# ---- fetch_unit ----
fetch_unit/met1.png
The bar under the picture is 20 um long. Supply wires on this layer in grey.
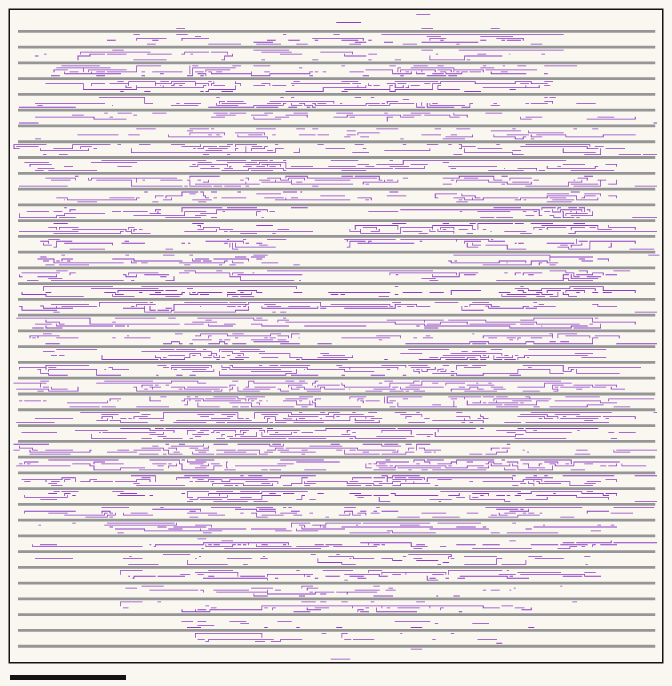
fetch_unit/met2.png
Cells faint in the background.
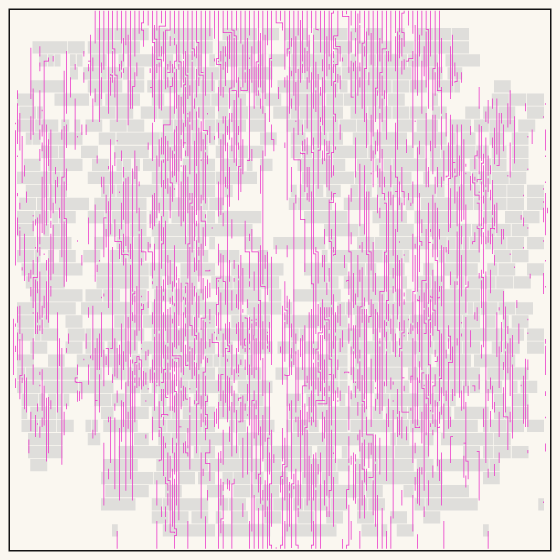
File: src/rtl/fetch_unit_pkg.sv
// Shared definitions for the fetch stage and the control unit: FSM state
// encoding, reset fetch address, instruction field positions and helpers.
package fetch_unit_pkg;

  typedef enum logic [1:0] {
    IDLE    = 2'd0,
    FETCH   = 2'd1,
    HOLD    = 2'd2,
    DISCARD = 2'd3
  } fetch_state_t;

  localparam logic [31:0] RESET_PC_DEFAULT = 32'h0000_0000;
  localparam logic [31:0] PC_STEP          = 32'd4;

  // Opcode and funct field positions inside a 32-bit instruction word.
  localparam int OPCODE_MSB = 31;
  localparam int OPCODE_LSB = 26;
  localparam int FUNCT_MSB  = 5;
  localparam int FUNCT_LSB  = 0;

  // Instruction addresses are word aligned; the low two bits are dropped.
  function automatic logic [31:0] word_align(input logic [31:0] addr);
    return {addr[31:2], 2'b00};
  endfunction

endpackage

File: src/rtl/fetch_unit_pc_counter.sv
// Program counter register with a redirect load and a sequential +4 step.
// A load takes priority over an increment; the increment wraps modulo 2^32.
module pc_counter
  import fetch_unit_pkg::*;
#(
  parameter logic [31:0] RESET_PC = RESET_PC_DEFAULT
) (
  input  logic        clk,
  input  logic        rst,
  input  logic        load_en,
  input  logic [31:0] load_target,
  input  logic        inc_en,
  output logic [31:0] pc
);

  logic [31:0] pc_seq;

  assign pc_seq = pc + PC_STEP;

  // PC update: reset, then redirect, then sequential advance.
  always_ff @(posedge clk) begin
    if (rst) begin
      pc <= RESET_PC;
    end else if (load_en) begin
      pc <= word_align(load_target);
    end else if (inc_en) begin
      pc <= pc_seq;
    end
  end

endmodule

File: src/rtl/fetch_unit.sv
// Single-request instruction fetch stage. One word is requested, held for
// decode until accepted, then the next request is issued (no prefetch).
// A redirect while a request is outstanding leaves the request on the bus
// until it is acknowledged and throws the returned word away.
module fetch_unit
  import fetch_unit_pkg::*;
#(
  parameter logic [31:0] RESET_PC = RESET_PC_DEFAULT
) (
  input  logic        clk,
  input  logic        rst,
  output logic        imem_req,
  output logic [31:0] imem_addr,
  input  logic        imem_ack,
  input  logic [31:0] imem_rdata,
  input  logic        branch_en,
  input  logic [31:0] branch_target,
  output logic        dec_valid,
  input  logic        dec_ready,
  output logic [31:0] instr,
  output logic [5:0]  inscod,
  output logic [5:0]  funct,
  output logic [31:0] pc_out,
  output logic [31:0] pc_plus4
);

  fetch_state_t state_q, state_d;

  logic [31:0] pc;
  logic        pc_load;
  logic        pc_inc;
  logic        capture;
  // Address of the request on the bus; needed in DISCARD because the pc
  // register already holds the redirect target there.
  logic [31:0] req_addr_q;

  pc_counter #(
    .RESET_PC (RESET_PC)
  ) u_pc (
    .clk         (clk),
    .rst         (rst),
    .load_en     (pc_load),
    .load_target (branch_target),
    .inc_en      (pc_inc),
    .pc          (pc)
  );

  // State register.
  always_ff @(posedge clk) begin
    if (rst) begin
      state_q <= IDLE;
    end else begin
      state_q <= state_d;
    end
  end

  // Next-state logic and Moore outputs; memory acks are only looked at in
  // FETCH and DISCARD, so acks arriving in IDLE or HOLD fall through.
  always_comb begin
    state_d   = state_q;
    imem_req  = 1'b0;
    imem_addr = 32'h0000_0000;
    dec_valid = 1'b0;
    pc_load   = 1'b0;
    pc_inc    = 1'b0;
    capture   = 1'b0;
    case (state_q)
      IDLE: begin
        state_d = FETCH;
      end
      FETCH: begin
        imem_req  = 1'b1;
        imem_addr = pc;
        if (branch_en) begin
          pc_load = 1'b1;
          // An ack in the same cycle completes the old request, so the
          // redirected fetch can start straight away.
          state_d = imem_ack ? FETCH : DISCARD;
        end else if (imem_ack) begin
          capture = 1'b1;
          pc_inc  = 1'b1;
          state_d = HOLD;
        end
      end
      HOLD: begin
        dec_valid = 1'b1;
        if (branch_en) begin
          pc_load = 1'b1;
          state_d = FETCH;
        end else if (dec_ready) begin
          state_d = FETCH;
        end
      end
      DISCARD: begin
        imem_req  = 1'b1;
        imem_addr = req_addr_q;
        if (branch_en) begin
          pc_load = 1'b1;
        end
        if (imem_ack) begin
          state_d = FETCH;
        end
      end
      default: begin
        state_d = IDLE;
      end
    endcase
  end

  // Track the outstanding request address while in FETCH.
  always_ff @(posedge clk) begin
    if (state_q == FETCH) begin
      req_addr_q <= pc;
    end
  end

  // Instruction holding register presented to decode.
  always_ff @(posedge clk) begin
    if (rst) begin
      instr  <= 32'h0000_0000;
      pc_out <= 32'h0000_0000;
    end else if (capture) begin
      instr  <= imem_rdata;
      pc_out <= pc;
    end
  end

  assign inscod   = instr[OPCODE_MSB:OPCODE_LSB];
  assign funct    = instr[FUNCT_MSB:FUNCT_LSB];
  assign pc_plus4 = pc_out + PC_STEP;

endmodule

File: config.mk
export PLATFORM = sky130hd
export DESIGN_NAME = fetch_unit
export DESIGN_NICKNAME = d
export VERILOG_FILES = /design/src/rtl/fetch_unit_pkg.sv /design/src/rtl/fetch_unit_pc_counter.sv /design/src/rtl/fetch_unit.sv
export SDC_FILE = /design/constraint.sdc
export NUM_CORES = 1
export LEC_CHECK = 0
export CAP_MARGIN = 20
export CORE_UTILIZATION = 49
export DETAILED_ROUTE_END_ITERATION = 10
export PLACE_DENSITY = 0.86
export SYNTH_ARGS = -nofsm -noshare
export SYNTH_HDL_FRONTEND = slang
export SYNTH_SLANG_ARGS = --single-unit
File: constraint.sdc
create_clock -name clk -period 5.7 [get_ports clk]
set_input_delay 1.71 -clock clk [delete_from_list [all_inputs] [get_ports clk]]
set_output_delay 1.71 -clock clk [all_outputs]
set_load 0.01 [all_outputs]
==> out/qor.txt <==
Final Wtd Congestion: 0.864
EDFF count, synth: 30
highest-count logic cell in the final layout: clkdlybuf4s50_1
MaxCap Viol Count: 0
Hold Path Class: reg -> reg
GRT Total Usage: 28.4%
Worst Hold Path Cells: 2
Avg Cell Area, Syn: 8.59 um2
cycle use final: 83.8%
Area Growth Syn to Fin: 42.6%
Max-area cell share: 31.5%
Mux area share: 5.02%
max frequency: 0.209 GHz
Top Layer Used: met4
vias in the first global route: 5,636
cts hold-fix bufs: 0
die y size: 112 um
Final Hold Viols: 0
top-count cell post-synth: nand2_1
Num CTS Buffers: 17
Routed WL per cell: 17.2 um
Distinct lib cells used: 45
Top cells excl fill/tap: clkdlybuf4s50_1, nand2_1, dfxtp_1
wire length on met2: 8940 um
top cells, area: dfxtp_1, edfxtp_1, nand2_1
CTS root buf: clkbuf_16
cell taking the most area after synthesis: dfxtp_1
status: complete, no violations
Clock transition at path regs: 0.05 ns
Bufs on Longest Clock Path: 2
Post-CTS Resized: 0
DIE AREA: 12,700 um2
synthesis warning total: 0
setup TNS: 0 ns
max FFs per register: 32
XORs/XNORs by Area: 7.03%
Top reg by flops: instr
Netlist Area Pre-Place: 5980 um2
Commonest flop: dfxtp_1
most crowded layer after global routing: met2
Worst Setup EP: pc_plus4[30]
reg2reg start: state_q[0]
Reg2Reg Depth: 6
hold_sp: instr[20]
peak supply drop: 179 uV
core area: 11,700 um2
Reg2Reg Capture Point: u_pc.pc[29]
post-route ant nets: 0
top cells by count: nand2_1, dfxtp_1, a21oi_1
io pins: 211
yosys simple share: 24.0%
shortest period the worst path allows: 4.78 ns
initial antenna violation count: 0
WL met1: 6890 um
post-CTS setup buffer count: 0
Worst Skew: 0.00643 ns
H-Tree Depth: 4
# DRC: 0
WHS: 0.458 ns
async set-reset flop share out of synthesis: 0%
Notes on fetch_unit/met1.png above:
- longest straight run: 38.2 um
- wire length on this layer: 6,890 um
- nets with wire on the layer: 826
- share of all routed wire: 39%
- main direction: horizontal
vias: 5,759
met1 GRT Util: 31.4%
Post-Route WL: 17,600 um

Notes on fetch_unit/met2.png above:
- longest straight run: 43.9 um
- nets with wire on the layer: 804
- share of all routed wire: 51%
- wire length on this layer: 8,940 um
- main direction: vertical
met2 usage: 50.1%

-- per-stage QoR --
stage | total power, mW | cells | utilization (%) | worst slack (ns) | area, um2
after floorplan | 1.14 | 701 | - | 2.11 | 6000
after global placement | 1.27 | 988 | 68.1 | 1.42 | 7950
after detailed placement | 1.28 | 988 | 68.1 | 1.29 | 7950
after CTS | 2.29 | 1020 | 72.9 | 0.951 | 8500
after global routing | 2.37 | 1021 | 73.1 | 0.756 | 8530
final | 2.28 | 1021 | 73.1 | 0.925 | 8530
-- critical path, cell delays in order (launching register included) --
cell,delay [ns]
dfxtp_1,0.42
ha_1,0.23
nand3_1,0.18
nor4_2,0.74
nand2_1,0.15
nor2_1,0.18
xnor2_1,0.16
clkdlybuf4s50_1,0.58
-- area by class of cell --
class | instances | area (um2)
inverters | 9 | 33.8
flip-flops and latches | 124 | 2780
clock buffers | 24 | 493
clock inverters | 8 | 65.1
fillers | 833 | 3130
well taps | 143 | 179
repair buffers | 210 | 2100
multi-input cells | 503 | 2880
-- power by group --
group	internal [mW]	total, mW	switching [mW]	leakage (nW)
clock	0.642	1.01	0.371	0.274
combinational	0.143	0.266	0.123	1.44
sequential	0.953	1.00	0.0505	1.07
total	1.74	2.28	0.545	2.78

# ---- adder_driver_flat ----
===== src/rtl/adder_driver_if.sv =====
// Operand/result bus between adder_driver (master) and the adder under test (slave).
interface adder_driver_if #(
    parameter int unsigned WIDTH = 8
);
    logic [WIDTH-1:0] sig_a;
    logic [WIDTH-1:0] sig_b;
    logic [WIDTH-1:0] sig_sum;

    modport master (output sig_a, output sig_b, input sig_sum);
    modport slave  (input sig_a, input sig_b, output sig_sum);
endinterface


===== src/rtl/adder_driver.sv =====
// Stimulus-and-check engine for a WIDTH-bit adder with LATENCY-edge result latency.
// Define ADDER_DRIVER_LFSR_EN for LFSR operands (WIDTH=8 only) instead of the index sweep.
module adder_driver #(
    parameter int unsigned WIDTH   = 8,
    parameter int unsigned LATENCY = 1,
    parameter int unsigned CNT_W   = 16
) (
    input  logic               clock,
    input  logic               reset,
    input  logic               start,
    input  logic [CNT_W-1:0]   num_vectors,
    adder_driver_if.master     bus,
    output logic               busy,
    output logic               done,
    output logic               pass,
    output logic [CNT_W-1:0]   err_count,
    output logic [WIDTH-1:0]   first_err_a,
    output logic [WIDTH-1:0]   first_err_b,
    output logic [WIDTH-1:0]   first_err_sum
);
    localparam int unsigned      VW         = 2 * WIDTH;
    localparam logic [CNT_W-1:0] CNT_ONE    = CNT_W'(1);
    localparam logic [2:0]       DRAIN_LAST = 3'(LATENCY - 1);

    typedef enum logic [1:0] {IDLE, RUN, DRAIN, DONE} state_t;

    state_t           r_state, w_next;
    logic             w_accept, w_issue;
    logic [CNT_W-1:0] r_num, r_cnt, r_err;
    logic [VW-1:0]    r_vec, w_vec_step, w_seed;
    logic [2:0]       r_drain;
    logic [WIDTH-1:0] r_a, r_b, r_fa, r_fb, r_fs;
    logic             r_busy, r_done, r_pass;
    logic [VW-1:0]    r_pipe_vec [LATENCY];
    logic             r_pipe_vld [LATENCY];
    logic [WIDTH-1:0] w_exp_a, w_exp_b, w_expect;
    logic             w_mismatch;

`ifdef ADDER_DRIVER_LFSR_EN
    always_comb begin
        w_seed     = VW'(16'hACE1);
        w_vec_step = r_vec[0] ? ((r_vec >> 1) ^ VW'(16'hB400)) : (r_vec >> 1);
    end
`else
    always_comb begin
        w_seed     = '0;
        w_vec_step = r_vec + VW'(1);
    end
`endif

    always_comb begin
        w_next   = r_state;
        w_accept = 1'b0;
        w_issue  = 1'b0;
        case (r_state)
            IDLE: begin
                if (start) begin
                    w_accept = 1'b1;
                    w_next   = (num_vectors == '0) ? DONE : RUN;
                end
            end
            RUN: begin
                w_issue = 1'b1;
                if (r_cnt + CNT_ONE == r_num) w_next = DRAIN;
            end
            DRAIN: begin
                if (r_drain == DRAIN_LAST) w_next = DONE;
            end
            DONE:    w_next = IDLE;
            default: w_next = IDLE;
        endcase
    end

    // The expect pipeline carries the issued operands; the expected sum is formed at its tail.
    always_comb begin
        w_exp_a    = r_pipe_vec[LATENCY-1][WIDTH-1:0];
        w_exp_b    = r_pipe_vec[LATENCY-1][VW-1:WIDTH];
        w_expect   = w_exp_a + w_exp_b;
        w_mismatch = r_pipe_vld[LATENCY-1] && (bus.sig_sum != w_expect);
    end

    always_ff @(posedge clock) begin
        r_pipe_vec[0] <= r_vec;
        for (int unsigned k = 1; k < LATENCY; k++) r_pipe_vec[k] <= r_pipe_vec[k-1];
    end

    always_ff @(posedge clock) begin
        if (reset) begin
            r_state <= IDLE;
            r_num   <= '0;
            r_cnt   <= '0;
            r_vec   <= '0;
            r_drain <= '0;
            r_a     <= '0;
            r_b     <= '0;
            r_busy  <= 1'b0;
            r_done  <= 1'b0;
            r_pass  <= 1'b0;
            r_err   <= '0;
            r_fa    <= '0;
            r_fb    <= '0;
            r_fs    <= '0;
            for (int unsigned k = 0; k < LATENCY; k++) r_pipe_vld[k] <= 1'b0;
        end else begin
            r_state <= w_next;
            r_busy  <= (r_state == RUN) || (r_state == DRAIN);
            r_done  <= (r_state == DONE);
            r_drain <= (r_state == DRAIN) ? r_drain + 3'd1 : 3'd0;

            r_pipe_vld[0] <= w_issue;
            for (int unsigned k = 1; k < LATENCY; k++) r_pipe_vld[k] <= r_pipe_vld[k-1];

            if (w_issue) begin
                {r_b, r_a} <= r_vec;
                r_vec      <= w_vec_step;
                r_cnt      <= r_cnt + CNT_ONE;
            end

            // The pipeline is empty whenever a start is accepted, so the clear cannot race a compare.
            if (w_accept) begin
                r_num  <= num_vectors;
                r_cnt  <= '0;
                r_vec  <= w_seed;
                r_err  <= '0;
                r_pass <= 1'b0;
                r_fa   <= '0;
                r_fb   <= '0;
                r_fs   <= '0;
            end else if (w_mismatch) begin
                r_err <= r_err + CNT_ONE;
                if (r_err == '0) begin
                    r_fa <= w_exp_a;
                    r_fb <= w_exp_b;
                    r_fs <= bus.sig_sum;
                end
            end

            if (r_state == DONE) r_pass <= (r_err == '0);
        end
    end

    always_comb begin
        bus.sig_a     = r_a;
        bus.sig_b     = r_b;
        busy          = r_busy;
        done          = r_done;
        pass          = r_pass;
        err_count     = r_err;
        first_err_a   = r_fa;
        first_err_b   = r_fb;
        first_err_sum = r_fs;
    end
endmodule


===== src/flat_wrapper.sv =====
// flat-port wrapper written by rule: the top's interface ports become plain ports
module adder_driver_flat 
#(
    parameter int unsigned WIDTH   = 8,
    parameter int unsigned LATENCY = 1,
    parameter int unsigned CNT_W   = 16
)
  (clock, reset, start, num_vectors, busy, done, pass, err_count, first_err_a, first_err_b, first_err_sum, bus_sig_a, bus_sig_b, bus_sig_sum);
  adder_driver_if #(.WIDTH(WIDTH)) bus_i ();
  input  logic clock;
  input  logic reset;
  input  logic start;
  input  logic [CNT_W-1:0] num_vectors;
  output logic busy;
  output logic done;
  output logic pass;
  output logic [CNT_W-1:0] err_count;
  output logic [WIDTH-1:0] first_err_a;
  output logic [WIDTH-1:0] first_err_b;
  output logic [WIDTH-1:0] first_err_sum;
  output wire logic [$bits(bus_i.sig_a)-1:0] bus_sig_a;
  output wire logic [$bits(bus_i.sig_b)-1:0] bus_sig_b;
  input wire logic [$bits(bus_i.sig_sum)-1:0] bus_sig_sum;
  assign bus_sig_a = bus_i.sig_a;
  assign bus_sig_b = bus_i.sig_b;
  assign bus_i.sig_sum = bus_sig_sum;
  adder_driver #(.WIDTH(WIDTH), .LATENCY(LATENCY), .CNT_W(CNT_W)) u_core (.clock(clock), .reset(reset), .start(start), .num_vectors(num_vectors), .bus(bus_i), .busy(busy), .done(done), .pass(pass), .err_count(err_count), .first_err_a(first_err_a), .first_err_b(first_err_b), .first_err_sum(first_err_sum));
endmodule

===== config.mk =====
export PLATFORM = sky130hd
export DESIGN_NAME = adder_driver_flat
export DESIGN_NICKNAME = d
export VERILOG_FILES = /design/src/rtl/adder_driver_if.sv /design/src/rtl/adder_driver.sv /design/src/flat_wrapper.sv
export SDC_FILE = /design/constraint.sdc
export NUM_CORES = 1
export LEC_CHECK = 0
export CAP_MARGIN = 20
export CORE_ASPECT_RATIO = 0.9
export CORE_MARGIN = 8
export CORE_UTILIZATION = 58
export CTS_BUF_LIST = sky130_fd_sc_hd__clkbuf_8 sky130_fd_sc_hd__clkbuf_16
export DETAILED_ROUTE_END_ITERATION = 7
export PLACE_DENSITY = 0.84
export REMOVE_ABC_BUFFERS = 1
export SETUP_SLACK_MARGIN = 0.05
export SLEW_MARGIN = 15
export SYNTH_ARGS = -nofsm -noshare
export SYNTH_HDL_FRONTEND = slang
export SYNTH_SLANG_ARGS = --single-unit

===== constraint.sdc =====
create_clock -name clock -period 5.9 [get_ports clock]
set_input_delay 1.18 -clock clock [delete_from_list [all_inputs] [get_ports clock]]
set_output_delay 1.18 -clock clock [all_outputs]
set_load 0.02 [all_outputs]

adder_driver_flat/met1.png
The bar under the picture is 20 um long. Supply wires on this layer in grey.
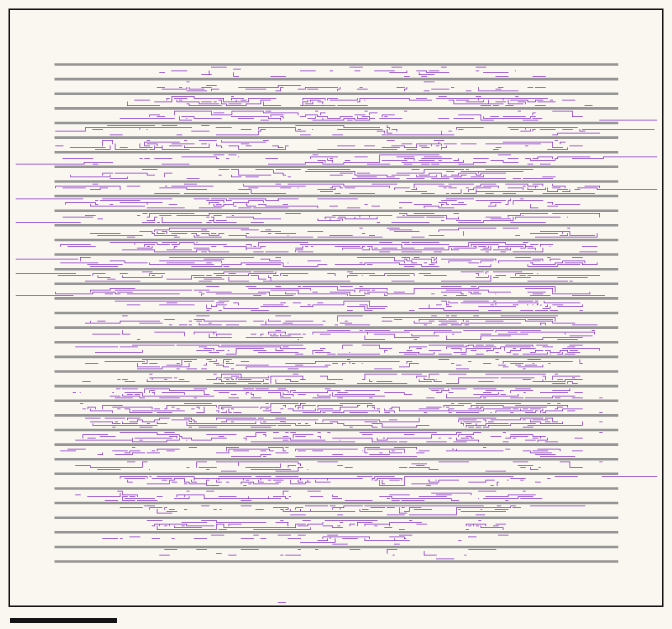
- share of all routed wire: 43%
- main direction: horizontal
met1 GRT Util: 25.4%
Post-Route WL: 14,100 um
vias: 4,989

==> out/qor.txt <==
DIE AREA: 13,400 um2
post-route cell area: 7270 um2
CP Depth: 8
Switching Fraction: 28.5%
async set-reset flop share out of synthesis: 0%
Hold Path Class: reg -> reg
instance area at placement: 6670 um2
reg2reg start: u_core.r_pipe_vec[0][0]
CTS Sinks: 129
status: complete, no violations
Die W: 121 um
Area Growth Syn to Fin: 25.5%
GRT Total Usage: 20.8%
fin. max-slew vios: 0
Leak: 2.65 nW
ys cells: 659
Post-CTS Resized: 0
Starting DRT DRC Count: 514
Avg Cell Area, Syn: 8.78 um2
Clock transition at path regs: 0.06 ns
1st-pass router iterations: 6
-- how the worst max path moves through the flow --
stage,start,to
floorplan,bus_sig_sum[4],u_core.first_err_a[0]
global placement,bus_sig_sum[4],u_core.err_count[15]
detailed placement,bus_sig_sum[4],u_core.err_count[1]
CTS,bus_sig_sum[4],u_core.err_count[3]
global route,bus_sig_sum[4],u_core.err_count[5]
finish,bus_sig_sum[4],u_core.err_count[9]
-- cells by family (layout without fill, tap and decap cells) --
kind of cell | count (synthesis) | in the layout | synth area share [%]
compound gates | 109 | 109 | 11.4
xor+xnor | 64 | 64 | 9.68
fa+ha+maj | 20 | 20 | 4.45
buf+inv | 47 | 136 | 3.98
flops | 129 | 129 | 44.6
mux | 23 | 23 | 4.02
simple gates | 267 | 267 | 21.9
-- area by class of cell --
cell class | instances | area (um2) | area share, %
clock buffer | 17 | 414 | 5.70
timing repair buffer | 89 | 881 | 12.1
clock inverter | 15 | 183 | 2.51
tap | 126 | 158 | 2.17
inverter | 15 | 56.3 | 0.775
sequential | 129 | 2580 | 35.5
multi-input combinational | 483 | 2990 | 41.2

# ---- gate_sweep_ctrl ----
gate_sweep_ctrl/met1.png
The bar under the picture is 20 um long. Supply wires on this layer in grey.
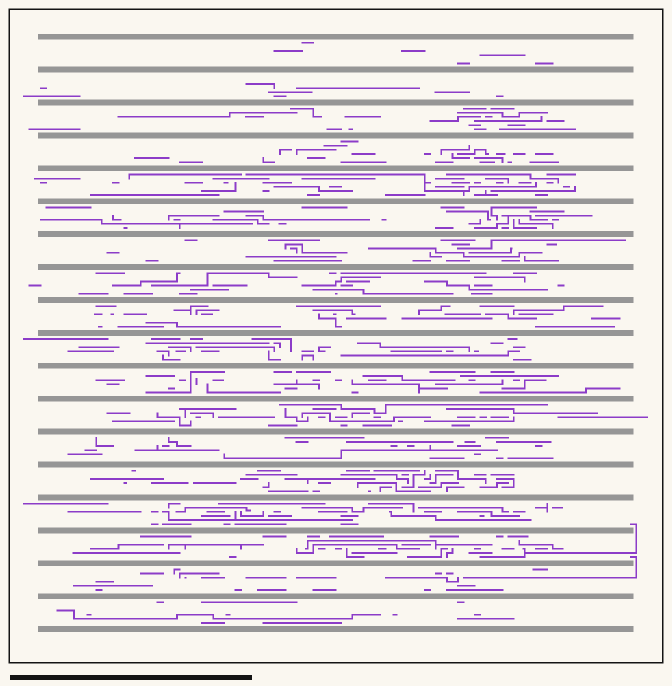
**src/rtl/gate_sweep_pkg.sv**
```systemverilog
// Shared constants for the gate sweep controller: FSM encoding, gate bit
// positions within the 7-bit result vector, and sweep geometry.
package gate_sweep_pkg;

   localparam int NUM_GATES = 7;
   localparam int NUM_VECS  = 4;

   localparam int GATE_AND  = 0;
   localparam int GATE_OR   = 1;
   localparam int GATE_NAND = 2;
   localparam int GATE_NOT  = 3;
   localparam int GATE_NOR  = 4;
   localparam int GATE_XOR  = 5;
   localparam int GATE_XNOR = 6;

   localparam logic [1:0] ST_IDLE   = 2'd0;
   localparam logic [1:0] ST_SETTLE = 2'd1;
   localparam logic [1:0] ST_CHECK  = 2'd2;
   localparam logic [1:0] ST_DONE   = 2'd3;

   typedef logic [NUM_GATES-1:0] gate_vec_t;

endpackage

```
**src/rtl/gate_ref_model.sv**
```systemverilog
// Truth-table model of the seven-gate unit: expected outputs for inputs a, b.
module gate_ref_model
   import gate_sweep_pkg::*;
(
   input  logic      a_i,
   input  logic      b_i,
   output gate_vec_t exp_o
);

   always_comb begin
      // NOTE: a full default first keeps every bit driven on every path, so no latch.
      exp_o            = '0;
      exp_o[GATE_AND]  = a_i & b_i;
      exp_o[GATE_OR]   = a_i | b_i;
      exp_o[GATE_NAND] = ~(a_i & b_i);
      exp_o[GATE_NOT]  = ~a_i;
      exp_o[GATE_NOR]  = ~(a_i | b_i);
      exp_o[GATE_XOR]  = a_i ^ b_i;
      exp_o[GATE_XNOR] = ~(a_i ^ b_i);
   end

endmodule

```
**src/rtl/gate_sweep_ctrl.sv**
```systemverilog
// Sweeps the gate unit through all four a/b combinations, samples after a
// settle time, and accumulates a per-gate error mask and mismatch count.
module gate_sweep_ctrl
   import gate_sweep_pkg::*;
#(
   parameter int SETTLE_CYC = 2,
   parameter int NUM_PASSES = 1
) (
   input  logic       clk,
   input  logic       rst,
   input  logic       start,
   output logic       a_out,
   output logic       b_out,
   input  logic [6:0] gate_res,
   output logic       busy,
   output logic       done,
   output logic       pass,
   output logic [6:0] err_mask,
   output logic [3:0] err_count,
   output logic [1:0] vec_idx
);

   localparam logic [3:0] SETTLE_LD = 4'(SETTLE_CYC);
   localparam logic [1:0] LAST_PASS = 2'(NUM_PASSES - 1);
   localparam logic [1:0] LAST_VEC  = 2'(NUM_VECS - 1);
   localparam logic [3:0] CNT_MAX   = 4'hF;

   logic [1:0] state_q, state_d;
   logic [1:0] vec_q, vec_d;
   logic [3:0] settle_q, settle_d;
   logic [1:0] pcnt_q, pcnt_d;
   gate_vec_t  mask_q, mask_d;
   logic [3:0] cnt_q, cnt_d;
   logic       pass_q, pass_d;
   gate_vec_t  expected;
   gate_vec_t  mism;

   // Vector index doubles as the stimulus: bit0 -> a, bit1 -> b.
   assign a_out     = vec_q[0];
   assign b_out     = vec_q[1];
   assign vec_idx   = vec_q;
   assign busy      = (state_q != ST_IDLE);
   assign done      = (state_q == ST_DONE);
   assign pass      = pass_q;
   assign err_mask  = mask_q;
   assign err_count = cnt_q;

   gate_ref_model u_ref (
      .a_i  (a_out),
      .b_i  (b_out),
      .exp_o(expected)
   );

   assign mism = gate_res ^ expected;

   always_comb begin
      state_d  = state_q;
      vec_d    = vec_q;
      settle_d = settle_q;
      pcnt_d   = pcnt_q;
      mask_d   = mask_q;
      cnt_d    = cnt_q;
      pass_d   = pass_q;
      case (state_q)
         ST_IDLE: begin
            vec_d = '0;
            if (start) begin
               mask_d   = '0;
               cnt_d    = '0;
               pass_d   = 1'b0;
               pcnt_d   = '0;
               settle_d = SETTLE_LD;
               state_d  = ST_SETTLE;
            end
         end
         ST_SETTLE: begin
            settle_d = settle_q - 4'd1;
            if (settle_q <= 4'd1) state_d = ST_CHECK;
         end
         ST_CHECK: begin
            mask_d = mask_q | mism;
            if (mism != '0 && cnt_q != CNT_MAX) cnt_d = cnt_q + 4'd1;
            if (vec_q == LAST_VEC && pcnt_q == LAST_PASS) begin
               // Pass must see this final CHECK's mismatches, hence mask_d.
               pass_d  = (mask_d == '0);
               state_d = ST_DONE;
            end else begin
               if (vec_q == LAST_VEC) pcnt_d = pcnt_q + 2'd1;
               vec_d    = vec_q + 2'd1;
               settle_d = SETTLE_LD;
               state_d  = ST_SETTLE;
            end
         end
         ST_DONE: begin
            vec_d   = '0;
            state_d = ST_IDLE;
         end
         default: state_d = ST_IDLE;
      endcase
   end

   always_ff @(posedge clk) begin
      // NOTE: non-blocking assignments so every register samples pre-edge values.
      if (rst) begin
         state_q  <= ST_IDLE;
         vec_q    <= '0;
         settle_q <= '0;
         pcnt_q   <= '0;
         mask_q   <= '0;
         cnt_q    <= '0;
         pass_q   <= 1'b0;
      end else begin
         state_q  <= state_d;
         vec_q    <= vec_d;
         settle_q <= settle_d;
         pcnt_q   <= pcnt_d;
         mask_q   <= mask_d;
         cnt_q    <= cnt_d;
         pass_q   <= pass_d;
      end
   end

endmodule

```
**config.mk**
```make
export PLATFORM = sky130hd
export DESIGN_NAME = gate_sweep_ctrl
export DESIGN_NICKNAME = d
export VERILOG_FILES = /design/src/rtl/gate_sweep_pkg.sv /design/src/rtl/gate_ref_model.sv /design/src/rtl/gate_sweep_ctrl.sv
export SDC_FILE = /design/constraint.sdc
export NUM_CORES = 1
export LEC_CHECK = 0
export ABC_CLOCK_PERIOD_IN_PS = 4600
export CORE_MARGIN = 2
export CORE_UTILIZATION = 54
export CTS_CLUSTER_SIZE = 8
export DETAILED_ROUTE_END_ITERATION = 6
export PLACE_DENSITY = 0.86
export SYNTH_ARGS = -nofsm -noshare
export SYNTH_HDL_FRONTEND = slang
export SYNTH_HIERARCHICAL = 1
export SYNTH_SLANG_ARGS = --single-unit
```
**constraint.sdc**
```tcl
create_clock -name clk -period 4.6 [get_ports clk]
set_input_delay 0.69 -clock clk [delete_from_list [all_inputs] [get_ports clk]]
set_output_delay 0.69 -clock clk [all_outputs]
set_load 0.01 [all_outputs]
```
==> out/qor.txt <==
Top delay family on crit path: buffers and inverters
Worst Max-Slew Pin Slew: 0.810 ns
reg2reg start: vec_idx[0]
Leak: 0.646 nW
grt total ovfl: 0
Inserted Diodes: 0
RSZ-0062 raised after global routing: no
CP max FO: 6
DIE AREA: 2900 um2
Reg2Reg Capture Point: err_count[0]
startpoint types: flop
post-route ant nets: 0
core area: 2410 um2
most frequent cell on the critical path: inv_1
1st-pass router iterations: 4
status: complete, no violations
Layout Utilization: 68.4%
hold_sp: pcnt_q[1]
crit path DAT: 1.72 ns
crit path kind: reg -> out
## Picture notes: gate_sweep_ctrl/met1.png
- main direction: horizontal
- wire length on this layer: 1,350 um
- share of all routed wire: 45%
met1 GRT Util: 29.7%
Post-Route WL: 2990 um

-- metal layers --
layer / up-vias / part of all wire, % / track usage, %
met5: - / 0 / 0
met1: 586 / 45 / 29.7
li1: 607 / - / -
met3: 5 / 4.7 / 4.17
met4: 0 / 1.8 / 11.5
met2: 39 / 48 / 38.6
-- layout make-up --
type                            count  area [um2]  area share [%]
Tap cell                           30        37.5            2.28
Multi-Input combinational cell    113         813            49.4
Sequential cell                    22         440            26.7
Clock buffer                        3        22.5            1.37
Timing Repair Buffer               27         270            16.4
Inverter                           17        63.8            3.87
-- sequential cells by signal, summed over array words and instances, names as in the netlist --
name       flops
err_count      4
err_mask       7
pass           1
pcnt_q         2
settle_q       4
state_q        2
vec_idx        2
-- report_power, final --
group	switching [mW]	internal (mW)
clock	0.0562	0.0306
sequential	0.00863	0.198
combinational	0.0550	0.0437
-- kinds of logic after synthesis --
family | synth area share, %
buffers and inverters | 6.70
DFF | 32.8
xor gates and xnor gates | 4.56
and+or+nand+nor | 21.6
AOI/OAI and AO/OA | 20.0
adders and majority gates | 12.1
muxes | 2.23

# ---- claw_axis_scheduler_flat ----
claw_axis_scheduler_flat/met1.png
The bar under the picture is 20 um long. Supply wires on this layer in grey.
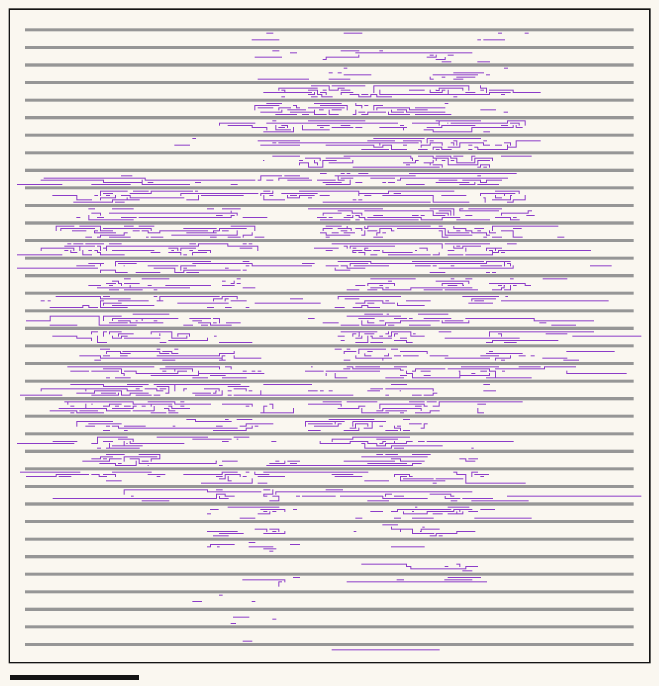
claw_axis_scheduler_flat/met2.png
Cells faint in the background.
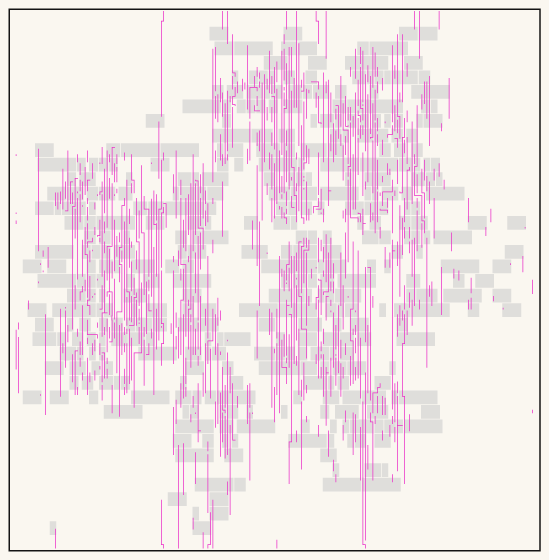
File: config.mk
export PLATFORM = sky130hd
export DESIGN_NAME = claw_axis_scheduler_flat
export DESIGN_NICKNAME = d
export VERILOG_FILES = /design/src/rtl/claw_pkg.sv /design/src/rtl/claw_axis_scheduler_if.sv /design/src/rtl/claw_edge_detect.sv /design/src/rtl/claw_axis_scheduler.sv /design/src/flat_wrapper.sv
export SDC_FILE = /design/constraint.sdc
export NUM_CORES = 1
export LEC_CHECK = 0
export ABC_AREA = 0
export CAP_MARGIN = 20
export CORE_AREA = 2 2 97 99
export DETAILED_ROUTE_END_ITERATION = 12
export DIE_AREA = 0 0 99 101
export PLACE_DENSITY = 0.62
export SYNTH_ARGS = -nofsm -noshare
export SYNTH_HDL_FRONTEND = slang
export SYNTH_SLANG_ARGS = --single-unit
File: constraint.sdc
create_clock -name clk -period 3.6 [get_ports clk]
set_clock_uncertainty 0.2 [all_clocks]
set_input_delay 0.54 -clock clk [delete_from_list [all_inputs] [get_ports clk]]
set_output_delay 0.54 -clock clk [all_outputs]
set_load 0.005 [all_outputs]
File: src/rtl/claw_pkg.sv
// Shared encodings for the two-axis claw scheduler: command values, scheduler states,
// button/limit indices and the per-axis command update rule. Homing states exist only with CLAW_HOMING_EN.
package claw_pkg;

  typedef enum logic [1:0] {
    CMD_IDLE = 2'd0,
    CMD_POS  = 2'd1,
    CMD_NEG  = 2'd2
  } cmd_e;

`ifdef CLAW_HOMING_EN
  typedef enum logic [2:0] {
    ST_IDLE,
    ST_RUN_X,
    ST_RUN_Y,
    ST_HOME_X,
    ST_HOME_Y
  } state_e;
`else
  typedef enum logic [1:0] {
    ST_IDLE,
    ST_RUN_X,
    ST_RUN_Y
  } state_e;
`endif

  localparam int BTN_XP = 0;
  localparam int BTN_XN = 1;
  localparam int BTN_YP = 2;
  localparam int BTN_YN = 3;
  localparam int LIM_X  = 0;
  localparam int LIM_Y  = 1;

  // Button edges toggle the command; with no edge, hitting either travel end parks the axis.
  function automatic cmd_e cmd_next(input cmd_e cmd, input logic p_edge, input logic m_edge,
                                    input logic at_home, input logic at_max);
    if (p_edge && m_edge) return CMD_IDLE;
    if (p_edge)           return (cmd == CMD_POS) ? CMD_IDLE : CMD_POS;
    if (m_edge)           return (cmd == CMD_NEG) ? CMD_IDLE : CMD_NEG;
    if (cmd == CMD_NEG && at_home) return CMD_IDLE;
    if (cmd == CMD_POS && at_max)  return CMD_IDLE;
    return cmd;
  endfunction

endpackage

File: src/rtl/claw_axis_scheduler_if.sv
// Signal bundle between the claw scheduler and its surroundings (buttons, switches, drivers).
interface claw_axis_scheduler_if #(
  parameter int POS_W = 12
) ();
  logic             step_tick;
  logic [3:0]       rf_db;
  logic [1:0]       limit_sw;
  logic             en_x;
  logic             dir_x;
  logic             en_y;
  logic             dir_y;
  logic [POS_W-1:0] pos_x;
  logic [POS_W-1:0] pos_y;
  logic             homing;

  modport slave (
    input  step_tick, rf_db, limit_sw,
    output en_x, dir_x, en_y, dir_y, pos_x, pos_y, homing
  );

  modport master (
    output step_tick, rf_db, limit_sw,
    input  en_x, dir_x, en_y, dir_y, pos_x, pos_y, homing
  );
endinterface

File: src/rtl/claw_edge_detect.sv
// Four-bit rising-edge detector; the history register loads the live inputs during reset
// so a button already held at reset release is not seen as a press.
module claw_edge_detect (
  input  logic       clk,
  input  logic       rst,
  input  logic [3:0] din,
  output logic [3:0] rise
);
  logic [3:0] prev_q, prev_d;

  always_comb begin
    prev_d = din;
    rise   = din & ~prev_q;
  end

  // NOTE: sequential state uses non-blocking assignment so every flop samples pre-edge values.
  always_ff @(posedge clk) begin
    if (!rst) prev_q <= din;
    else      prev_q <= prev_d;
  end
endmodule

File: src/rtl/claw_axis_scheduler.sv
// Time-sliced X/Y step scheduler for the claw: button-driven axis commands, soft travel limits,
// fair slice arbitration and, with CLAW_HOMING_EN defined, a homing sequence after reset.
module claw_axis_scheduler #(
  parameter int POS_W   = 12,
  parameter int MAX_POS = 2000,
  parameter int SLICE   = 16
) (
  input  logic                  clk,
  input  logic                  rst,
  claw_axis_scheduler_if.slave  io
);
  import claw_pkg::*;

  localparam int               SL_W    = $clog2(SLICE + 1);
  localparam logic [POS_W-1:0] POS_MAX = POS_W'(MAX_POS);
  localparam logic [SL_W-1:0]  SL_FULL = SL_W'(SLICE);

  cmd_e             cmd_x_q, cmd_x_d, cmd_y_q, cmd_y_d;
  state_e           state_q, state_d;
  logic [POS_W-1:0] pos_x_q, pos_x_d, pos_y_q, pos_y_d;
  logic [SL_W-1:0]  slice_q, slice_d;
  logic             last_x_q, last_x_d;

  logic [3:0] btn_rise;
  logic       home_x, home_y, homing;
  logic       x_act, y_act, en_x, en_y, dir_x, dir_y;
  logic       grant_chg, running;

  claw_edge_detect u_edge (
    .clk  (clk),
    .rst  (rst),
    .din  (io.rf_db),
    .rise (btn_rise)
  );

`ifdef CLAW_HOMING_EN
  localparam state_e RST_STATE = ST_HOME_X;
  assign home_x = (state_q == ST_HOME_X);
  assign home_y = (state_q == ST_HOME_Y);
`else
  localparam state_e RST_STATE = ST_IDLE;
  assign home_x = 1'b0;
  assign home_y = 1'b0;
`endif

  assign homing    = home_x | home_y;
  assign x_act     = (cmd_x_q != CMD_IDLE);
  assign y_act     = (cmd_y_q != CMD_IDLE);
  assign en_x      = (state_q == ST_RUN_X) | home_x;
  assign en_y      = (state_q == ST_RUN_Y) | home_y;
  assign dir_x     = (cmd_x_q == CMD_POS);
  assign dir_y     = (cmd_y_q == CMD_POS);
  assign running   = (state_q == ST_RUN_X) | (state_q == ST_RUN_Y);
  assign grant_chg = (state_d != state_q);

  // Saturating move; zeroing at the home switch takes priority over any step.
  function automatic logic [POS_W-1:0] pos_next(input logic [POS_W-1:0] pos, input logic zero,
                                                input logic step, input logic dir);
    if (zero)                         return '0;
    if (step && dir && pos < POS_MAX) return pos + POS_W'(1);
    if (step && !dir && pos != '0)    return pos - POS_W'(1);
    return pos;
  endfunction

  // NOTE: every always_comb output gets a default first, so no path can infer a latch.
  always_comb begin
    state_d = state_q;
    unique case (state_q)
      ST_IDLE: begin
        if (x_act && y_act) state_d = last_x_q ? ST_RUN_Y : ST_RUN_X;
        else if (x_act)     state_d = ST_RUN_X;
        else if (y_act)     state_d = ST_RUN_Y;
      end
      ST_RUN_X: begin
        if (!x_act)                          state_d = y_act ? ST_RUN_Y : ST_IDLE;
        else if (slice_q == SL_FULL && y_act) state_d = ST_RUN_Y;
      end
      ST_RUN_Y: begin
        if (!y_act)                          state_d = x_act ? ST_RUN_X : ST_IDLE;
        else if (slice_q == SL_FULL && x_act) state_d = ST_RUN_X;
      end
`ifdef CLAW_HOMING_EN
      ST_HOME_X: if (io.limit_sw[LIM_X]) state_d = ST_HOME_Y;
      ST_HOME_Y: if (io.limit_sw[LIM_Y]) state_d = ST_IDLE;
`endif
      default: state_d = ST_IDLE;
    endcase
  end

  always_comb begin
    cmd_x_d = cmd_next(cmd_x_q, btn_rise[BTN_XP] & ~homing, btn_rise[BTN_XN] & ~homing,
                       io.limit_sw[LIM_X], pos_x_q == POS_MAX);
    cmd_y_d = cmd_next(cmd_y_q, btn_rise[BTN_YP] & ~homing, btn_rise[BTN_YN] & ~homing,
                       io.limit_sw[LIM_Y], pos_y_q == POS_MAX);

    // A tick that lands on a grant change belongs to neither axis.
    pos_x_d = pos_next(pos_x_q, io.limit_sw[LIM_X] & ((cmd_x_q == CMD_NEG) | home_x),
                       io.step_tick & en_x & ~grant_chg, dir_x);
    pos_y_d = pos_next(pos_y_q, io.limit_sw[LIM_Y] & ((cmd_y_q == CMD_NEG) | home_y),
                       io.step_tick & en_y & ~grant_chg, dir_y);

    slice_d = slice_q;
    if (grant_chg || !running)                 slice_d = '0;
    else if (io.step_tick && slice_q != SL_FULL) slice_d = slice_q + SL_W'(1);

    last_x_d = last_x_q;
    if (grant_chg && state_d == ST_RUN_X) last_x_d = 1'b1;
    if (grant_chg && state_d == ST_RUN_Y) last_x_d = 1'b0;
  end

  always_ff @(posedge clk) begin
    if (!rst) begin
      cmd_x_q  <= CMD_IDLE;
      cmd_y_q  <= CMD_IDLE;
      state_q  <= RST_STATE;
      pos_x_q  <= '0;
      pos_y_q  <= '0;
      slice_q  <= '0;
      last_x_q <= 1'b0;
    end else begin
      cmd_x_q  <= cmd_x_d;
      cmd_y_q  <= cmd_y_d;
      state_q  <= state_d;
      pos_x_q  <= pos_x_d;
      pos_y_q  <= pos_y_d;
      slice_q  <= slice_d;
      last_x_q <= last_x_d;
    end
  end

  assign io.en_x   = en_x;
  assign io.en_y   = en_y;
  assign io.dir_x  = dir_x;
  assign io.dir_y  = dir_y;
  assign io.pos_x  = pos_x_q;
  assign io.pos_y  = pos_y_q;
  assign io.homing = homing;
endmodule

File: src/flat_wrapper.sv
// flat-port wrapper written by rule: the top's interface ports become plain ports
module claw_axis_scheduler_flat import claw_pkg::*;
#(
  parameter int POS_W   = 12,
  parameter int MAX_POS = 2000,
  parameter int SLICE   = 16
)
  (clk, rst, io_step_tick, io_rf_db, io_limit_sw, io_en_x, io_dir_x, io_en_y, io_dir_y, io_pos_x, io_pos_y, io_homing);
  claw_axis_scheduler_if #(.POS_W(POS_W)) io_i ();
  input  logic clk;
  input  logic rst;
  input wire logic [$bits(io_i.step_tick)-1:0] io_step_tick;
  input wire logic [$bits(io_i.rf_db)-1:0] io_rf_db;
  input wire logic [$bits(io_i.limit_sw)-1:0] io_limit_sw;
  output wire logic [$bits(io_i.en_x)-1:0] io_en_x;
  output wire logic [$bits(io_i.dir_x)-1:0] io_dir_x;
  output wire logic [$bits(io_i.en_y)-1:0] io_en_y;
  output wire logic [$bits(io_i.dir_y)-1:0] io_dir_y;
  output wire logic [$bits(io_i.pos_x)-1:0] io_pos_x;
  output wire logic [$bits(io_i.pos_y)-1:0] io_pos_y;
  output wire logic [$bits(io_i.homing)-1:0] io_homing;
  assign io_i.step_tick = io_step_tick;
  assign io_i.rf_db = io_rf_db;
  assign io_i.limit_sw = io_limit_sw;
  assign io_en_x = io_i.en_x;
  assign io_dir_x = io_i.dir_x;
  assign io_en_y = io_i.en_y;
  assign io_dir_y = io_i.dir_y;
  assign io_pos_x = io_i.pos_x;
  assign io_pos_y = io_i.pos_y;
  assign io_homing = io_i.homing;
  claw_axis_scheduler #(.POS_W(POS_W), .MAX_POS(MAX_POS), .SLICE(SLICE)) u_core (.clk(clk), .rst(rst), .io(io_i));
endmodule
==> out/qor.txt <==
Netlist Area Pre-Place: 2880 um2
comb area leader: AND-OR/OR-AND gates
Switching Fraction: 31.5%
GRT Total Usage: 16.6%
Hold Path Class: reg -> reg
hold_sp: u_core.slice_q[1]
# DRC: 0
Post-CTS Resized: 0
tap cells: 111
fillers: 916
Clock transition at path regs: 0.08 ns
worst setup margin: 0.403 ns
Synth Seq Share: 27.8%
nets@finish: 422
via/cell ratio: 5.88
met1 GRT Util: 22.0%
status: complete, no violations
CTS root buf: clkbuf_8
cycle use final: 88.8%
RSZ-0062 raised after global routing: no
instance area at placement: 3320 um2
fin. max-slew vios: 0
wire length on met2: 3970 um
Pwr Total: 1.01 mW
Registers, synthesis: 40
HPWL Detailed: 5870 um
## Picture notes: claw_axis_scheduler_flat/met1.png
- longest straight run: 30.4 um
- share of all routed wire: 45%
- main direction: horizontal
- wire length on this layer: 3,710 um
Post-Route WL: 8220 um
vias: 3,021

## Picture notes: claw_axis_scheduler_flat/met2.png
- longest straight run: 31.6 um
- wire length on this layer: 3,970 um
- main direction: vertical
- nets with wire on the layer: 355
- share of all routed wire: 48%
met2 usage: 28.4%

==> power by group through the flow <==
stage          logic, mW  clock network [mW]  registers [mW]
3_5_place_dp       0.216                   0           0.482
6_report           0.217               0.325           0.472
4_1_cts            0.217               0.334           0.471
3_3_place_gp       0.212                   0           0.481
5_1_grt            0.239               0.347           0.474
2_1_floorplan      0.160                   0           0.476
==> worst max path at each step <==
stage | slack [ns] | to | from | depth (start not counted)
5_1_grt | 0.10 | u_core.io.pos_x[6] | u_core.state_q[0] | 10
2_1_floorplan | 0.84 | u_core.io.pos_y[11] | u_core.state_q[0] | 9
3_5_place_dp | 0.44 | u_core.io.pos_x[2] | u_core.state_q[0] | 8
3_3_place_gp | 0.53 | u_core.io.pos_x[2] | u_core.state_q[0] | 10
6_report | 0.40 | u_core.io.pos_x[6] | u_core.state_q[0] | 10
4_1_cts | 0.42 | u_core.io.pos_x[6] | u_core.state_q[0] | 10
==> critical path, stage by stage (launching register included) <==
cell	delay, ns
dfxtp_1	0.42
inv_1	0.14
ha_1	0.20
nor4bb_1	0.50
a31oi_4	0.05
a21oi_1	0.18
o21ai_0	0.21
a211oi_4	0.56
buf_4	0.31
a21oi_1	0.09
a311oi_1	0.25

# ---- fifo_rd_stream ----
**src/rtl/fifo_rd_stream_pkg.sv**
```systemverilog
// Shared types, constants and helpers for the FIFO read-side drain stage.
package fifo_rd_stream_pkg;

  // Prefetch buffer geometry: three entries cover the two-cycle issue-to-visible latency plus one.
  localparam int unsigned BUF_ENTRIES = 3;
  localparam int unsigned PTR_W       = 2;
  localparam int unsigned CNT_W       = 2;

  // Default-width view of one stream beat, for consumers at the standard data width.
  localparam int unsigned BEAT_DW = 8;

  typedef struct packed {
    logic [BEAT_DW-1:0] data;
    logic               last;
  } stream_beat_t;

  // Advance a buffer pointer, wrapping after the last entry.
  function automatic logic [PTR_W-1:0] ptr_next(input logic [PTR_W-1:0] ptr);
    return (ptr == PTR_W'(BUF_ENTRIES - 1)) ? '0 : ptr + PTR_W'(1);
  endfunction

endpackage

```
**src/rtl/fifo_rd_prefetch_buf.sv**
```systemverilog
// Three-entry circular prefetch buffer with occupancy count and flop-based read port.
module fifo_rd_prefetch_buf
  import fifo_rd_stream_pkg::*;
#(
  parameter int unsigned DATA_WIDTH = 8
) (
  input  logic                  clk,
  input  logic                  rst_n,
  input  logic                  push_i,
  input  logic [DATA_WIDTH-1:0] push_data_i,
  input  logic                  pop_i,
  output logic [CNT_W-1:0]      count_o,
  output logic [DATA_WIDTH-1:0] rd_data_o
);

  logic [DATA_WIDTH-1:0] mem_q [BUF_ENTRIES];
  logic [PTR_W-1:0]      wr_ptr_q, wr_ptr_d;
  logic [PTR_W-1:0]      rd_ptr_q, rd_ptr_d;
  logic [CNT_W-1:0]      count_q, count_d;

  // Next pointers and count; simultaneous push and pop leaves the count unchanged.
  always_comb begin
    wr_ptr_d = wr_ptr_q;
    rd_ptr_d = rd_ptr_q;
    count_d  = count_q;
    if (push_i) wr_ptr_d = ptr_next(wr_ptr_q);
    if (pop_i)  rd_ptr_d = ptr_next(rd_ptr_q);
    case ({push_i, pop_i})
      2'b10:   count_d = count_q + CNT_W'(1);
      2'b01:   count_d = count_q - CNT_W'(1);
      default: count_d = count_q;
    endcase
  end

  // State and storage registers; reset discards all buffered content.
  always_ff @(posedge clk or negedge rst_n) begin
    if (!rst_n) begin
      wr_ptr_q <= '0;
      rd_ptr_q <= '0;
      count_q  <= '0;
      for (int unsigned i = 0; i < BUF_ENTRIES; i++) mem_q[i] <= '0;
    end else begin
      wr_ptr_q <= wr_ptr_d;
      rd_ptr_q <= rd_ptr_d;
      count_q  <= count_d;
      if (push_i) mem_q[wr_ptr_q] <= push_data_i;
    end
  end

  assign count_o   = count_q;
  assign rd_data_o = mem_q[rd_ptr_q];

endmodule

```
**src/rtl/fifo_rd_stream.sv**
```systemverilog
// Drains an async FIFO's registered read port into a valid/ready stream with packet framing.
module fifo_rd_stream
  import fifo_rd_stream_pkg::*;
#(
  parameter int unsigned DATA_WIDTH = 8,
  parameter int unsigned PKT_LEN    = 4
) (
  input  logic                  rclk,
  input  logic                  rrst_n,
  input  logic                  fifo_empty,
  input  logic [DATA_WIDTH-1:0] fifo_data,
  output logic                  fifo_r_en,
  output logic                  m_valid,
  input  logic                  m_ready,
  output logic [DATA_WIDTH-1:0] m_data,
  output logic                  m_last,
  output logic [1:0]            buf_count
);

  localparam int unsigned BEAT_W = $clog2(PKT_LEN) + 1;
  localparam int unsigned OCC_W  = CNT_W + 1;
  localparam logic [BEAT_W-1:0] LAST_BEAT = BEAT_W'(PKT_LEN - 1);

  logic                  inflight_q, inflight_d;
  logic [BEAT_W-1:0]     beat_cnt_q, beat_cnt_d;
  logic [CNT_W-1:0]      count;
  logic [OCC_W-1:0]      occupancy;
  logic [DATA_WIDTH-1:0] rd_data;
  logic                  pop;

  // Entries held plus the one still in flight; issuing only below capacity means captures never overflow.
  assign occupancy = {1'b0, count} + OCC_W'(inflight_q);

  // Issue from registered state and the empty flag only; held low while reset is asserted.
  assign fifo_r_en = rrst_n & ~fifo_empty & (occupancy < OCC_W'(BUF_ENTRIES));

  assign m_valid   = (count != '0);
  assign pop       = m_valid & m_ready;
  assign m_data    = rd_data;
  assign m_last    = m_valid & (beat_cnt_q == LAST_BEAT);
  assign buf_count = count;

  // Next inflight flag and packet beat position.
  always_comb begin
    inflight_d = fifo_r_en;
    beat_cnt_d = beat_cnt_q;
    if (pop) beat_cnt_d = (beat_cnt_q == LAST_BEAT) ? '0 : beat_cnt_q + BEAT_W'(1);
  end

  // Issue tracking and framing registers.
  always_ff @(posedge rclk or negedge rrst_n) begin
    if (!rrst_n) begin
      inflight_q <= 1'b0;
      beat_cnt_q <= '0;
    end else begin
      inflight_q <= inflight_d;
      beat_cnt_q <= beat_cnt_d;
    end
  end

  fifo_rd_prefetch_buf #(
    .DATA_WIDTH (DATA_WIDTH)
  ) u_buf (
    .clk         (rclk),
    .rst_n       (rrst_n),
    .push_i      (inflight_q),
    .push_data_i (fifo_data),
    .pop_i       (pop),
    .count_o     (count),
    .rd_data_o   (rd_data)
  );

endmodule

```
**config.mk**
```make
export PLATFORM = sky130hd
export DESIGN_NAME = fifo_rd_stream
export DESIGN_NICKNAME = d
export VERILOG_FILES = /design/src/rtl/fifo_rd_stream_pkg.sv /design/src/rtl/fifo_rd_prefetch_buf.sv /design/src/rtl/fifo_rd_stream.sv
export SDC_FILE = /design/constraint.sdc
export NUM_CORES = 1
export LEC_CHECK = 0
export CORE_MARGIN = 2
export CORE_UTILIZATION = 35
export DETAILED_ROUTE_END_ITERATION = 7
export SLEW_MARGIN = 20
export SYNTH_ARGS = -nofsm -noshare
export SYNTH_HDL_FRONTEND = slang
export SYNTH_SLANG_ARGS = --single-unit
```
**constraint.sdc**
```tcl
create_clock -name rclk -period 2.22 [get_ports rclk]
set_input_delay 0.666 -clock rclk [delete_from_list [all_inputs] [get_ports rclk]]
set_output_delay 0.666 -clock rclk [all_outputs]
set_load 0.005 [all_outputs]
```
fifo_rd_stream/met1.png
The bar under the picture is 20 um long. Supply wires on this layer in grey.
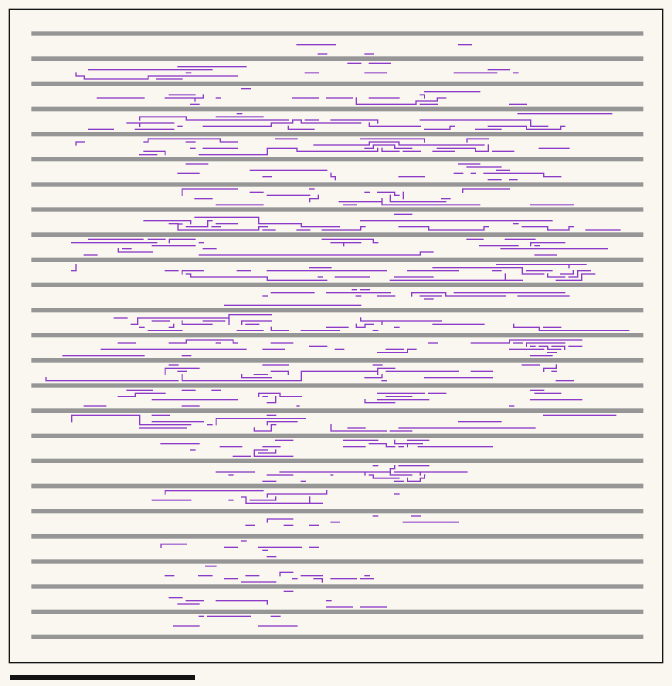
- main direction: horizontal
- share of all routed wire: 44%
- nets with wire on the layer: 160
vias: 1,044
met1 GRT Util: 16.9%
Post-Route WL: 3100 um

==> out/qor.txt <==
instance area at placement: 1920 um2
worst setup margin: -0.0503 ns
HPWL Detailed: 2090 um
Hold Crit Endpoint: beat_cnt_q[1]
Worst Hold Path Cells: 2
grt total ovfl: 0
Final Wtd Congestion: 0.715
Synth Instances: 121
peak supply drop: 439 uV
final setup fails: 1
die y size: 70.6 um
fin. max-slew vios: 0
status: finished, violations left
WHS: 0.501 ns
setup TNS: -0.0503 ns
reg2reg start: inflight_q
Num CTS Buffers: 5
R2R setup slack: 0.61 ns
top cells by count: dfrtp_1, mux2_2, nand2_1
Commonest flop: dfrtp_1
vias in the first global route: 1,119
cts hold-fix bufs: 0
top cells, area: dfrtp_1, mux2_2, mux2_4
violated checks: negative setup slack
fifo_rd_stream/met2.png
Cells faint in the background.
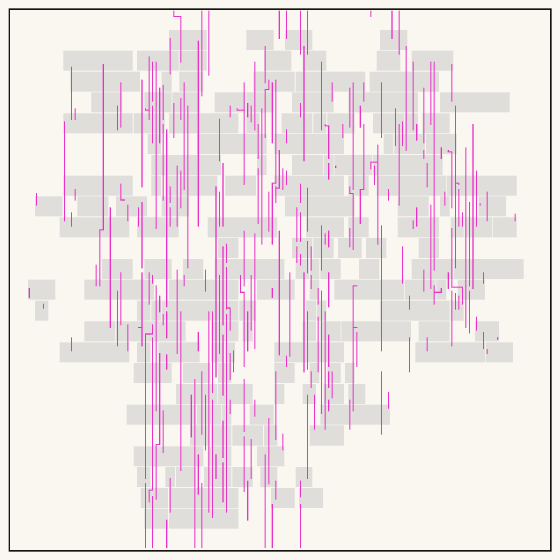
- main direction: vertical
- nets with wire on the layer: 163
- longest straight run: 27.2 um
met2 usage: 24.3%

layout make-up:
type,count,share of cell area [%]
multi-input combinational,78,33.8
sequential,34,41.5
timing repair buffer,38,16.0
clock buffer,6,4.02
tap,52,3.17
clock inverter,2,0.610
inverter,5,0.915
layer usage:
layer | share of wire (%) | global-route usage (%) | up-vias
li1 | - | - | 499
met1 | 44 | 16.9 | 526
met2 | 52 | 24.3 | 14
met3 | 2.8 | 3.56 | 5
met4 | 1.6 | 6.92 | 0
met5 | 0 | 0 | -
power by group through the flow:
stage	Sequential [mW]	Combinational [mW]	Clock, mW
3_3_place_gp	1.08	1.35	0
2_1_floorplan	1.07	0.747	0
5_1_grt	1.13	1.52	0.523
4_1_cts	1.08	1.38	0.491
6_report	1.09	1.38	0.474
3_5_place_dp	1.10	1.38	0
worst max-delay path, cell delays in order, from the launching register on:
cell and delay (ns):
dfrtp_1 0.39, ha_2 0.21, ha_4 0.25, a2111oi_4 0.31, buf_2 0.17
state kept, by name (all words and copies together), names as in the netlist:
signal / count
u_buf.count_o: 2
u_buf.mem_q: 24
inflight_q: 1
u_buf.rd_ptr_q: 2
beat_cnt_q: 3
u_buf.wr_ptr_q: 2

# ---- fwd_operand_stage_flat ----
fwd_operand_stage_flat/met1.png
The bar under the picture is 50 um long. Supply wires on this layer in grey.
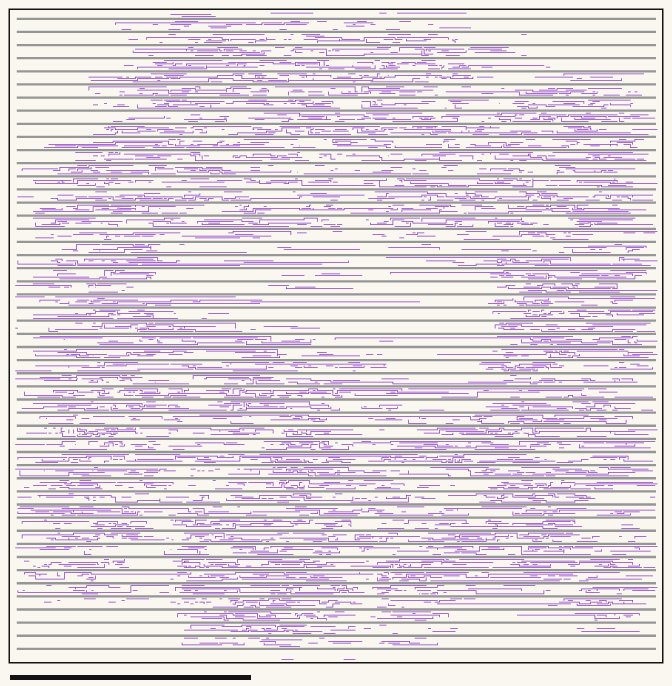
fwd_operand_stage_flat/met2.png
Cells faint in the background.
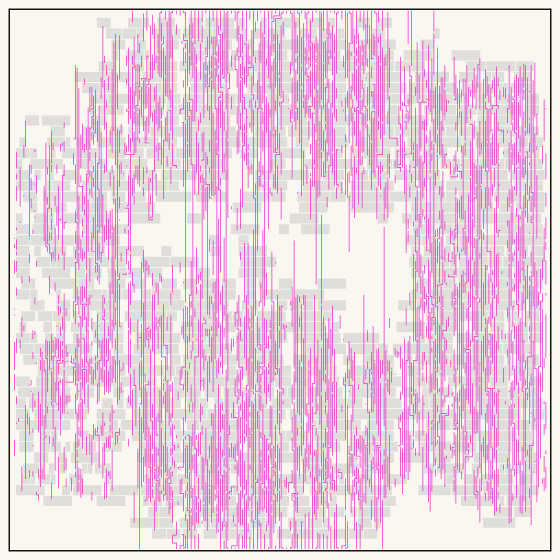
**config.mk**
```make
export PLATFORM = sky130hd
export DESIGN_NAME = fwd_operand_stage_flat
export DESIGN_NICKNAME = d
export VERILOG_FILES = /design/src/rtl/fwd_pkg.sv /design/src/rtl/fwd_operand_stage_if.sv /design/src/rtl/fwd_match.sv /design/src/rtl/fwd_operand_stage.sv /design/src/flat_wrapper.sv
export SDC_FILE = /design/constraint.sdc
export NUM_CORES = 1
export LEC_CHECK = 0
export CORE_UTILIZATION = 40
export CTS_CLUSTER_SIZE = 40
export DETAILED_ROUTE_END_ITERATION = 8
export GPL_ROUTABILITY_DRIVEN = 0
export PLACE_DENSITY = 0.84
export SYNTH_ARGS = -nofsm -noshare
export SYNTH_HDL_FRONTEND = slang
export SYNTH_SLANG_ARGS = --single-unit
```
**constraint.sdc**
```tcl
create_clock -name clk -period 3.1 [get_ports clk]
set_clock_uncertainty 0.15 [all_clocks]
set_input_delay 0.775 -clock clk [delete_from_list [all_inputs] [get_ports clk]]
set_output_delay 0.775 -clock clk [all_outputs]
set_load 0.01 [all_outputs]
```
**src/rtl/fwd_pkg.sv**
```systemverilog
// Shared definitions for the operand-forwarding stage.
//   fwd_sel_t : 2-bit per-channel operand source select
//   SEL_REG   : operand comes from the held register-file value (or zero for r0)
//   SEL_WB    : operand forwarded from the write-back stage
//   SEL_MEM   : operand forwarded from the MEM stage
// The encoding 2'b11 is reserved and never produced.
package fwd_pkg;

    typedef logic [1:0] fwd_sel_t;

    localparam fwd_sel_t SEL_REG = 2'b00;
    localparam fwd_sel_t SEL_WB  = 2'b01;
    localparam fwd_sel_t SEL_MEM = 2'b10;

endpackage

```
**src/rtl/fwd_operand_stage_if.sv**
```systemverilog
// Bundle of the ID-side handshake, the MEM/WB bypass buses and the EX-side
// handshake of the operand-forwarding stage.
//   slave  : the forwarding stage's own view
//   master : the surrounding pipeline's view (ID, MEM, WB and EX stages)
// Flat vectors carry channel i at [i*REGW +: REGW], [i*WIDTH +: WIDTH]
// and [i*2 +: 2].
interface fwd_operand_stage_if #(
    parameter int WIDTH = 32,
    parameter int NSRC  = 2,
    parameter int REGW  = 5
);
    // ID side
    logic                    id_valid;
    logic                    id_ready;
    logic [NSRC*REGW-1:0]    id_rs;
    logic [NSRC*WIDTH-1:0]   id_rdata;

    // MEM-stage bypass
    logic                    mem_wen;
    logic                    mem_is_load;
    logic [REGW-1:0]         mem_rd;
    logic [WIDTH-1:0]        mem_data;

    // WB-stage bypass
    logic                    wb_wen;
    logic [REGW-1:0]         wb_rd;
    logic [WIDTH-1:0]        wb_data;

    // EX side
    logic                    ex_valid;
    logic                    ex_ready;
    logic [NSRC*WIDTH-1:0]   ex_op;
    logic [NSRC*2-1:0]       ex_sel;

    modport slave (
        input  id_valid, id_rs, id_rdata,
        input  mem_wen, mem_is_load, mem_rd, mem_data,
        input  wb_wen, wb_rd, wb_data,
        input  ex_ready,
        output id_ready, ex_valid, ex_op, ex_sel
    );

    modport master (
        output id_valid, id_rs, id_rdata,
        output mem_wen, mem_is_load, mem_rd, mem_data,
        output wb_wen, wb_rd, wb_data,
        output ex_ready,
        input  id_ready, ex_valid, ex_op, ex_sel
    );

endinterface

```
**src/rtl/fwd_match.sv**
```systemverilog
// Single-channel forwarding resolver: compares one held source register
// against the MEM and WB destinations and picks the operand by priority
// (r0, MEM, WB, held value). Purely combinational.
//   rs, rd_val          : held source register and its buffered value
//   mem_*, wb_*         : bypass buses from the later pipeline stages
//   op, sel             : resolved operand and its source select
//   blocked             : MEM holds a load whose data is not yet available
module fwd_match
    import fwd_pkg::*;
#(
    parameter int WIDTH = 32,
    parameter int REGW  = 5
) (
    input  logic [REGW-1:0]  rs,
    input  logic [WIDTH-1:0] rd_val,
    input  logic             mem_wen,
    input  logic             mem_is_load,
    input  logic [REGW-1:0]  mem_rd,
    input  logic [WIDTH-1:0] mem_data,
    input  logic             wb_wen,
    input  logic [REGW-1:0]  wb_rd,
    input  logic [WIDTH-1:0] wb_data,
    output logic [WIDTH-1:0] op,
    output fwd_sel_t         sel,
    output logic             blocked
);

    always_comb begin
        op      = rd_val;
        sel     = SEL_REG;
        blocked = 1'b0;
        if (rs == '0) begin
            // r0 is hard-wired to zero and must never pick up a bypass value
            op = '0;
        end else if (mem_wen && (mem_rd == rs)) begin
            op      = mem_data;
            sel     = SEL_MEM;
            blocked = mem_is_load;
        end else if (wb_wen && (wb_rd == rs)) begin
            op  = wb_data;
            sel = SEL_WB;
        end
    end

endmodule

```
**src/rtl/fwd_operand_stage.sv**
```systemverilog
// ID/EX operand-forwarding stage. Holds one issued instruction's source
// registers and buffered operand values, resolves each channel every cycle
// against the MEM and WB bypasses, stalls on load-use hazards and hands the
// operands to EX over a valid/ready handshake.
//   clk, rst  : clock, synchronous active-high reset (wins over flush)
//   flush     : drop the held instruction and suppress a same-cycle capture
//   stall_cnt : saturating count of cycles spent blocked on a load
//   bus       : ID handshake, MEM/WB bypass buses, EX handshake (slave view)
module fwd_operand_stage
    import fwd_pkg::*;
#(
    parameter int WIDTH = 32,
    parameter int NSRC  = 2,
    parameter int REGW  = 5,
    parameter int CNTW  = 16
) (
    input  logic              clk,
    input  logic              rst,
    input  logic              flush,
    output logic [CNTW-1:0]   stall_cnt,
    fwd_operand_stage_if.slave bus
);

    logic            hv_reg;
    logic            hv_next;
    logic [CNTW-1:0] stall_cnt_reg;
    logic [NSRC-1:0] ch_blocked;
    logic            blocked;
    logic            ex_valid;
    logic            id_ready;
    logic            capture;
    logic            transfer;

    assign blocked  = hv_reg && (|ch_blocked);
    assign ex_valid = hv_reg && !blocked;
    assign transfer = ex_valid && bus.ex_ready;
    assign id_ready = !hv_reg || transfer;
    assign capture  = bus.id_valid && id_ready && !flush;

    assign bus.ex_valid = ex_valid;
    assign bus.id_ready = id_ready;
    assign stall_cnt    = stall_cnt_reg;

    generate
        for (genvar gi = 0; gi < NSRC; gi++) begin : g_ch
            logic [REGW-1:0]  rs_reg;
            logic [WIDTH-1:0] rd_val_reg;
            logic [REGW-1:0]  id_rs_ch;
            logic [WIDTH-1:0] id_rdata_ch;
            logic [WIDTH-1:0] ch_op;
            fwd_sel_t         ch_sel;
            logic             wb_hit_id;
            logic             wb_hit_held;

            assign id_rs_ch    = bus.id_rs[gi*REGW +: REGW];
            assign id_rdata_ch = bus.id_rdata[gi*WIDTH +: WIDTH];

            // The register file may be written in the very cycle it is read;
            // write-through makes the captured value reflect that write.
            assign wb_hit_id   = bus.wb_wen && (bus.wb_rd == id_rs_ch) && (id_rs_ch != '0);
            // Write-backs landing while we wait are folded into the buffer so
            // a value forwarded earlier survives after WB retires.
            assign wb_hit_held = bus.wb_wen && (bus.wb_rd == rs_reg) && (rs_reg != '0);

            always_ff @(posedge clk) begin
                if (rst) begin
                    rs_reg     <= '0;
                    rd_val_reg <= '0;
                end else if (capture) begin
                    rs_reg     <= id_rs_ch;
                    rd_val_reg <= wb_hit_id ? bus.wb_data : id_rdata_ch;
                end else if (hv_reg && wb_hit_held) begin
                    rd_val_reg <= bus.wb_data;
                end
            end

            fwd_match #(
                .WIDTH (WIDTH),
                .REGW  (REGW)
            ) u_match (
                .rs          (rs_reg),
                .rd_val      (rd_val_reg),
                .mem_wen     (bus.mem_wen),
                .mem_is_load (bus.mem_is_load),
                .mem_rd      (bus.mem_rd),
                .mem_data    (bus.mem_data),
                .wb_wen      (bus.wb_wen),
                .wb_rd       (bus.wb_rd),
                .wb_data     (bus.wb_data),
                .op          (ch_op),
                .sel         (ch_sel),
                .blocked     (ch_blocked[gi])
            );

            assign bus.ex_op[gi*WIDTH +: WIDTH] = ch_op;
            assign bus.ex_sel[gi*2 +: 2]        = ch_sel;
        end
    endgenerate

    // A capture in the same cycle as a transfer keeps the stage full.
    always_comb begin
        hv_next = hv_reg;
        if (flush) begin
            hv_next = 1'b0;
        end else if (capture) begin
            hv_next = 1'b1;
        end else if (transfer) begin
            hv_next = 1'b0;
        end
    end

    always_ff @(posedge clk) begin
        if (rst) begin
            hv_reg        <= 1'b0;
            stall_cnt_reg <= '0;
        end else begin
            hv_reg <= hv_next;
            if (blocked && (stall_cnt_reg != '1)) begin
                stall_cnt_reg <= stall_cnt_reg + CNTW'(1);
            end
        end
    end

endmodule
```
**src/flat_wrapper.sv**
```systemverilog
// flat-port wrapper written by rule: the top's interface ports become plain ports
module fwd_operand_stage_flat import fwd_pkg::*;
#(
    parameter int WIDTH = 32,
    parameter int NSRC  = 2,
    parameter int REGW  = 5,
    parameter int CNTW  = 16
)
  (clk, rst, flush, stall_cnt, bus_id_valid, bus_id_rs, bus_id_rdata, bus_mem_wen, bus_mem_is_load, bus_mem_rd, bus_mem_data, bus_wb_wen, bus_wb_rd, bus_wb_data, bus_ex_ready, bus_id_ready, bus_ex_valid, bus_ex_op, bus_ex_sel);
  fwd_operand_stage_if #(.WIDTH(WIDTH), .NSRC(NSRC), .REGW(REGW)) bus_i ();
  input  logic clk;
  input  logic rst;
  input  logic flush;
  output logic [CNTW-1:0] stall_cnt;
  input wire logic [$bits(bus_i.id_valid)-1:0] bus_id_valid;
  input wire logic [$bits(bus_i.id_rs)-1:0] bus_id_rs;
  input wire logic [$bits(bus_i.id_rdata)-1:0] bus_id_rdata;
  input wire logic [$bits(bus_i.mem_wen)-1:0] bus_mem_wen;
  input wire logic [$bits(bus_i.mem_is_load)-1:0] bus_mem_is_load;
  input wire logic [$bits(bus_i.mem_rd)-1:0] bus_mem_rd;
  input wire logic [$bits(bus_i.mem_data)-1:0] bus_mem_data;
  input wire logic [$bits(bus_i.wb_wen)-1:0] bus_wb_wen;
  input wire logic [$bits(bus_i.wb_rd)-1:0] bus_wb_rd;
  input wire logic [$bits(bus_i.wb_data)-1:0] bus_wb_data;
  input wire logic [$bits(bus_i.ex_ready)-1:0] bus_ex_ready;
  output wire logic [$bits(bus_i.id_ready)-1:0] bus_id_ready;
  output wire logic [$bits(bus_i.ex_valid)-1:0] bus_ex_valid;
  output wire logic [$bits(bus_i.ex_op)-1:0] bus_ex_op;
  output wire logic [$bits(bus_i.ex_sel)-1:0] bus_ex_sel;
  assign bus_i.id_valid = bus_id_valid;
  assign bus_i.id_rs = bus_id_rs;
  assign bus_i.id_rdata = bus_id_rdata;
  assign bus_i.mem_wen = bus_mem_wen;
  assign bus_i.mem_is_load = bus_mem_is_load;
  assign bus_i.mem_rd = bus_mem_rd;
  assign bus_i.mem_data = bus_mem_data;
  assign bus_i.wb_wen = bus_wb_wen;
  assign bus_i.wb_rd = bus_wb_rd;
  assign bus_i.wb_data = bus_wb_data;
  assign bus_i.ex_ready = bus_ex_ready;
  assign bus_id_ready = bus_i.id_ready;
  assign bus_ex_valid = bus_i.ex_valid;
  assign bus_ex_op = bus_i.ex_op;
  assign bus_ex_sel = bus_i.ex_sel;
  fwd_operand_stage #(.WIDTH(WIDTH), .NSRC(NSRC), .REGW(REGW), .CNTW(CNTW)) u_core (.clk(clk), .rst(rst), .flush(flush), .stall_cnt(stall_cnt), .bus(bus_i));
endmodule
```
==> out/qor.txt <==
status: finished, violations left
violated checks: negative setup slack
yosys stat chip area: 7090 um2
DIE AREA: 18,300 um2
worst setup margin: -0.363 ns
Worst Setup EP: bus_ex_op[16]
crit path kind: in -> out
CTS Sinks: 91
1st-pass router iterations: 5
peak supply drop: 221 uV
largest net degree at the start of global routing: 62
area occupied by registers: 1830 um2
Worst Max-Slew Pin Slew: 0.572 ns
tool warnings: 29
flop count: 91
GR Util met3: 4.80%
final setup fails: 65
Hold Path Class: reg -> reg
About fwd_operand_stage_flat/met1.png:
- longest straight run: 47.8 um
- main direction: horizontal
- nets with wire on the layer: 1,125
- share of all routed wire: 40%
vias: 8,299
Post-Route WL: 30,800 um
met1 GRT Util: 38.8%

About fwd_operand_stage_flat/met2.png:
- longest straight run: 67.3 um
- main direction: vertical
- wire length on this layer: 15,200 um
met2 usage: 54.6%

## worst register-to-register path, stage by stage, from the launching register on
cell,delay [ns]
dfxtp_2,0.36
or4_4,0.57
nor2_4,0.14
nor3_4,0.07
buf_4,0.14
buf_4,0.15
o211a_1,0.25
buf_4,0.20
o21ai_0,0.28
a21oi_1,0.13
## power groups by stage
stage / Sequential (mW) / Combinational, mW / Clock, mW
after floorplan: 1.28 / 0.472 / 0
after global placement: 1.28 / 0.973 / 0
after detailed placement: 1.29 / 0.993 / 0
after CTS: 1.27 / 1.04 / 1.08
after global routing: 1.28 / 1.20 / 1.14
final: 1.28 / 1.14 / 1.08
## stage by stage
step	hold slack, ns	std cells	worst slack, ns
finish	0.384	1364	-0.363
global route	0.402	1364	-0.406
CTS	0.379	1353	-0.290
detailed placement	0.367	1294	-1.06
global placement	0.350	1294	-1.07
floorplan	0.347	809	-0.0123
## cell families (layout without fill, tap and decap cells)
group | Yosys count | after routing | synth area share [%]
compound gates | 217 | 217 | 22.5
xor+xnor | 30 | 30 | 3.71
fa+ha+maj | 1 | 1 | 0.177
buf+inv | 90 | 419 | 5.81
flops | 91 | 91 | 25.7
mux | 194 | 194 | 28.6
simple gates | 186 | 187 | 13.5

# ---- mem_access_stage ----
--- config.mk ---
export PLATFORM = sky130hd
export DESIGN_NAME = mem_access_stage
export DESIGN_NICKNAME = d
export VERILOG_FILES = /design/src/rtl/mem_pkg.sv /design/src/rtl/load_store_align.sv /design/src/rtl/mem_access_stage.sv
export SDC_FILE = /design/constraint.sdc
export NUM_CORES = 1
export LEC_CHECK = 0
export CAP_MARGIN = 5
export CORE_ASPECT_RATIO = 2
export CORE_MARGIN = 4
export CORE_UTILIZATION = 35
export CTS_CLUSTER_DIAMETER = 150
export DETAILED_ROUTE_END_ITERATION = 8
export PLACE_DENSITY_LB_ADDON = 0.05
export RECOVER_POWER = 100
export SLEW_MARGIN = 10
export SYNTH_ARGS = -nofsm -noshare
export SYNTH_HDL_FRONTEND = slang
export SYNTH_SLANG_ARGS = --single-unit
--- constraint.sdc ---
create_clock -name clk -period 10.44 [get_ports clk]
set_input_delay 3.132 -clock clk [delete_from_list [all_inputs] [get_ports clk]]
set_output_delay 3.132 -clock clk [all_outputs]
set_load 0.02 [all_outputs]
--- src/rtl/mem_pkg.sv ---
// mem_pkg: shared types and helpers for the MEM stage.
// Access size decode, byte-enable generation and load extension live here
// so the stage and its lane-steering block agree on one definition.
package mem_pkg;

  localparam logic [2:0] F3_B  = 3'b000;
  localparam logic [2:0] F3_H  = 3'b001;
  localparam logic [2:0] F3_W  = 3'b010;
  localparam logic [2:0] F3_BU = 3'b100;
  localparam logic [2:0] F3_HU = 3'b101;

  typedef enum logic [1:0] {IDLE, WAIT, DONE} state_t;

  typedef enum logic [1:0] {SZ_B, SZ_H, SZ_W} size_t;

  typedef struct packed {
    logic [31:0] alures;
    logic [31:0] memres;
    logic [31:0] mulres;
    logic [31:0] divres;
    logic        memread;
    logic        mul_ready;
    logic        div_ready;
    logic        regwrite;
    logic [4:0]  rd;
  } wb_t;

  // Unlisted encodings (011/110/111) fall back to a full word access.
  function automatic size_t mem_size(input logic [2:0] f3);
    case (f3)
      F3_B, F3_BU: mem_size = SZ_B;
      F3_H, F3_HU: mem_size = SZ_H;
      F3_W:        mem_size = SZ_W;
      default:     mem_size = SZ_W;
    endcase
  endfunction

  function automatic logic [3:0] be_gen(input logic [2:0] f3, input logic [1:0] a);
    case (mem_size(f3))
      SZ_B:    be_gen = 4'b0001 << a;
      SZ_H:    be_gen = a[1] ? 4'b1100 : 4'b0011;
      default: be_gen = 4'b1111;
    endcase
  endfunction

  // Byte lane by a[1:0], half lane by a[1]; bit 2 of funct3 selects zero-extension.
  function automatic logic [31:0] load_ext(input logic [2:0] f3, input logic [1:0] a,
                                           input logic [31:0] rdata);
    logic [7:0]  b;
    logic [15:0] h;
    b = rdata[{a, 3'b000} +: 8];
    h = a[1] ? rdata[31:16] : rdata[15:0];
    case (mem_size(f3))
      SZ_B:    load_ext = {{24{b[7] & ~f3[2]}}, b};
      SZ_H:    load_ext = {{16{h[15] & ~f3[2]}}, h};
      default: load_ext = rdata;
    endcase
  endfunction

endpackage

--- src/rtl/load_store_align.sv ---
// load_store_align: purely combinational lane steering for the MEM stage.
// Produces store byte enables and lane-replicated write data, and the
// aligned, extended load result.
module load_store_align (
  input  logic [2:0]  funct3_i,
  input  logic [1:0]  addr_lo_i,
  input  logic [31:0] storedata_i,
  input  logic [31:0] rdata_i,
  output logic [3:0]  be_o,
  output logic [31:0] wdata_o,
  output logic [31:0] ldata_o
);
  import mem_pkg::*;

  // Replicate the store operand into every lane it may land in.
  always_comb begin
    be_o    = be_gen(funct3_i, addr_lo_i);
    ldata_o = load_ext(funct3_i, addr_lo_i, rdata_i);
    case (mem_size(funct3_i))
      SZ_B:    wdata_o = {4{storedata_i[7:0]}};
      SZ_H:    wdata_o = {2{storedata_i[15:0]}};
      default: wdata_o = storedata_i;
    endcase
  end

endmodule

--- src/rtl/mem_access_stage.sv ---
// mem_access_stage: pipeline MEM stage with req/ack data-memory handshake.
// Optional feature macro: MEM_MISALIGN_TRAP_EN (trap misaligned half/word
// accesses instead of serving them aligned).
module mem_access_stage #(
  parameter int unsigned ACK_TIMEOUT = 255
) (
  input  logic        clk,
  input  logic        Rst,
  input  logic        dbg,
  input  logic [31:0] EX_MEM_alures,
  input  logic [31:0] EX_MEM_storedata,
  input  logic [2:0]  EX_MEM_funct3,
  input  logic        EX_MEM_memread,
  input  logic        EX_MEM_memwrite,
  input  logic [4:0]  EX_MEM_rd,
  input  logic        EX_MEM_regwrite,
  input  logic        EX_MEM_mul_ready,
  input  logic        EX_MEM_div_ready,
  input  logic [31:0] EX_MEM_mulres,
  input  logic [31:0] EX_MEM_divres,
  output logic        dmem_req,
  output logic        dmem_we,
  output logic [31:0] dmem_addr,
  output logic [31:0] dmem_wdata,
  output logic [3:0]  dmem_be,
  input  logic [31:0] dmem_rdata,
  input  logic        dmem_ack,
  output logic        mem_hold,
  output logic        mem_err,
  output logic        mem_misalign,
  output logic [31:0] MEM_WB_alures,
  output logic [31:0] MEM_WB_memres,
  output logic [31:0] MEM_WB_mulres,
  output logic [31:0] MEM_WB_divres,
  output logic        MEM_WB_memread,
  output logic        MEM_WB_mul_ready,
  output logic        MEM_WB_div_ready,
  output logic        MEM_WB_regwrite,
  output logic [4:0]  MEM_WB_rd
);
  import mem_pkg::*;

  localparam logic [7:0] TIMEOUT_CNT = 8'(ACK_TIMEOUT);

  state_t      state_q, state_d;
  logic [7:0]  cnt_q, cnt_d;
  logic [31:0] rbuf_q, rbuf_d;
  wb_t         wb_q, wb_d;
  logic        mem_err_q;
  logic        acc, mis, start, timeout, wb_en;
  logic [31:0] rd_src, ldata;

  assign acc   = EX_MEM_memread | EX_MEM_memwrite;
  assign start = acc & ~dbg & ~mis & ~Rst;

  // A parked access in DONE extends from the buffered word, not the live bus.
  assign rd_src    = (state_q == DONE) ? rbuf_q : dmem_rdata;
  assign dmem_we   = EX_MEM_memwrite;
  assign dmem_addr = {EX_MEM_alures[31:2], 2'b00};

  load_store_align u_align (
    .funct3_i    (EX_MEM_funct3),
    .addr_lo_i   (EX_MEM_alures[1:0]),
    .storedata_i (EX_MEM_storedata),
    .rdata_i     (rd_src),
    .be_o        (dmem_be),
    .wdata_o     (dmem_wdata),
    .ldata_o     (ldata)
  );

`ifdef MEM_MISALIGN_TRAP_EN
  size_t sz;
  logic  mis_q;
  assign sz  = mem_size(EX_MEM_funct3);
  assign mis = acc & (((sz == SZ_H) & EX_MEM_alures[0]) |
                      ((sz == SZ_W) & (EX_MEM_alures[1:0] != 2'b00)));
  assign mem_misalign = mis_q;

  // One pulse when the trapped instruction retires into MEM/WB.
  always_ff @(posedge clk or posedge Rst) begin
    if (Rst) mis_q <= 1'b0;
    else     mis_q <= wb_en & mis;
  end
`else
  assign mis          = 1'b0;
  assign mem_misalign = 1'b0;
`endif

  // Access FSM: request generation, wait counting, debug parking of read data.
  always_comb begin
    state_d  = state_q;
    cnt_d    = cnt_q;
    rbuf_d   = rbuf_q;
    dmem_req = 1'b0;
    timeout  = 1'b0;
    case (state_q)
      IDLE: begin
        if (start) begin
          dmem_req = 1'b1;
          if (!dmem_ack) begin
            state_d = WAIT;
            cnt_d   = 8'd1;
          end
        end
      end
      WAIT: begin
        dmem_req = ~Rst;
        cnt_d    = cnt_q + 8'd1;
        if (dmem_ack) begin
          if (dbg) begin
            rbuf_d  = dmem_rdata;
            state_d = DONE;
          end else begin
            state_d = IDLE;
          end
        end else if (cnt_q == TIMEOUT_CNT) begin
          timeout = 1'b1;
          state_d = IDLE;
        end
      end
      DONE: begin
        if (!dbg) state_d = IDLE;
      end
      default: state_d = IDLE;
    endcase
  end

  // The abandon cycle and the DONE release cycle retire the instruction, so
  // neither stalls upstream; otherwise the same access would be re-issued.
  assign mem_hold = (dmem_req & ~dmem_ack & ~timeout) | ((state_q == DONE) & dbg);
  assign wb_en    = (~dbg & ~mem_hold) | timeout;

  // MEM/WB next state: load on retire, hold otherwise.
  always_comb begin
    wb_d = wb_q;
    if (wb_en) begin
      wb_d.alures    = EX_MEM_alures;
      wb_d.memres    = ldata;
      wb_d.mulres    = EX_MEM_mulres;
      wb_d.divres    = EX_MEM_divres;
      wb_d.memread   = EX_MEM_memread & ~EX_MEM_memwrite;
      wb_d.mul_ready = EX_MEM_mul_ready;
      wb_d.div_ready = EX_MEM_div_ready;
      wb_d.regwrite  = EX_MEM_regwrite & ~timeout & ~mis;
      wb_d.rd        = EX_MEM_rd;
    end
  end

  // State, counter, read buffer, MEM/WB and error pulse registers.
  always_ff @(posedge clk or posedge Rst) begin
    if (Rst) begin
      state_q   <= IDLE;
      cnt_q     <= 8'd0;
      rbuf_q    <= 32'd0;
      wb_q      <= '0;
      mem_err_q <= 1'b0;
    end else begin
      state_q   <= state_d;
      cnt_q     <= cnt_d;
      rbuf_q    <= rbuf_d;
      wb_q      <= wb_d;
      mem_err_q <= timeout;
    end
  end

  assign mem_err          = mem_err_q;
  assign MEM_WB_alures    = wb_q.alures;
  assign MEM_WB_memres    = wb_q.memres;
  assign MEM_WB_mulres    = wb_q.mulres;
  assign MEM_WB_divres    = wb_q.divres;
  assign MEM_WB_memread   = wb_q.memread;
  assign MEM_WB_mul_ready = wb_q.mul_ready;
  assign MEM_WB_div_ready = wb_q.div_ready;
  assign MEM_WB_regwrite  = wb_q.regwrite;
  assign MEM_WB_rd        = wb_q.rd;

endmodule

mem_access_stage/met1.png
The bar under the picture is 20 um long. Supply wires on this layer in grey.
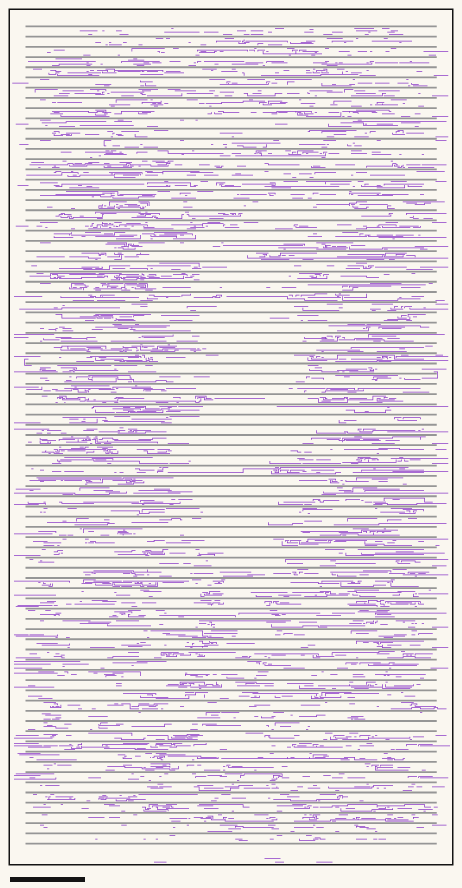
- nets with wire on the layer: 1,211
- main direction: horizontal
met1 GRT Util: 21.6%
vias: 7,308

mem_access_stage/met3.png
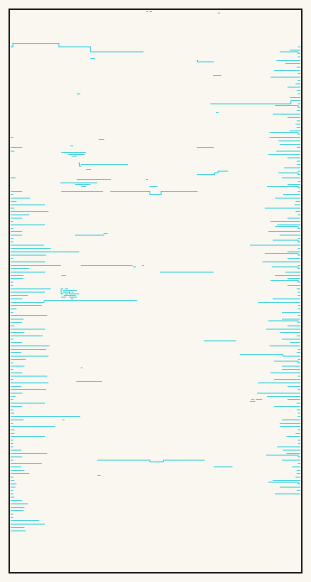
- wire length on this layer: 1,970 um
- longest straight run: 37.5 um
Post-Route WL: 28,000 um
GR Util met3: 6.14%

==> out/qor.txt <==
worst-path cell chain: dlygate4sd3_1 > nor4_1 > or2_0 > clkbuf_1 > buf_4 > nand2_1 > nand2_1
cycle use final: 84.6%
internal power: 1.52 mW
non-clk buf share: 30.6%
Post-Synth AOI/OAI Area: 8.99%
synthesis warning total: 0
non-filler cells in the finished layout: 1,507
clock share of power: 31.2%
Distinct lib cells used: 48
Worst Max-Slew Pin Slew: 4.01 ns
Bufs on Longest Clock Path: 2
P_sw: 658 uW
Top Layer Used: met4
CTS Sinks: 180
async set-reset flop share out of synthesis: 100%
clock latency (worst-skew pair): 0.44 ns
Row Count: 80
combinational share of cell area: 26.2%
comb area leader: simple AND/OR/NAND/NOR gates
Pwr Total: 2.18 mW
worst rel slew slack: -167%
violated checks: max-capacitance violations, max-slew violations
MI comb cells: 611
flop count: 180
Commonest flop: dfrtp_1
sequential share of power: 40.7%
Switching Fraction: 30.2%
DIE AREA: 26,800 um2
bufs w/o clock: 394
cts hold-fix bufs: 0
flop share of the area: 35.4%
pwr dens: 171 nW/um2
fillers: 2,230
Inverters excl. clock: 4
area occupied by registers: 4500 um2
cell taking the most area after synthesis: dfrtp_1
Slowest cell on crit path: clkbuf_1
fin. max-slew vios: 426
shortest period the worst path allows: 8.83 ns
MaxCap Viol Count: 8
largest net degree at the start of global routing: 74
Starting DRT DRC Count: 442
via/cell ratio: 4.85
1st-pass router iterations: 4
instance area at placement: 12,200 um2
WHS: 0.458 ns
hold_sp: MEM_WB_alures[24]
CTS root buf: clkbuf_16
WL met1: 10,000 um
io pins: 387
met3 WL: 1970 um
floorplan-stage core utilization: 35.4%
status: finished, violations left
Crit path largest cell delay: 1.87 ns
nets@finish: 1,386
top-count cell post-synth: nand2_1
worst setup margin: 1.61 ns
Area Growth Syn to Fin: 51.0%
R2R setup slack: 4.25 ns
crit path launch: dmem_ack
CTS tree: yes
setup TNS: 0 ns
Worst Hold Path Cells: 2
first-pass GRT wire length: 42,800 um
max frequency: 0.113 GHz
peak supply drop: 128 uV
HPWL Detailed: 21,300 um
wire length on met2: 15,300 um
Synth Instances: 887
top cells, area: dfrtp_1, nand2_1, mux2_2
mem_access_stage/final_congestion.png
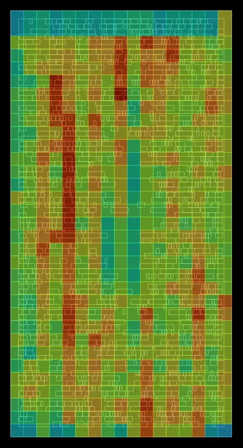
met2 usage: 39.2%
Layout Utilization: 53.4%
most crowded layer after global routing: met2
Routed WL per cell: 18.6 um
GRT Total Usage: 20.7%

[how the worst max path moves through the flow]
stage               cells past startpoint           endpoint  slack (ns)
floorplan                               1   MEM_WB_alures[0]        2.42
global placement                        5     dmem_wdata[11]        1.94
detailed placement                      5     dmem_wdata[15]        1.91
CTS                                     5     dmem_wdata[15]        1.90
global route                            7   MEM_WB_alures[2]        1.07
finish                                  7  MEM_WB_mulres[14]        1.61
[flip-flops by register name, indices dropped and copies added, names as in the netlist, 2 cells and up]
register / cells
MEM_WB_mulres: 32
MEM_WB_rd: 5
MEM_WB_divres: 32
state_q: 2
cnt_q: 8
rbuf_q: 32
MEM_WB_alures: 32
MEM_WB_memres: 32
[layout by cell type (no fill, tap or decap), types with 10 or more instances in the layout]
cell	instances
a21oi_1	28
clkbuf_1	10
clkbuf_16	17
clkdlybuf4s50_1	175
dfrtp_1	180
dlygate4sd3_1	208
mux2_2	49
mux2i_1	41
nand2_1	335
nor2_1	35
o21ai_0	33
o22a_1	17
o22ai_1	16
[critical path: cells and delay by family]
family        cells  cell delay [ns]
simple gates      4             2.66
buf+inv           3             3.33

# ---- updown_sweep_ctrl ----
updown_sweep_ctrl/met1.png
The bar under the picture is 20 um long. Supply wires on this layer in grey.
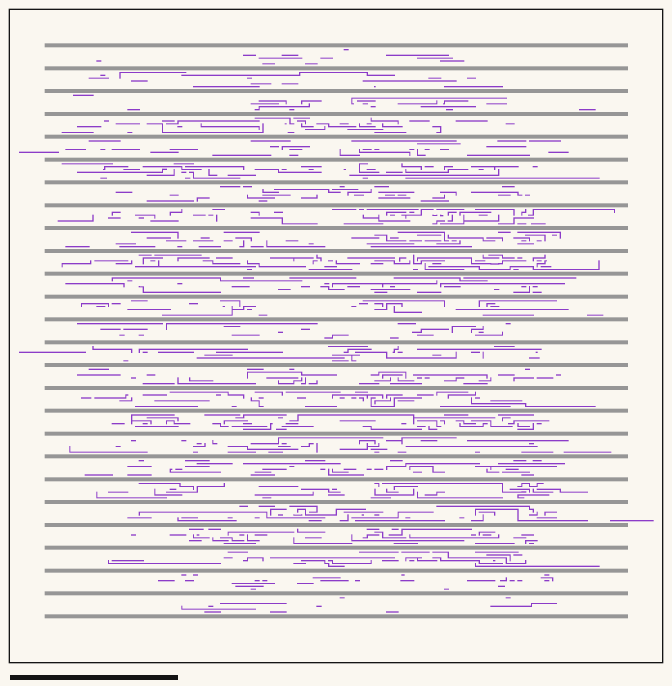
updown_sweep_ctrl/met2.png
Cells faint in the background.
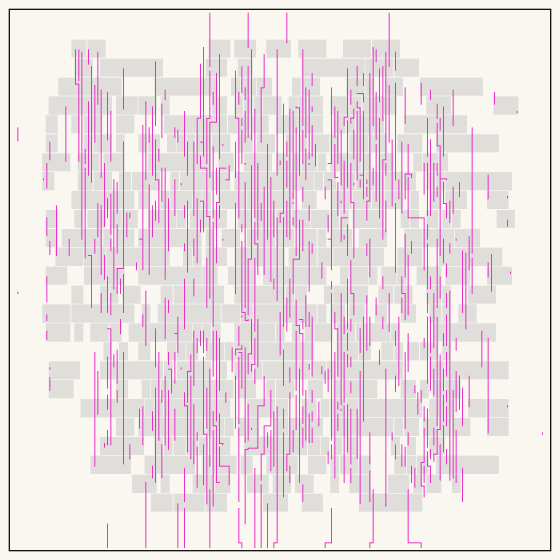
updown_sweep_ctrl/met3.png
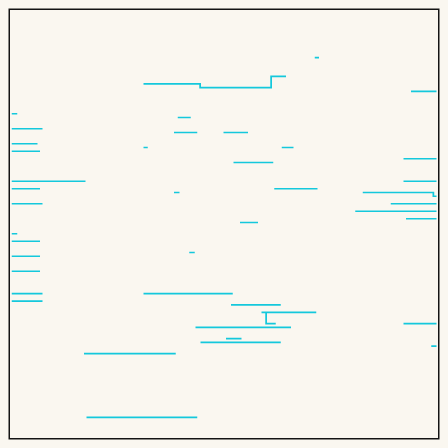
## src/rtl/updown_sweep_ctrl.sv

```systemverilog
// Purpose : sequences an up/down counter so it sweeps between captured lo/hi limits for n full sweeps.
// Latency : start accepted -> o_sclr next cycle; o_done and o_err pulse one cycle after the deciding edge.
// Backpr. : i_hold freezes the sequence and drops o_en; i_abort drops o_en at once and returns to IDLE.
//
// Ports:
//   i_clk, i_rst_n      clock shared with the counter; asynchronous active-low reset
//   i_start             start request, only looked at in IDLE
//   i_abort, i_hold     abort the run / pause it (abort has priority)
//   i_lo, i_hi          sweep limits, captured on an accepted start
//   i_nsweeps           number of up+down sweeps, captured on an accepted start
//   i_cnt               count value fed back from the counter
//   o_up_down           counter direction (1 = up), registered
//   o_en                counter enable, combinational
//   o_sclr              counter synchronous clear, registered
//   o_busy              high outside IDLE
//   o_done              one-cycle pulse on normal completion
//   o_err               one-cycle pulse when a start is rejected
//   o_sweep_cnt         sweeps completed in the current or last run

module updown_sweep_ctrl #(
  parameter int BUS_WIDTH   = 4,
  parameter int SWEEP_WIDTH = 8
) (
  input  logic                   i_clk,
  input  logic                   i_rst_n,
  input  logic                   i_start,
  input  logic                   i_abort,
  input  logic                   i_hold,
  input  logic [BUS_WIDTH-1:0]   i_lo,
  input  logic [BUS_WIDTH-1:0]   i_hi,
  input  logic [SWEEP_WIDTH-1:0] i_nsweeps,
  input  logic [BUS_WIDTH-1:0]   i_cnt,
  output logic                   o_up_down,
  output logic                   o_en,
  output logic                   o_sclr,
  output logic                   o_busy,
  output logic                   o_done,
  output logic                   o_err,
  output logic [SWEEP_WIDTH-1:0] o_sweep_cnt
);

  typedef enum logic [2:0] {
    S_IDLE    = 3'd0,
    S_CLR     = 3'd1,
    S_SEEK    = 3'd2,
    S_UP      = 3'd3,
    S_TURN_DN = 3'd4,
    S_DOWN    = 3'd5,
    S_TURN_UP = 3'd6
  } state_t;

  state_t                 state_q, state_d;
  logic [BUS_WIDTH-1:0]   lo_q, lo_d;
  logic [BUS_WIDTH-1:0]   hi_q, hi_d;
  logic [SWEEP_WIDTH-1:0] n_q, n_d;
  logic [SWEEP_WIDTH-1:0] sweep_q, sweep_d;
  logic [SWEEP_WIDTH-1:0] sweep_nxt;
  logic                   up_down_q, up_down_d;
  logic                   sclr_q, sclr_d;
  logic                   done_q, done_d;
  logic                   err_q, err_d;

  logic                   start_ok;
  logic                   at_lo;
  logic                   at_hi;
  logic                   en_term;

  assign start_ok = (i_lo <= i_hi) && (i_nsweeps != '0);
  assign at_lo    = (i_cnt == lo_q);
  assign at_hi    = (i_cnt == hi_q);

  // Enable is purely a function of the current state and the fed-back count,
  // so the counter stops on the very edge it reaches a limit.
  always_comb begin
    en_term = 1'b0;
    case (state_q)
      S_SEEK:  en_term = !at_lo;
      S_UP:    en_term = !at_hi;
      S_DOWN:  en_term = !at_lo;
      default: en_term = 1'b0;
    endcase
  end

  always_comb begin
    state_d   = state_q;
    lo_d      = lo_q;
    hi_d      = hi_q;
    n_d       = n_q;
    sweep_d   = sweep_q;
    done_d    = 1'b0;
    err_d     = 1'b0;
    sweep_nxt = sweep_q + SWEEP_WIDTH'(1);

    if (state_q == S_IDLE) begin
      // Abort has no meaning in IDLE, so a start alongside it still goes.
      if (i_start) begin
        if (start_ok) begin
          lo_d    = i_lo;
          hi_d    = i_hi;
          n_d     = i_nsweeps;
          sweep_d = '0;
          state_d = S_CLR;
        end else begin
          err_d = 1'b1;
        end
      end
    end else if (i_abort) begin
      state_d = S_IDLE;
    end else if (!i_hold) begin
      case (state_q)
        S_CLR:     state_d = S_SEEK;
        S_SEEK:    if (at_lo) state_d = S_UP;
        S_UP:      if (at_hi) state_d = S_TURN_DN;
        S_TURN_DN: state_d = S_DOWN;
        S_DOWN: begin
          if (at_lo) begin
            sweep_d = sweep_nxt;
            if (sweep_nxt == n_q) begin
              state_d = S_IDLE;
              done_d  = 1'b1;
            end else begin
              state_d = S_TURN_UP;
            end
          end
        end
        S_TURN_UP: state_d = S_UP;
        default:   state_d = S_IDLE;
      endcase
    end

    // Direction only moves on entry to a turn (or back to IDLE), giving the
    // counter a dead cycle to register it before it is enabled again. A held
    // state keeps its own value, so hold freezes these too.
    up_down_d = up_down_q;
    case (state_d)
      S_TURN_DN:         up_down_d = 1'b0;
      S_TURN_UP, S_IDLE: up_down_d = 1'b1;
      default:           up_down_d = up_down_q;
    endcase

    // Clear is asserted for every cycle spent in CLR, including held ones.
    sclr_d = (state_d == S_CLR);
  end

  always_ff @(posedge i_clk or negedge i_rst_n) begin
    if (!i_rst_n) begin
      state_q   <= S_IDLE;
      lo_q      <= '0;
      hi_q      <= '0;
      n_q       <= '0;
      sweep_q   <= '0;
      up_down_q <= 1'b1;
      sclr_q    <= 1'b0;
      done_q    <= 1'b0;
      err_q     <= 1'b0;
    end else begin
      state_q   <= state_d;
      lo_q      <= lo_d;
      hi_q      <= hi_d;
      n_q       <= n_d;
      sweep_q   <= sweep_d;
      up_down_q <= up_down_d;
      sclr_q    <= sclr_d;
      done_q    <= done_d;
      err_q     <= err_d;
    end
  end

  assign o_en        = en_term && !i_hold && !i_abort;
  assign o_up_down   = up_down_q;
  assign o_sclr      = sclr_q;
  assign o_busy      = (state_q != S_IDLE);
  assign o_done      = done_q;
  assign o_err       = err_q;
  assign o_sweep_cnt = sweep_q;

endmodule

```

## config.mk

```make
export PLATFORM = sky130hd
export DESIGN_NAME = updown_sweep_ctrl
export DESIGN_NICKNAME = d
export VERILOG_FILES = /design/src/rtl/updown_sweep_ctrl.sv
export SDC_FILE = /design/constraint.sdc
export NUM_CORES = 1
export LEC_CHECK = 0
export ABC_AREA = 1
export CORE_MARGIN = 4
export CORE_UTILIZATION = 40
export CTS_CLUSTER_SIZE = 16
export DETAILED_ROUTE_END_ITERATION = 16
export HOLD_SLACK_MARGIN = 0.12
export PLACE_DENSITY = 0.7
export SLEW_MARGIN = 20
export SYNTH_ARGS = -nofsm -noshare
export SYNTH_HDL_FRONTEND = slang
export SYNTH_SLANG_ARGS = --single-unit
```

## constraint.sdc

```tcl
create_clock -name i_clk -period 1.6 [get_ports i_clk]
set_input_delay 0.32 -clock i_clk [delete_from_list [all_inputs] [get_ports i_clk]]
set_output_delay 0.32 -clock i_clk [all_outputs]
set_load 0.02 [all_outputs]
```

==> out/qor.txt <==
Reg2Reg Depth: 17
Worst Setup EP: o_up_down
Distinct lib cells used: 30
CTS root buf: clkbuf_8
non-filler cells in the finished layout: 446
Netlist Area Pre-Place: 1940 um2
grt total ovfl: 0
layout cell share with drive strength beyond 1: 44.6%
Post-Synth AOI/OAI Area: 9.99%
post-route ant nets: 0
Worst Max-Slew Pin Slew: 0.263 ns
Row Count: 25
1st-pass router iterations: 4
setup TNS: -1.65 ns
P_sw: 1.46 mW
synthesis warning total: 0
cycle use final: 121%
worst setup margin: -0.342 ns
Synth Instances: 271
post-CTS setup buffer count: 10
violated checks: negative setup slack
XORs/XNORs by Area: 1.81%
Synth Seq Share: 40.0%
WL met1: 2380 um
internal power: 2.26 mW
R2R setup slack: -0.34 ns
crit path DRT: 1.82 ns
crit path launch: o_sweep_cnt[1]
Comb power frac: 51.6%
final setup fails: 9
MaxCap Viol Count: 0
shortest period the worst path allows: 1.94 ns
Reg2Reg Capture Point: o_up_down
Worst setup EP type: flop
DIE AREA: 6030 um2
Mux area share: 0%
CTS Sinks: 31
fin. max-slew vios: 0
io pins: 39
first-pass GRT wire length: 9390 um
async set-reset flop share out of synthesis: 100%
Bufs on Longest Clock Path: 2
max frequency: 0.515 GHz
Die W: 77.7 um
Top Layer Used: met4
# DRC: 0
sequential share of power: 32.2%
crit path kind: reg -> reg
startpoint types: flop
WHS: 0.245 ns
cts hold-fix bufs: 0
instance area at placement: 2850 um2
status: finished, violations left
yosys stat chip area: 1940 um2
worst rel slew slack: 82.3%
About updown_sweep_ctrl/met1.png:
- nets with wire on the layer: 365
- wire length on this layer: 2,380 um
- main direction: horizontal
- share of all routed wire: 41%
met1 GRT Util: 23.4%
vias: 2,160
Post-Route WL: 5770 um

About updown_sweep_ctrl/met2.png:
- main direction: vertical
- share of all routed wire: 51%
met2 usage: 34.4%

About updown_sweep_ctrl/met3.png:
- main direction: horizontal
- nets with wire on the layer: 34
- wire length on this layer: 295 um
GR Util met3: 4.06%

[sequential cells by signal, indices dropped and copies added, names as in the netlist]
register,count
n_q,8
o_sweep_cnt,8
hi_q,4
lo_q,4
state_q,3
o_done,1
o_err,1
o_sclr,1
o_up_down,1
[critical path, cell delays in order (launching register included)]
cell     delay (ns)
dfrtp_2        0.42
ha_4           0.28
inv_2          0.03
nand2_1        0.05
nand2_1        0.05
nor2_1         0.08
nand3_1        0.11
nor2_2         0.14
nand2_1        0.08
nor2_2         0.09
nand3_2        0.08
nand2_1        0.06
nand2_1        0.04
nand2_1        0.07
nand2_2        0.06
nand2_2        0.06
nand2_1        0.06
a21oi_2        0.11
[power groups by stage]
stage	Combinational, mW	Sequential (mW)	Clock (mW)
3_5_place_dp	1.58	1.20	0
6_report	1.92	1.20	0.600
3_3_place_gp	1.54	1.19	0
5_1_grt	2.11	1.22	0.657
4_1_cts	1.77	1.18	0.613
2_1_floorplan	0.836	1.25	0
[area by class of cell]
cell class	instances	area (um2)
clock buffer	7	76.3
clock inverter	1	5.00
fill	397	1450
inverter	46	196
multi-input combinational	191	1230
sequential	31	781
tap	67	83.8
timing repair buffer	102	890
timing repair inverter	1	8.76

# ---- seq_restoring_divider ----
File: src/rtl/div_pkg.sv
// rtl/div_pkg.sv - shared state encoding and defaults for the sequential restoring divider
package div_pkg;

  typedef enum logic [1:0] {IDLE, ITER, FIX, DONE} div_state_t;

  localparam int DIV_DEFAULT_W = 8;

endpackage

File: src/rtl/div_sub_stage.sv
// rtl/div_sub_stage.sv - one restoring step: shift in the next dividend bit, trial subtract, restore
module div_sub_stage
  import div_pkg::*;
#(
  parameter int WIDTH = DIV_DEFAULT_W
) (
  input  logic [WIDTH-1:0] r,
  input  logic             q_msb,
  input  logic [WIDTH-1:0] d,
  output logic [WIDTH-1:0] r_next,
  output logic             q_bit
);

  logic [WIDTH:0] a;
  logic [WIDTH:0] b;
  logic [WIDTH:0] diff;
  logic [WIDTH:0] borrow;

  always_comb begin
    a         = {r, q_msb};
    b         = {1'b0, d};
    diff      = '0;
    borrow    = '0;
    for (int i = 0; i <= WIDTH; i++) begin
      diff[i] = a[i] ^ b[i] ^ borrow[i];
      if (i < WIDTH)
        borrow[i+1] = (~a[i] & b[i]) | (~(a[i] ^ b[i]) & borrow[i]);
    end
    // Partial remainder always stays below D, so W bits hold it after the step.
    q_bit  = ~diff[WIDTH];
    r_next = diff[WIDTH] ? a[WIDTH-1:0] : diff[WIDTH-1:0];
  end

endmodule

File: src/rtl/seq_restoring_divider.sv
// rtl/seq_restoring_divider.sv - multi-cycle signed/unsigned restoring divider with Run/Done handshake
module seq_restoring_divider
  import div_pkg::*;
#(
  parameter int WIDTH = DIV_DEFAULT_W
) (
  input  logic             Clk,
  input  logic             Reset,
  input  logic             Run,
  input  logic             Signed_Op,
  input  logic [WIDTH-1:0] Dividend,
  input  logic [WIDTH-1:0] Divisor,
  output logic [WIDTH-1:0] Quotient,
  output logic [WIDTH-1:0] Remainder,
  output logic             Busy,
  output logic             Done,
  output logic             Div_Zero,
  output logic             Overflow
);

  localparam int CW = (WIDTH > 1) ? $clog2(WIDTH) : 1;
  localparam logic [CW-1:0] LAST = CW'(WIDTH - 1);

  div_state_t       state;
  logic [CW-1:0]    count;
  logic [WIDTH-1:0] r_reg;
  logic [WIDTH-1:0] q_reg;
  logic [WIDTH-1:0] d_reg;
  logic             sop;
  logic             dvd_neg;
  logic             dvs_neg;

  logic [WIDTH-1:0] dvd_mag;
  logic [WIDTH-1:0] dvs_mag;
  logic [WIDTH-1:0] r_next;
  logic             q_bit;
  logic             sign;
  logic             ovf;

  // Magnitude of -2^(W-1) wraps to 2^(W-1), which is exact as a W-bit unsigned value.
  always_comb begin
    dvd_mag = (Signed_Op && Dividend[WIDTH-1]) ? -Dividend : Dividend;
    dvs_mag = (Signed_Op && Divisor[WIDTH-1])  ? -Divisor  : Divisor;
    sign    = sop & (dvd_neg ^ dvs_neg);
    ovf     = sop & ~sign & q_reg[WIDTH-1];
  end

  div_sub_stage #(.WIDTH(WIDTH)) u_stage (
    .r      (r_reg),
    .q_msb  (q_reg[WIDTH-1]),
    .d      (d_reg),
    .r_next (r_next),
    .q_bit  (q_bit)
  );

  always_ff @(posedge Clk or posedge Reset) begin
    if (Reset) begin
      state     <= IDLE;
      count     <= '0;
      r_reg     <= '0;
      q_reg     <= '0;
      d_reg     <= '0;
      sop       <= 1'b0;
      dvd_neg   <= 1'b0;
      dvs_neg   <= 1'b0;
      Quotient  <= '0;
      Remainder <= '0;
      Busy      <= 1'b0;
      Done      <= 1'b0;
      Div_Zero  <= 1'b0;
      Overflow  <= 1'b0;
    end else begin
      case (state)
        IDLE: begin
          if (Run) begin
            sop     <= Signed_Op;
            dvd_neg <= Dividend[WIDTH-1];
            dvs_neg <= Divisor[WIDTH-1];
            d_reg   <= dvs_mag;
            q_reg   <= dvd_mag;
            r_reg   <= '0;
            count   <= '0;
            if (Divisor == '0) begin
              state     <= DONE;
              Done      <= 1'b1;
              Quotient  <= '1;
              Remainder <= Dividend;
              Div_Zero  <= 1'b1;
              Overflow  <= 1'b0;
            end else begin
              state <= ITER;
              Busy  <= 1'b1;
            end
          end
        end
        ITER: begin
          r_reg <= r_next;
          q_reg <= {q_reg[WIDTH-2:0], q_bit};
          if (count == LAST)
            state <= FIX;
          else
            count <= count + 1'b1;
        end
        FIX: begin
          if (ovf) begin
            Quotient  <= {1'b1, {(WIDTH-1){1'b0}}};
            Remainder <= '0;
          end else begin
            Quotient  <= sign ? -q_reg : q_reg;
            Remainder <= (sop && dvd_neg) ? -r_reg : r_reg;
          end
          Overflow <= ovf;
          Div_Zero <= 1'b0;
          Busy     <= 1'b0;
          Done     <= 1'b1;
          state    <= DONE;
        end
        DONE: begin
          // Held Run keeps us here so one button press yields exactly one divide.
          if (!Run) begin
            Done  <= 1'b0;
            state <= IDLE;
          end
        end
        default: state <= IDLE;
      endcase
    end
  end

endmodule

File: config.mk
export PLATFORM = sky130hd
export DESIGN_NAME = seq_restoring_divider
export DESIGN_NICKNAME = d
export VERILOG_FILES = /design/src/rtl/div_pkg.sv /design/src/rtl/div_sub_stage.sv /design/src/rtl/seq_restoring_divider.sv
export SDC_FILE = /design/constraint.sdc
export NUM_CORES = 1
export LEC_CHECK = 0
export CORE_MARGIN = 8
export CORE_UTILIZATION = 58
export CTS_BUF_LIST = sky130_fd_sc_hd__clkbuf_2 sky130_fd_sc_hd__clkbuf_4 sky130_fd_sc_hd__clkbuf_8
export CTS_CLUSTER_DIAMETER = 60
export DETAILED_ROUTE_END_ITERATION = 8
export PLACE_DENSITY = 0.83
export SLEW_MARGIN = 20
export SYNTH_ARGS = -nofsm -noshare
export SYNTH_HDL_FRONTEND = slang
export SYNTH_SLANG_ARGS = --single-unit
export TNS_END_PERCENT = 50
File: constraint.sdc
create_clock -name Clk -period 5.6 [get_ports Clk]
set_input_delay 1.12 -clock Clk [delete_from_list [all_inputs] [get_ports Clk]]
set_output_delay 1.12 -clock Clk [all_outputs]
set_load 0.02 [all_outputs]
==> out/qor.txt <==
status: complete, no violations
R2R setup slack: 1.41 ns
CTS Sinks: 52
post-route ant nets: 0
1st-pass router iterations: 4
tool warnings: 30
IO Port Bufs: 39
XORs/XNORs by Area: 5.11%
top cells by count: dfrtp_1, nand2_1, o21ai_0
Synth Instances: 344
grt total ovfl: 0
Reg2Reg Capture Point: r_reg[2]
Distinct lib cells used: 48
post-route cell area: 3740 um2
cts hold-fix bufs: 0
ys cells: 344
Leak: 1.59 nW
Combinational Power: 1.30 mW
Layout Utilization: 68.9%
Post-CTS Resized: 0
CP max FO: 12
comb area leader: AND-OR/OR-AND gates
shortest period the worst path allows: 4.19 ns
Top delay family on crit path: adder cells
P_sw: 1.02 mW
Comb power frac: 57.2%
reg2reg start: q_reg[7]
Netlist Area Pre-Place: 3230 um2
Hold Path Class: reg -> reg
Area Growth Syn to Fin: 15.9%
Avg Cell Area, Syn: 9.39 um2
WL met1: 3410 um
Switching Fraction: 45.0%
CTS tree: yes
non-filler cells in the finished layout: 449
yosys stat chip area: 3230 um2
top cells, area: dfrtp_1, ha_1, mux2i_1
layout cell share with drive strength beyond 1: 5.84%
io pins: 40
Final Wtd Congestion: 0.896
EDFF count, synth: 0
worst setup margin: 1.41 ns
hold_sp: d_reg[2]
final setup fails: 0
HPWL Detailed: 5540 um
Commonest flop: dfrtp_1
Worst Hold Path Cells: 2
Routed WL per cell: 16.3 um
cell taking the most area after synthesis: dfrtp_1
Registers, synthesis: 52
Clock transition at path regs: 0.09 ns
RSZ-0062 raised after global routing: no
adder share: 8.98%
die y size: 90.6 um
post-place setup slack: 1.42 ns
initial antenna violation count: 0
cycle use final: 74.8%
[placed cells by master, fill, tap and decap left out, types with 2 or more instances in the layout]
cell,netlist,final
nor3b_1,2,2
o21ai_0,30,30
dfrtp_1,52,52
o21a_1,2,2
mux2i_1,15,15
o32a_1,2,2
inv_1,26,25
xor2_1,2,2
o31ai_1,2,2
a31oi_1,11,11
o311ai_0,5,5
nand2_1,40,40
nand3_1,5,5
clkbuf_4,0,2
or3_1,3,3
fa_1,7,7
o32ai_1,2,2
xnor2_1,15,15
nor3_1,8,8
a21boi_0,2,2
a21oi_1,18,18
o211ai_1,6,6
a22oi_1,3,3
nor2b_1,4,4
clkdlybuf4s50_1,0,39
nand2b_1,2,2
ha_1,12,12
nand3b_1,2,2
mux2_2,6,6
o22a_1,2,2
o22ai_1,2,2
clkbuf_8,0,6
and3_1,2,2
and4b_1,2,2
nor2_1,22,22
or4_1,3,3
[final cells by class]
cell class / count / area (um2)
Multi-Input combinational cell: 250 / 1760
Tap cell: 72 / 90.1
Sequential cell: 52 / 1300
Inverter: 27 / 103
Fill cell: 440 / 1690
Clock buffer: 8 / 97.6
Timing Repair Buffer: 40 / 398
seq_restoring_divider/met1.png
The bar under the picture is 20 um long. Supply wires on this layer in grey.
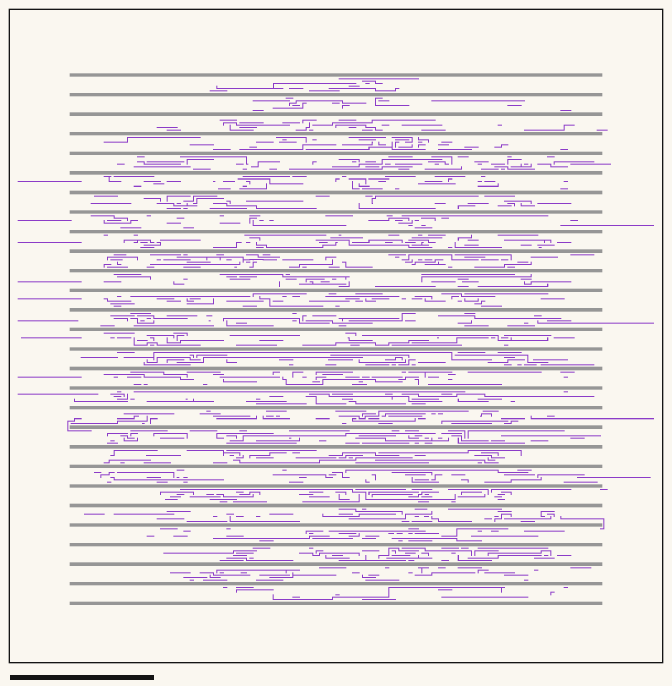
- nets with wire on the layer: 375
- share of all routed wire: 47%
- longest straight run: 46.0 um
- main direction: horizontal
met1 GRT Util: 23.9%
Post-Route WL: 7320 um
vias: 2,610

seq_restoring_divider/met2.png
Cells faint in the background.
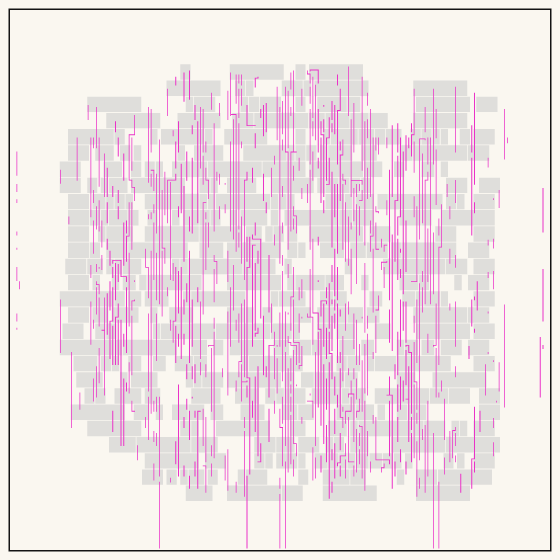
- longest straight run: 29.6 um
- main direction: vertical
- share of all routed wire: 47%
met2 usage: 30.5%


# ---- if_fetch_stage ----
$ cat src/rtl/if_fetch_stage.sv
// Instruction-fetch stage: owns the PC, keeps at most one imem request in flight
// and fills the IF/ID register, honouring ID stall, EX redirect and syscall halt.
module if_fetch_stage #(
   parameter int unsigned        ADDR_W   = 32,
   parameter logic [ADDR_W-1:0]  PC_RESET = ADDR_W'(32'h0000_3000)
) (
   input  logic              clk,
   input  logic              rst,
   output logic              imem_req,
   output logic [ADDR_W-1:0] imem_addr,
   input  logic              imem_rvalid,
   input  logic [31:0]       imem_rdata,
   input  logic              stall_i,
   input  logic              redirect_i,
   input  logic [ADDR_W-1:0] redirect_pc_i,
   input  logic              halt_i,
   output logic              id_valid,
   output logic [ADDR_W-1:0] id_pc,
   output logic [31:0]       id_instr,
   output logic [ADDR_W-1:0] id_pc_plus4,
   output logic              halted
);

   typedef enum logic [2:0] {
      S_IDLE,
      S_WAIT,
      S_HOLD,
      S_DRAIN,
      S_HALTED
   } state_e;

   state_e            state_q;
   logic [ADDR_W-1:0] pc_q;
   logic              discard_q;
   logic [31:0]       pend_q;
   logic              id_valid_q;
   logic [ADDR_W-1:0] id_pc_q;
   logic [31:0]       id_instr_q;
   logic [ADDR_W-1:0] id_pc_plus4_q;

   logic [ADDR_W-1:0] pc_plus4_d;
   logic [ADDR_W-1:0] redir_pc_d;
   logic              accept_d;
   logic              load_d;
   logic [31:0]       load_word_d;
   logic              outstanding_d;

   always_comb begin
      pc_plus4_d    = pc_q + ADDR_W'(4);
      redir_pc_d    = redirect_pc_i & ~ADDR_W'(3);
      accept_d      = !id_valid_q || !stall_i;
      load_d        = 1'b0;
      load_word_d   = imem_rdata;
      // A request is in flight after this edge if IDLE just pulsed one, or WAIT is still waiting.
      outstanding_d = (state_q == S_IDLE) || ((state_q == S_WAIT) && !imem_rvalid);
      if (!halt_i && !redirect_i) begin
         if ((state_q == S_WAIT) && imem_rvalid && !discard_q && accept_d) begin
            load_d = 1'b1;
         end else if ((state_q == S_HOLD) && !stall_i) begin
            load_d      = 1'b1;
            load_word_d = pend_q;
         end
      end
   end

   always_ff @(posedge clk or negedge rst) begin
      if (!rst) begin
         state_q       <= S_IDLE;
         pc_q          <= PC_RESET;
         discard_q     <= 1'b0;
         pend_q        <= '0;
         id_valid_q    <= 1'b0;
         id_pc_q       <= '0;
         id_instr_q    <= '0;
         id_pc_plus4_q <= '0;
      end else begin
         case (state_q)
            S_HALTED: ;
            S_DRAIN: begin
               if (imem_rvalid) begin
                  state_q <= S_HALTED;
               end
            end
            default: begin
               if (halt_i) begin
                  id_valid_q <= 1'b0;
                  discard_q  <= 1'b0;
                  state_q    <= outstanding_d ? S_DRAIN : S_HALTED;
               end else if (redirect_i) begin
                  pc_q       <= redir_pc_d;
                  id_valid_q <= 1'b0;
                  if (outstanding_d) begin
                     discard_q <= 1'b1;
                     state_q   <= S_WAIT;
                  end else begin
                     discard_q <= 1'b0;
                     state_q   <= S_IDLE;
                  end
               end else begin
                  if (!stall_i) begin
                     id_valid_q <= 1'b0;
                  end
                  if (load_d) begin
                     id_valid_q    <= 1'b1;
                     id_pc_q       <= pc_q;
                     id_instr_q    <= load_word_d;
                     id_pc_plus4_q <= pc_plus4_d;
                     pc_q          <= pc_plus4_d;
                     state_q       <= S_IDLE;
                  end else begin
                     case (state_q)
                        S_IDLE: state_q <= S_WAIT;
                        S_WAIT: begin
                           if (imem_rvalid) begin
                              if (discard_q) begin
                                 discard_q <= 1'b0;
                                 state_q   <= S_IDLE;
                              end else begin
                                 pend_q  <= imem_rdata;
                                 state_q <= S_HOLD;
                              end
                           end
                        end
                        default: ;
                     endcase
                  end
               end
            end
         endcase
      end
   end

   assign imem_req    = rst && (state_q == S_IDLE);
   assign imem_addr   = pc_q;
   assign id_valid    = id_valid_q;
   assign id_pc       = id_pc_q;
   assign id_instr    = id_instr_q;
   assign id_pc_plus4 = id_pc_plus4_q;
   assign halted      = (state_q == S_HALTED);

endmodule

$ cat config.mk
export PLATFORM = sky130hd
export DESIGN_NAME = if_fetch_stage
export DESIGN_NICKNAME = d
export VERILOG_FILES = /design/src/rtl/if_fetch_stage.sv
export SDC_FILE = /design/constraint.sdc
export NUM_CORES = 1
export LEC_CHECK = 0
export CORE_MARGIN = 4
export CORE_UTILIZATION = 42
export CTS_CLUSTER_SIZE = 24
export DETAILED_ROUTE_END_ITERATION = 8
export PLACE_DENSITY = 0.73
export SLEW_MARGIN = 10
export SYNTH_ARGS = -nofsm -noshare
export SYNTH_HDL_FRONTEND = slang
export SYNTH_SLANG_ARGS = --single-unit
$ cat constraint.sdc
create_clock -name clk -period 3 [get_ports clk]
set_input_delay 0.3 -clock clk [delete_from_list [all_inputs] [get_ports clk]]
set_output_delay 0.3 -clock clk [all_outputs]
set_load 0.05 [all_outputs]
if_fetch_stage/met1.png
The bar under the picture is 50 um long. Supply wires on this layer in grey.
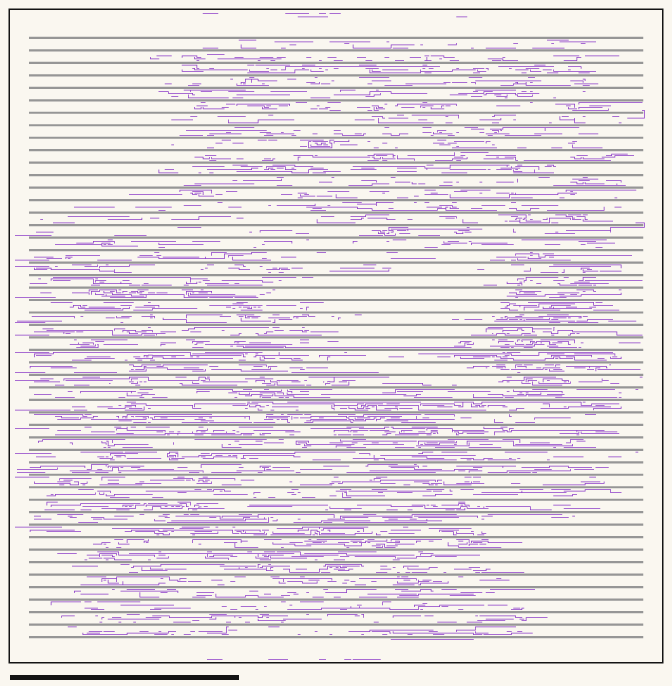
- nets with wire on the layer: 857
- wire length on this layer: 8,660 um
- share of all routed wire: 43%
- main direction: horizontal
- longest straight run: 40.5 um
vias: 6,058
met1 GRT Util: 27.0%

[how the worst min path moves through the flow]
stage               startpoint       endpoint  slack, ns  depth (start not counted)
floorplan                  rst      discard_q      0.004                          0
global placement           rst  imem_addr[11]       0.20                          1
detailed placement         rst  imem_addr[11]       0.21                          1
CTS                        rst  imem_addr[11]       0.33                          2
global route               rst  imem_addr[11]       0.34                          2
finish                     rst  imem_addr[11]       0.33                          2
[worst reg2reg max path, stage by stage, from the launching register on]
cell,delay (ns)
dfrtp_1,0.57
nor4b_1,0.16
and2_2,0.25
nor2_4,0.84
buf_12,0.34
mux2_2,0.38
[per-stage QoR]
| step | area (um2) | worst slack [ns] | util [%] | total power, mW |
|---|---|---|---|---|
| final | 10300 | 0.347 | 58.9 | 11.8 |
| after global routing | 10300 | 0.130 | 58.9 | 12.5 |
| after CTS | 10300 | 0.333 | 58.9 | 12.0 |
| after detailed placement | 9720 | 0.134 | 55.6 | 9.82 |
| after global placement | 9720 | 0.163 | 55.6 | 9.73 |
| after floorplan | 7570 | 0.445 | - | 7.58 |
==> out/qor.txt <==
CTS tree: yes
flop share of the area: 38.7%
GR Util met3: 6.65%
top-count cell post-synth: dfrtp_1
1st-pass router iterations: 4
Reg2Reg Capture Point: id_pc[13]
synthesis warning total: 0
clock share of power: 17.6%
Avg Cell Area, Syn: 10.6 um2
flop count: 159
cell taking the most area after synthesis: dfrtp_1
WHS: 0.326 ns
status: complete, no violations
reg2reg start: state_q[0]
comb area leader: AND-OR/OR-AND gates
fin. max-slew vios: 0
sequential share of power: 31.1%
Multi-input gate area: 3300 um2
worst-path cell chain: nor4b_1 > and2_2 > nor2_4 > buf_12 > mux2_2
IO Port Bufs: 192
XORs/XNORs by Area: 3.25%
nets@finish: 968
Inserted Diodes: 0
Clock Power: 2.08 mW
Top cells excl fill/tap: clkdlybuf4s50_1, dfrtp_1, nand2_1
top cells by count: dfrtp_1, nand2_1, o21ai_0
tap cells: 225
largest net degree at the start of global routing: 70
top cells, area: dfrtp_1, mux2_2, o21ai_0
cts hold-fix bufs: 1
combinational share of cell area: 32.1%
Routed WL per cell: 17.6 um
Distinct lib cells used: 57
post-route ant nets: 0
Num CTS Buffers: 17
largest class: registers
crit path launch: state_q[0]
peak supply drop: 745 uV
non-filler cells in the finished layout: 1,135
first-pass GRT wire length: 32,700 um
MI comb cells: 491
Crit path buffers/inverters: 1
Comb power frac: 51.3%

# ---- sequenciador_rodadas_flat ----
File: config.mk
export PLATFORM = sky130hd
export DESIGN_NAME = sequenciador_rodadas_flat
export DESIGN_NICKNAME = d
export VERILOG_FILES = /design/src/rtl/sequenciador_rodadas_if.sv /design/src/rtl/sequenciador_rodadas.sv /design/src/flat_wrapper.sv
export SDC_FILE = /design/constraint.sdc
export NUM_CORES = 1
export LEC_CHECK = 0
export CAP_MARGIN = 25
export CORE_ASPECT_RATIO = 1.75
export CORE_MARGIN = 1
export CORE_UTILIZATION = 25
export DETAILED_ROUTE_END_ITERATION = 7
export GPL_ROUTABILITY_DRIVEN = 1
export PLACE_DENSITY = 0.41
export SYNTH_ARGS = -nofsm -noshare
export SYNTH_HDL_FRONTEND = slang
export SYNTH_SLANG_ARGS = --single-unit
File: constraint.sdc
create_clock -name clock -period 4.4 [get_ports clock]
set_input_delay 0.88 -clock clock [delete_from_list [all_inputs] [get_ports clock]]
set_output_delay 0.88 -clock clock [all_outputs]
set_load 0.01 [all_outputs]
File: src/rtl/sequenciador_rodadas_if.sv
// Handshake and status bundle between the round sequencer and the game datapath/panel.
interface sequenciador_rodadas_if #(
  parameter int N_JOGADAS = 16
);
  localparam int W = $clog2(N_JOGADAS);

  logic         iniciar;
  logic         jogada_valida;
  logic         jogada_igual;
  logic [W-1:0] endereco;
  logic [W-1:0] rodada;
  logic         mostra_led;
  logic         registra_jogada;
  logic         pronto;
  logic         ganhou;
  logic         perdeu;
  logic         timeout;
  logic [3:0]   db_estado;

  modport master (
    output iniciar, jogada_valida, jogada_igual,
    input  endereco, rodada, mostra_led, registra_jogada,
    input  pronto, ganhou, perdeu, timeout, db_estado
  );

  modport slave (
    input  iniciar, jogada_valida, jogada_igual,
    output endereco, rodada, mostra_led, registra_jogada,
    output pronto, ganhou, perdeu, timeout, db_estado
  );
endinterface

File: src/rtl/sequenciador_rodadas.sv
// Round sequencer for the memory game: replays positions 0..r, collects r+1 moves,
// advances rounds until all N_JOGADAS positions are matched.
module sequenciador_rodadas #(
  parameter int N_JOGADAS = 16,
  parameter int T_LED     = 1000,
  parameter int T_APAGADO = 500,
  parameter int T_TIMEOUT = 5000
) (
  input logic                  clock,
  input logic                  reset,
  sequenciador_rodadas_if.slave bus
);
  localparam int W     = $clog2(N_JOGADAS);
  localparam int T_MAX = (T_LED > T_APAGADO) ?
                         ((T_LED > T_TIMEOUT) ? T_LED : T_TIMEOUT) :
                         ((T_APAGADO > T_TIMEOUT) ? T_APAGADO : T_TIMEOUT);
  localparam int TW    = (T_MAX > 1) ? $clog2(T_MAX) : 1;

  localparam logic [W-1:0]  ULTIMO      = W'(N_JOGADAS - 1);
  localparam logic [W-1:0]  W_UM        = W'(32'd1);
  localparam logic [TW-1:0] T_UM        = TW'(32'd1);
  localparam logic [TW-1:0] FIM_LED     = TW'(T_LED - 1);
  localparam logic [TW-1:0] FIM_APAGADO = TW'(T_APAGADO - 1);
  localparam logic [TW-1:0] FIM_ESPERA  = TW'(T_TIMEOUT - 1);

  // Encodings double as the debug display codes.
  typedef enum logic [3:0] {
    ST_OCIOSO     = 4'h0,
    ST_PREPARA    = 4'h1,
    ST_MOSTRA     = 4'h2,
    ST_APAGADO    = 4'h3,
    ST_ESPERA     = 4'h5,
    ST_FIM_RODADA = 4'h8,
    ST_GANHOU     = 4'hC,
    ST_TIMEOUT    = 4'hD,
    ST_PERDEU     = 4'hE
  } estado_t;

  estado_t       state_r;
  estado_t       state_next_s;
  logic [W-1:0]  endereco_r;
  logic [W-1:0]  rodada_r;
  logic [TW-1:0] timer_r;

  logic limpa_timer_s;
  logic conta_timer_s;
  logic limpa_end_s;
  logic inc_end_s;
  logic limpa_rod_s;
  logic inc_rod_s;

  // State register
  always_ff @(posedge clock or negedge reset) begin
    if (!reset) begin
      state_r <= ST_OCIOSO;
    end else begin
      state_r <= state_next_s;
    end
  end

  // Next-state and counter control
  always_comb begin
    state_next_s  = state_r;
    limpa_timer_s = 1'b0;
    conta_timer_s = 1'b0;
    limpa_end_s   = 1'b0;
    inc_end_s     = 1'b0;
    limpa_rod_s   = 1'b0;
    inc_rod_s     = 1'b0;
    case (state_r)
      ST_OCIOSO: begin
        if (bus.iniciar) begin
          state_next_s = ST_PREPARA;
        end else begin
          state_next_s = ST_OCIOSO;
        end
      end
      ST_PREPARA: begin
        limpa_timer_s = 1'b1;
        limpa_end_s   = 1'b1;
        limpa_rod_s   = 1'b1;
        state_next_s  = ST_MOSTRA;
      end
      ST_MOSTRA: begin
        if (timer_r == FIM_LED) begin
          limpa_timer_s = 1'b1;
          state_next_s  = ST_APAGADO;
        end else begin
          conta_timer_s = 1'b1;
        end
      end
      ST_APAGADO: begin
        if (timer_r != FIM_APAGADO) begin
          conta_timer_s = 1'b1;
        end else if (endereco_r == rodada_r) begin
          limpa_timer_s = 1'b1;
          limpa_end_s   = 1'b1;
          state_next_s  = ST_ESPERA;
        end else begin
          limpa_timer_s = 1'b1;
          inc_end_s     = 1'b1;
          state_next_s  = ST_MOSTRA;
        end
      end
      ST_ESPERA: begin
        // A move arriving on the expiry cycle takes priority over the timeout.
        if (bus.jogada_valida && bus.jogada_igual) begin
          limpa_timer_s = 1'b1;
          if (endereco_r == rodada_r) begin
            state_next_s = ST_FIM_RODADA;
          end else begin
            inc_end_s = 1'b1;
          end
        end else if (bus.jogada_valida) begin
          limpa_timer_s = 1'b1;
          state_next_s  = ST_PERDEU;
        end else if (timer_r == FIM_ESPERA) begin
          limpa_timer_s = 1'b1;
          state_next_s  = ST_TIMEOUT;
        end else begin
          conta_timer_s = 1'b1;
        end
      end
      ST_FIM_RODADA: begin
        limpa_timer_s = 1'b1;
        if (rodada_r == ULTIMO) begin
          state_next_s = ST_GANHOU;
        end else begin
          inc_rod_s    = 1'b1;
          limpa_end_s  = 1'b1;
          state_next_s = ST_MOSTRA;
        end
      end
      ST_GANHOU, ST_TIMEOUT, ST_PERDEU: begin
        if (bus.iniciar) begin
          state_next_s = ST_PREPARA;
        end else begin
          state_next_s = state_r;
        end
      end
      default: begin
        limpa_timer_s = 1'b1;
        state_next_s  = ST_OCIOSO;
      end
    endcase
  end

  // Address, round and shared phase timer
  always_ff @(posedge clock or negedge reset) begin
    if (!reset) begin
      endereco_r <= {W{1'b0}};
      rodada_r   <= {W{1'b0}};
      timer_r    <= {TW{1'b0}};
    end else begin
      if (limpa_end_s) begin
        endereco_r <= {W{1'b0}};
      end else if (inc_end_s) begin
        endereco_r <= endereco_r + W_UM;
      end else begin
        endereco_r <= endereco_r;
      end

      if (limpa_rod_s) begin
        rodada_r <= {W{1'b0}};
      end else if (inc_rod_s) begin
        rodada_r <= rodada_r + W_UM;
      end else begin
        rodada_r <= rodada_r;
      end

      if (limpa_timer_s || (state_next_s != state_r)) begin
        timer_r <= {TW{1'b0}};
      end else if (conta_timer_s) begin
        timer_r <= timer_r + T_UM;
      end else begin
        timer_r <= timer_r;
      end
    end
  end

  // Moore outputs from the state register; registra_jogada is the only Mealy term
  always_comb begin
    bus.mostra_led      = 1'b0;
    bus.pronto          = 1'b0;
    bus.ganhou          = 1'b0;
    bus.perdeu          = 1'b0;
    bus.timeout         = 1'b0;
    bus.db_estado       = 4'hB;
    bus.registra_jogada = (state_r == ST_ESPERA) & bus.jogada_valida;
    case (state_r)
      ST_OCIOSO:     bus.db_estado = 4'h0;
      ST_PREPARA:    bus.db_estado = 4'h1;
      ST_MOSTRA: begin
        bus.db_estado  = 4'h2;
        bus.mostra_led = 1'b1;
      end
      ST_APAGADO:    bus.db_estado = 4'h3;
      ST_ESPERA:     bus.db_estado = 4'h5;
      ST_FIM_RODADA: bus.db_estado = 4'h8;
      ST_GANHOU: begin
        bus.db_estado = 4'hC;
        bus.pronto    = 1'b1;
        bus.ganhou    = 1'b1;
      end
      ST_TIMEOUT: begin
        bus.db_estado = 4'hD;
        bus.pronto    = 1'b1;
        bus.timeout   = 1'b1;
      end
      ST_PERDEU: begin
        bus.db_estado = 4'hE;
        bus.pronto    = 1'b1;
        bus.perdeu    = 1'b1;
      end
      default:       bus.db_estado = 4'hB;
    endcase
  end

  assign bus.endereco = endereco_r;
  assign bus.rodada   = rodada_r;

endmodule

File: src/flat_wrapper.sv
// flat-port wrapper written by rule: the top's interface ports become plain ports
module sequenciador_rodadas_flat 
#(
  parameter int N_JOGADAS = 16,
  parameter int T_LED     = 1000,
  parameter int T_APAGADO = 500,
  parameter int T_TIMEOUT = 5000
)
  (clock, reset, bus_iniciar, bus_jogada_valida, bus_jogada_igual, bus_endereco, bus_rodada, bus_mostra_led, bus_registra_jogada, bus_pronto, bus_ganhou, bus_perdeu, bus_timeout, bus_db_estado);
  sequenciador_rodadas_if #(.N_JOGADAS(N_JOGADAS)) bus_i ();
  input logic clock;
  input logic reset;
  input wire logic [$bits(bus_i.iniciar)-1:0] bus_iniciar;
  input wire logic [$bits(bus_i.jogada_valida)-1:0] bus_jogada_valida;
  input wire logic [$bits(bus_i.jogada_igual)-1:0] bus_jogada_igual;
  output wire logic [$bits(bus_i.endereco)-1:0] bus_endereco;
  output wire logic [$bits(bus_i.rodada)-1:0] bus_rodada;
  output wire logic [$bits(bus_i.mostra_led)-1:0] bus_mostra_led;
  output wire logic [$bits(bus_i.registra_jogada)-1:0] bus_registra_jogada;
  output wire logic [$bits(bus_i.pronto)-1:0] bus_pronto;
  output wire logic [$bits(bus_i.ganhou)-1:0] bus_ganhou;
  output wire logic [$bits(bus_i.perdeu)-1:0] bus_perdeu;
  output wire logic [$bits(bus_i.timeout)-1:0] bus_timeout;
  output wire logic [$bits(bus_i.db_estado)-1:0] bus_db_estado;
  assign bus_i.iniciar = bus_iniciar;
  assign bus_i.jogada_valida = bus_jogada_valida;
  assign bus_i.jogada_igual = bus_jogada_igual;
  assign bus_endereco = bus_i.endereco;
  assign bus_rodada = bus_i.rodada;
  assign bus_mostra_led = bus_i.mostra_led;
  assign bus_registra_jogada = bus_i.registra_jogada;
  assign bus_pronto = bus_i.pronto;
  assign bus_ganhou = bus_i.ganhou;
  assign bus_perdeu = bus_i.perdeu;
  assign bus_timeout = bus_i.timeout;
  assign bus_db_estado = bus_i.db_estado;
  sequenciador_rodadas #(.N_JOGADAS(N_JOGADAS), .T_LED(T_LED), .T_APAGADO(T_APAGADO), .T_TIMEOUT(T_TIMEOUT)) u_core (.clock(clock), .reset(reset), .bus(bus_i));
endmodule
sequenciador_rodadas_flat/met1.png
The bar under the picture is 20 um long. Supply wires on this layer in grey.
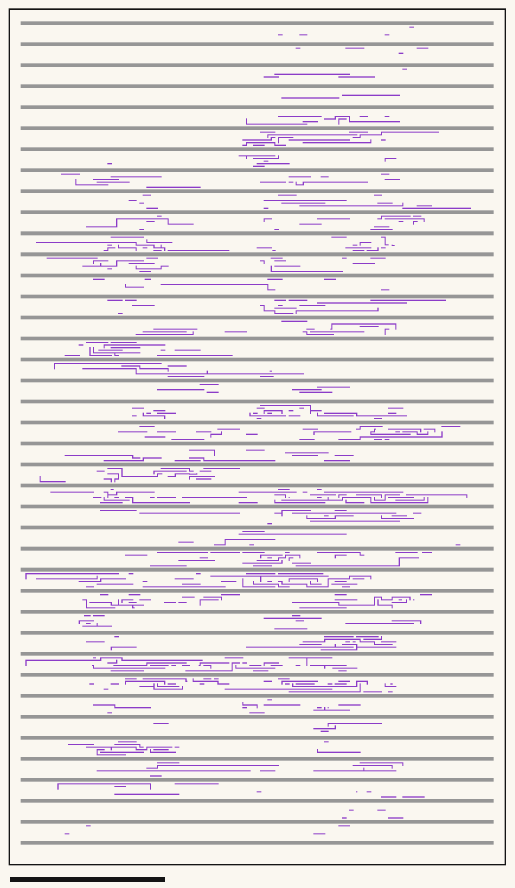
- main direction: horizontal
- longest straight run: 21.6 um
- wire length on this layer: 1,800 um
met1 GRT Util: 15.6%
Post-Route WL: 4540 um

==> out/qor.txt <==
Worst Skew: 0.00333 ns
Row Count: 39
layout cell share with drive strength beyond 1: 4.59%
Top Layer Used: met4
status: complete, no violations
EDFF count, synth: 0
Mux area share: 0.595%
post-CTS setup buffer count: 0
tool warnings: 26
crit path launch: bus_jogada_valida
R2R setup slack: 1.76 ns
Post-CTS Resized: 0
floorplan-stage core utilization: 25.9%
WL met1: 1800 um
vias: 1,544
grt total ovfl: 0
vias in the first global route: 1,537
Starting DRT DRC Count: 93
async set-reset flop share out of synthesis: 100%
shortest period the worst path allows: 3.06 ns
CTS Sinks: 25
met3 WL: 62 um
wire length on met2: 2630 um
nets@finish: 227
IO Port Bufs: 22
setup TNS: 0 ns
Worst Hold Path Cells: 2
H-Tree Depth: 1
io pins: 23
largest net degree at the start of global routing: 26
pwr dens: 355 nW/um2
1st-pass router iterations: 4
XORs/XNORs by Area: 5.21%
CTS tree: yes
crit path DAT: 2.18 ns
HPWL Detailed: 3450 um
Clock transition at path regs: 0.07 ns
[flip-flops by register name, indices dropped and copies added (netlist names)]
name and count:
u_core.timer_r 13, u_core.bus.endereco 4, u_core.bus.rodada 4, u_core.state_r 4
[final cells by class]
class	instances	area (um2)
Inverter	8	30.0
Tap cell	82	103
Sequential cell	25	626
Fill cell	689	4430
Clock inverter	1	7.51
Timing Repair Buffer	24	235
Multi-Input combinational cell	157	987
Clock buffer	3	75.1
[where the power goes]
| part | internal (mW) | total, mW | switching, mW |
|---|---|---|---|
| Clock | 0.124 | 0.214 | 0.0903 |
| Combinational | 0.0891 | 0.192 | 0.103 |
| Sequential | 0.265 | 0.328 | 0.0627 |
| Total | 0.478 | 0.733 | 0.256 |
[per-stage QoR]
stage          area (um2)  total power [mW]
6_report             2060             0.733
5_1_grt              2060             0.786
4_1_cts              2060             0.746
3_5_place_dp         1980             0.527
3_3_place_gp         1980             0.525
2_1_floorplan        1680             0.464
[worst max-delay path, stage by stage]
cell and delay (ns):
clkdlybuf4s50_1 0.59, nand2_1 0.12, inv_1 0.07, clkdlybuf4s50_1 0.53

# ---- fifo_word_packer ----
fifo_word_packer/met1.png
The bar under the picture is 20 um long. Supply wires on this layer in grey.
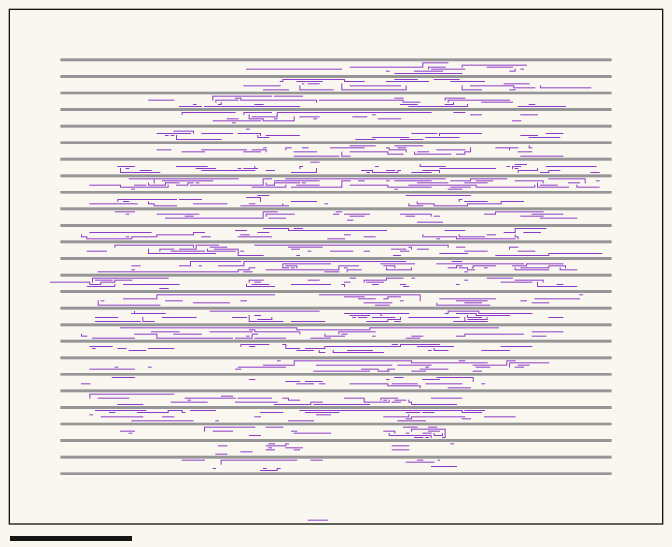
<file path="src/rtl/fifo_pkg.sv">
// Shared defaults and counter sizing helper for the FIFO word packer.
package fifo_pkg;

    localparam int unsigned DefaultDataWidth = 8;
    localparam int unsigned DefaultPack      = 4;

    // Counters must be able to hold the value PACK itself, not just PACK-1.
    function automatic int unsigned cnt_width(input int unsigned pack);
        return $clog2(pack + 1);
    endfunction

endpackage

</file>
<file path="src/rtl/fifo_word_packer.sv">
// Gathers PACK bytes from a one-cycle-latency FIFO into one little-endian output word.
// Defining PACKER_PARITY_EN adds a registered even-parity output (out_parity).
module fifo_word_packer
    import fifo_pkg::*;
#(
    parameter int unsigned DATA_WIDTH = DefaultDataWidth,
    parameter int unsigned PACK       = DefaultPack
) (
    input  logic                       clk,
    input  logic                       rst_,
    input  logic                       fifo_empty,
    input  logic [DATA_WIDTH-1:0]      fifo_dout,
    output logic                       fifo_rd_en,
    output logic [DATA_WIDTH*PACK-1:0] out_data,
    output logic                       out_valid,
    input  logic                       out_ready
`ifdef PACKER_PARITY_EN
    ,
    output logic                       out_parity
`endif
);

    localparam int unsigned     CntW    = cnt_width(PACK);
    localparam int unsigned     WordW   = DATA_WIDTH * PACK;
    localparam logic [CntW-1:0] PackCnt = CntW'(PACK);
    localparam logic [CntW-1:0] CntOne  = CntW'(1);

    logic [CntW-1:0]  req_cnt_q, req_cnt_d;
    logic [CntW-1:0]  cap_cnt_q, cap_cnt_d;
    logic             pending_q, pending_d;
    logic [WordW-1:0] asm_q, asm_d;
    logic [WordW-1:0] out_data_q, out_data_d;
    logic             out_valid_q, out_valid_d;
    logic             load;

    always_comb begin
        fifo_rd_en  = rst_ && !fifo_empty && (req_cnt_q < PackCnt);
        load        = (cap_cnt_q == PackCnt) && (!out_valid_q || out_ready);

        req_cnt_d   = req_cnt_q;
        cap_cnt_d   = cap_cnt_q;
        pending_d   = fifo_rd_en;
        asm_d       = asm_q;
        out_data_d  = out_data_q;
        out_valid_d = out_valid_q;

        if (fifo_rd_en) begin
            req_cnt_d = req_cnt_q + CntOne;
        end

        // Byte requested last cycle is on fifo_dout now; drop it into its lane.
        if (pending_q) begin
            for (int unsigned i = 0; i < PACK; i++) begin
                if (cap_cnt_q == CntW'(i)) begin
                    asm_d[i*DATA_WIDTH +: DATA_WIDTH] = fifo_dout;
                end
            end
            cap_cnt_d = cap_cnt_q + CntOne;
        end

        if (out_valid_q && out_ready) begin
            out_valid_d = 1'b0;
        end

        // A full word implies every request was captured, so no read or capture
        // can coincide with the load.
        if (load) begin
            out_data_d  = asm_q;
            out_valid_d = 1'b1;
            req_cnt_d   = '0;
            cap_cnt_d   = '0;
        end
    end

    always_ff @(posedge clk or negedge rst_) begin
        if (!rst_) begin
            req_cnt_q   <= '0;
            cap_cnt_q   <= '0;
            pending_q   <= 1'b0;
            asm_q       <= '0;
            out_data_q  <= '0;
            out_valid_q <= 1'b0;
        end else begin
            req_cnt_q   <= req_cnt_d;
            cap_cnt_q   <= cap_cnt_d;
            pending_q   <= pending_d;
            asm_q       <= asm_d;
            out_data_q  <= out_data_d;
            out_valid_q <= out_valid_d;
        end
    end

    assign out_data  = out_data_q;
    assign out_valid = out_valid_q;

`ifdef PACKER_PARITY_EN
    logic parity_q, parity_d;

    always_comb begin
        parity_d = parity_q;
        if (load) begin
            parity_d = ^asm_q;
        end
    end

    always_ff @(posedge clk or negedge rst_) begin
        if (!rst_) begin
            parity_q <= 1'b0;
        end else begin
            parity_q <= parity_d;
        end
    end

    assign out_parity = parity_q;
`endif

endmodule

</file>
<file path="config.mk">
export PLATFORM = sky130hd
export DESIGN_NAME = fifo_word_packer
export DESIGN_NICKNAME = d
export VERILOG_FILES = /design/src/rtl/fifo_pkg.sv /design/src/rtl/fifo_word_packer.sv
export SDC_FILE = /design/constraint.sdc
export NUM_CORES = 1
export LEC_CHECK = 0
export CAP_MARGIN = 20
export CORE_ASPECT_RATIO = 0.75
export CORE_MARGIN = 8
export CORE_UTILIZATION = 45
export DETAILED_ROUTE_END_ITERATION = 16
export DONT_BUFFER_PORTS = 1
export SLEW_MARGIN = 0
export SYNTH_ARGS = -nofsm -noshare
export SYNTH_HDL_FRONTEND = slang
export SYNTH_SLANG_ARGS = --single-unit
</file>
<file path="constraint.sdc">
create_clock -name clk -period 1.45 [get_ports clk]
set_input_delay 0.29 -clock clk [delete_from_list [all_inputs] [get_ports clk]]
set_output_delay 0.29 -clock clk [all_outputs]
set_load 0.01 [all_outputs]
</file>
==> out/qor.txt <==
status: finished, violations left
violated checks: negative hold slack, negative setup slack
Synth Seq Share: 64.3%
CTS root buf: clkbuf_8
Hold Path Class: in -> async
nets@finish: 222
1st-pass router iterations: 4
placed cells: 260
Comb power frac: 35.5%
Top Layer Used: met4
CTS tree: yes
sequential power: 4.00 mW
grt total ovfl: 0
IO Port Bufs: 0
via/cell ratio: 5.17
Netlist Area Pre-Place: 2800 um2
fin. max-slew vios: 0
crit path kind: reg -> reg
Registers, synthesis: 72
async set-reset flop share out of synthesis: 100%
Reg2Reg Depth: 7
crit path launch: cap_cnt_q[1]
yosys simple share: 2.50%
HPWL Detailed: 3800 um
Bufs on Longest Clock Path: 2
Routed WL per cell: 21.5 um
clock share of power: 20.3%
instance area at placement: 2960 um2
wire length on met2: 3100 um
WL met1: 2570 um
ys cells: 174
WHS: -0.362 ns
pwr dens: 2490 nW/um2
DIE AREA: 9040 um2
top cells, area: dfrtp_1, mux2_2, mux2_1
H-Tree Depth: 3
post-route ant nets: 0
internal power: 6.29 mW
GRT Total Usage: 14.8%
Worst Max-Slew Pin Slew: 0.352 ns
crit path DRT: 1.68 ns
final setup fails: 43
yosys stat chip area: 2800 um2
startpoint types: flop
worst setup margin: -0.221 ns
Top cells excl fill/tap: dfrtp_1, mux2_4, clkbuf_8, buf_4, mux2_2
io pins: 46
XORs/XNORs by Area: 0.625%
layout cell share with drive strength beyond 1: 56.5%
cycle use final: 115%
EDFF count, synth: 0
# DRC: 0
cell taking the most area after synthesis: dfrtp_1
core area: 6160 um2
Layout Utilization: 58.9%
die y size: 84.4 um
setup TNS: -6.38 ns
vias in the first global route: 1,711
Reg2Reg Capture Point: out_data[25]
RSZ-0062 raised after global routing: yes
Clock Power: 1.84 mW
Final Hold Viols: 72
met3 WL: 508 um
Area Growth Syn to Fin: 29.4%
Worst Skew: 0.0102 ns
## Picture notes: fifo_word_packer/met1.png
- nets with wire on the layer: 214
- longest straight run: 31.7 um
vias: 1,499
Post-Route WL: 6230 um
met1 GRT Util: 17.2%

[critical path: stages, from the launching register on]
cell and delay (ns):
dfrtp_1 0.40, inv_2 0.10, ha_4 0.16, nand2_4 0.05, a21oi_4 0.25, buf_8 0.17
buf_4 0.11, mux2_2 0.31
[repair_timing]
item | CTS | global route
buffers inserted | 15 | 4
cloned | 2 | 0
pin swaps | 3 | 3
resized | 71 | 20
endpoints found under the hold margin | 72 | 72
setup endpoints to repair | 49 | 48
[worst max path at each step]
stage / endpoint / slack (ns) / cells past startpoint
2_1_floorplan: out_data[12] / -0.12 / 7
3_3_place_gp: out_data[25] / -0.12 / 6
3_5_place_dp: out_data[19] / -0.19 / 6
4_1_cts: out_data[16] / -0.15 / 7
5_1_grt: out_data[20] / -0.27 / 7
6_report: out_data[25] / -0.22 / 7
[layout make-up]
class                      instances  area, um2  area share [%]
clock buffer                      12        165            4.55
clock inverter                     4       75.1            2.07
inverter                           6       22.5           0.621
multi-input combinational         91       1220            33.8
sequential                        72       1800            49.7
tap                               81        101            2.79
timing repair buffer              24        236            6.52
[metal layers]
metal,vias up,GRT usage [%]
met1,798,17.2
met5,-,0
met4,0,6.50
met3,6,6.35
met2,37,23.1
li1,658,-

# ---- dm_copy_engine ----
## src/rtl/dm_copy_engine.sv

```systemverilog
// Block-command engine that masters the 8-bit data memory: copy, fill or byte-sum over a
// pointer range. Memory-side outputs are decoded from the registered state and pointers only.
module dm_copy_engine #(
    parameter int AW = 8
) (
    input  logic          clk,
    input  logic          rst_n,
    input  logic          Start,
    input  logic [1:0]    Op,
    input  logic [AW-1:0] SrcAdr,
    input  logic [AW-1:0] DstAdr,
    input  logic [AW:0]   Len,
    input  logic [7:0]    FillVal,
    output logic          Busy,
    output logic          Done,
    output logic          Err,
    output logic [7:0]    Result,
    output logic [AW-1:0] MemAdr,
    output logic          ReadEn,
    output logic          WriteEn,
    output logic [7:0]    DatIn,
    input  logic [7:0]    DatOut
);

    typedef enum logic [1:0] {IDLE, RD, WR, DONE} state_t;

    localparam logic [1:0]    OP_COPY = 2'b00;
    localparam logic [1:0]    OP_FILL = 2'b01;
    localparam logic [1:0]    OP_SUM  = 2'b10;
    localparam logic [1:0]    OP_ILL  = 2'b11;
    localparam logic [AW-1:0] PTR_ONE = {{(AW-1){1'b0}}, 1'b1};
    localparam logic [AW:0]   CNT_ONE = {{AW{1'b0}}, 1'b1};

    state_t        state;
    logic [AW-1:0] src_ptr;
    logic [AW-1:0] dst_ptr;
    logic [AW:0]   cnt;
    logic [7:0]    data_reg;
    logic [7:0]    fill_val;
    logic [7:0]    acc;
    logic [1:0]    op;

    always_ff @(posedge clk or negedge rst_n) begin
        if (!rst_n) begin
            state    <= IDLE;
            src_ptr  <= '0;
            dst_ptr  <= '0;
            cnt      <= '0;
            data_reg <= '0;
            fill_val <= '0;
            acc      <= '0;
            op       <= OP_COPY;
            Result   <= '0;
        end else begin
            case (state)
                IDLE: begin
                    if (Start) begin
                        src_ptr  <= SrcAdr;
                        dst_ptr  <= DstAdr;
                        cnt      <= Len;
                        fill_val <= FillVal;
                        op       <= Op;
                        if (Op == OP_SUM) acc <= '0;
                        if (Op == OP_ILL || Len == '0) state <= DONE;
                        else if (Op == OP_FILL)         state <= WR;
                        else                            state <= RD;
                    end
                end
                RD: begin
                    src_ptr <= src_ptr + PTR_ONE;
                    if (op == OP_COPY) begin
                        data_reg <= DatOut;
                        state    <= WR;
                    end else begin
                        acc   <= acc + DatOut;
                        cnt   <= cnt - CNT_ONE;
                        state <= (cnt == CNT_ONE) ? DONE : RD;
                    end
                end
                WR: begin
                    dst_ptr <= dst_ptr + PTR_ONE;
                    cnt     <= cnt - CNT_ONE;
                    if (cnt == CNT_ONE)     state <= DONE;
                    else if (op == OP_COPY) state <= RD;
                    else                    state <= WR;
                end
                DONE: begin
                    if (op == OP_SUM) Result <= acc;
                    state <= IDLE;
                end
                default: state <= IDLE;
            endcase
        end
    end

    assign Busy = (state != IDLE);
    assign Done = (state == DONE);
    assign Err  = (state == DONE) && (op == OP_ILL);

    // Read and write enables come from disjoint states, so they can never overlap.
    always_comb begin
        MemAdr  = '0;
        ReadEn  = 1'b0;
        WriteEn = 1'b0;
        DatIn   = '0;
        case (state)
            RD: begin
                MemAdr = src_ptr;
                ReadEn = 1'b1;
            end
            WR: begin
                MemAdr  = dst_ptr;
                WriteEn = 1'b1;
                DatIn   = (op == OP_FILL) ? fill_val : data_reg;
            end
            default: ;
        endcase
    end

endmodule

```

## config.mk

```make
export PLATFORM = sky130hd
export DESIGN_NAME = dm_copy_engine
export DESIGN_NICKNAME = d
export VERILOG_FILES = /design/src/rtl/dm_copy_engine.sv
export SDC_FILE = /design/constraint.sdc
export NUM_CORES = 1
export LEC_CHECK = 0
export CAP_MARGIN = 20
export CORE_MARGIN = 1
export CORE_UTILIZATION = 40
export DETAILED_ROUTE_END_ITERATION = 16
export GPL_ROUTABILITY_DRIVEN = 1
export GPL_TIMING_DRIVEN = 0
export HOLD_SLACK_MARGIN = 0.05
export PLACE_DENSITY = 0.63
export SLEW_MARGIN = 10
export SYNTH_ARGS = -nofsm -noshare
export SYNTH_HDL_FRONTEND = slang
export SYNTH_SLANG_ARGS = --single-unit
```

## constraint.sdc

```tcl
create_clock -name clk -period 2.3 [get_ports clk]
set_input_delay 0.23 -clock clk [delete_from_list [all_inputs] [get_ports clk]]
set_output_delay 0.23 -clock clk [all_outputs]
set_load 0.005 [all_outputs]
```

dm_copy_engine/met1.png
The bar under the picture is 20 um long. Supply wires on this layer in grey.
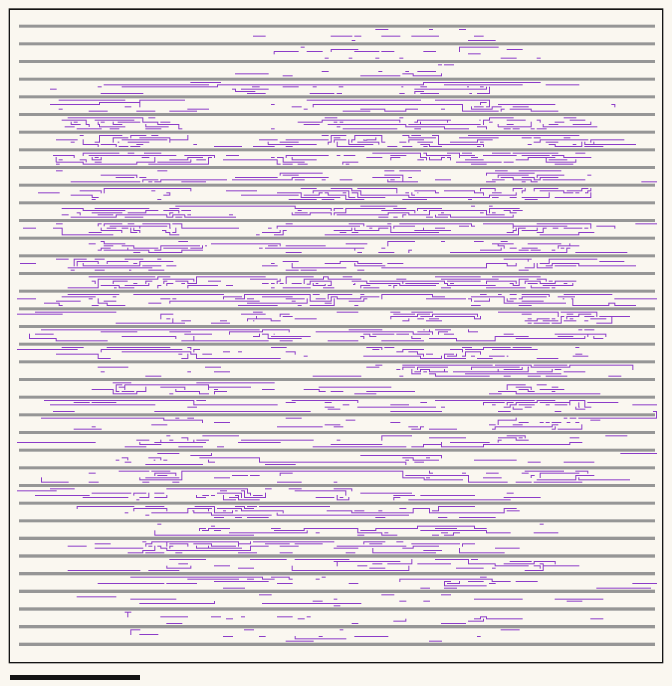
- nets with wire on the layer: 518
- longest straight run: 34.0 um
- wire length on this layer: 4,820 um
- main direction: horizontal
- share of all routed wire: 46%
vias: 3,570
Post-Route WL: 10,600 um
met1 GRT Util: 30.2%

dm_copy_engine/met2.png
Cells faint in the background.
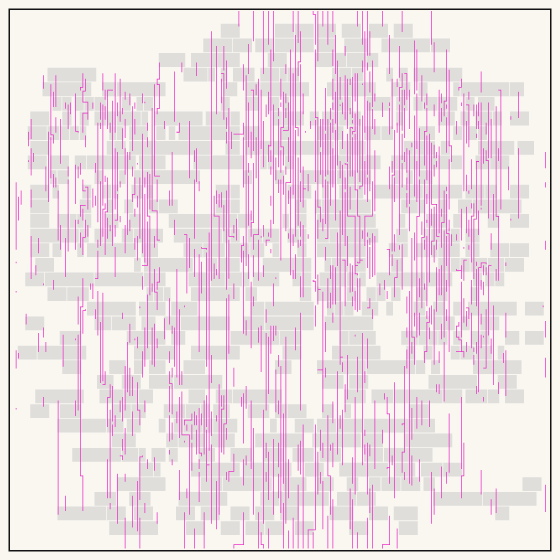
- share of all routed wire: 48%
- longest straight run: 46.2 um
- nets with wire on the layer: 492
- main direction: vertical
met2 usage: 35.9%

==> out/qor.txt <==
status: complete, no violations
MaxCap Viol Count: 0
Clock Power: 1.19 mW
R2R setup slack: 0.20 ns
Combinational Power: 3.82 mW
Registers, synthesis: 61
fin. max-slew vios: 0
clock share of power: 16.9%
Commonest flop: dfrtp_1
sequential share of power: 28.8%
CP max FO: 10
Starting DRT DRC Count: 165
CP Depth: 7
IO Port Bufs: 74
Distinct lib cells used: 55
peak supply drop: 551 uV
synthesis warning total: 0
Top reg by flops: cnt
Hold Path Class: in -> async
max FFs per register: 9
worst-path cell chain: inv_2 > ha_2 > buf_6 > clkbuf_16 > a22oi_1 > nor2b_1 > clkdlybuf4s50_1
Crit path buffers/inverters: 4
Post-Synth AOI/OAI Area: 22.1%
sequential power: 2.03 mW
clock latency (worst-skew pair): 0.36 ns
via/cell ratio: 5.57
Top Consumer: combinational logic
cts hold-fix bufs: 1
Routed WL per cell: 16.5 um
final setup fails: 0
EDFF count, synth: 0
Final Hold Viols: 0
P_sw: 2.79 mW
Final Wtd Congestion: 0.857
CTS root buf: clkbuf_8
Reg2Reg Depth: 9
most crowded layer after global routing: met2
HPWL Detailed: 7460 um
Crit path largest cell delay: 0.51 ns
crit path DAT: 2.07 ns
crit path DRT: 2.07 ns
max frequency: 0.436 GHz
Bufs on Longest Clock Path: 2
CTS tree: yes
post-route ant nets: 0
Avg Cell Area, Syn: 9.29 um2
1st-pass router iterations: 5
Clock transition at path regs: 0.08 ns
fillers: 852
H-Tree Depth: 3
Leak: 2.24 nW
Top delay family on crit path: buffers and inverters
Layout Utilization: 55.8%
met3 WL: 485 um
internal power: 4.24 mW
highest-count logic cell in the final layout: clkdlybuf4s50_1
# DRC: 0
worst rel slew slack: 51.1%
nets@finish: 569
DIE AREA: 10,100 um2
crit path launch: state[0]
Slowest cell on crit path: clkdlybuf4s50_1
Mux area share: 10.4%
Switching Fraction: 39.7%
Area Growth Syn to Fin: 34.4%
Num CTS Buffers: 9
Comb power frac: 54.3%
Worst setup EP type: primary output
Synth Instances: 417
cycle use final: 99.8%
-- layout make-up --
cell class | count | area [um2] | area share [%]
tap | 129 | 161 | 3.10
sequential | 61 | 1530 | 29.3
buffer | 29 | 219 | 4.21
clock inverter | 6 | 111 | 2.14
multi-input combinational | 314 | 2200 | 42.2
timing repair buffer | 79 | 810 | 15.5
clock buffer | 10 | 128 | 2.45
inverter | 13 | 51.3 | 0.985
-- cells in the mapped netlist (3+ instances only) --
master    number  area [um2]
dfrtp_1       61        1530
o21ai_0       39         195
a21oi_1       32         160
mux2_2        27         304
nand2_1       27         101
nand3_1       21         105
nor2b_1       17         106
clkbuf_1      16        60.1
ha_1          15         188
inv_1         13        48.8
and3_1        12        75.1
nor2_1        11        41.3
o22ai_1       11        68.8
mux2i_1       10         100
a22oi_1        8        60.1
a21o_1         6        45.0
a22o_1         6        52.6
buf_2          6        30.0
a211oi_1       5        37.5
a31oi_1        5        31.3
nand2b_1       5        31.3
o32ai_1        5        43.8
buf_1          4        15.0
or2_2          4        25.0
a221oi_1       3        26.3
and4_1         3        26.3
nor4_1         3        18.8
o211ai_1       3        22.5
o221ai_1       3        26.3
xnor2_1        3        26.3

# ---- op_mem_flat ----
op_mem_flat/met1.png
The bar under the picture is 50 um long. Supply wires on this layer in grey.
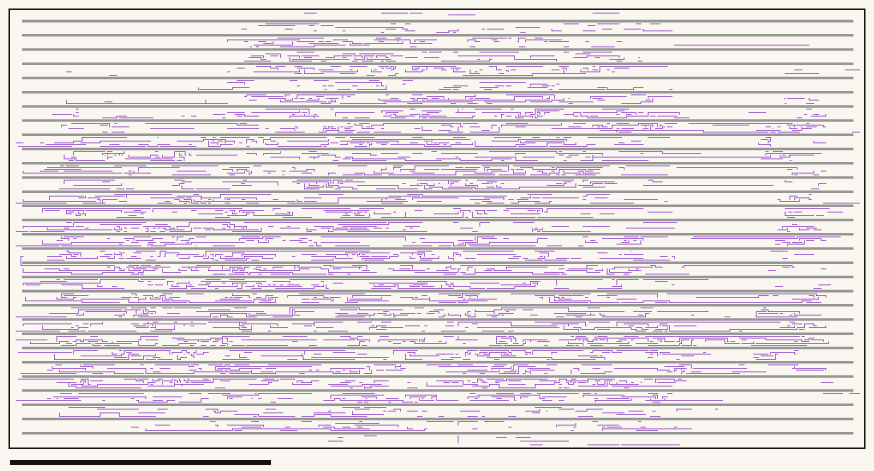
op_mem_flat/met2.png
Cells faint in the background.
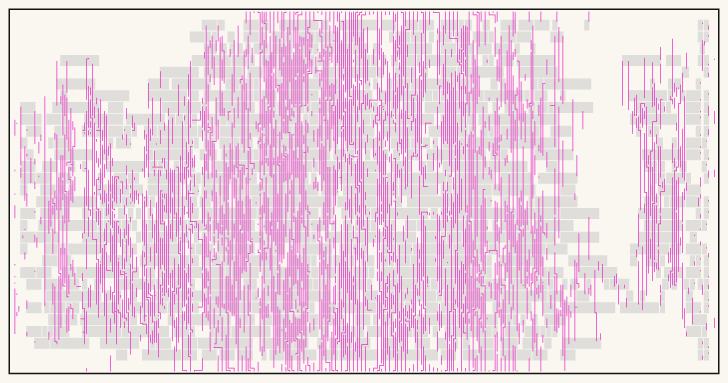
### config.mk
export PLATFORM = sky130hd
export DESIGN_NAME = op_mem_flat
export DESIGN_NICKNAME = d
export VERILOG_FILES = /design/src/rtl/op_mem_if.sv /design/src/rtl/op_mem.sv /design/src/flat_wrapper.sv
export SDC_FILE = /design/constraint.sdc
export NUM_CORES = 1
export LEC_CHECK = 0
export ABC_AREA = 1
export CORE_ASPECT_RATIO = 0.5
export CORE_MARGIN = 2
export CORE_UTILIZATION = 47
export CTS_CLUSTER_DIAMETER = 80
export DETAILED_ROUTE_END_ITERATION = 8
export PLACE_DENSITY = 0.86
export SETUP_SLACK_MARGIN = 0.02
export SYNTH_ARGS = -nofsm -noshare
export SYNTH_HDL_FRONTEND = slang
export SYNTH_SLANG_ARGS = --single-unit
### constraint.sdc
create_clock -name i_clk -period 2.8 [get_ports i_clk]
set_input_delay 0.56 -clock i_clk [delete_from_list [all_inputs] [get_ports i_clk]]
set_output_delay 0.56 -clock i_clk [all_outputs]
set_load 0.02 [all_outputs]
### src/rtl/op_mem_if.sv
// op_mem_if: LSU-side load/store bus of the output-peripheral register file.
// The LSU (master) drives address, lane-aligned store data, store strobe and
// byte-lane enables; the peripheral (slave) returns combinational load data.
interface op_mem_if;
    logic [15:0] i_op_addr;
    logic [31:0] i_st_data;
    logic        i_st_en;
    logic [3:0]  i_bmask;
    logic [31:0] o_ld_data;

    modport master (
        output i_op_addr,
        output i_st_data,
        output i_st_en,
        output i_bmask,
        input  o_ld_data
    );

    modport slave (
        input  i_op_addr,
        input  i_st_data,
        input  i_st_en,
        input  i_bmask,
        output o_ld_data
    );
endinterface

### src/rtl/op_mem.sv
// op_mem: output-peripheral register file of the single-cycle RISC-V core.
// Memory-mapped LEDR / LEDG / HEXLO / HEXHI / LCD registers written by byte-
// masked stores and read back combinationally. Register state drives the
// board pins directly, so a store reaches its pin at the sampling edge.
//
// Optional build macro OP_MEM_HEX_DECODE_EN: each hex digit stores a 4-bit
// nibble and the pin carries its active-low 7-segment decode. Without it the
// raw 7-bit segment pattern is stored and driven unchanged.
module op_mem #(
    parameter logic [15:0] BASE_ADDR = 16'h7000,
    parameter int          LEDR_W    = 17,
    parameter int          LEDG_W    = 8
) (
    input  logic        i_clk,
    input  logic        i_rst,
    op_mem_if.slave     bus,
    output logic [31:0] o_io_ledr,
    output logic [31:0] o_io_ledg,
    output logic [6:0]  o_io_hex0,
    output logic [6:0]  o_io_hex1,
    output logic [6:0]  o_io_hex2,
    output logic [6:0]  o_io_hex3,
    output logic [6:0]  o_io_hex4,
    output logic [6:0]  o_io_hex5,
    output logic [6:0]  o_io_hex6,
    output logic [6:0]  o_io_hex7,
    output logic [31:0] o_io_lcd
);

`ifdef OP_MEM_HEX_DECODE_EN
    localparam int HEX_W = 4;
`else
    localparam int HEX_W = 7;
`endif

    // Word indices of the mapped registers (address bits [15:2]).
    localparam logic [13:0] WORD_BASE = BASE_ADDR[15:2];
    localparam logic [13:0] LEDR_IDX  = WORD_BASE;
    localparam logic [13:0] LEDG_IDX  = WORD_BASE + 14'd4;
    localparam logic [13:0] HEXLO_IDX = WORD_BASE + 14'd8;
    localparam logic [13:0] HEXHI_IDX = WORD_BASE + 14'd9;
    localparam logic [13:0] LCD_IDX   = WORD_BASE + 14'd12;

    // Byte-lane merge: lanes with we[n]=1 take new data, the rest hold.
    function automatic logic [31:0] merge_lanes(
        input logic [31:0] old_word,
        input logic [31:0] new_word,
        input logic [3:0]  we
    );
        logic [31:0] res;
        res = old_word;
        for (int n = 0; n < 4; n++) begin
            if (we[n]) begin
                res[8*n +: 8] = new_word[8*n +: 8];
            end
        end
        return res;
    endfunction

`ifdef OP_MEM_HEX_DECODE_EN
    // Active-low segment pattern {g,f,e,d,c,b,a} for a hexadecimal nibble.
    function automatic logic [6:0] seg_decode(input logic [3:0] nib);
        logic [6:0] seg;
        case (nib)
            4'h0:    seg = 7'h40;
            4'h1:    seg = 7'h79;
            4'h2:    seg = 7'h24;
            4'h3:    seg = 7'h30;
            4'h4:    seg = 7'h19;
            4'h5:    seg = 7'h12;
            4'h6:    seg = 7'h02;
            4'h7:    seg = 7'h78;
            4'h8:    seg = 7'h00;
            4'h9:    seg = 7'h10;
            4'hA:    seg = 7'h08;
            4'hB:    seg = 7'h03;
            4'hC:    seg = 7'h46;
            4'hD:    seg = 7'h21;
            4'hE:    seg = 7'h06;
            default: seg = 7'h0E;
        endcase
        return seg;
    endfunction
`endif

    // ------------------------------------------------------------------
    // Address decode
    // ------------------------------------------------------------------
    logic [13:0] word_idx;
    logic [3:0]  lane_we;
    logic        sel_ledr;
    logic        sel_ledg;
    logic        sel_hexlo;
    logic        sel_hexhi;
    logic        sel_lcd;
    logic        unused_addr_bits;

    assign word_idx = bus.i_op_addr[15:2];
    // Byte offset within the word is irrelevant: lanes come from i_bmask.
    assign unused_addr_bits = ^bus.i_op_addr[1:0];

    // Register select decode and store-gated lane enables.
    always_comb begin
        sel_ledr  = (word_idx == LEDR_IDX);
        sel_ledg  = (word_idx == LEDG_IDX);
        sel_hexlo = (word_idx == HEXLO_IDX);
        sel_hexhi = (word_idx == HEXHI_IDX);
        sel_lcd   = (word_idx == LCD_IDX);
        lane_we   = bus.i_st_en ? bus.i_bmask : 4'b0000;
    end

    // ------------------------------------------------------------------
    // LED and LCD registers
    // ------------------------------------------------------------------
    logic [LEDR_W-1:0] ledr_q;
    logic [LEDR_W-1:0] ledr_d;
    logic [LEDG_W-1:0] ledg_q;
    logic [LEDG_W-1:0] ledg_d;
    logic [31:0]       lcd_q;
    logic [31:0]       lcd_d;
    logic [31:0]       ledr_full;
    logic [31:0]       ledg_full;

    // Next-state for the word registers; bits above the implemented
    // width are simply dropped after the lane merge.
    always_comb begin
        ledr_full = merge_lanes(32'(ledr_q), bus.i_st_data,
                                sel_ledr ? lane_we : 4'b0000);
        ledg_full = merge_lanes(32'(ledg_q), bus.i_st_data,
                                sel_ledg ? lane_we : 4'b0000);
        lcd_d     = merge_lanes(lcd_q, bus.i_st_data,
                                sel_lcd ? lane_we : 4'b0000);
        ledr_d    = ledr_full[LEDR_W-1:0];
        ledg_d    = ledg_full[LEDG_W-1:0];
    end

    // Word register flop banks, cleared asynchronously.
    always_ff @(posedge i_clk or negedge i_rst) begin
        if (!i_rst) begin
            ledr_q <= '0;
            ledg_q <= '0;
            lcd_q  <= '0;
        end else begin
            ledr_q <= ledr_d;
            ledg_q <= ledg_d;
            lcd_q  <= lcd_d;
        end
    end

    // ------------------------------------------------------------------
    // Hex digit registers: digit gi lives in byte (gi % 4) of HEXLO (gi<4)
    // or HEXHI (gi>=4).
    // ------------------------------------------------------------------
    logic [63:0] hex_rd;   // read-back image {HEXHI, HEXLO}
    logic [55:0] hex_pin;  // 7 pin bits per digit

    for (genvar gi = 0; gi < 8; gi++) begin : g_hex
        localparam int LANE = gi % 4;
        logic             hex_sel;
        logic [HEX_W-1:0] hex_q;
        logic [HEX_W-1:0] hex_d;

        assign hex_sel = (gi < 4) ? sel_hexlo : sel_hexhi;

        // Digit next-state: only the stored low bits of the lane are kept.
        always_comb begin
            hex_d = hex_q;
            if (hex_sel && lane_we[LANE]) begin
                hex_d = bus.i_st_data[8*LANE +: HEX_W];
            end
        end

        // Digit flop bank, cleared asynchronously.
        always_ff @(posedge i_clk or negedge i_rst) begin
            if (!i_rst) begin
                hex_q <= '0;
            end else begin
                hex_q <= hex_d;
            end
        end

        assign hex_rd[8*gi +: 8] = 8'(hex_q);
`ifdef OP_MEM_HEX_DECODE_EN
        assign hex_pin[7*gi +: 7] = seg_decode(hex_q);
`else
        assign hex_pin[7*gi +: 7] = hex_q;
`endif
    end

    // ------------------------------------------------------------------
    // Load data: combinational from current state, so a same-cycle store
    // is visible only from the following cycle.
    // ------------------------------------------------------------------
    always_comb begin
        bus.o_ld_data = 32'h0;
        if (sel_ledr) begin
            bus.o_ld_data = 32'(ledr_q);
        end else if (sel_ledg) begin
            bus.o_ld_data = 32'(ledg_q);
        end else if (sel_hexlo) begin
            bus.o_ld_data = hex_rd[31:0];
        end else if (sel_hexhi) begin
            bus.o_ld_data = hex_rd[63:32];
        end else if (sel_lcd) begin
            bus.o_ld_data = lcd_q;
        end
    end

    // ------------------------------------------------------------------
    // Pins
    // ------------------------------------------------------------------
    assign o_io_ledr = 32'(ledr_q);
    assign o_io_ledg = 32'(ledg_q);
    assign o_io_lcd  = lcd_q;
    assign o_io_hex0 = hex_pin[6:0];
    assign o_io_hex1 = hex_pin[13:7];
    assign o_io_hex2 = hex_pin[20:14];
    assign o_io_hex3 = hex_pin[27:21];
    assign o_io_hex4 = hex_pin[34:28];
    assign o_io_hex5 = hex_pin[41:35];
    assign o_io_hex6 = hex_pin[48:42];
    assign o_io_hex7 = hex_pin[55:49];

endmodule

### src/flat_wrapper.sv
// flat-port wrapper written by rule: the top's interface ports become plain ports
module op_mem_flat 
#(
    parameter logic [15:0] BASE_ADDR = 16'h7000,
    parameter int          LEDR_W    = 17,
    parameter int          LEDG_W    = 8
)
  (i_clk, i_rst, o_io_ledr, o_io_ledg, o_io_hex0, o_io_hex1, o_io_hex2, o_io_hex3, o_io_hex4, o_io_hex5, o_io_hex6, o_io_hex7, o_io_lcd, bus_i_op_addr, bus_i_st_data, bus_i_st_en, bus_i_bmask, bus_o_ld_data);
  op_mem_if bus_i ();
  input  logic i_clk;
  input  logic i_rst;
  output logic [31:0] o_io_ledr;
  output logic [31:0] o_io_ledg;
  output logic [6:0] o_io_hex0;
  output logic [6:0] o_io_hex1;
  output logic [6:0] o_io_hex2;
  output logic [6:0] o_io_hex3;
  output logic [6:0] o_io_hex4;
  output logic [6:0] o_io_hex5;
  output logic [6:0] o_io_hex6;
  output logic [6:0] o_io_hex7;
  output logic [31:0] o_io_lcd;
  input wire logic [$bits(bus_i.i_op_addr)-1:0] bus_i_op_addr;
  input wire logic [$bits(bus_i.i_st_data)-1:0] bus_i_st_data;
  input wire logic [$bits(bus_i.i_st_en)-1:0] bus_i_st_en;
  input wire logic [$bits(bus_i.i_bmask)-1:0] bus_i_bmask;
  output wire logic [$bits(bus_i.o_ld_data)-1:0] bus_o_ld_data;
  assign bus_i.i_op_addr = bus_i_op_addr;
  assign bus_i.i_st_data = bus_i_st_data;
  assign bus_i.i_st_en = bus_i_st_en;
  assign bus_i.i_bmask = bus_i_bmask;
  assign bus_o_ld_data = bus_i.o_ld_data;
  op_mem #(.BASE_ADDR(BASE_ADDR), .LEDR_W(LEDR_W), .LEDG_W(LEDG_W)) u_core (.i_clk(i_clk), .i_rst(i_rst), .bus(bus_i), .o_io_ledr(o_io_ledr), .o_io_ledg(o_io_ledg), .o_io_hex0(o_io_hex0), .o_io_hex1(o_io_hex1), .o_io_hex2(o_io_hex2), .o_io_hex3(o_io_hex3), .o_io_hex4(o_io_hex4), .o_io_hex5(o_io_hex5), .o_io_hex6(o_io_hex6), .o_io_hex7(o_io_hex7), .o_io_lcd(o_io_lcd));
endmodule
==> out/qor.txt <==
GRT Total Usage: 30.5%
initial antenna violation count: 0
EDFF count, synth: 0
setup TNS: 0 ns
via/cell ratio: 5.29
Worst Setup EP: bus_o_ld_data[13]
Commonest flop: dfrtp_1
startpoint types: primary input
R2R setup slack: 2.05 ns
GR Util met3: 5.66%
Post-Synth AOI/OAI Area: 15.0%
CP max FO: 5
# DRC: 0
post-place setup slack: -0.577 ns
Die W: 163 um
nets@finish: 1,005
Reg2Reg Capture Point: u_core.o_io_lcd[3]
Row Count: 29
first-pass GRT wire length: 32,100 um
P_sw: 949 uW
Clock transition at path regs: 0.05 ns
async set-reset flop share out of synthesis: 100%
core area: 12,600 um2
post-route cell area: 8950 um2
Top Layer Used: met4
status: complete, no violations
Distinct lib cells used: 34
Netlist Area Pre-Place: 5980 um2
reg2reg start: u_core.o_io_lcd[3]
die y size: 83.7 um
Notes on op_mem_flat/met1.png above:
- wire length on this layer: 7,830 um
- nets with wire on the layer: 871
- longest straight run: 59.8 um
vias: 5,999
Post-Route WL: 20,200 um

Notes on op_mem_flat/met2.png above:
- longest straight run: 48.3 um
- share of all routed wire: 50%
- wire length on this layer: 10,100 um
- main direction: vertical
met2 usage: 51.7%

## layout make-up
type / instances / area [um2] / area share (%)
Inverter: 73 / 297 / 3.31
Tap cell: 170 / 213 / 2.38
Sequential cell: 113 / 2830 / 31.6
Clock inverter: 10 / 155 / 1.73
Clock buffer: 22 / 484 / 5.41
Multi-Input combinational cell: 500 / 2590 / 29.0
Timing Repair Buffer: 245 / 2380 / 26.6
## timing repair
item                                    CTS  global route
gates cloned                              4             0
hold buffers                              0             0
pin swaps                                10            10
endpoints found under the setup margin   32            28
buffers inserted                          7             0
resized                                 142            45
## flip-flops by register name, summed over array words and instances (netlist names)
register / count
u_core.o_io_hex6: 7
u_core.o_io_hex1: 7
u_core.ledr_q: 17
u_core.o_io_hex3: 7
u_core.ledg_q: 8
u_core.o_io_hex7: 7
u_core.o_io_lcd: 32
u_core.o_io_hex4: 7
u_core.o_io_hex2: 7
u_core.o_io_hex5: 7
u_core.o_io_hex0: 7
## worst max-delay path: cells and delay by family
family                 cells  cell delay (ns)
buffers and inverters      5             0.86
AND/OR/NAND/NOR            6             0.81
## cells by family after synthesis
logic type / Yosys count
compound gates: 144
buf+inv: 140
flops: 113
other cells: 1
simple gates: 317

# ---- sum_window_accumulator ----
[src/rtl/sum_window_pkg.sv]
// Shared defaults, FSM state type and width helper for the sum window accumulator.
package sum_window_pkg;

  localparam int unsigned DEFAULT_DATA_W = 4;
  localparam int unsigned DEFAULT_COUNT  = 16;

  typedef enum logic {
    ST_ACCUM = 1'b0,
    ST_HOLD  = 1'b1
  } state_t;

  // Smallest accumulator that cannot overflow for count samples of data_w bits.
  function automatic int unsigned acc_width(input int unsigned data_w,
                                            input int unsigned count);
    return data_w + $clog2(count);
  endfunction

endpackage

[src/rtl/sum_window_accumulator.sv]
// Accumulates COUNT handshaked samples per window and presents the window total
// and maximum on a held valid/ready output port.
module sum_window_accumulator
  import sum_window_pkg::*;
#(
  parameter int unsigned DATA_W = DEFAULT_DATA_W,
  parameter int unsigned COUNT  = DEFAULT_COUNT,
  parameter int unsigned ACC_W  = acc_width(DATA_W, COUNT)
) (
  input  logic              clk,
  input  logic              rst_n,
  input  logic              clr,
  input  logic              in_valid,
  output logic              in_ready,
  input  logic [DATA_W-1:0] in_data,
  output logic              out_valid,
  input  logic              out_ready,
  output logic [ACC_W-1:0]  out_sum,
  output logic [DATA_W-1:0] out_max
);

  localparam int unsigned CNT_W = $clog2(COUNT);

  if (COUNT < 2 || COUNT > 256) begin : g_bad_count
    $error("sum_window_accumulator: COUNT must be in 2..256");
  end
  if (ACC_W < acc_width(DATA_W, COUNT)) begin : g_bad_acc_w
    $error("sum_window_accumulator: ACC_W too narrow, totals could wrap");
  end

  state_t             state_q, state_d;
  logic [ACC_W-1:0]   acc_q;
  logic [DATA_W-1:0]  max_q;
  logic [CNT_W-1:0]   cnt_q;

  logic               accept;
  logic               last;
  logic [ACC_W-1:0]   sum_next;
  logic [DATA_W-1:0]  max_next;

  assign in_ready  = (state_q == ST_ACCUM);
  assign out_valid = (state_q == ST_HOLD);

  assign accept   = in_valid && in_ready;
  assign last     = (cnt_q == CNT_W'(COUNT - 1));
  assign sum_next = acc_q + ACC_W'(in_data);
  assign max_next = (in_data > max_q) ? in_data : max_q;

  always_comb begin
    state_d = state_q;
    if (clr) begin
      state_d = ST_ACCUM;
    end else begin
      case (state_q)
        ST_ACCUM: if (accept && last) state_d = ST_HOLD;
        ST_HOLD:  if (out_ready)      state_d = ST_ACCUM;
        default:                      state_d = ST_ACCUM;
      endcase
    end
  end

  always_ff @(posedge clk or negedge rst_n) begin
    if (!rst_n) begin
      state_q <= ST_ACCUM;
    end else begin
      state_q <= state_d;
    end
  end

  // Window end folds the final sample straight into the outputs and restarts
  // the running statistics on the same edge.
  always_ff @(posedge clk or negedge rst_n) begin
    if (!rst_n) begin
      acc_q   <= '0;
      max_q   <= '0;
      cnt_q   <= '0;
      out_sum <= '0;
      out_max <= '0;
    end else if (clr) begin
      acc_q   <= '0;
      max_q   <= '0;
      cnt_q   <= '0;
      out_sum <= '0;
      out_max <= '0;
    end else if (accept) begin
      if (last) begin
        out_sum <= sum_next;
        out_max <= max_next;
        acc_q   <= '0;
        max_q   <= '0;
        cnt_q   <= '0;
      end else begin
        acc_q   <= sum_next;
        max_q   <= max_next;
        cnt_q   <= cnt_q + CNT_W'(1);
      end
    end
  end

endmodule

[config.mk]
export PLATFORM = sky130hd
export DESIGN_NAME = sum_window_accumulator
export DESIGN_NICKNAME = d
export VERILOG_FILES = /design/src/rtl/sum_window_pkg.sv /design/src/rtl/sum_window_accumulator.sv
export SDC_FILE = /design/constraint.sdc
export NUM_CORES = 1
export LEC_CHECK = 0
export ABC_AREA = 1
export CAP_MARGIN = 5
export CORE_UTILIZATION = 28
export CTS_BUF_LIST = sky130_fd_sc_hd__clkbuf_8
export DETAILED_ROUTE_END_ITERATION = 8
export PLACE_DENSITY = 0.5
export SLEW_MARGIN = 20
export SYNTH_ARGS = -nofsm -noshare
export SYNTH_HDL_FRONTEND = slang
export SYNTH_SLANG_ARGS = --single-unit
[constraint.sdc]
create_clock -name clk -period 4.6 [get_ports clk]
set_input_delay 0.92 -clock clk [delete_from_list [all_inputs] [get_ports clk]]
set_output_delay 0.92 -clock clk [all_outputs]
set_load 0.005 [all_outputs]
==> out/qor.txt <==
status: complete, no violations
layout cell share with drive strength beyond 1: 7.42%
Crit path buffers/inverters: 1
clk cell area share: 4.35%
area occupied by registers: 726 um2
floorplan-stage core utilization: 29.4%
flop share of the area: 36.6%
Reg2Reg Capture Point: acc_q[4]
P_sw: 236 uW
most frequent cell on the critical path: nand2_1
peak supply drop: 110 uV
crit path kind: in -> reg
number of clock buffers in the layout: 6
non-clk buf share: 11.5%
syn_nets: 224
final setup fails: 0
Crit path largest cell delay: 0.43 ns
core area: 5570 um2
instance area at placement: 1900 um2
die y size: 78.5 um
Worst setup EP type: flop
hold_sp: max_q[2]
HPWL Detailed: 2550 um
io pins: 23
ys cells: 205
Multi-input gate area: 753 um2
most crowded layer after global routing: met2
flop count: 29
clock latency (worst-skew pair): 0.28 ns
cycle use final: 51.6%
MI comb cells: 144
R2R setup slack: 2.94 ns
IO Port Bufs: 22
crit path launch: in_data[0]
Reg2Reg Depth: 9
shortest period the worst path allows: 2.37 ns
combinational share of cell area: 38.0%
Area Growth Syn to Fin: 20.9%
Top Layer Used: met4
non-filler cells in the finished layout: 301
worst setup margin: 2.23 ns
highest-count logic cell in the final layout: nand2_1
Pwr Total: 733 uW
max frequency: 0.421 GHz
Num CTS Buffers: 5
Worst Max-Slew Pin Slew: 0.416 ns
tap cells: 72
CTS Sinks: 29
Slowest cell on crit path: clkdlybuf4s50_1
==> cells in the mapped netlist <==
master,instances,area [um2]
xor2_1,2,17.5
o21ai_1,2,10.0
a21oi_1,4,20.0
nand2_1,73,274
inv_4,1,6.26
nor3_1,1,5.00
ha_1,9,113
nand2_4,1,11.3
or2_4,1,8.76
fa_1,1,20.0
o21ai_2,2,17.5
inv_1,22,82.6
buf_6,2,22.5
dfrtp_1,29,726
nand2_2,1,6.26
nand4_1,17,106
buf_8,1,15.0
nand3_1,16,80.1
nor2_1,7,26.3
o21ai_0,5,25.0
and3_1,1,6.26
buf_2,2,10.0
or2_2,1,6.26
clkbuf_8,1,13.8
inv_2,3,11.3
==> kinds of logic after synthesis <==
logic type	count (synthesis)	synth area share, %
xor+xnor	2	1.07
fa+ha+maj	10	8.09
buf+inv	32	9.84
simple gates	119	32.3
compound gates	13	4.42
flops	29	44.2
==> state kept, by name, summed over array words and instances (netlist names) <==
| register | flops |
|---|---|
| acc_q | 8 |
| cnt_q | 4 |
| max_q | 4 |
| out_max | 4 |
| out_sum | 8 |
| out_valid | 1 |
sum_window_accumulator/met1.png
The bar under the picture is 20 um long. Supply wires on this layer in grey.
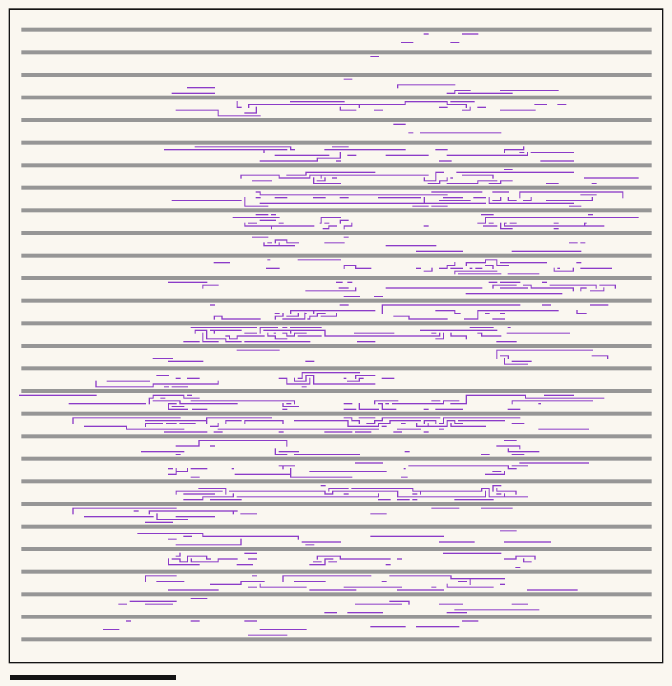
- share of all routed wire: 48%
- nets with wire on the layer: 226
- main direction: horizontal
met1 GRT Util: 17.2%
Post-Route WL: 3630 um
vias: 1,375

sum_window_accumulator/met2.png
Cells faint in the background.
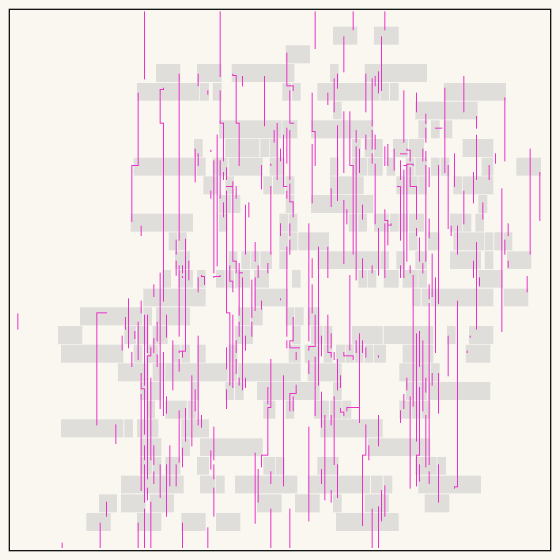
- nets with wire on the layer: 195
- main direction: vertical
- wire length on this layer: 1,650 um
met2 usage: 21.4%


# ---- demux_stream_1ton_flat ----
File: src/rtl/demux_stream_1ton_pkg.sv
`default_nettype none
// +----------------------------------------------------------------------------+
// | demux_stream_pkg                                                           |
// | Shared constants and helpers for the 1-to-N stream demultiplexer.          |
// | Revision: 1.0                                                              |
// +----------------------------------------------------------------------------+
package demux_stream_pkg;

  localparam int MAX_CH = 16;

  // Select field is never narrower than one bit, even for a single channel.
  function automatic int sel_width(input int n);
    return (n > 1) ? $clog2(n) : 1;
  endfunction

endpackage
`default_nettype wire

File: src/rtl/demux_stream_1ton_if.sv
`default_nettype none
// +----------------------------------------------------------------------------+
// | demux_stream_1ton_if                                                       |
// | Producer-side stream plus NUM_CH consumer channels of the demultiplexer.   |
// | Revision: 1.0                                                              |
// +----------------------------------------------------------------------------+
interface demux_stream_1ton_if
  import demux_stream_pkg::*;
#(
  parameter int WIDTH  = 8,
  parameter int NUM_CH = 4
) ();

  localparam int SEL_W = sel_width(NUM_CH);

  logic                    in_valid;
  logic                    in_ready;
  logic [WIDTH-1:0]        in_data;
  logic [SEL_W-1:0]        in_select;
  logic                    in_bcast;
  logic [NUM_CH-1:0]       out_valid;
  logic [NUM_CH-1:0]       out_ready;
  logic [NUM_CH*WIDTH-1:0] out_data;
  logic                    err_sel;

  modport slave (
    input  in_valid, in_data, in_select, in_bcast, out_ready,
    output in_ready, out_valid, out_data, err_sel
  );

  modport master (
    output in_valid, in_data, in_select, in_bcast, out_ready,
    input  in_ready, out_valid, out_data, err_sel
  );

endinterface
`default_nettype wire

File: src/rtl/demux_stream_1ton_chan_reg.sv
`default_nettype none
// +----------------------------------------------------------------------------+
// | demux_chan_reg                                                             |
// | One-entry valid/data holding register for a single output channel.         |
// | Revision: 1.0                                                              |
// +----------------------------------------------------------------------------+
module demux_chan_reg #(
  parameter int WIDTH = 8
) (
  input  logic             clk,
  input  logic             rst_n,
  input  logic             i_load,
  input  logic [WIDTH-1:0] i_load_data,
  input  logic             i_out_ready,
  output logic             o_out_valid,
  output logic [WIDTH-1:0] o_out_data,
  output logic             o_free
);

  logic             r_valid;
  logic [WIDTH-1:0] r_data;

  // Free also when the held word leaves this cycle, allowing drain-and-refill.
  assign o_free      = ~r_valid | i_out_ready;
  assign o_out_valid = r_valid;
  assign o_out_data  = r_data;

  always_ff @(posedge clk) begin
    if (!rst_n) begin
      r_valid <= 1'b0;
      r_data  <= '0;
    end else if (i_load) begin
      r_valid <= 1'b1;
      r_data  <= i_load_data;
    end else if (i_out_ready) begin
      r_valid <= 1'b0;
    end
  end

endmodule
`default_nettype wire

File: src/rtl/demux_stream_1ton.sv
`default_nettype none
// +----------------------------------------------------------------------------+
// | demux_stream_1ton                                                          |
// | Registered 1-to-N stream demultiplexer with broadcast and bad-select flag. |
// | Revision: 1.0                                                              |
// +----------------------------------------------------------------------------+
module demux_stream_1ton
  import demux_stream_pkg::*;
#(
  parameter int WIDTH  = 8,
  parameter int NUM_CH = 4
) (
  input  wire logic             clk,
  input  wire logic             rst_n,
  demux_stream_1ton_if.slave    io_strm
);

  localparam int SEL_W = sel_width(NUM_CH);

  logic [NUM_CH-1:0] w_free;
  logic [NUM_CH-1:0] w_hit;
  logic [NUM_CH-1:0] w_load;
  logic              w_sel_free;
  logic              w_sel_ok;
  logic              w_all_free;
  logic              w_accept;
  logic              r_err_sel;

  always_comb begin
    w_hit      = '0;
    w_sel_free = 1'b0;
    for (int k = 0; k < NUM_CH; k++) begin
      if (io_strm.in_select == SEL_W'(k)) begin
        w_hit[k]   = 1'b1;
        w_sel_free = w_free[k];
      end
    end
  end

  assign w_sel_ok   = |w_hit;
  assign w_all_free = &w_free;

  // Out-of-range selects are swallowed so a bad producer cannot wedge the input.
  always_comb begin
    io_strm.in_ready = 1'b0;
    if (rst_n) begin
      if (io_strm.in_bcast)
        io_strm.in_ready = w_all_free;
      else if (w_sel_ok)
        io_strm.in_ready = w_sel_free;
      else
        io_strm.in_ready = 1'b1;
    end
  end

  assign w_accept = io_strm.in_valid & io_strm.in_ready;

  always_comb begin
    w_load = '0;
    if (w_accept)
      w_load = io_strm.in_bcast ? {NUM_CH{1'b1}} : w_hit;
  end

  always_ff @(posedge clk) begin
    if (!rst_n)
      r_err_sel <= 1'b0;
    else
      r_err_sel <= w_accept & ~io_strm.in_bcast & ~w_sel_ok;
  end

  assign io_strm.err_sel = r_err_sel;

  for (genvar k = 0; k < NUM_CH; k++) begin : g_chan
    demux_chan_reg #(
      .WIDTH (WIDTH)
    ) u_chan (
      .clk         (clk),
      .rst_n       (rst_n),
      .i_load      (w_load[k]),
      .i_load_data (io_strm.in_data),
      .i_out_ready (io_strm.out_ready[k]),
      .o_out_valid (io_strm.out_valid[k]),
      .o_out_data  (io_strm.out_data[k*WIDTH +: WIDTH]),
      .o_free      (w_free[k])
    );
  end

endmodule
`default_nettype wire
File: src/flat_wrapper.sv
// flat-port wrapper written by rule: the top's interface ports become plain ports
module demux_stream_1ton_flat import demux_stream_pkg::*;
#(
  parameter int WIDTH  = 8,
  parameter int NUM_CH = 4
)
  (clk, rst_n, io_strm_in_valid, io_strm_in_data, io_strm_in_select, io_strm_in_bcast, io_strm_out_ready, io_strm_in_ready, io_strm_out_valid, io_strm_out_data, io_strm_err_sel);
  demux_stream_1ton_if #(.WIDTH(WIDTH), .NUM_CH(NUM_CH)) io_strm_i ();
  input  wire logic clk;
  input  wire logic rst_n;
  input wire logic [$bits(io_strm_i.in_valid)-1:0] io_strm_in_valid;
  input wire logic [$bits(io_strm_i.in_data)-1:0] io_strm_in_data;
  input wire logic [$bits(io_strm_i.in_select)-1:0] io_strm_in_select;
  input wire logic [$bits(io_strm_i.in_bcast)-1:0] io_strm_in_bcast;
  input wire logic [$bits(io_strm_i.out_ready)-1:0] io_strm_out_ready;
  output wire logic [$bits(io_strm_i.in_ready)-1:0] io_strm_in_ready;
  output wire logic [$bits(io_strm_i.out_valid)-1:0] io_strm_out_valid;
  output wire logic [$bits(io_strm_i.out_data)-1:0] io_strm_out_data;
  output wire logic [$bits(io_strm_i.err_sel)-1:0] io_strm_err_sel;
  assign io_strm_i.in_valid = io_strm_in_valid;
  assign io_strm_i.in_data = io_strm_in_data;
  assign io_strm_i.in_select = io_strm_in_select;
  assign io_strm_i.in_bcast = io_strm_in_bcast;
  assign io_strm_i.out_ready = io_strm_out_ready;
  assign io_strm_in_ready = io_strm_i.in_ready;
  assign io_strm_out_valid = io_strm_i.out_valid;
  assign io_strm_out_data = io_strm_i.out_data;
  assign io_strm_err_sel = io_strm_i.err_sel;
  demux_stream_1ton #(.WIDTH(WIDTH), .NUM_CH(NUM_CH)) u_core (.clk(clk), .rst_n(rst_n), .io_strm(io_strm_i));
endmodule
File: config.mk
export PLATFORM = sky130hd
export DESIGN_NAME = demux_stream_1ton_flat
export DESIGN_NICKNAME = d
export VERILOG_FILES = /design/src/rtl/demux_stream_1ton_pkg.sv /design/src/rtl/demux_stream_1ton_if.sv /design/src/rtl/demux_stream_1ton_chan_reg.sv /design/src/rtl/demux_stream_1ton.sv /design/src/flat_wrapper.sv
export SDC_FILE = /design/constraint.sdc
export NUM_CORES = 1
export LEC_CHECK = 0
export CAP_MARGIN = 10
export CORE_UTILIZATION = 46
export DETAILED_ROUTE_END_ITERATION = 8
export PLACE_DENSITY = 0.92
export SYNTH_ARGS = -nofsm -noshare
export SYNTH_HDL_FRONTEND = slang
export SYNTH_SLANG_ARGS = --single-unit
export TNS_END_PERCENT = 50
File: constraint.sdc
create_clock -name clk -period 2.7 [get_ports clk]
set_input_delay 0.675 -clock clk [delete_from_list [all_inputs] [get_ports clk]]
set_output_delay 0.675 -clock clk [all_outputs]
set_load 0.01 [all_outputs]
demux_stream_1ton_flat/met1.png
The bar under the picture is 20 um long. Supply wires on this layer in grey.
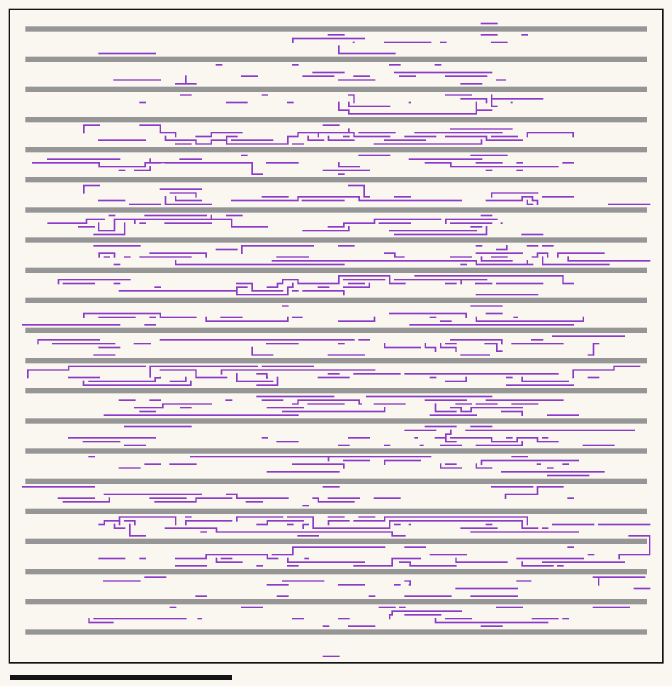
- share of all routed wire: 41%
- wire length on this layer: 1,530 um
- main direction: horizontal
vias: 1,268
met1 GRT Util: 24.8%
Post-Route WL: 3700 um

==> out/qor.txt <==
Commonest flop: dfxtp_1
tool warnings: 26
bufs w/o clock: 73
# DRC: 0
yosys stat chip area: 1490 um2
setup TNS: 0 ns
max frequency: 0.389 GHz
Comb power frac: 20.7%
CTS root buf: clkbuf_4
syn_nets: 166
largest net degree at the start of global routing: 44
1st-pass router iterations: 5
fillers: 227
R2R setup slack: 0.50 ns
Multi-input gate area: 696 um2
startpoint types: primary input
Avg Cell Area, Syn: 10.0 um2
Die W: 58.8 um
final setup fails: 0
RSZ-0062 raised after global routing: no
status: complete, no violations
Post-Synth AOI/OAI Area: 7.91%
combinational share of cell area: 30.7%
Hold Path Class: reg -> reg
comb area leader: multiplexers
vias in the first global route: 1,321
EDFF count, synth: 0
placed cells: 251
shortest period the worst path allows: 2.57 ns
Reg2Reg Capture Point: u_core.g_chan[1].u_chan.o_out_data[4]
via/cell ratio: 4.88
Layout Utilization: 74.2%
post-route ant nets: 0
io pins: 56
yosys simple share: 12.5%
tap cells: 44
DIE AREA: 3460 um2
top cells, area: dfxtp_1, mux2i_1, nand2_1
GR Util met3: 8.57%
Switching Fraction: 25.3%
wire length on met2: 1880 um
Top Layer Used: met4
cts hold-fix bufs: 0
Top Consumer: sequential cells
cycle use final: 95.3%
non-clk buf share: 29.8%
met3 WL: 232 um
demux_stream_1ton_flat/met2.png
Cells faint in the background.
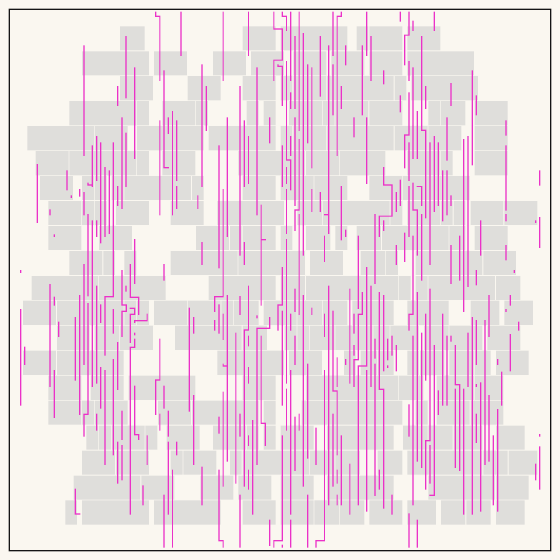
- main direction: vertical
- wire length on this layer: 1,880 um
- share of all routed wire: 51%
- longest straight run: 24.1 um
- nets with wire on the layer: 211
met2 usage: 40.6%

flip-flops by register name (all words and copies together) (netlist names):
register and flops:
u_core.io_strm.err_sel 1, u_core.g_chan.u_chan.o_out_data 32, u_core.g_chan.u_chan.o_out_valid 4
layout by cell type (no fill, tap or decap):
| cell type | n |
|---|---|
| nor2_1 | 1 |
| clkbuf_8 | 1 |
| o41a_1 | 1 |
| or2b_1 | 1 |
| bufinv_16 | 1 |
| conb_1 | 1 |
| clkbuf_4 | 5 |
| clkbuf_1 | 1 |
| a2111o_1 | 1 |
| buf_4 | 18 |
| a2111oi_4 | 2 |
| clkdlybuf4s50_1 | 49 |
| nand2_1 | 40 |
| mux2i_1 | 32 |
| nor2b_2 | 4 |
| mux4_2 | 1 |
| o21ai_0 | 1 |
| a21oi_1 | 3 |
| buf_2 | 1 |
| dfxtp_1 | 37 |
| a211oi_2 | 2 |
| inv_1 | 4 |
| o21a_1 | 4 |
| dlygate4sd2_1 | 5 |
cell families after synthesis:
family / after synthesis
compound gates: 14
buf+inv: 17
other cells: 1
mux: 33
simple gates: 46
flops: 37
worst max-delay path, cell delays in order:
cell           delay [ns]
dlygate4sd2_1        0.30
mux4_2               0.56
a211oi_2             0.20
buf_2                0.16

# ---- mem_stage_seq ----
mem_stage_seq/met1.png
The bar under the picture is 20 um long. Supply wires on this layer in grey.
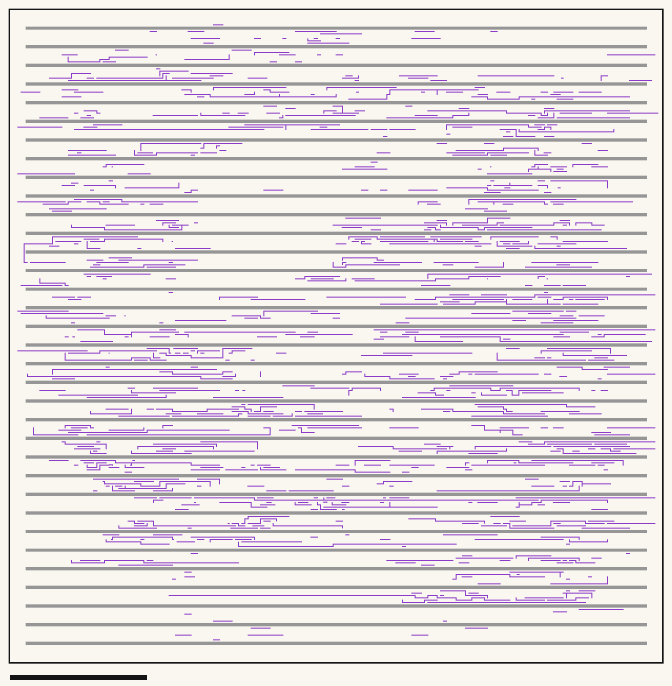
mem_stage_seq/met2.png
Cells faint in the background.
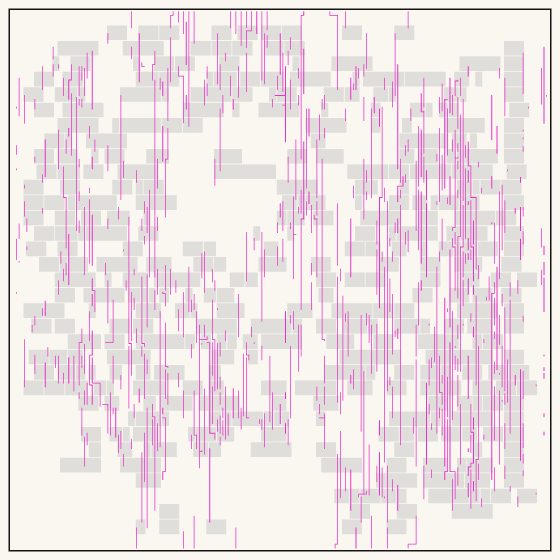
mem_stage_seq/met3.png
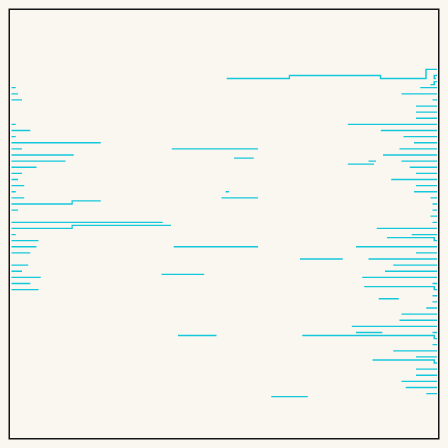
$ cat config.mk
export PLATFORM = sky130hd
export DESIGN_NAME = mem_stage_seq
export DESIGN_NICKNAME = d
export VERILOG_FILES = /design/src/rtl/lc3b_types.sv /design/src/rtl/byte_lane.sv /design/src/rtl/mem_stage_seq.sv
export SDC_FILE = /design/constraint.sdc
export NUM_CORES = 1
export LEC_CHECK = 0
export ABC_AREA = 0
export CAP_MARGIN = 10
export CORE_MARGIN = 2
export CORE_UTILIZATION = 35
export DETAILED_ROUTE_END_ITERATION = 8
export HOLD_SLACK_MARGIN = 0.06
export PLACE_DENSITY = 0.66
export SLEW_MARGIN = 20
export SYNTH_ARGS = -nofsm -noshare
export SYNTH_HDL_FRONTEND = slang
export SYNTH_SLANG_ARGS = --single-unit
$ cat constraint.sdc
create_clock -name clk -period 3.71 [get_ports clk]
set_clock_uncertainty 0.2 [all_clocks]
set_input_delay 0.742 -clock clk [delete_from_list [all_inputs] [get_ports clk]]
set_output_delay 0.742 -clock clk [all_outputs]
set_load 0.02 [all_outputs]
$ cat src/rtl/lc3b_types.sv
// lc3b_types: shared types for the LC-3b memory stage.
//   lc3b_mem_op  - memory-stage operation code carried by req_op
//   mem_state_e  - control FSM state of mem_stage_seq
//   op_* helpers - classify an operation (active, indirect, store, byte)
package lc3b_types;

    typedef enum logic [2:0] {
        MOP_NONE = 3'd0,
        MOP_LD   = 3'd1,
        MOP_ST   = 3'd2,
        MOP_LDB  = 3'd3,
        MOP_STB  = 3'd4,
        MOP_LDI  = 3'd5,
        MOP_STI  = 3'd6
    } lc3b_mem_op;

    typedef enum logic [1:0] {
        S_IDLE,
        S_INDIR,
        S_ACCESS,
        S_DONE
    } mem_state_e;

    // Code 3'd7 is unassigned and is treated exactly like NONE.
    function automatic logic op_active(lc3b_mem_op op);
        return op inside {MOP_LD, MOP_ST, MOP_LDB, MOP_STB, MOP_LDI, MOP_STI};
    endfunction

    function automatic logic op_indirect(lc3b_mem_op op);
        return op inside {MOP_LDI, MOP_STI};
    endfunction

    function automatic logic op_store(lc3b_mem_op op);
        return op inside {MOP_ST, MOP_STB, MOP_STI};
    endfunction

    function automatic logic op_byte(lc3b_mem_op op);
        return op inside {MOP_LDB, MOP_STB};
    endfunction

    function automatic logic op_word(lc3b_mem_op op);
        return op_active(op) && !op_byte(op);
    endfunction

endpackage

$ cat src/rtl/byte_lane.sv
// byte_lane: combinational byte-lane steering for the data port.
//   lane      in  byte lane index (low address bits)
//   byte_op   in  1 = byte access (LDB/STB), 0 = full-word access
//   wdata_in  in  store data as latched from the pipeline
//   rdata_in  in  raw data-port read data
//   wdata_out out store data; byte ops replicate the low byte to all lanes
//   mask      out lane enables; one-hot for byte ops, all ones for word ops
//   rdata_out out load result; byte ops return the selected lane sign-extended
module byte_lane #(
    parameter  int DATA_W = 16,
    localparam int LANES  = DATA_W / 8,
    localparam int LW     = $clog2(LANES)
) (
    input  logic [LW-1:0]     lane,
    input  logic              byte_op,
    input  logic [DATA_W-1:0] wdata_in,
    input  logic [DATA_W-1:0] rdata_in,
    output logic [DATA_W-1:0] wdata_out,
    output logic [LANES-1:0]  mask,
    output logic [DATA_W-1:0] rdata_out
);

    logic [7:0] sel_byte;

    always_comb begin
        wdata_out = wdata_in;
        mask      = '1;
        rdata_out = rdata_in;
        sel_byte  = '0;
        if (byte_op) begin
            wdata_out = {LANES{wdata_in[7:0]}};
            mask      = '0;
            for (int i = 0; i < LANES; i++) begin
                if (lane == LW'(i)) begin
                    mask[i]  = 1'b1;
                    sel_byte = rdata_in[i*8 +: 8];
                end
            end
            rdata_out = {{(DATA_W-8){sel_byte[7]}}, sel_byte};
        end
    end

endmodule

$ cat src/rtl/mem_stage_seq.sv
// mem_stage_seq: LC-3b memory stage sequencer with pointer indirection.
// Accepts one memory op in IDLE, optionally walks IND_DEPTH pointer reads
// (LDI/STI), performs the final data-port access, then pulses rsp_valid.
//   clk, reset                   clock, synchronous active-high reset
//   req_valid/op/addr/wdata      request from execute (sampled in IDLE only)
//   mem_resp, mem_rdata          data-port completion and read data
//   mem_read, mem_write          data-port strobes (mutually exclusive)
//   mem_address/wdata/wmask      data-port address, store data, lane enables
//   stall                        hold upstream while the op is in flight
//   rsp_valid, rsp_rdata         completion pulse and load result
//   misaligned                   word op presented with an odd address
module mem_stage_seq
    import lc3b_types::*;
#(
    parameter int DATA_W    = 16,
    parameter int ADDR_W    = 16,
    parameter int IND_DEPTH = 1
) (
    input  logic                clk,
    input  logic                reset,
    input  logic                req_valid,
    input  logic [2:0]          req_op,
    input  logic [ADDR_W-1:0]   req_addr,
    input  logic [DATA_W-1:0]   req_wdata,
    input  logic                mem_resp,
    input  logic [DATA_W-1:0]   mem_rdata,
    output logic                mem_read,
    output logic                mem_write,
    output logic [ADDR_W-1:0]   mem_address,
    output logic [DATA_W-1:0]   mem_wdata,
    output logic [DATA_W/8-1:0] mem_wmask,
    output logic                stall,
    output logic                rsp_valid,
    output logic [DATA_W-1:0]   rsp_rdata,
    output logic                misaligned
);

    localparam int LANES = DATA_W / 8;
    localparam int LW    = $clog2(LANES);
    localparam int CNT_W = 3;

    mem_state_e        state_q, state_d;
    lc3b_mem_op        op_q, op_d;
    logic [ADDR_W-1:0] addr_q, addr_d;
    logic [DATA_W-1:0] wdata_q, wdata_d;
    logic [CNT_W-1:0]  cnt_q, cnt_d;
    logic [DATA_W-1:0] rdata_q, rdata_d;

    lc3b_mem_op        req_op_e;
    logic [ADDR_W-1:0] ptr_addr;
    logic [DATA_W-1:0] lane_wdata;
    logic [DATA_W-1:0] lane_rdata;
    logic [LANES-1:0]  lane_mask;

    assign req_op_e = lc3b_mem_op'(req_op);

    byte_lane #(.DATA_W(DATA_W)) u_byte_lane (
        .lane      (addr_q[LW-1:0]),
        .byte_op   (op_byte(op_q)),
        .wdata_in  (wdata_q),
        .rdata_in  (mem_rdata),
        .wdata_out (lane_wdata),
        .mask      (lane_mask),
        .rdata_out (lane_rdata)
    );

    // Pointer fetched during indirection; always word aligned.
    always_comb begin
        ptr_addr    = ADDR_W'(mem_rdata);
        ptr_addr[0] = 1'b0;
    end

    always_comb begin
        state_d = state_q;
        op_d    = op_q;
        addr_d  = addr_q;
        wdata_d = wdata_q;
        cnt_d   = cnt_q;
        rdata_d = rdata_q;
        unique case (state_q)
            S_IDLE: begin
                if (req_valid && op_active(req_op_e)) begin
                    op_d    = req_op_e;
                    addr_d  = req_addr;
                    wdata_d = req_wdata;
                    cnt_d   = CNT_W'(IND_DEPTH);
                    state_d = op_indirect(req_op_e) ? S_INDIR : S_ACCESS;
                end
            end
            S_INDIR: begin
                if (mem_resp) begin
                    addr_d = ptr_addr;
                    cnt_d  = cnt_q - 1'b1;
                    if (cnt_q <= CNT_W'(1)) state_d = S_ACCESS;
                end
            end
            S_ACCESS: begin
                if (mem_resp) begin
                    // Stores leave the previous load result untouched.
                    if (!op_store(op_q)) rdata_d = lane_rdata;
                    state_d = S_DONE;
                end
            end
            S_DONE: begin
                state_d = S_IDLE;
            end
            default: begin
                state_d = S_IDLE;
            end
        endcase
    end

    always_ff @(posedge clk) begin
        if (reset) begin
            state_q <= S_IDLE;
            op_q    <= MOP_NONE;
            addr_q  <= '0;
            wdata_q <= '0;
            cnt_q   <= '0;
            rdata_q <= '0;
        end else begin
            state_q <= state_d;
            op_q    <= op_d;
            addr_q  <= addr_d;
            wdata_q <= wdata_d;
            cnt_q   <= cnt_d;
            rdata_q <= rdata_d;
        end
    end

    // Pointer reads use the raw latched address; the final word access is
    // aligned. Keying on op_q (not state) keeps the address stable in IDLE.
    always_comb begin
        mem_address = addr_q;
        if (op_word(op_q) && state_q != S_INDIR) begin
            mem_address = {addr_q[ADDR_W-1:1], 1'b0};
        end
    end

    assign mem_read   = (state_q == S_INDIR) ||
                        (state_q == S_ACCESS && !op_store(op_q));
    assign mem_write  = (state_q == S_ACCESS) && op_store(op_q);
    assign mem_wdata  = lane_wdata;
    assign mem_wmask  = (state_q == S_ACCESS) ? lane_mask : '0;
    assign rsp_valid  = (state_q == S_DONE);
    assign rsp_rdata  = rdata_q;
    assign stall      = req_valid && op_active(req_op_e) && (state_q != S_DONE);
    assign misaligned = (state_q == S_IDLE) && req_valid &&
                        op_word(req_op_e) && req_addr[0];

endmodule

==> out/qor.txt <==
status: complete, no violations
WL met1: 3680 um
HPWL Detailed: 5540 um
post-CTS setup buffer count: 0
peak supply drop: 288 uV
tool warnings: 32
Reg2Reg Depth: 6
Distinct lib cells used: 44
Clock transition at path regs: 0.10 ns
Top delay family on crit path: buffers and inverters
worst rel slew slack: 58.2%
hold_sp: wdata_q[11]
H-Tree Depth: 2
setup TNS: 0 ns
non-filler cells in the finished layout: 494
Notes on mem_stage_seq/met1.png above:
- longest straight run: 41.4 um
- nets with wire on the layer: 379
- share of all routed wire: 48%
Post-Route WL: 7680 um
vias: 2,496
met1 GRT Util: 22.8%

Notes on mem_stage_seq/met2.png above:
- longest straight run: 42.2 um
- share of all routed wire: 42%
met2 usage: 26.0%

Notes on mem_stage_seq/met3.png above:
- share of all routed wire: 9.4%
- nets with wire on the layer: 92
- wire length on this layer: 724 um
- longest straight run: 33.4 um
- main direction: horizontal
GR Util met3: 5.61%

==> worst max path at each step <==
stage	slack, ns	end	depth (start not counted)
3_5_place_dp	0.22	stall	4
5_1_grt	0.20	stall	4
3_3_place_gp	0.24	stall	4
4_1_cts	0.22	stall	4
6_report	0.26	stall	4
2_1_floorplan	1.15	stall	2
==> layout make-up <==
class	count	area (um2)
Fill cell	788	4000
Multi-Input combinational cell	200	1580
Timing Repair Buffer	115	1130
Sequential cell	56	1120
Tap cell	105	131
Clock buffer	5	68.8
Clock inverter	3	68.8
Inverter	10	37.5
==> cell families (layout without fill, tap and decap cells) <==
logic type	count (synthesis)	count (layout)
AOI/OAI and AO/OA	75	75
xor gates and xnor gates	1	1
muxes	54	54
DFF	56	56
buffers and inverters	38	133
adders and majority gates	9	9
and+or+nand+nor	61	61
==> where the power goes <==
part | internal [mW] | switching (mW) | total (mW)
Clock | 0.272 | 0.206 | 0.478
Sequential | 0.782 | 0.105 | 0.887
Combinational | 0.740 | 0.878 | 1.62
==> worst register-to-register path: cells and delay by family, from the launching register on <==
family	cells	cell delay (ns)
buffers and inverters	1	0.10
multiplexers	1	0.26
flip-flops	1	0.34
adder cells (fa/ha/maj)	1	0.50
AND-OR/OR-AND	3	0.99

# ---- mag_comp_serial_flat ----
mag_comp_serial_flat/met1.png
The bar under the picture is 20 um long. Supply wires on this layer in grey.
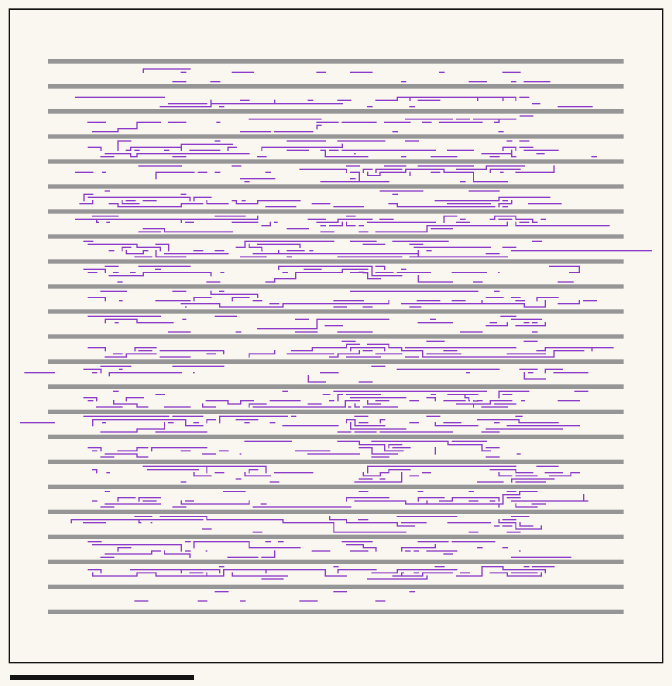
`src/rtl/mag_comp_serial_if.sv`:
```
// mag_comp_serial_if: request/result bundle for the serial magnitude comparator
interface mag_comp_serial_if #(parameter int WIDTH = 16, parameter int CHUNK = 4);
  localparam int CW = $clog2(WIDTH / CHUNK) + 1;
  logic start;
  logic signed_mode;
  logic [WIDTH-1:0] a;
  logic [WIDTH-1:0] b;
  logic busy;
  logic done;
  logic L;
  logic G;
  logic E;
  logic [CW-1:0] steps;
  modport master (output start, signed_mode, a, b, input busy, done, L, G, E, steps);
  modport slave (input start, signed_mode, a, b, output busy, done, L, G, E, steps);
endinterface

```
`src/rtl/mag_comp_serial.sv`:
```
// mag_comp_serial: MSB-first chunked magnitude compare with early exit on the first differing chunk
module mag_comp_serial #(
  parameter int WIDTH = 16,
  parameter int CHUNK = 4
) (
  input logic clk,
  input logic rst,
  mag_comp_serial_if.slave bus
);
  localparam int NCHUNK = WIDTH / CHUNK;
  localparam int CW = $clog2(NCHUNK) + 1;
  localparam logic [WIDTH-1:0] MSB = WIDTH'(1) << (WIDTH - 1);
  typedef enum logic {IDLE, COMPARE} state_t;
  state_t state, state_n;
  logic [WIDTH-1:0] a_r, b_r, a_n, b_n;
  logic [CW-1:0] idx, idx_n, cnt, cnt_n, steps_r, steps_n;
  logic l_r, g_r, e_r, done_r, l_n, g_n, e_n, done_n;
  logic [CHUNK-1:0] ca, cb;
  assign ca = a_r[idx*CHUNK +: CHUNK];
  assign cb = b_r[idx*CHUNK +: CHUNK];
  assign bus.busy = (state == COMPARE);
  assign bus.done = done_r;
  assign bus.L = l_r;
  assign bus.G = g_r;
  assign bus.E = e_r;
  assign bus.steps = steps_r;
  always_comb begin
    state_n = state;
    a_n = a_r;
    b_n = b_r;
    idx_n = idx;
    cnt_n = cnt;
    l_n = l_r;
    g_n = g_r;
    e_n = e_r;
    steps_n = steps_r;
    done_n = 1'b0;
    if (state == IDLE) begin
      if (bus.start) begin
        // flipping the sign bit at latch time turns a signed compare into an unsigned one
        a_n = bus.a ^ (bus.signed_mode ? MSB : '0);
        b_n = bus.b ^ (bus.signed_mode ? MSB : '0);
        idx_n = CW'(NCHUNK - 1);
        cnt_n = '0;
        state_n = COMPARE;
      end
    end else begin
      cnt_n = cnt + CW'(1);
      if (ca != cb || idx == '0) begin
        l_n = ca < cb;
        g_n = ca > cb;
        e_n = ca == cb;
        steps_n = cnt + CW'(1);
        done_n = 1'b1;
        state_n = IDLE;
      end else begin
        idx_n = idx - CW'(1);
      end
    end
  end
  always_ff @(posedge clk) begin
    if (rst) begin
      state <= IDLE;
      a_r <= '0;
      b_r <= '0;
      idx <= '0;
      cnt <= '0;
      l_r <= 1'b0;
      g_r <= 1'b0;
      e_r <= 1'b0;
      steps_r <= '0;
      done_r <= 1'b0;
    end else begin
      state <= state_n;
      a_r <= a_n;
      b_r <= b_n;
      idx <= idx_n;
      cnt <= cnt_n;
      l_r <= l_n;
      g_r <= g_n;
      e_r <= e_n;
      steps_r <= steps_n;
      done_r <= done_n;
    end
  end
endmodule

```
`src/flat_wrapper.sv`:
```
// flat-port wrapper written by rule: the top's interface ports become plain ports
module mag_comp_serial_flat 
#(
  parameter int WIDTH = 16,
  parameter int CHUNK = 4
)
  (clk, rst, bus_start, bus_signed_mode, bus_a, bus_b, bus_busy, bus_done, bus_L, bus_G, bus_E, bus_steps);
  mag_comp_serial_if #(.WIDTH(WIDTH), .CHUNK(CHUNK)) bus_i ();
  input logic clk;
  input logic rst;
  input wire logic [$bits(bus_i.start)-1:0] bus_start;
  input wire logic [$bits(bus_i.signed_mode)-1:0] bus_signed_mode;
  input wire logic [$bits(bus_i.a)-1:0] bus_a;
  input wire logic [$bits(bus_i.b)-1:0] bus_b;
  output wire logic [$bits(bus_i.busy)-1:0] bus_busy;
  output wire logic [$bits(bus_i.done)-1:0] bus_done;
  output wire logic [$bits(bus_i.L)-1:0] bus_L;
  output wire logic [$bits(bus_i.G)-1:0] bus_G;
  output wire logic [$bits(bus_i.E)-1:0] bus_E;
  output wire logic [$bits(bus_i.steps)-1:0] bus_steps;
  assign bus_i.start = bus_start;
  assign bus_i.signed_mode = bus_signed_mode;
  assign bus_i.a = bus_a;
  assign bus_i.b = bus_b;
  assign bus_busy = bus_i.busy;
  assign bus_done = bus_i.done;
  assign bus_L = bus_i.L;
  assign bus_G = bus_i.G;
  assign bus_E = bus_i.E;
  assign bus_steps = bus_i.steps;
  mag_comp_serial #(.WIDTH(WIDTH), .CHUNK(CHUNK)) u_core (.clk(clk), .rst(rst), .bus(bus_i));
endmodule
```
`config.mk`:
```
export PLATFORM = sky130hd
export DESIGN_NAME = mag_comp_serial_flat
export DESIGN_NICKNAME = d
export VERILOG_FILES = /design/src/rtl/mag_comp_serial_if.sv /design/src/rtl/mag_comp_serial.sv /design/src/flat_wrapper.sv
export SDC_FILE = /design/constraint.sdc
export NUM_CORES = 1
export LEC_CHECK = 0
export CORE_MARGIN = 4
export CORE_UTILIZATION = 54
export DETAILED_ROUTE_END_ITERATION = 10
export HOLD_SLACK_MARGIN = 0.06
export PLACE_DENSITY_LB_ADDON = 0.15
export SETUP_SLACK_MARGIN = 0.1
export SKIP_LAST_GASP = 1
export SLEW_MARGIN = 20
export SYNTH_ARGS = -nofsm -noshare
export SYNTH_HDL_FRONTEND = slang
export SYNTH_SLANG_ARGS = --single-unit
```
`constraint.sdc`:
```
create_clock -name clk -period 5.3 [get_ports clk]
set_input_delay 1.06 -clock clk [delete_from_list [all_inputs] [get_ports clk]]
set_output_delay 1.06 -clock clk [all_outputs]
set_load 0.02 [all_outputs]
```
==> out/qor.txt <==
nets@finish: 317
Multi-input gate area: 1090 um2
Worst Setup EP: bus_busy
reg2reg start: u_core.idx[0]
status: complete, no violations
GRT Total Usage: 18.5%
bufs w/o clock: 46
flop share of the area: 34.7%
area occupied by registers: 921 um2
1st-pass router iterations: 4
HPWL Detailed: 3000 um
crit path launch: u_core.bus.busy
grt total ovfl: 0
Crit path largest cell delay: 0.76 ns
cycle use final: 53.9%
Top cells excl fill/tap: nand2_1, dfxtp_1, clkdlybuf4s50_1
Worst Max-Slew Pin Slew: 0.735 ns
Switching Fraction: 30.4%
## Picture notes: mag_comp_serial_flat/met1.png
- longest straight run: 19.8 um
- nets with wire on the layer: 274
- main direction: horizontal
met1 GRT Util: 21.4%
vias: 1,771
Post-Route WL: 4280 um

[stage by stage]
stage	area, um2	hold slack [ns]	util, %	setup WS (ns)	power, mW
CTS	2650	0.459	70.9	2.45	0.923
floorplan	2130	0.433	-	2.98	0.591
detailed placement	2540	0.448	67.9	2.46	0.668
finish	2650	0.455	70.9	2.44	0.917
global route	2650	0.477	70.9	2.27	0.967
global placement	2540	0.440	67.9	2.45	0.660
[cells by family (layout without fill, tap and decap cells)]
logic type,after synthesis,after routing,share of synthesized area (%)
fa+ha+maj,7,7,4.11
simple gates,93,93,19.5
xor+xnor,3,3,1.23
flops,46,46,43.2
mux,9,9,8.91
buf+inv,26,60,5.98
compound gates,57,57,17.1
[sequential cells by signal (all words and copies together) (netlist names)]
signal            cells
u_core.a_r           16
u_core.b_r           16
u_core.bus.steps      3
u_core.cnt            3
u_core.idx            3
u_core.bus.E          1
u_core.bus.G          1
u_core.bus.L          1
u_core.bus.busy       1
u_core.bus.done       1
[per-layer routing]
metal,vias up,share of wire (%),track usage (%)
li1,901,-,-
met1,814,44,21.4
met2,50,49,32.6
met3,6,6.1,6.11
met4,0,1.3,5.01
met5,-,0,0

# ---- fetch_pc_sel_flat ----
<file path="config.mk">
export PLATFORM = sky130hd
export DESIGN_NAME = fetch_pc_sel_flat
export DESIGN_NICKNAME = d
export VERILOG_FILES = /design/src/rtl/fetch_pc_sel_if.sv /design/src/rtl/fetch_pc_sel.sv /design/src/flat_wrapper.sv
export SDC_FILE = /design/constraint.sdc
export NUM_CORES = 1
export LEC_CHECK = 0
export CORE_MARGIN = 10
export CORE_UTILIZATION = 50
export DETAILED_ROUTE_END_ITERATION = 6
export PLACE_DENSITY = 0.82
export REMOVE_ABC_BUFFERS = 1
export SYNTH_ARGS = -nofsm -noshare
export SYNTH_HDL_FRONTEND = slang
export SYNTH_SLANG_ARGS = --single-unit
</file>
<file path="constraint.sdc">
create_clock -name clk -period 8.75 [get_ports clk]
set_input_delay 1.75 -clock clk [delete_from_list [all_inputs] [get_ports clk]]
set_output_delay 1.75 -clock clk [all_outputs]
set_load 0.05 [all_outputs]
</file>
<file path="src/rtl/fetch_pc_sel_if.sv">
// fetch_pc_sel_if: BTB, execute-resolve and fetch-side signals of the next-PC unit.
interface fetch_pc_sel_if;
    logic        stall;
    logic        btb_hit;
    logic [31:0] btb_ppc;
    logic        ex_valid;
    logic [31:0] ex_pc;
    logic        ex_taken;
    logic [31:0] ex_target;
    logic        ex_pred_taken;
    logic [31:0] ex_pred_target;
    logic [31:0] fetch_pc;
    logic        fetch_valid;
    logic        pred_taken;
    logic [31:0] pred_next_pc;
    logic        flush;
    logic        btb_start;
    logic        btb_update;
    logic [31:0] btb_update_pc;
    logic [31:0] btb_update_target;
    logic [31:0] branch_count;
    logic [31:0] mispredict_count;

    modport master (
        output stall, btb_hit, btb_ppc, ex_valid, ex_pc, ex_taken, ex_target,
               ex_pred_taken, ex_pred_target,
        input  fetch_pc, fetch_valid, pred_taken, pred_next_pc, flush, btb_start,
               btb_update, btb_update_pc, btb_update_target, branch_count, mispredict_count
    );

    modport slave (
        input  stall, btb_hit, btb_ppc, ex_valid, ex_pc, ex_taken, ex_target,
               ex_pred_taken, ex_pred_target,
        output fetch_pc, fetch_valid, pred_taken, pred_next_pc, flush, btb_start,
               btb_update, btb_update_pc, btb_update_target, branch_count, mispredict_count
    );
endinterface

</file>
<file path="src/rtl/fetch_pc_sel.sv">
// fetch_pc_sel: fetch PC owner; BTB + 2-bit PHT prediction, execute-resolve redirect,
// PHT training and registered BTB update.
module fetch_pc_sel #(
    parameter logic [31:0] RESET_PC = 32'h0000_0000,
    parameter int          IDX_BITS = 5,
    parameter logic [1:0]  CNT_INIT = 2'b01
) (
    input logic            clk,
    input logic            rst,
    fetch_pc_sel_if.slave  bus
);
    localparam int N = 1 << IDX_BITS;

    logic [1:0]          r_pht [N];
    logic [31:0]         r_fetch_pc;
    logic                r_fetch_valid;
    logic                r_btb_start;
    logic                r_btb_update;
    logic [31:0]         r_btb_update_pc;
    logic [31:0]         r_btb_update_target;
    logic [31:0]         r_branch_count;
    logic [31:0]         r_mispredict_count;
    logic [IDX_BITS-1:0] w_idx;
    logic [IDX_BITS-1:0] w_ex_idx;
    logic [1:0]          w_ex_cnt;
    logic [1:0]          w_ex_cnt_nxt;
    logic                w_pred_taken;
    logic [31:0]         w_pred_next_pc;
    logic                w_mis;
    logic [31:0]         w_correct_pc;
    logic [31:0]         w_fetch_pc_nxt;

    assign w_idx          = r_fetch_pc[IDX_BITS+1:2];
    assign w_ex_idx       = bus.ex_pc[IDX_BITS+1:2];
    assign w_ex_cnt       = r_pht[w_ex_idx];
    assign w_pred_taken   = bus.btb_hit & r_pht[w_idx][1];
    assign w_pred_next_pc = w_pred_taken ? bus.btb_ppc : r_fetch_pc + 32'd4;
    assign w_mis          = bus.ex_valid & ((bus.ex_taken != bus.ex_pred_taken) |
                            (bus.ex_taken & (bus.ex_target != bus.ex_pred_target)));
    assign w_correct_pc   = bus.ex_taken ? bus.ex_target : bus.ex_pc + 32'd4;

    always_comb begin
        w_ex_cnt_nxt   = bus.ex_taken ? ((w_ex_cnt == 2'b11) ? 2'b11 : w_ex_cnt + 2'd1)
                                      : ((w_ex_cnt == 2'b00) ? 2'b00 : w_ex_cnt - 2'd1);
        // A redirect outranks decode back-pressure.
        w_fetch_pc_nxt = w_mis ? w_correct_pc : bus.stall ? r_fetch_pc : w_pred_next_pc;
    end

    always_ff @(posedge clk or posedge rst) begin
        if (rst) begin
            for (int i = 0; i < N; i++) r_pht[i] <= CNT_INIT;
            r_fetch_pc          <= RESET_PC;
            r_fetch_valid       <= 1'b0;
            r_btb_start         <= 1'b1;
            r_btb_update        <= 1'b0;
            r_btb_update_pc     <= 32'd0;
            r_btb_update_target <= 32'd0;
            r_branch_count      <= 32'd0;
            r_mispredict_count  <= 32'd0;
        end else begin
            if (bus.ex_valid) r_pht[w_ex_idx] <= w_ex_cnt_nxt;
            r_fetch_pc         <= w_fetch_pc_nxt;
            r_fetch_valid      <= ~w_mis;
            r_btb_start        <= 1'b0;
            r_btb_update       <= bus.ex_valid & bus.ex_taken;
            if (bus.ex_valid & bus.ex_taken) begin
                r_btb_update_pc     <= bus.ex_pc;
                r_btb_update_target <= bus.ex_target;
            end
            r_branch_count     <= r_branch_count + {31'd0, bus.ex_valid};
            r_mispredict_count <= r_mispredict_count + {31'd0, w_mis};
        end
    end

    assign bus.fetch_pc          = r_fetch_pc;
    assign bus.fetch_valid       = r_fetch_valid;
    assign bus.pred_taken        = w_pred_taken;
    assign bus.pred_next_pc      = w_pred_next_pc;
    assign bus.flush             = w_mis;
    assign bus.btb_start         = r_btb_start;
    assign bus.btb_update        = r_btb_update;
    assign bus.btb_update_pc     = r_btb_update_pc;
    assign bus.btb_update_target = r_btb_update_target;
    assign bus.branch_count      = r_branch_count;
    assign bus.mispredict_count  = r_mispredict_count;
endmodule

</file>
<file path="src/flat_wrapper.sv">
// flat-port wrapper written by rule: the top's interface ports become plain ports
module fetch_pc_sel_flat 
#(
    parameter logic [31:0] RESET_PC = 32'h0000_0000,
    parameter int          IDX_BITS = 5,
    parameter logic [1:0]  CNT_INIT = 2'b01
)
  (clk, rst, bus_stall, bus_btb_hit, bus_btb_ppc, bus_ex_valid, bus_ex_pc, bus_ex_taken, bus_ex_target, bus_ex_pred_taken, bus_ex_pred_target, bus_fetch_pc, bus_fetch_valid, bus_pred_taken, bus_pred_next_pc, bus_flush, bus_btb_start, bus_btb_update, bus_btb_update_pc, bus_btb_update_target, bus_branch_count, bus_mispredict_count);
  fetch_pc_sel_if bus_i ();
  input logic clk;
  input logic rst;
  input wire logic [$bits(bus_i.stall)-1:0] bus_stall;
  input wire logic [$bits(bus_i.btb_hit)-1:0] bus_btb_hit;
  input wire logic [$bits(bus_i.btb_ppc)-1:0] bus_btb_ppc;
  input wire logic [$bits(bus_i.ex_valid)-1:0] bus_ex_valid;
  input wire logic [$bits(bus_i.ex_pc)-1:0] bus_ex_pc;
  input wire logic [$bits(bus_i.ex_taken)-1:0] bus_ex_taken;
  input wire logic [$bits(bus_i.ex_target)-1:0] bus_ex_target;
  input wire logic [$bits(bus_i.ex_pred_taken)-1:0] bus_ex_pred_taken;
  input wire logic [$bits(bus_i.ex_pred_target)-1:0] bus_ex_pred_target;
  output wire logic [$bits(bus_i.fetch_pc)-1:0] bus_fetch_pc;
  output wire logic [$bits(bus_i.fetch_valid)-1:0] bus_fetch_valid;
  output wire logic [$bits(bus_i.pred_taken)-1:0] bus_pred_taken;
  output wire logic [$bits(bus_i.pred_next_pc)-1:0] bus_pred_next_pc;
  output wire logic [$bits(bus_i.flush)-1:0] bus_flush;
  output wire logic [$bits(bus_i.btb_start)-1:0] bus_btb_start;
  output wire logic [$bits(bus_i.btb_update)-1:0] bus_btb_update;
  output wire logic [$bits(bus_i.btb_update_pc)-1:0] bus_btb_update_pc;
  output wire logic [$bits(bus_i.btb_update_target)-1:0] bus_btb_update_target;
  output wire logic [$bits(bus_i.branch_count)-1:0] bus_branch_count;
  output wire logic [$bits(bus_i.mispredict_count)-1:0] bus_mispredict_count;
  assign bus_i.stall = bus_stall;
  assign bus_i.btb_hit = bus_btb_hit;
  assign bus_i.btb_ppc = bus_btb_ppc;
  assign bus_i.ex_valid = bus_ex_valid;
  assign bus_i.ex_pc = bus_ex_pc;
  assign bus_i.ex_taken = bus_ex_taken;
  assign bus_i.ex_target = bus_ex_target;
  assign bus_i.ex_pred_taken = bus_ex_pred_taken;
  assign bus_i.ex_pred_target = bus_ex_pred_target;
  assign bus_fetch_pc = bus_i.fetch_pc;
  assign bus_fetch_valid = bus_i.fetch_valid;
  assign bus_pred_taken = bus_i.pred_taken;
  assign bus_pred_next_pc = bus_i.pred_next_pc;
  assign bus_flush = bus_i.flush;
  assign bus_btb_start = bus_i.btb_start;
  assign bus_btb_update = bus_i.btb_update;
  assign bus_btb_update_pc = bus_i.btb_update_pc;
  assign bus_btb_update_target = bus_i.btb_update_target;
  assign bus_branch_count = bus_i.branch_count;
  assign bus_mispredict_count = bus_i.mispredict_count;
  fetch_pc_sel #(.RESET_PC(RESET_PC), .IDX_BITS(IDX_BITS), .CNT_INIT(CNT_INIT)) u_core (.clk(clk), .rst(rst), .bus(bus_i));
endmodule
</file>
fetch_pc_sel_flat/met1.png
The bar under the picture is 50 um long. Supply wires on this layer in grey.
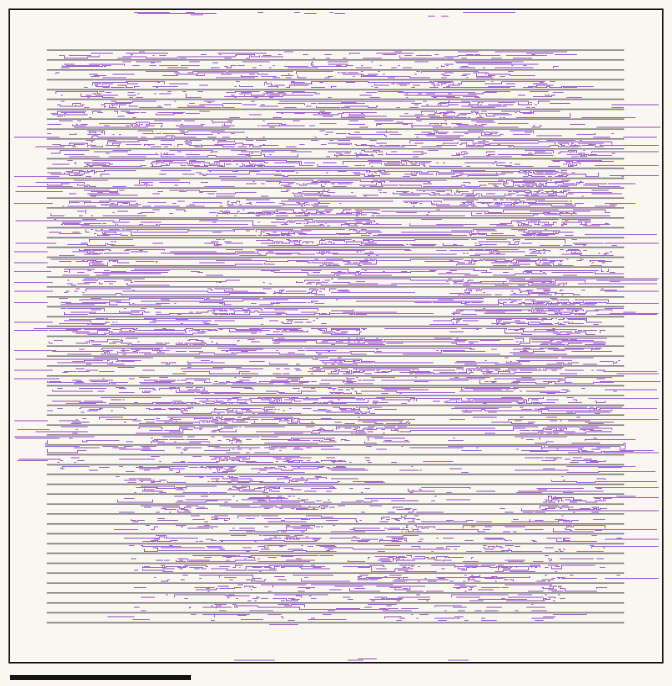
- wire length on this layer: 17,500 um
- share of all routed wire: 40%
- nets with wire on the layer: 1,468
- main direction: horizontal
vias: 11,000
Post-Route WL: 44,100 um
met1 GRT Util: 32.8%

==> out/qor.txt <==
status: complete, no violations
HPWL Detailed: 32,500 um
Reg2Reg Capture Point: u_core.bus.fetch_pc[30]
Leak: 6.98 nW
flop count: 227
Synth Instances: 1,178
top-count cell post-synth: dfrtp_1
non-filler cells in the finished layout: 1,833
Die W: 180 um
vias in the first global route: 11,200
Netlist Area Pre-Place: 12,700 um2
layout cell share with drive strength beyond 1: 17.7%
Inserted Diodes: 4
Switching Fraction: 38.3%
Worst setup EP type: primary output
[worst max path at each step]
stage | from | to | slack, ns | depth (start not counted)
after floorplan | rst | u_core.bus.branch_count[0] | 0.84 | 1
after global placement | bus_ex_target[14] | bus_flush | 1.85 | 9
after detailed placement | bus_ex_target[14] | bus_flush | 1.70 | 9
after CTS | bus_ex_target[14] | bus_flush | 1.68 | 9
after global routing | bus_ex_target[14] | bus_flush | 1.48 | 9
final | bus_ex_target[14] | bus_flush | 1.62 | 9
[flip-flops by register name, summed over array words and instances, names as in the netlist]
| signal | flops |
|---|---|
| u_core.bus.btb_update_pc | 32 |
| u_core.bus.btb_start | 1 |
| u_core.bus.btb_update_target | 32 |
| u_core.bus.btb_update | 1 |
| u_core.bus.fetch_valid | 1 |
| u_core.bus.branch_count | 32 |
| u_core.r_pht | 64 |
| u_core.bus.fetch_pc | 32 |
| u_core.bus.mispredict_count | 32 |
[metal layers]
layer,track usage (%),up-vias,part of all wire [%]
li1,-,4890,-
met1,32.8,5462,40
met2,43.2,530,49
met3,5.76,90,8.2
met4,9.66,2,3.3
met5,0,-,0.029

# ---- bcd_to_bin_seq ----
bcd_to_bin_seq/met1.png
The bar under the picture is 20 um long. Supply wires on this layer in grey.
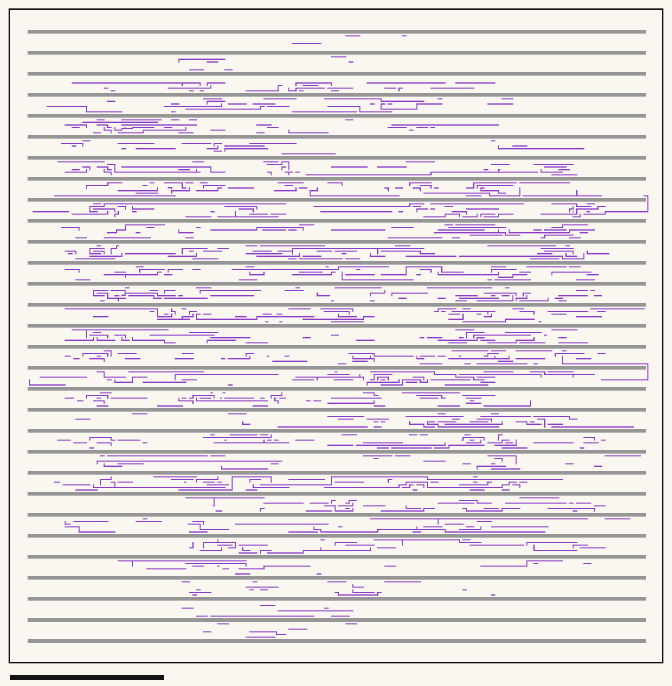
bcd_to_bin_seq/met2.png
Cells faint in the background.
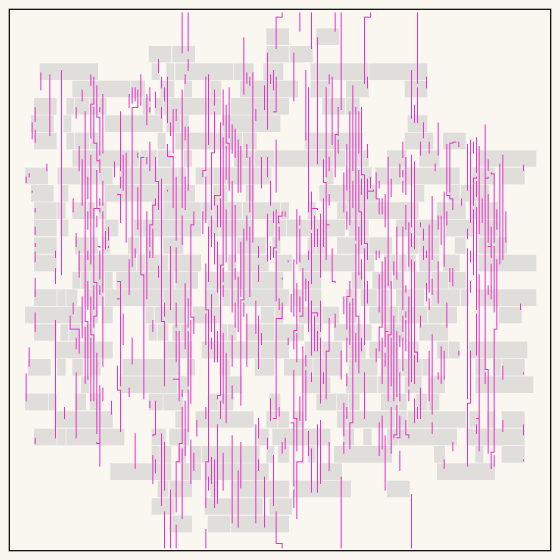
bcd_to_bin_seq/met3.png
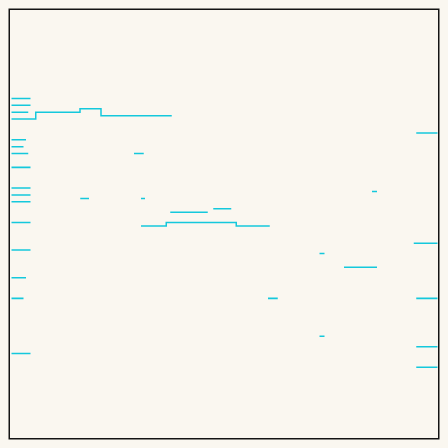
**config.mk**
```make
export PLATFORM = sky130hd
export DESIGN_NAME = bcd_to_bin_seq
export DESIGN_NICKNAME = d
export VERILOG_FILES = /design/src/rtl/bcd_to_bin_seq.sv
export SDC_FILE = /design/constraint.sdc
export NUM_CORES = 1
export LEC_CHECK = 0
export CAP_MARGIN = 20
export CORE_MARGIN = 2
export CORE_UTILIZATION = 45
export DETAILED_ROUTE_END_ITERATION = 8
export PLACE_DENSITY = 0.74
export RECOVER_POWER = 25
export SYNTH_ARGS = -nofsm -noshare
export SYNTH_HDL_FRONTEND = slang
export SYNTH_SLANG_ARGS = --single-unit
```
**constraint.sdc**
```tcl
create_clock -name clk -period 4.9 [get_ports clk]
set_input_delay 1.47 -clock clk [delete_from_list [all_inputs] [get_ports clk]]
set_output_delay 1.47 -clock clk [all_outputs]
set_load 0.005 [all_outputs]
```
**src/rtl/bcd_to_bin_seq.sv**
```systemverilog
// Sequential packed-BCD to binary converter.
// Accepts one BCD word, folds in one digit per clock (MSD first, acc = acc*10 + digit)
// and presents the binary result, or an error flag for non-decimal nibbles.
module bcd_to_bin_seq #(
    parameter int unsigned DIGITS = 4,
    parameter int unsigned OUT_W  = 14
) (
    input  logic                  clk,
    input  logic                  rst,
    input  logic [4*DIGITS-1:0]   bcd_in,
    input  logic                  in_valid,
    output logic                  in_ready,
    output logic [OUT_W-1:0]      bin_out,
    output logic                  err,
    output logic                  out_valid,
    input  logic                  out_ready
);

    localparam int unsigned BCD_W = 4 * DIGITS;
    localparam int unsigned CNT_W = $clog2(DIGITS + 1);
    localparam logic [CNT_W-1:0] LAST_CNT = CNT_W'(DIGITS - 1);

    typedef enum logic [1:0] {
        IDLE = 2'd0,
        CONV = 2'd1,
        DONE = 2'd2
    } state_t;

    state_t             state_q, state_d;
    logic [BCD_W-1:0]   shreg_q, shreg_d;
    logic [OUT_W-1:0]   acc_q, acc_d;
    logic [CNT_W-1:0]   cnt_q, cnt_d;
    logic [OUT_W-1:0]   bin_out_q, bin_out_d;
    logic               err_q, err_d;
    logic               out_valid_q, out_valid_d;
    logic               in_ready_q, in_ready_d;

    logic               bad_c;
    logic [OUT_W-1:0]   acc_next_c;

    // Times ten by shift/add, then add the current most-significant digit.
    assign acc_next_c = (acc_q << 3) + (acc_q << 1) + OUT_W'(shreg_q[BCD_W-1 -: 4]);

    // Flag any non-decimal nibble in the latched word.
    always_comb begin
        bad_c = 1'b0;
        for (int i = 0; i < DIGITS; i++) begin
            if (shreg_q[4*i +: 4] > 4'd9) begin
                bad_c = 1'b1;
            end
        end
    end

    // Next-state and output logic.
    always_comb begin
        state_d     = state_q;
        shreg_d     = shreg_q;
        acc_d       = acc_q;
        cnt_d       = cnt_q;
        bin_out_d   = bin_out_q;
        err_d       = err_q;
        out_valid_d = out_valid_q;
        in_ready_d  = in_ready_q;

        case (state_q)
            IDLE: begin
                if (in_valid && in_ready_q) begin
                    shreg_d    = bcd_in;
                    acc_d      = '0;
                    cnt_d      = '0;
                    in_ready_d = 1'b0;
                    state_d    = CONV;
                end
            end
            CONV: begin
                // The latched word is validated on the first conversion cycle.
                if ((cnt_q == '0) && bad_c) begin
                    bin_out_d   = '0;
                    err_d       = 1'b1;
                    out_valid_d = 1'b1;
                    state_d     = DONE;
                end else begin
                    acc_d   = acc_next_c;
                    shreg_d = shreg_q << 4;
                    cnt_d   = cnt_q + CNT_W'(1);
                    if (cnt_q == LAST_CNT) begin
                        bin_out_d   = acc_next_c;
                        err_d       = 1'b0;
                        out_valid_d = 1'b1;
                        state_d     = DONE;
                    end
                end
            end
            DONE: begin
                if (out_ready) begin
                    out_valid_d = 1'b0;
                    in_ready_d  = 1'b1;
                    state_d     = IDLE;
                end
            end
            default: begin
                state_d = IDLE;
            end
        endcase
    end

    // State and datapath registers.
    always_ff @(posedge clk or posedge rst) begin
        if (rst) begin
            state_q     <= IDLE;
            shreg_q     <= '0;
            acc_q       <= '0;
            cnt_q       <= '0;
            bin_out_q   <= '0;
            err_q       <= 1'b0;
            out_valid_q <= 1'b0;
            in_ready_q  <= 1'b1;
        end else begin
            state_q     <= state_d;
            shreg_q     <= shreg_d;
            acc_q       <= acc_d;
            cnt_q       <= cnt_d;
            bin_out_q   <= bin_out_d;
            err_q       <= err_d;
            out_valid_q <= out_valid_d;
            in_ready_q  <= in_ready_d;
        end
    end

    assign in_ready  = in_ready_q;
    assign out_valid = out_valid_q;
    assign bin_out   = bin_out_q;
    assign err       = err_q;

endmodule

```
==> out/qor.txt <==
cell taking the most area after synthesis: dfrtp_1
layout cell share with drive strength beyond 1: 4.97%
MI comb cells: 225
hold_sp: bin_out[8]
GRT Total Usage: 18.2%
Hold Crit Endpoint: bin_out[8]
Num CTS Buffers: 5
shortest period the worst path allows: 3.26 ns
Bufs on Longest Clock Path: 2
Comb power frac: 3.8%
clk cell area share: 3.43%
yosys stat chip area: 2910 um2
yosys simple share: 17.3%
status: finished, violations left
largest net degree at the start of global routing: 52
max frequency: 0.307 GHz
Registers, synthesis: 51
Final Wtd Congestion: 0.866
cts hold-fix bufs: 0
initial antenna violation count: 0
clock latency (worst-skew pair): 0.30 ns
ys cells: 309
Worst Hold Path Cells: 2
comb area leader: AND-OR/OR-AND gates
Worst Skew: 0.00335 ns
startpoint types: primary input
Combinational Power: 28.7 uW
floorplan-stage core utilization: 46.1%
Synth Instances: 309
clock share of power: 40.8%
violated checks: max-capacitance violations, max-slew violations
Clock Power: 310 uW
MaxCap Viol Count: 1
post-CTS setup buffer count: 0
Distinct lib cells used: 47
reg2reg start: shreg_q[1]
CTS root buf: clkbuf_8
Worst setup EP type: flop
R2R setup slack: 1.83 ns
syn_nets: 356
EDFF count, synth: 0
CP max FO: 25
io pins: 37
first-pass GRT wire length: 10,700 um
pwr dens: 221 nW/um2
Final Hold Viols: 0
Inverters excl. clock: 19
combinational share of cell area: 42.5%
core area: 6310 um2
P_sw: 156 uW
top cells, area: dfrtp_1, ha_1, nand2_1
Routed WL per cell: 14.7 um
fin. max-slew vios: 17
Avg Cell Area, Syn: 9.42 um2
crit path DAT: 3.42 ns
placed cells: 409
## Picture notes: bcd_to_bin_seq/met1.png
- share of all routed wire: 44%
- nets with wire on the layer: 353
- main direction: horizontal
- longest straight run: 28.1 um
- wire length on this layer: 2,720 um
Post-Route WL: 6150 um
vias: 2,333

## Picture notes: bcd_to_bin_seq/met2.png
- longest straight run: 38.2 um
- main direction: vertical
- share of all routed wire: 52%
- nets with wire on the layer: 311
met2 usage: 32.8%

## Picture notes: bcd_to_bin_seq/met3.png
- nets with wire on the layer: 26
- main direction: horizontal
- wire length on this layer: 151 um
- share of all routed wire: 2.5%
GR Util met3: 2.85%

[worst max-delay path, stage by stage]
cell and delay [ns]:
dlygate4sd3_1 0.54, nand2b_1 0.09, or3b_1 0.71, o21ai_4 0.35, nor2_1 0.18, a31oi_1 0.06
[layer usage]
metal	share of wire (%)	vias to the layer above	global-route usage [%]
li1	-	1152	-
met1	44	1136	22.9
met2	52	35	32.8
met3	2.4	10	2.85
met4	1.2	0	4.47
met5	0	-	0
[per-stage QoR]
step | cell area, um2 | utilization [%] | setup slack (ns) | power (mW) | hold WS [ns]
5_1_grt | 3430 | 54.4 | 1.45 | 0.783 | 0.523
4_1_cts | 3410 | 54.0 | 1.71 | 0.762 | 0.490
2_1_floorplan | 2910 | - | 2.20 | 0.438 | 0.462
6_report | 3430 | 54.4 | 1.64 | 0.759 | 0.485
3_3_place_gp | 3290 | 52.2 | 1.46 | 0.456 | 0.462
3_5_place_dp | 3290 | 52.2 | 1.40 | 0.456 | 0.469
[flip-flops by register name, summed over array words and instances, names as in the netlist]
name and flops:
acc_q 13, bin_out 14, cnt_q 3, err 1, in_ready 1, out_valid 1, shreg_q 16, state_q 2

# ---- rf_wb_queue ----
rf_wb_queue/met1.png
The bar under the picture is 50 um long. Supply wires on this layer in grey.
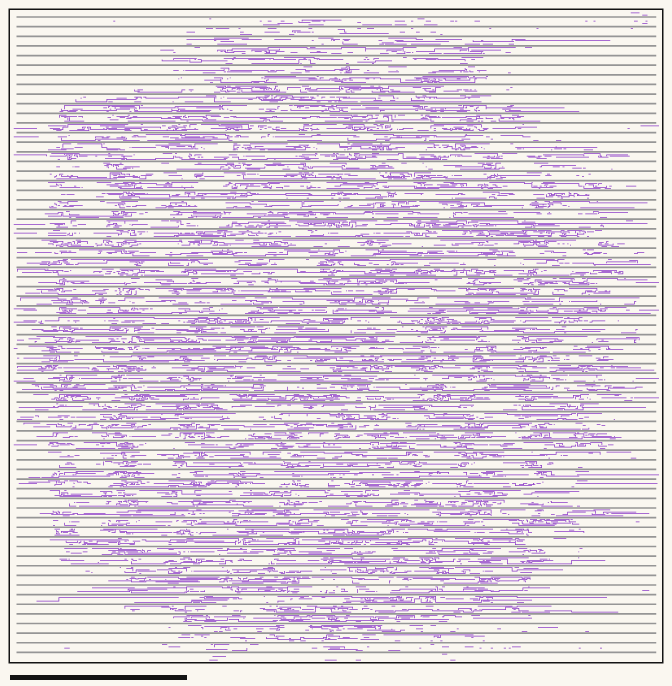
## config.mk

```make
export PLATFORM = sky130hd
export DESIGN_NAME = rf_wb_queue
export DESIGN_NICKNAME = d
export VERILOG_FILES = /design/src/rtl/rf_wb_queue_pkg.sv /design/src/rtl/rf_wbq_fwd_match.sv /design/src/rtl/rf_wb_queue.sv
export SDC_FILE = /design/constraint.sdc
export NUM_CORES = 1
export LEC_CHECK = 0
export ABC_AREA = 1
export CAP_MARGIN = 10
export CORE_MARGIN = 1.5
export CORE_UTILIZATION = 58
export CTS_CLUSTER_DIAMETER = 150
export DETAILED_ROUTE_END_ITERATION = 12
export PLACE_DENSITY = 0.81
export SLEW_MARGIN = 10
export SYNTH_ARGS = -nofsm -noshare
export SYNTH_HDL_FRONTEND = slang
export SYNTH_SLANG_ARGS = --single-unit
```

## constraint.sdc

```tcl
create_clock -name r_clk -period 5.4 [get_ports r_clk]
set_input_delay 1.35 -clock r_clk [delete_from_list [all_inputs] [get_ports r_clk]]
set_output_delay 1.35 -clock r_clk [all_outputs]
set_load 0.1 [all_outputs]
```

## src/rtl/rf_wb_queue_pkg.sv

```systemverilog
// Shared definitions for the register-file writeback queue.
// AWIDTH/DWIDTH normally come from header.vh; the defaults below apply when it is not included.
`ifndef AWIDTH
`define AWIDTH 5
`endif
`ifndef DWIDTH
`define DWIDTH 32
`endif

package rf_wb_queue_pkg;

    localparam int WB_AWIDTH = `AWIDTH;
    localparam int WB_DWIDTH = `DWIDTH;
    localparam int WB_LANES  = 2;

    // Queue entry layout for the default widths: {addr, data}.
    typedef struct packed {
        logic [WB_AWIDTH-1:0] addr;
        logic [WB_DWIDTH-1:0] data;
    } wb_entry_t;

    // Pointer width for a power-of-two queue depth.
    function automatic int ptr_width(input int depth);
        return $clog2(depth);
    endfunction

endpackage

```

## src/rtl/rf_wbq_fwd_match.sv

```systemverilog
// Single-port newest-match search over an oldest-first list of pending writes.
// Instantiated once per lookup port when RF_WBQ_FWD_EN is defined.
module rf_wbq_fwd_match #(
    parameter int N         = 9,
    parameter int AWIDTH    = 5,
    parameter int DWIDTH    = 32,
    parameter int DROP_ZERO = 1
) (
    input  logic [N-1:0]             cand_valid,
    input  logic [N-1:0][AWIDTH-1:0] cand_addr,
    input  logic [N-1:0][DWIDTH-1:0] cand_data,
    input  logic [AWIDTH-1:0]        lookup_addr,
    output logic                     hit,
    output logic [DWIDTH-1:0]        hit_data
);

    // Index 0 is the oldest candidate, so a later match overrides an earlier one.
    always_comb begin
        hit      = 1'b0;
        hit_data = '0;
        for (int i = 0; i < N; i++) begin
            if (cand_valid[i] && (cand_addr[i] == lookup_addr)) begin
                hit      = 1'b1;
                hit_data = cand_data[i];
            end
        end
        if ((DROP_ZERO != 0) && (lookup_addr == '0)) begin
            hit      = 1'b0;
            hit_data = '0;
        end
    end

endmodule

```

## src/rtl/rf_wb_queue.sv

```systemverilog
// Two-lane writeback serializer in front of a single-write-port register file.
// Optional feature: define RF_WBQ_FWD_EN to enable the rs/rt forwarding lookup.
module rf_wb_queue
    import rf_wb_queue_pkg::*;
#(
    parameter int AWIDTH    = WB_AWIDTH,
    parameter int DWIDTH    = WB_DWIDTH,
    parameter int DEPTH     = 8,
    parameter int DROP_ZERO = 1
) (
    input  logic                   r_clk,
    input  logic                   r_rst,
    input  logic                   wq_i_valid0,
    input  logic [AWIDTH-1:0]      wq_i_addr0,
    input  logic [DWIDTH-1:0]      wq_i_data0,
    input  logic                   wq_i_valid1,
    input  logic [AWIDTH-1:0]      wq_i_addr1,
    input  logic [DWIDTH-1:0]      wq_i_data1,
    output logic                   wq_o_ready,
    output logic                   wq_o_wr_en,
    output logic [AWIDTH-1:0]      wq_o_addr,
    output logic [DWIDTH-1:0]      wq_o_data,
    output logic [$clog2(DEPTH):0] wq_o_count,
    output logic                   wq_o_empty,
    output logic                   wq_o_full,
    input  logic [AWIDTH-1:0]      wq_i_fwd_addr_rs,
    input  logic [AWIDTH-1:0]      wq_i_fwd_addr_rt,
    output logic                   wq_o_fwd_hit_rs,
    output logic [DWIDTH-1:0]      wq_o_fwd_data_rs,
    output logic                   wq_o_fwd_hit_rt,
    output logic [DWIDTH-1:0]      wq_o_fwd_data_rt
);

    localparam int PW = ptr_width(DEPTH);
    localparam int CW = PW + 1;

    typedef struct packed {
        logic [AWIDTH-1:0] addr;
        logic [DWIDTH-1:0] data;
    } entry_t;

    entry_t        mem [DEPTH];
    logic [PW-1:0] head;
    logic [PW-1:0] tail;
    logic [PW-1:0] slot1;
    logic [CW-1:0] count;
    logic [CW-1:0] count_next;
    logic          acc0;
    logic          acc1;
    logic          pop;
    logic [1:0]    num_acc;

    // Ready looks only at the registered count, leaving room for two pushes.
    assign wq_o_ready = (count <= CW'(DEPTH - 2));
    assign acc0       = wq_i_valid0 && wq_o_ready && !((DROP_ZERO != 0) && (wq_i_addr0 == '0));
    assign acc1       = wq_i_valid1 && wq_o_ready && !((DROP_ZERO != 0) && (wq_i_addr1 == '0));
    assign pop        = (count != '0);
    assign num_acc    = {1'b0, acc0} + {1'b0, acc1};
    assign slot1      = acc0 ? tail + PW'(1) : tail;
    assign count_next = count + CW'(num_acc) - CW'(pop);

    assign wq_o_count = count;
    assign wq_o_empty = (count == '0);
    assign wq_o_full  = (count == CW'(DEPTH));

    always_ff @(posedge r_clk or negedge r_rst) begin
        if (!r_rst) begin
            head       <= '0;
            tail       <= '0;
            count      <= '0;
            wq_o_wr_en <= 1'b0;
            wq_o_addr  <= '0;
            wq_o_data  <= '0;
        end else begin
            tail  <= tail + PW'(num_acc);
            count <= count_next;
            if (pop) begin
                wq_o_wr_en <= 1'b1;
                wq_o_addr  <= mem[head].addr;
                wq_o_data  <= mem[head].data;
                head       <= head + PW'(1);
            end else begin
                wq_o_wr_en <= 1'b0;
            end
        end
    end

    // NOTE: storage has no reset; occupancy is tracked by count, so stale contents are never read.
    always_ff @(posedge r_clk) begin
        if (acc0) mem[tail]  <= '{addr: wq_i_addr0, data: wq_i_data0};
        if (acc1) mem[slot1] <= '{addr: wq_i_addr1, data: wq_i_data1};
    end

`ifdef RF_WBQ_FWD_EN
    localparam int N = DEPTH + 1;

    logic [N-1:0]             cand_valid;
    logic [N-1:0][AWIDTH-1:0] cand_addr;
    logic [N-1:0][DWIDTH-1:0] cand_data;

    // Candidate 0 is the output stage (oldest), then occupied entries from head onward.
    always_comb begin
        cand_valid    = '0;
        cand_addr     = '0;
        cand_data     = '0;
        cand_valid[0] = wq_o_wr_en;
        cand_addr[0]  = wq_o_addr;
        cand_data[0]  = wq_o_data;
        for (int i = 0; i < DEPTH; i++) begin
            cand_valid[i+1] = (CW'(i) < count);
            cand_addr[i+1]  = mem[head + PW'(i)].addr;
            cand_data[i+1]  = mem[head + PW'(i)].data;
        end
    end

    rf_wbq_fwd_match #(
        .N(N), .AWIDTH(AWIDTH), .DWIDTH(DWIDTH), .DROP_ZERO(DROP_ZERO)
    ) u_match_rs (
        .cand_valid  (cand_valid),
        .cand_addr   (cand_addr),
        .cand_data   (cand_data),
        .lookup_addr (wq_i_fwd_addr_rs),
        .hit         (wq_o_fwd_hit_rs),
        .hit_data    (wq_o_fwd_data_rs)
    );

    rf_wbq_fwd_match #(
        .N(N), .AWIDTH(AWIDTH), .DWIDTH(DWIDTH), .DROP_ZERO(DROP_ZERO)
    ) u_match_rt (
        .cand_valid  (cand_valid),
        .cand_addr   (cand_addr),
        .cand_data   (cand_data),
        .lookup_addr (wq_i_fwd_addr_rt),
        .hit         (wq_o_fwd_hit_rt),
        .hit_data    (wq_o_fwd_data_rt)
    );
`else
    logic unused_fwd;
    assign unused_fwd       = ^{wq_i_fwd_addr_rs, wq_i_fwd_addr_rt};
    assign wq_o_fwd_hit_rs  = 1'b0;
    assign wq_o_fwd_data_rs = '0;
    assign wq_o_fwd_hit_rt  = 1'b0;
    assign wq_o_fwd_data_rt = '0;
`endif

endmodule

```

==> out/qor.txt <==
status: complete, no violations
Hold Crit Endpoint: wq_o_data[29]
XORs/XNORs by Area: 0.276%
comb area leader: simple AND/OR/NAND/NOR gates
placed cells: 2,489
# DRC: 0
yosys stat chip area: 19,000 um2
reg2reg start: wq_o_count[3]
most frequent cell on the critical path: nand2_2
tool warnings: 41
max frequency: 0.244 GHz
crit path launch: wq_i_addr0[1]
Top Layer Used: met4
Avg Cell Area, Syn: 9.14 um2
largest net degree at the start of global routing: 133
Notes on rf_wb_queue/met1.png above:
- nets with wire on the layer: 1,979
- longest straight run: 38.6 um
- main direction: horizontal
- wire length on this layer: 18,800 um
- share of all routed wire: 36%
met1 GRT Util: 38.9%
vias: 15,400
Post-Route WL: 52,400 um

[registers in the layout, indices dropped and copies added, names as in the netlist]
name,flops
wq_o_addr,5
wq_o_count,4
head,3
wq_o_wr_en,1
wq_o_data,32
mem,296
tail,3
[tightest hold or removal path, cell delays in order, from the launching register on]
cell and delay [ns]:
dfrtp_1 0.34, nand2_1 0.05, nand2_1 0.05
[area by class of cell]
type | instances | area [um2]
Clock inverter | 11 | 78.8
Inverter | 101 | 388
Tap cell | 442 | 553
Timing Repair Buffer | 154 | 1500
Multi-Input combinational cell | 1448 | 7320
Sequential cell | 344 | 10100
Clock buffer | 53 | 1020
Fill cell | 2502 | 11500
[Yosys cell counts (3+ instances only)]
library cell  instances  area, um2
a21oi_1              75        375
buf_1                 6       22.5
buf_2                50        250
buf_4                83        623
buf_6                31        349
clkbuf_1             86        323
dfrtp_1              48       1200
edfxtp_1            296       8890
ha_1                 12        150
inv_1                98        368
mux2i_1              74        741
nand2_1             678       2540
nand2_2              11       68.8
nand2_4               3       33.8
nand3_1             196        981
nand3_4               3       52.6
nor2_4                6       67.6
nor2_8                4       80.1
o211ai_1             74        556
o21ai_0             166        831
o21ai_1              62        310
xnor2_1               3       26.3
xor2_1                3       26.3


==> layout pictures side by side <==
Cell classes on the final placement.
picture 1
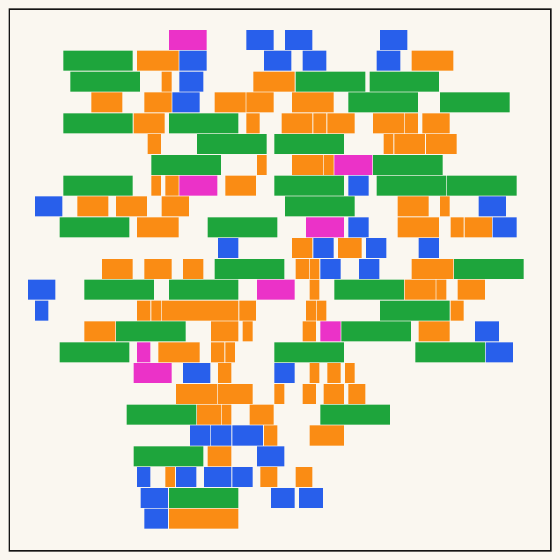
picture 2
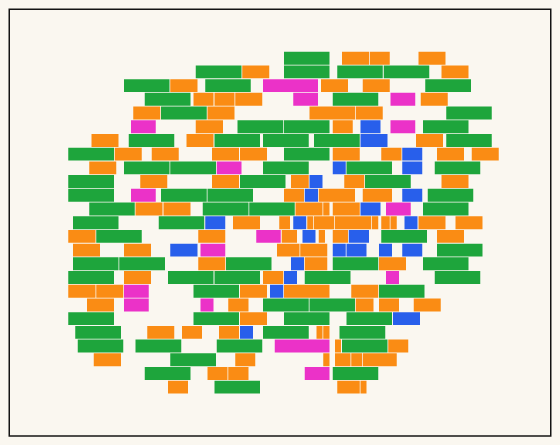
picture 3
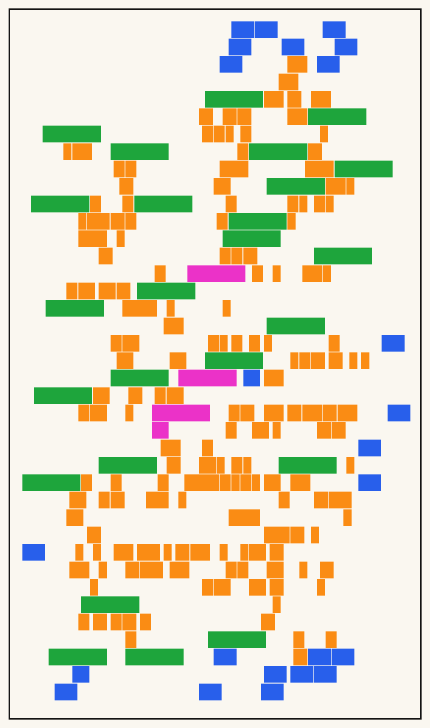
picture 4
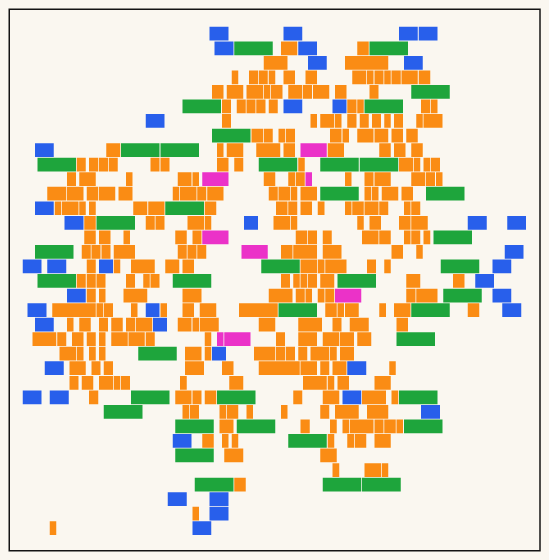
picture 5
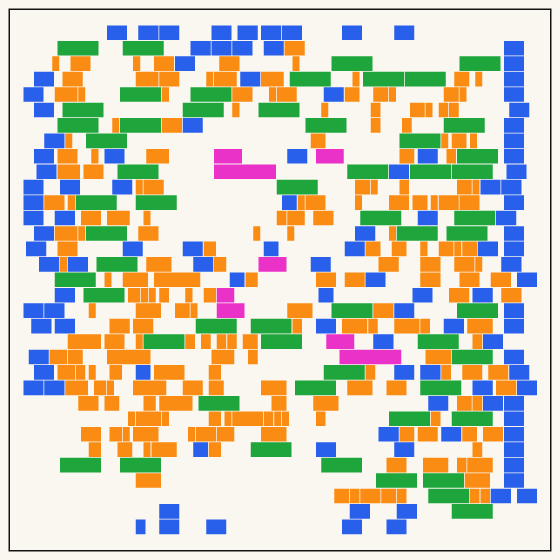
picture 6
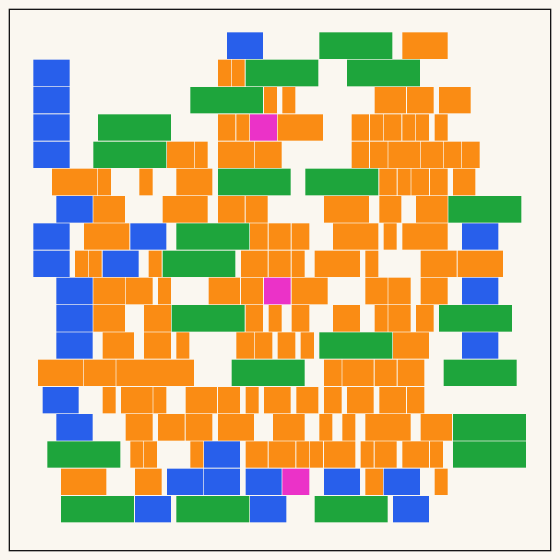
Picture 6 is gate_sweep_ctrl.
Picture 3 is sequenciador_rodadas_flat.
Picture 2 is fifo_word_packer.
Picture 5 is mem_stage_seq.
Picture 4 is claw_axis_scheduler_flat.
Picture 1 is fifo_rd_stream.
Of these, lowest utilization: picture 3


## Gallery

Routing congestion.
shot_01.png
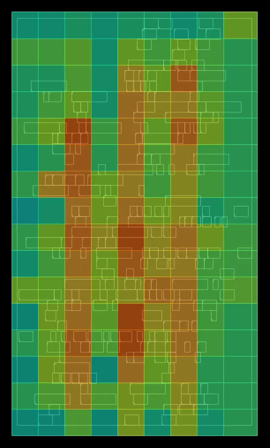
shot_02.png
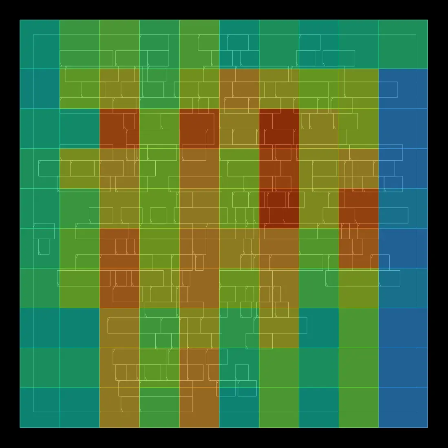
shot_03.png
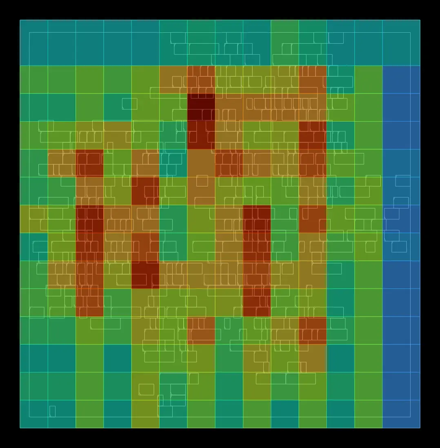
shot_04.png
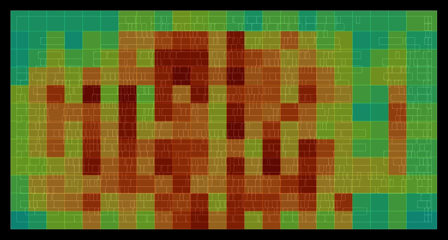
shot_05.png
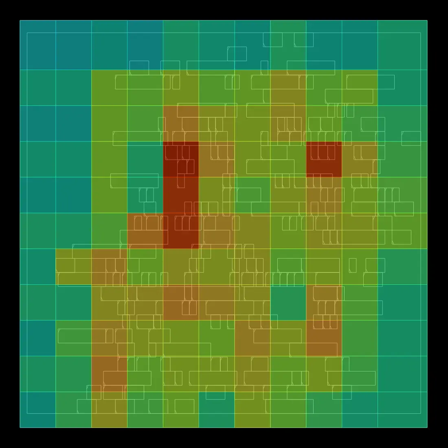
shot_06.png
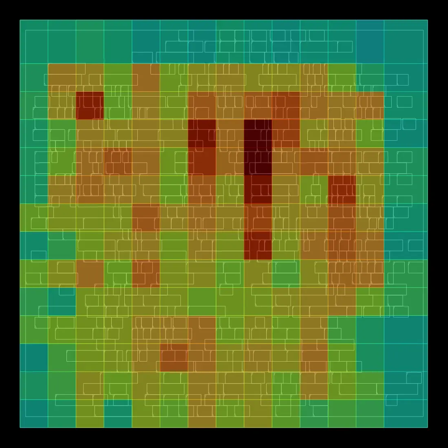
Of these, highest track usage: shot_04.png
Of these, least wire per cell: shot_05.png
- shot_01.png = sequenciador_rodadas_flat
- shot_02.png = fifo_rd_stream
- shot_04.png = op_mem_flat
- shot_03.png = claw_axis_scheduler_flat
- shot_06.png = dm_copy_engine
- shot_05.png = sum_window_accumulator

No activity file was given, so power comes from the tool's default toggle rates.
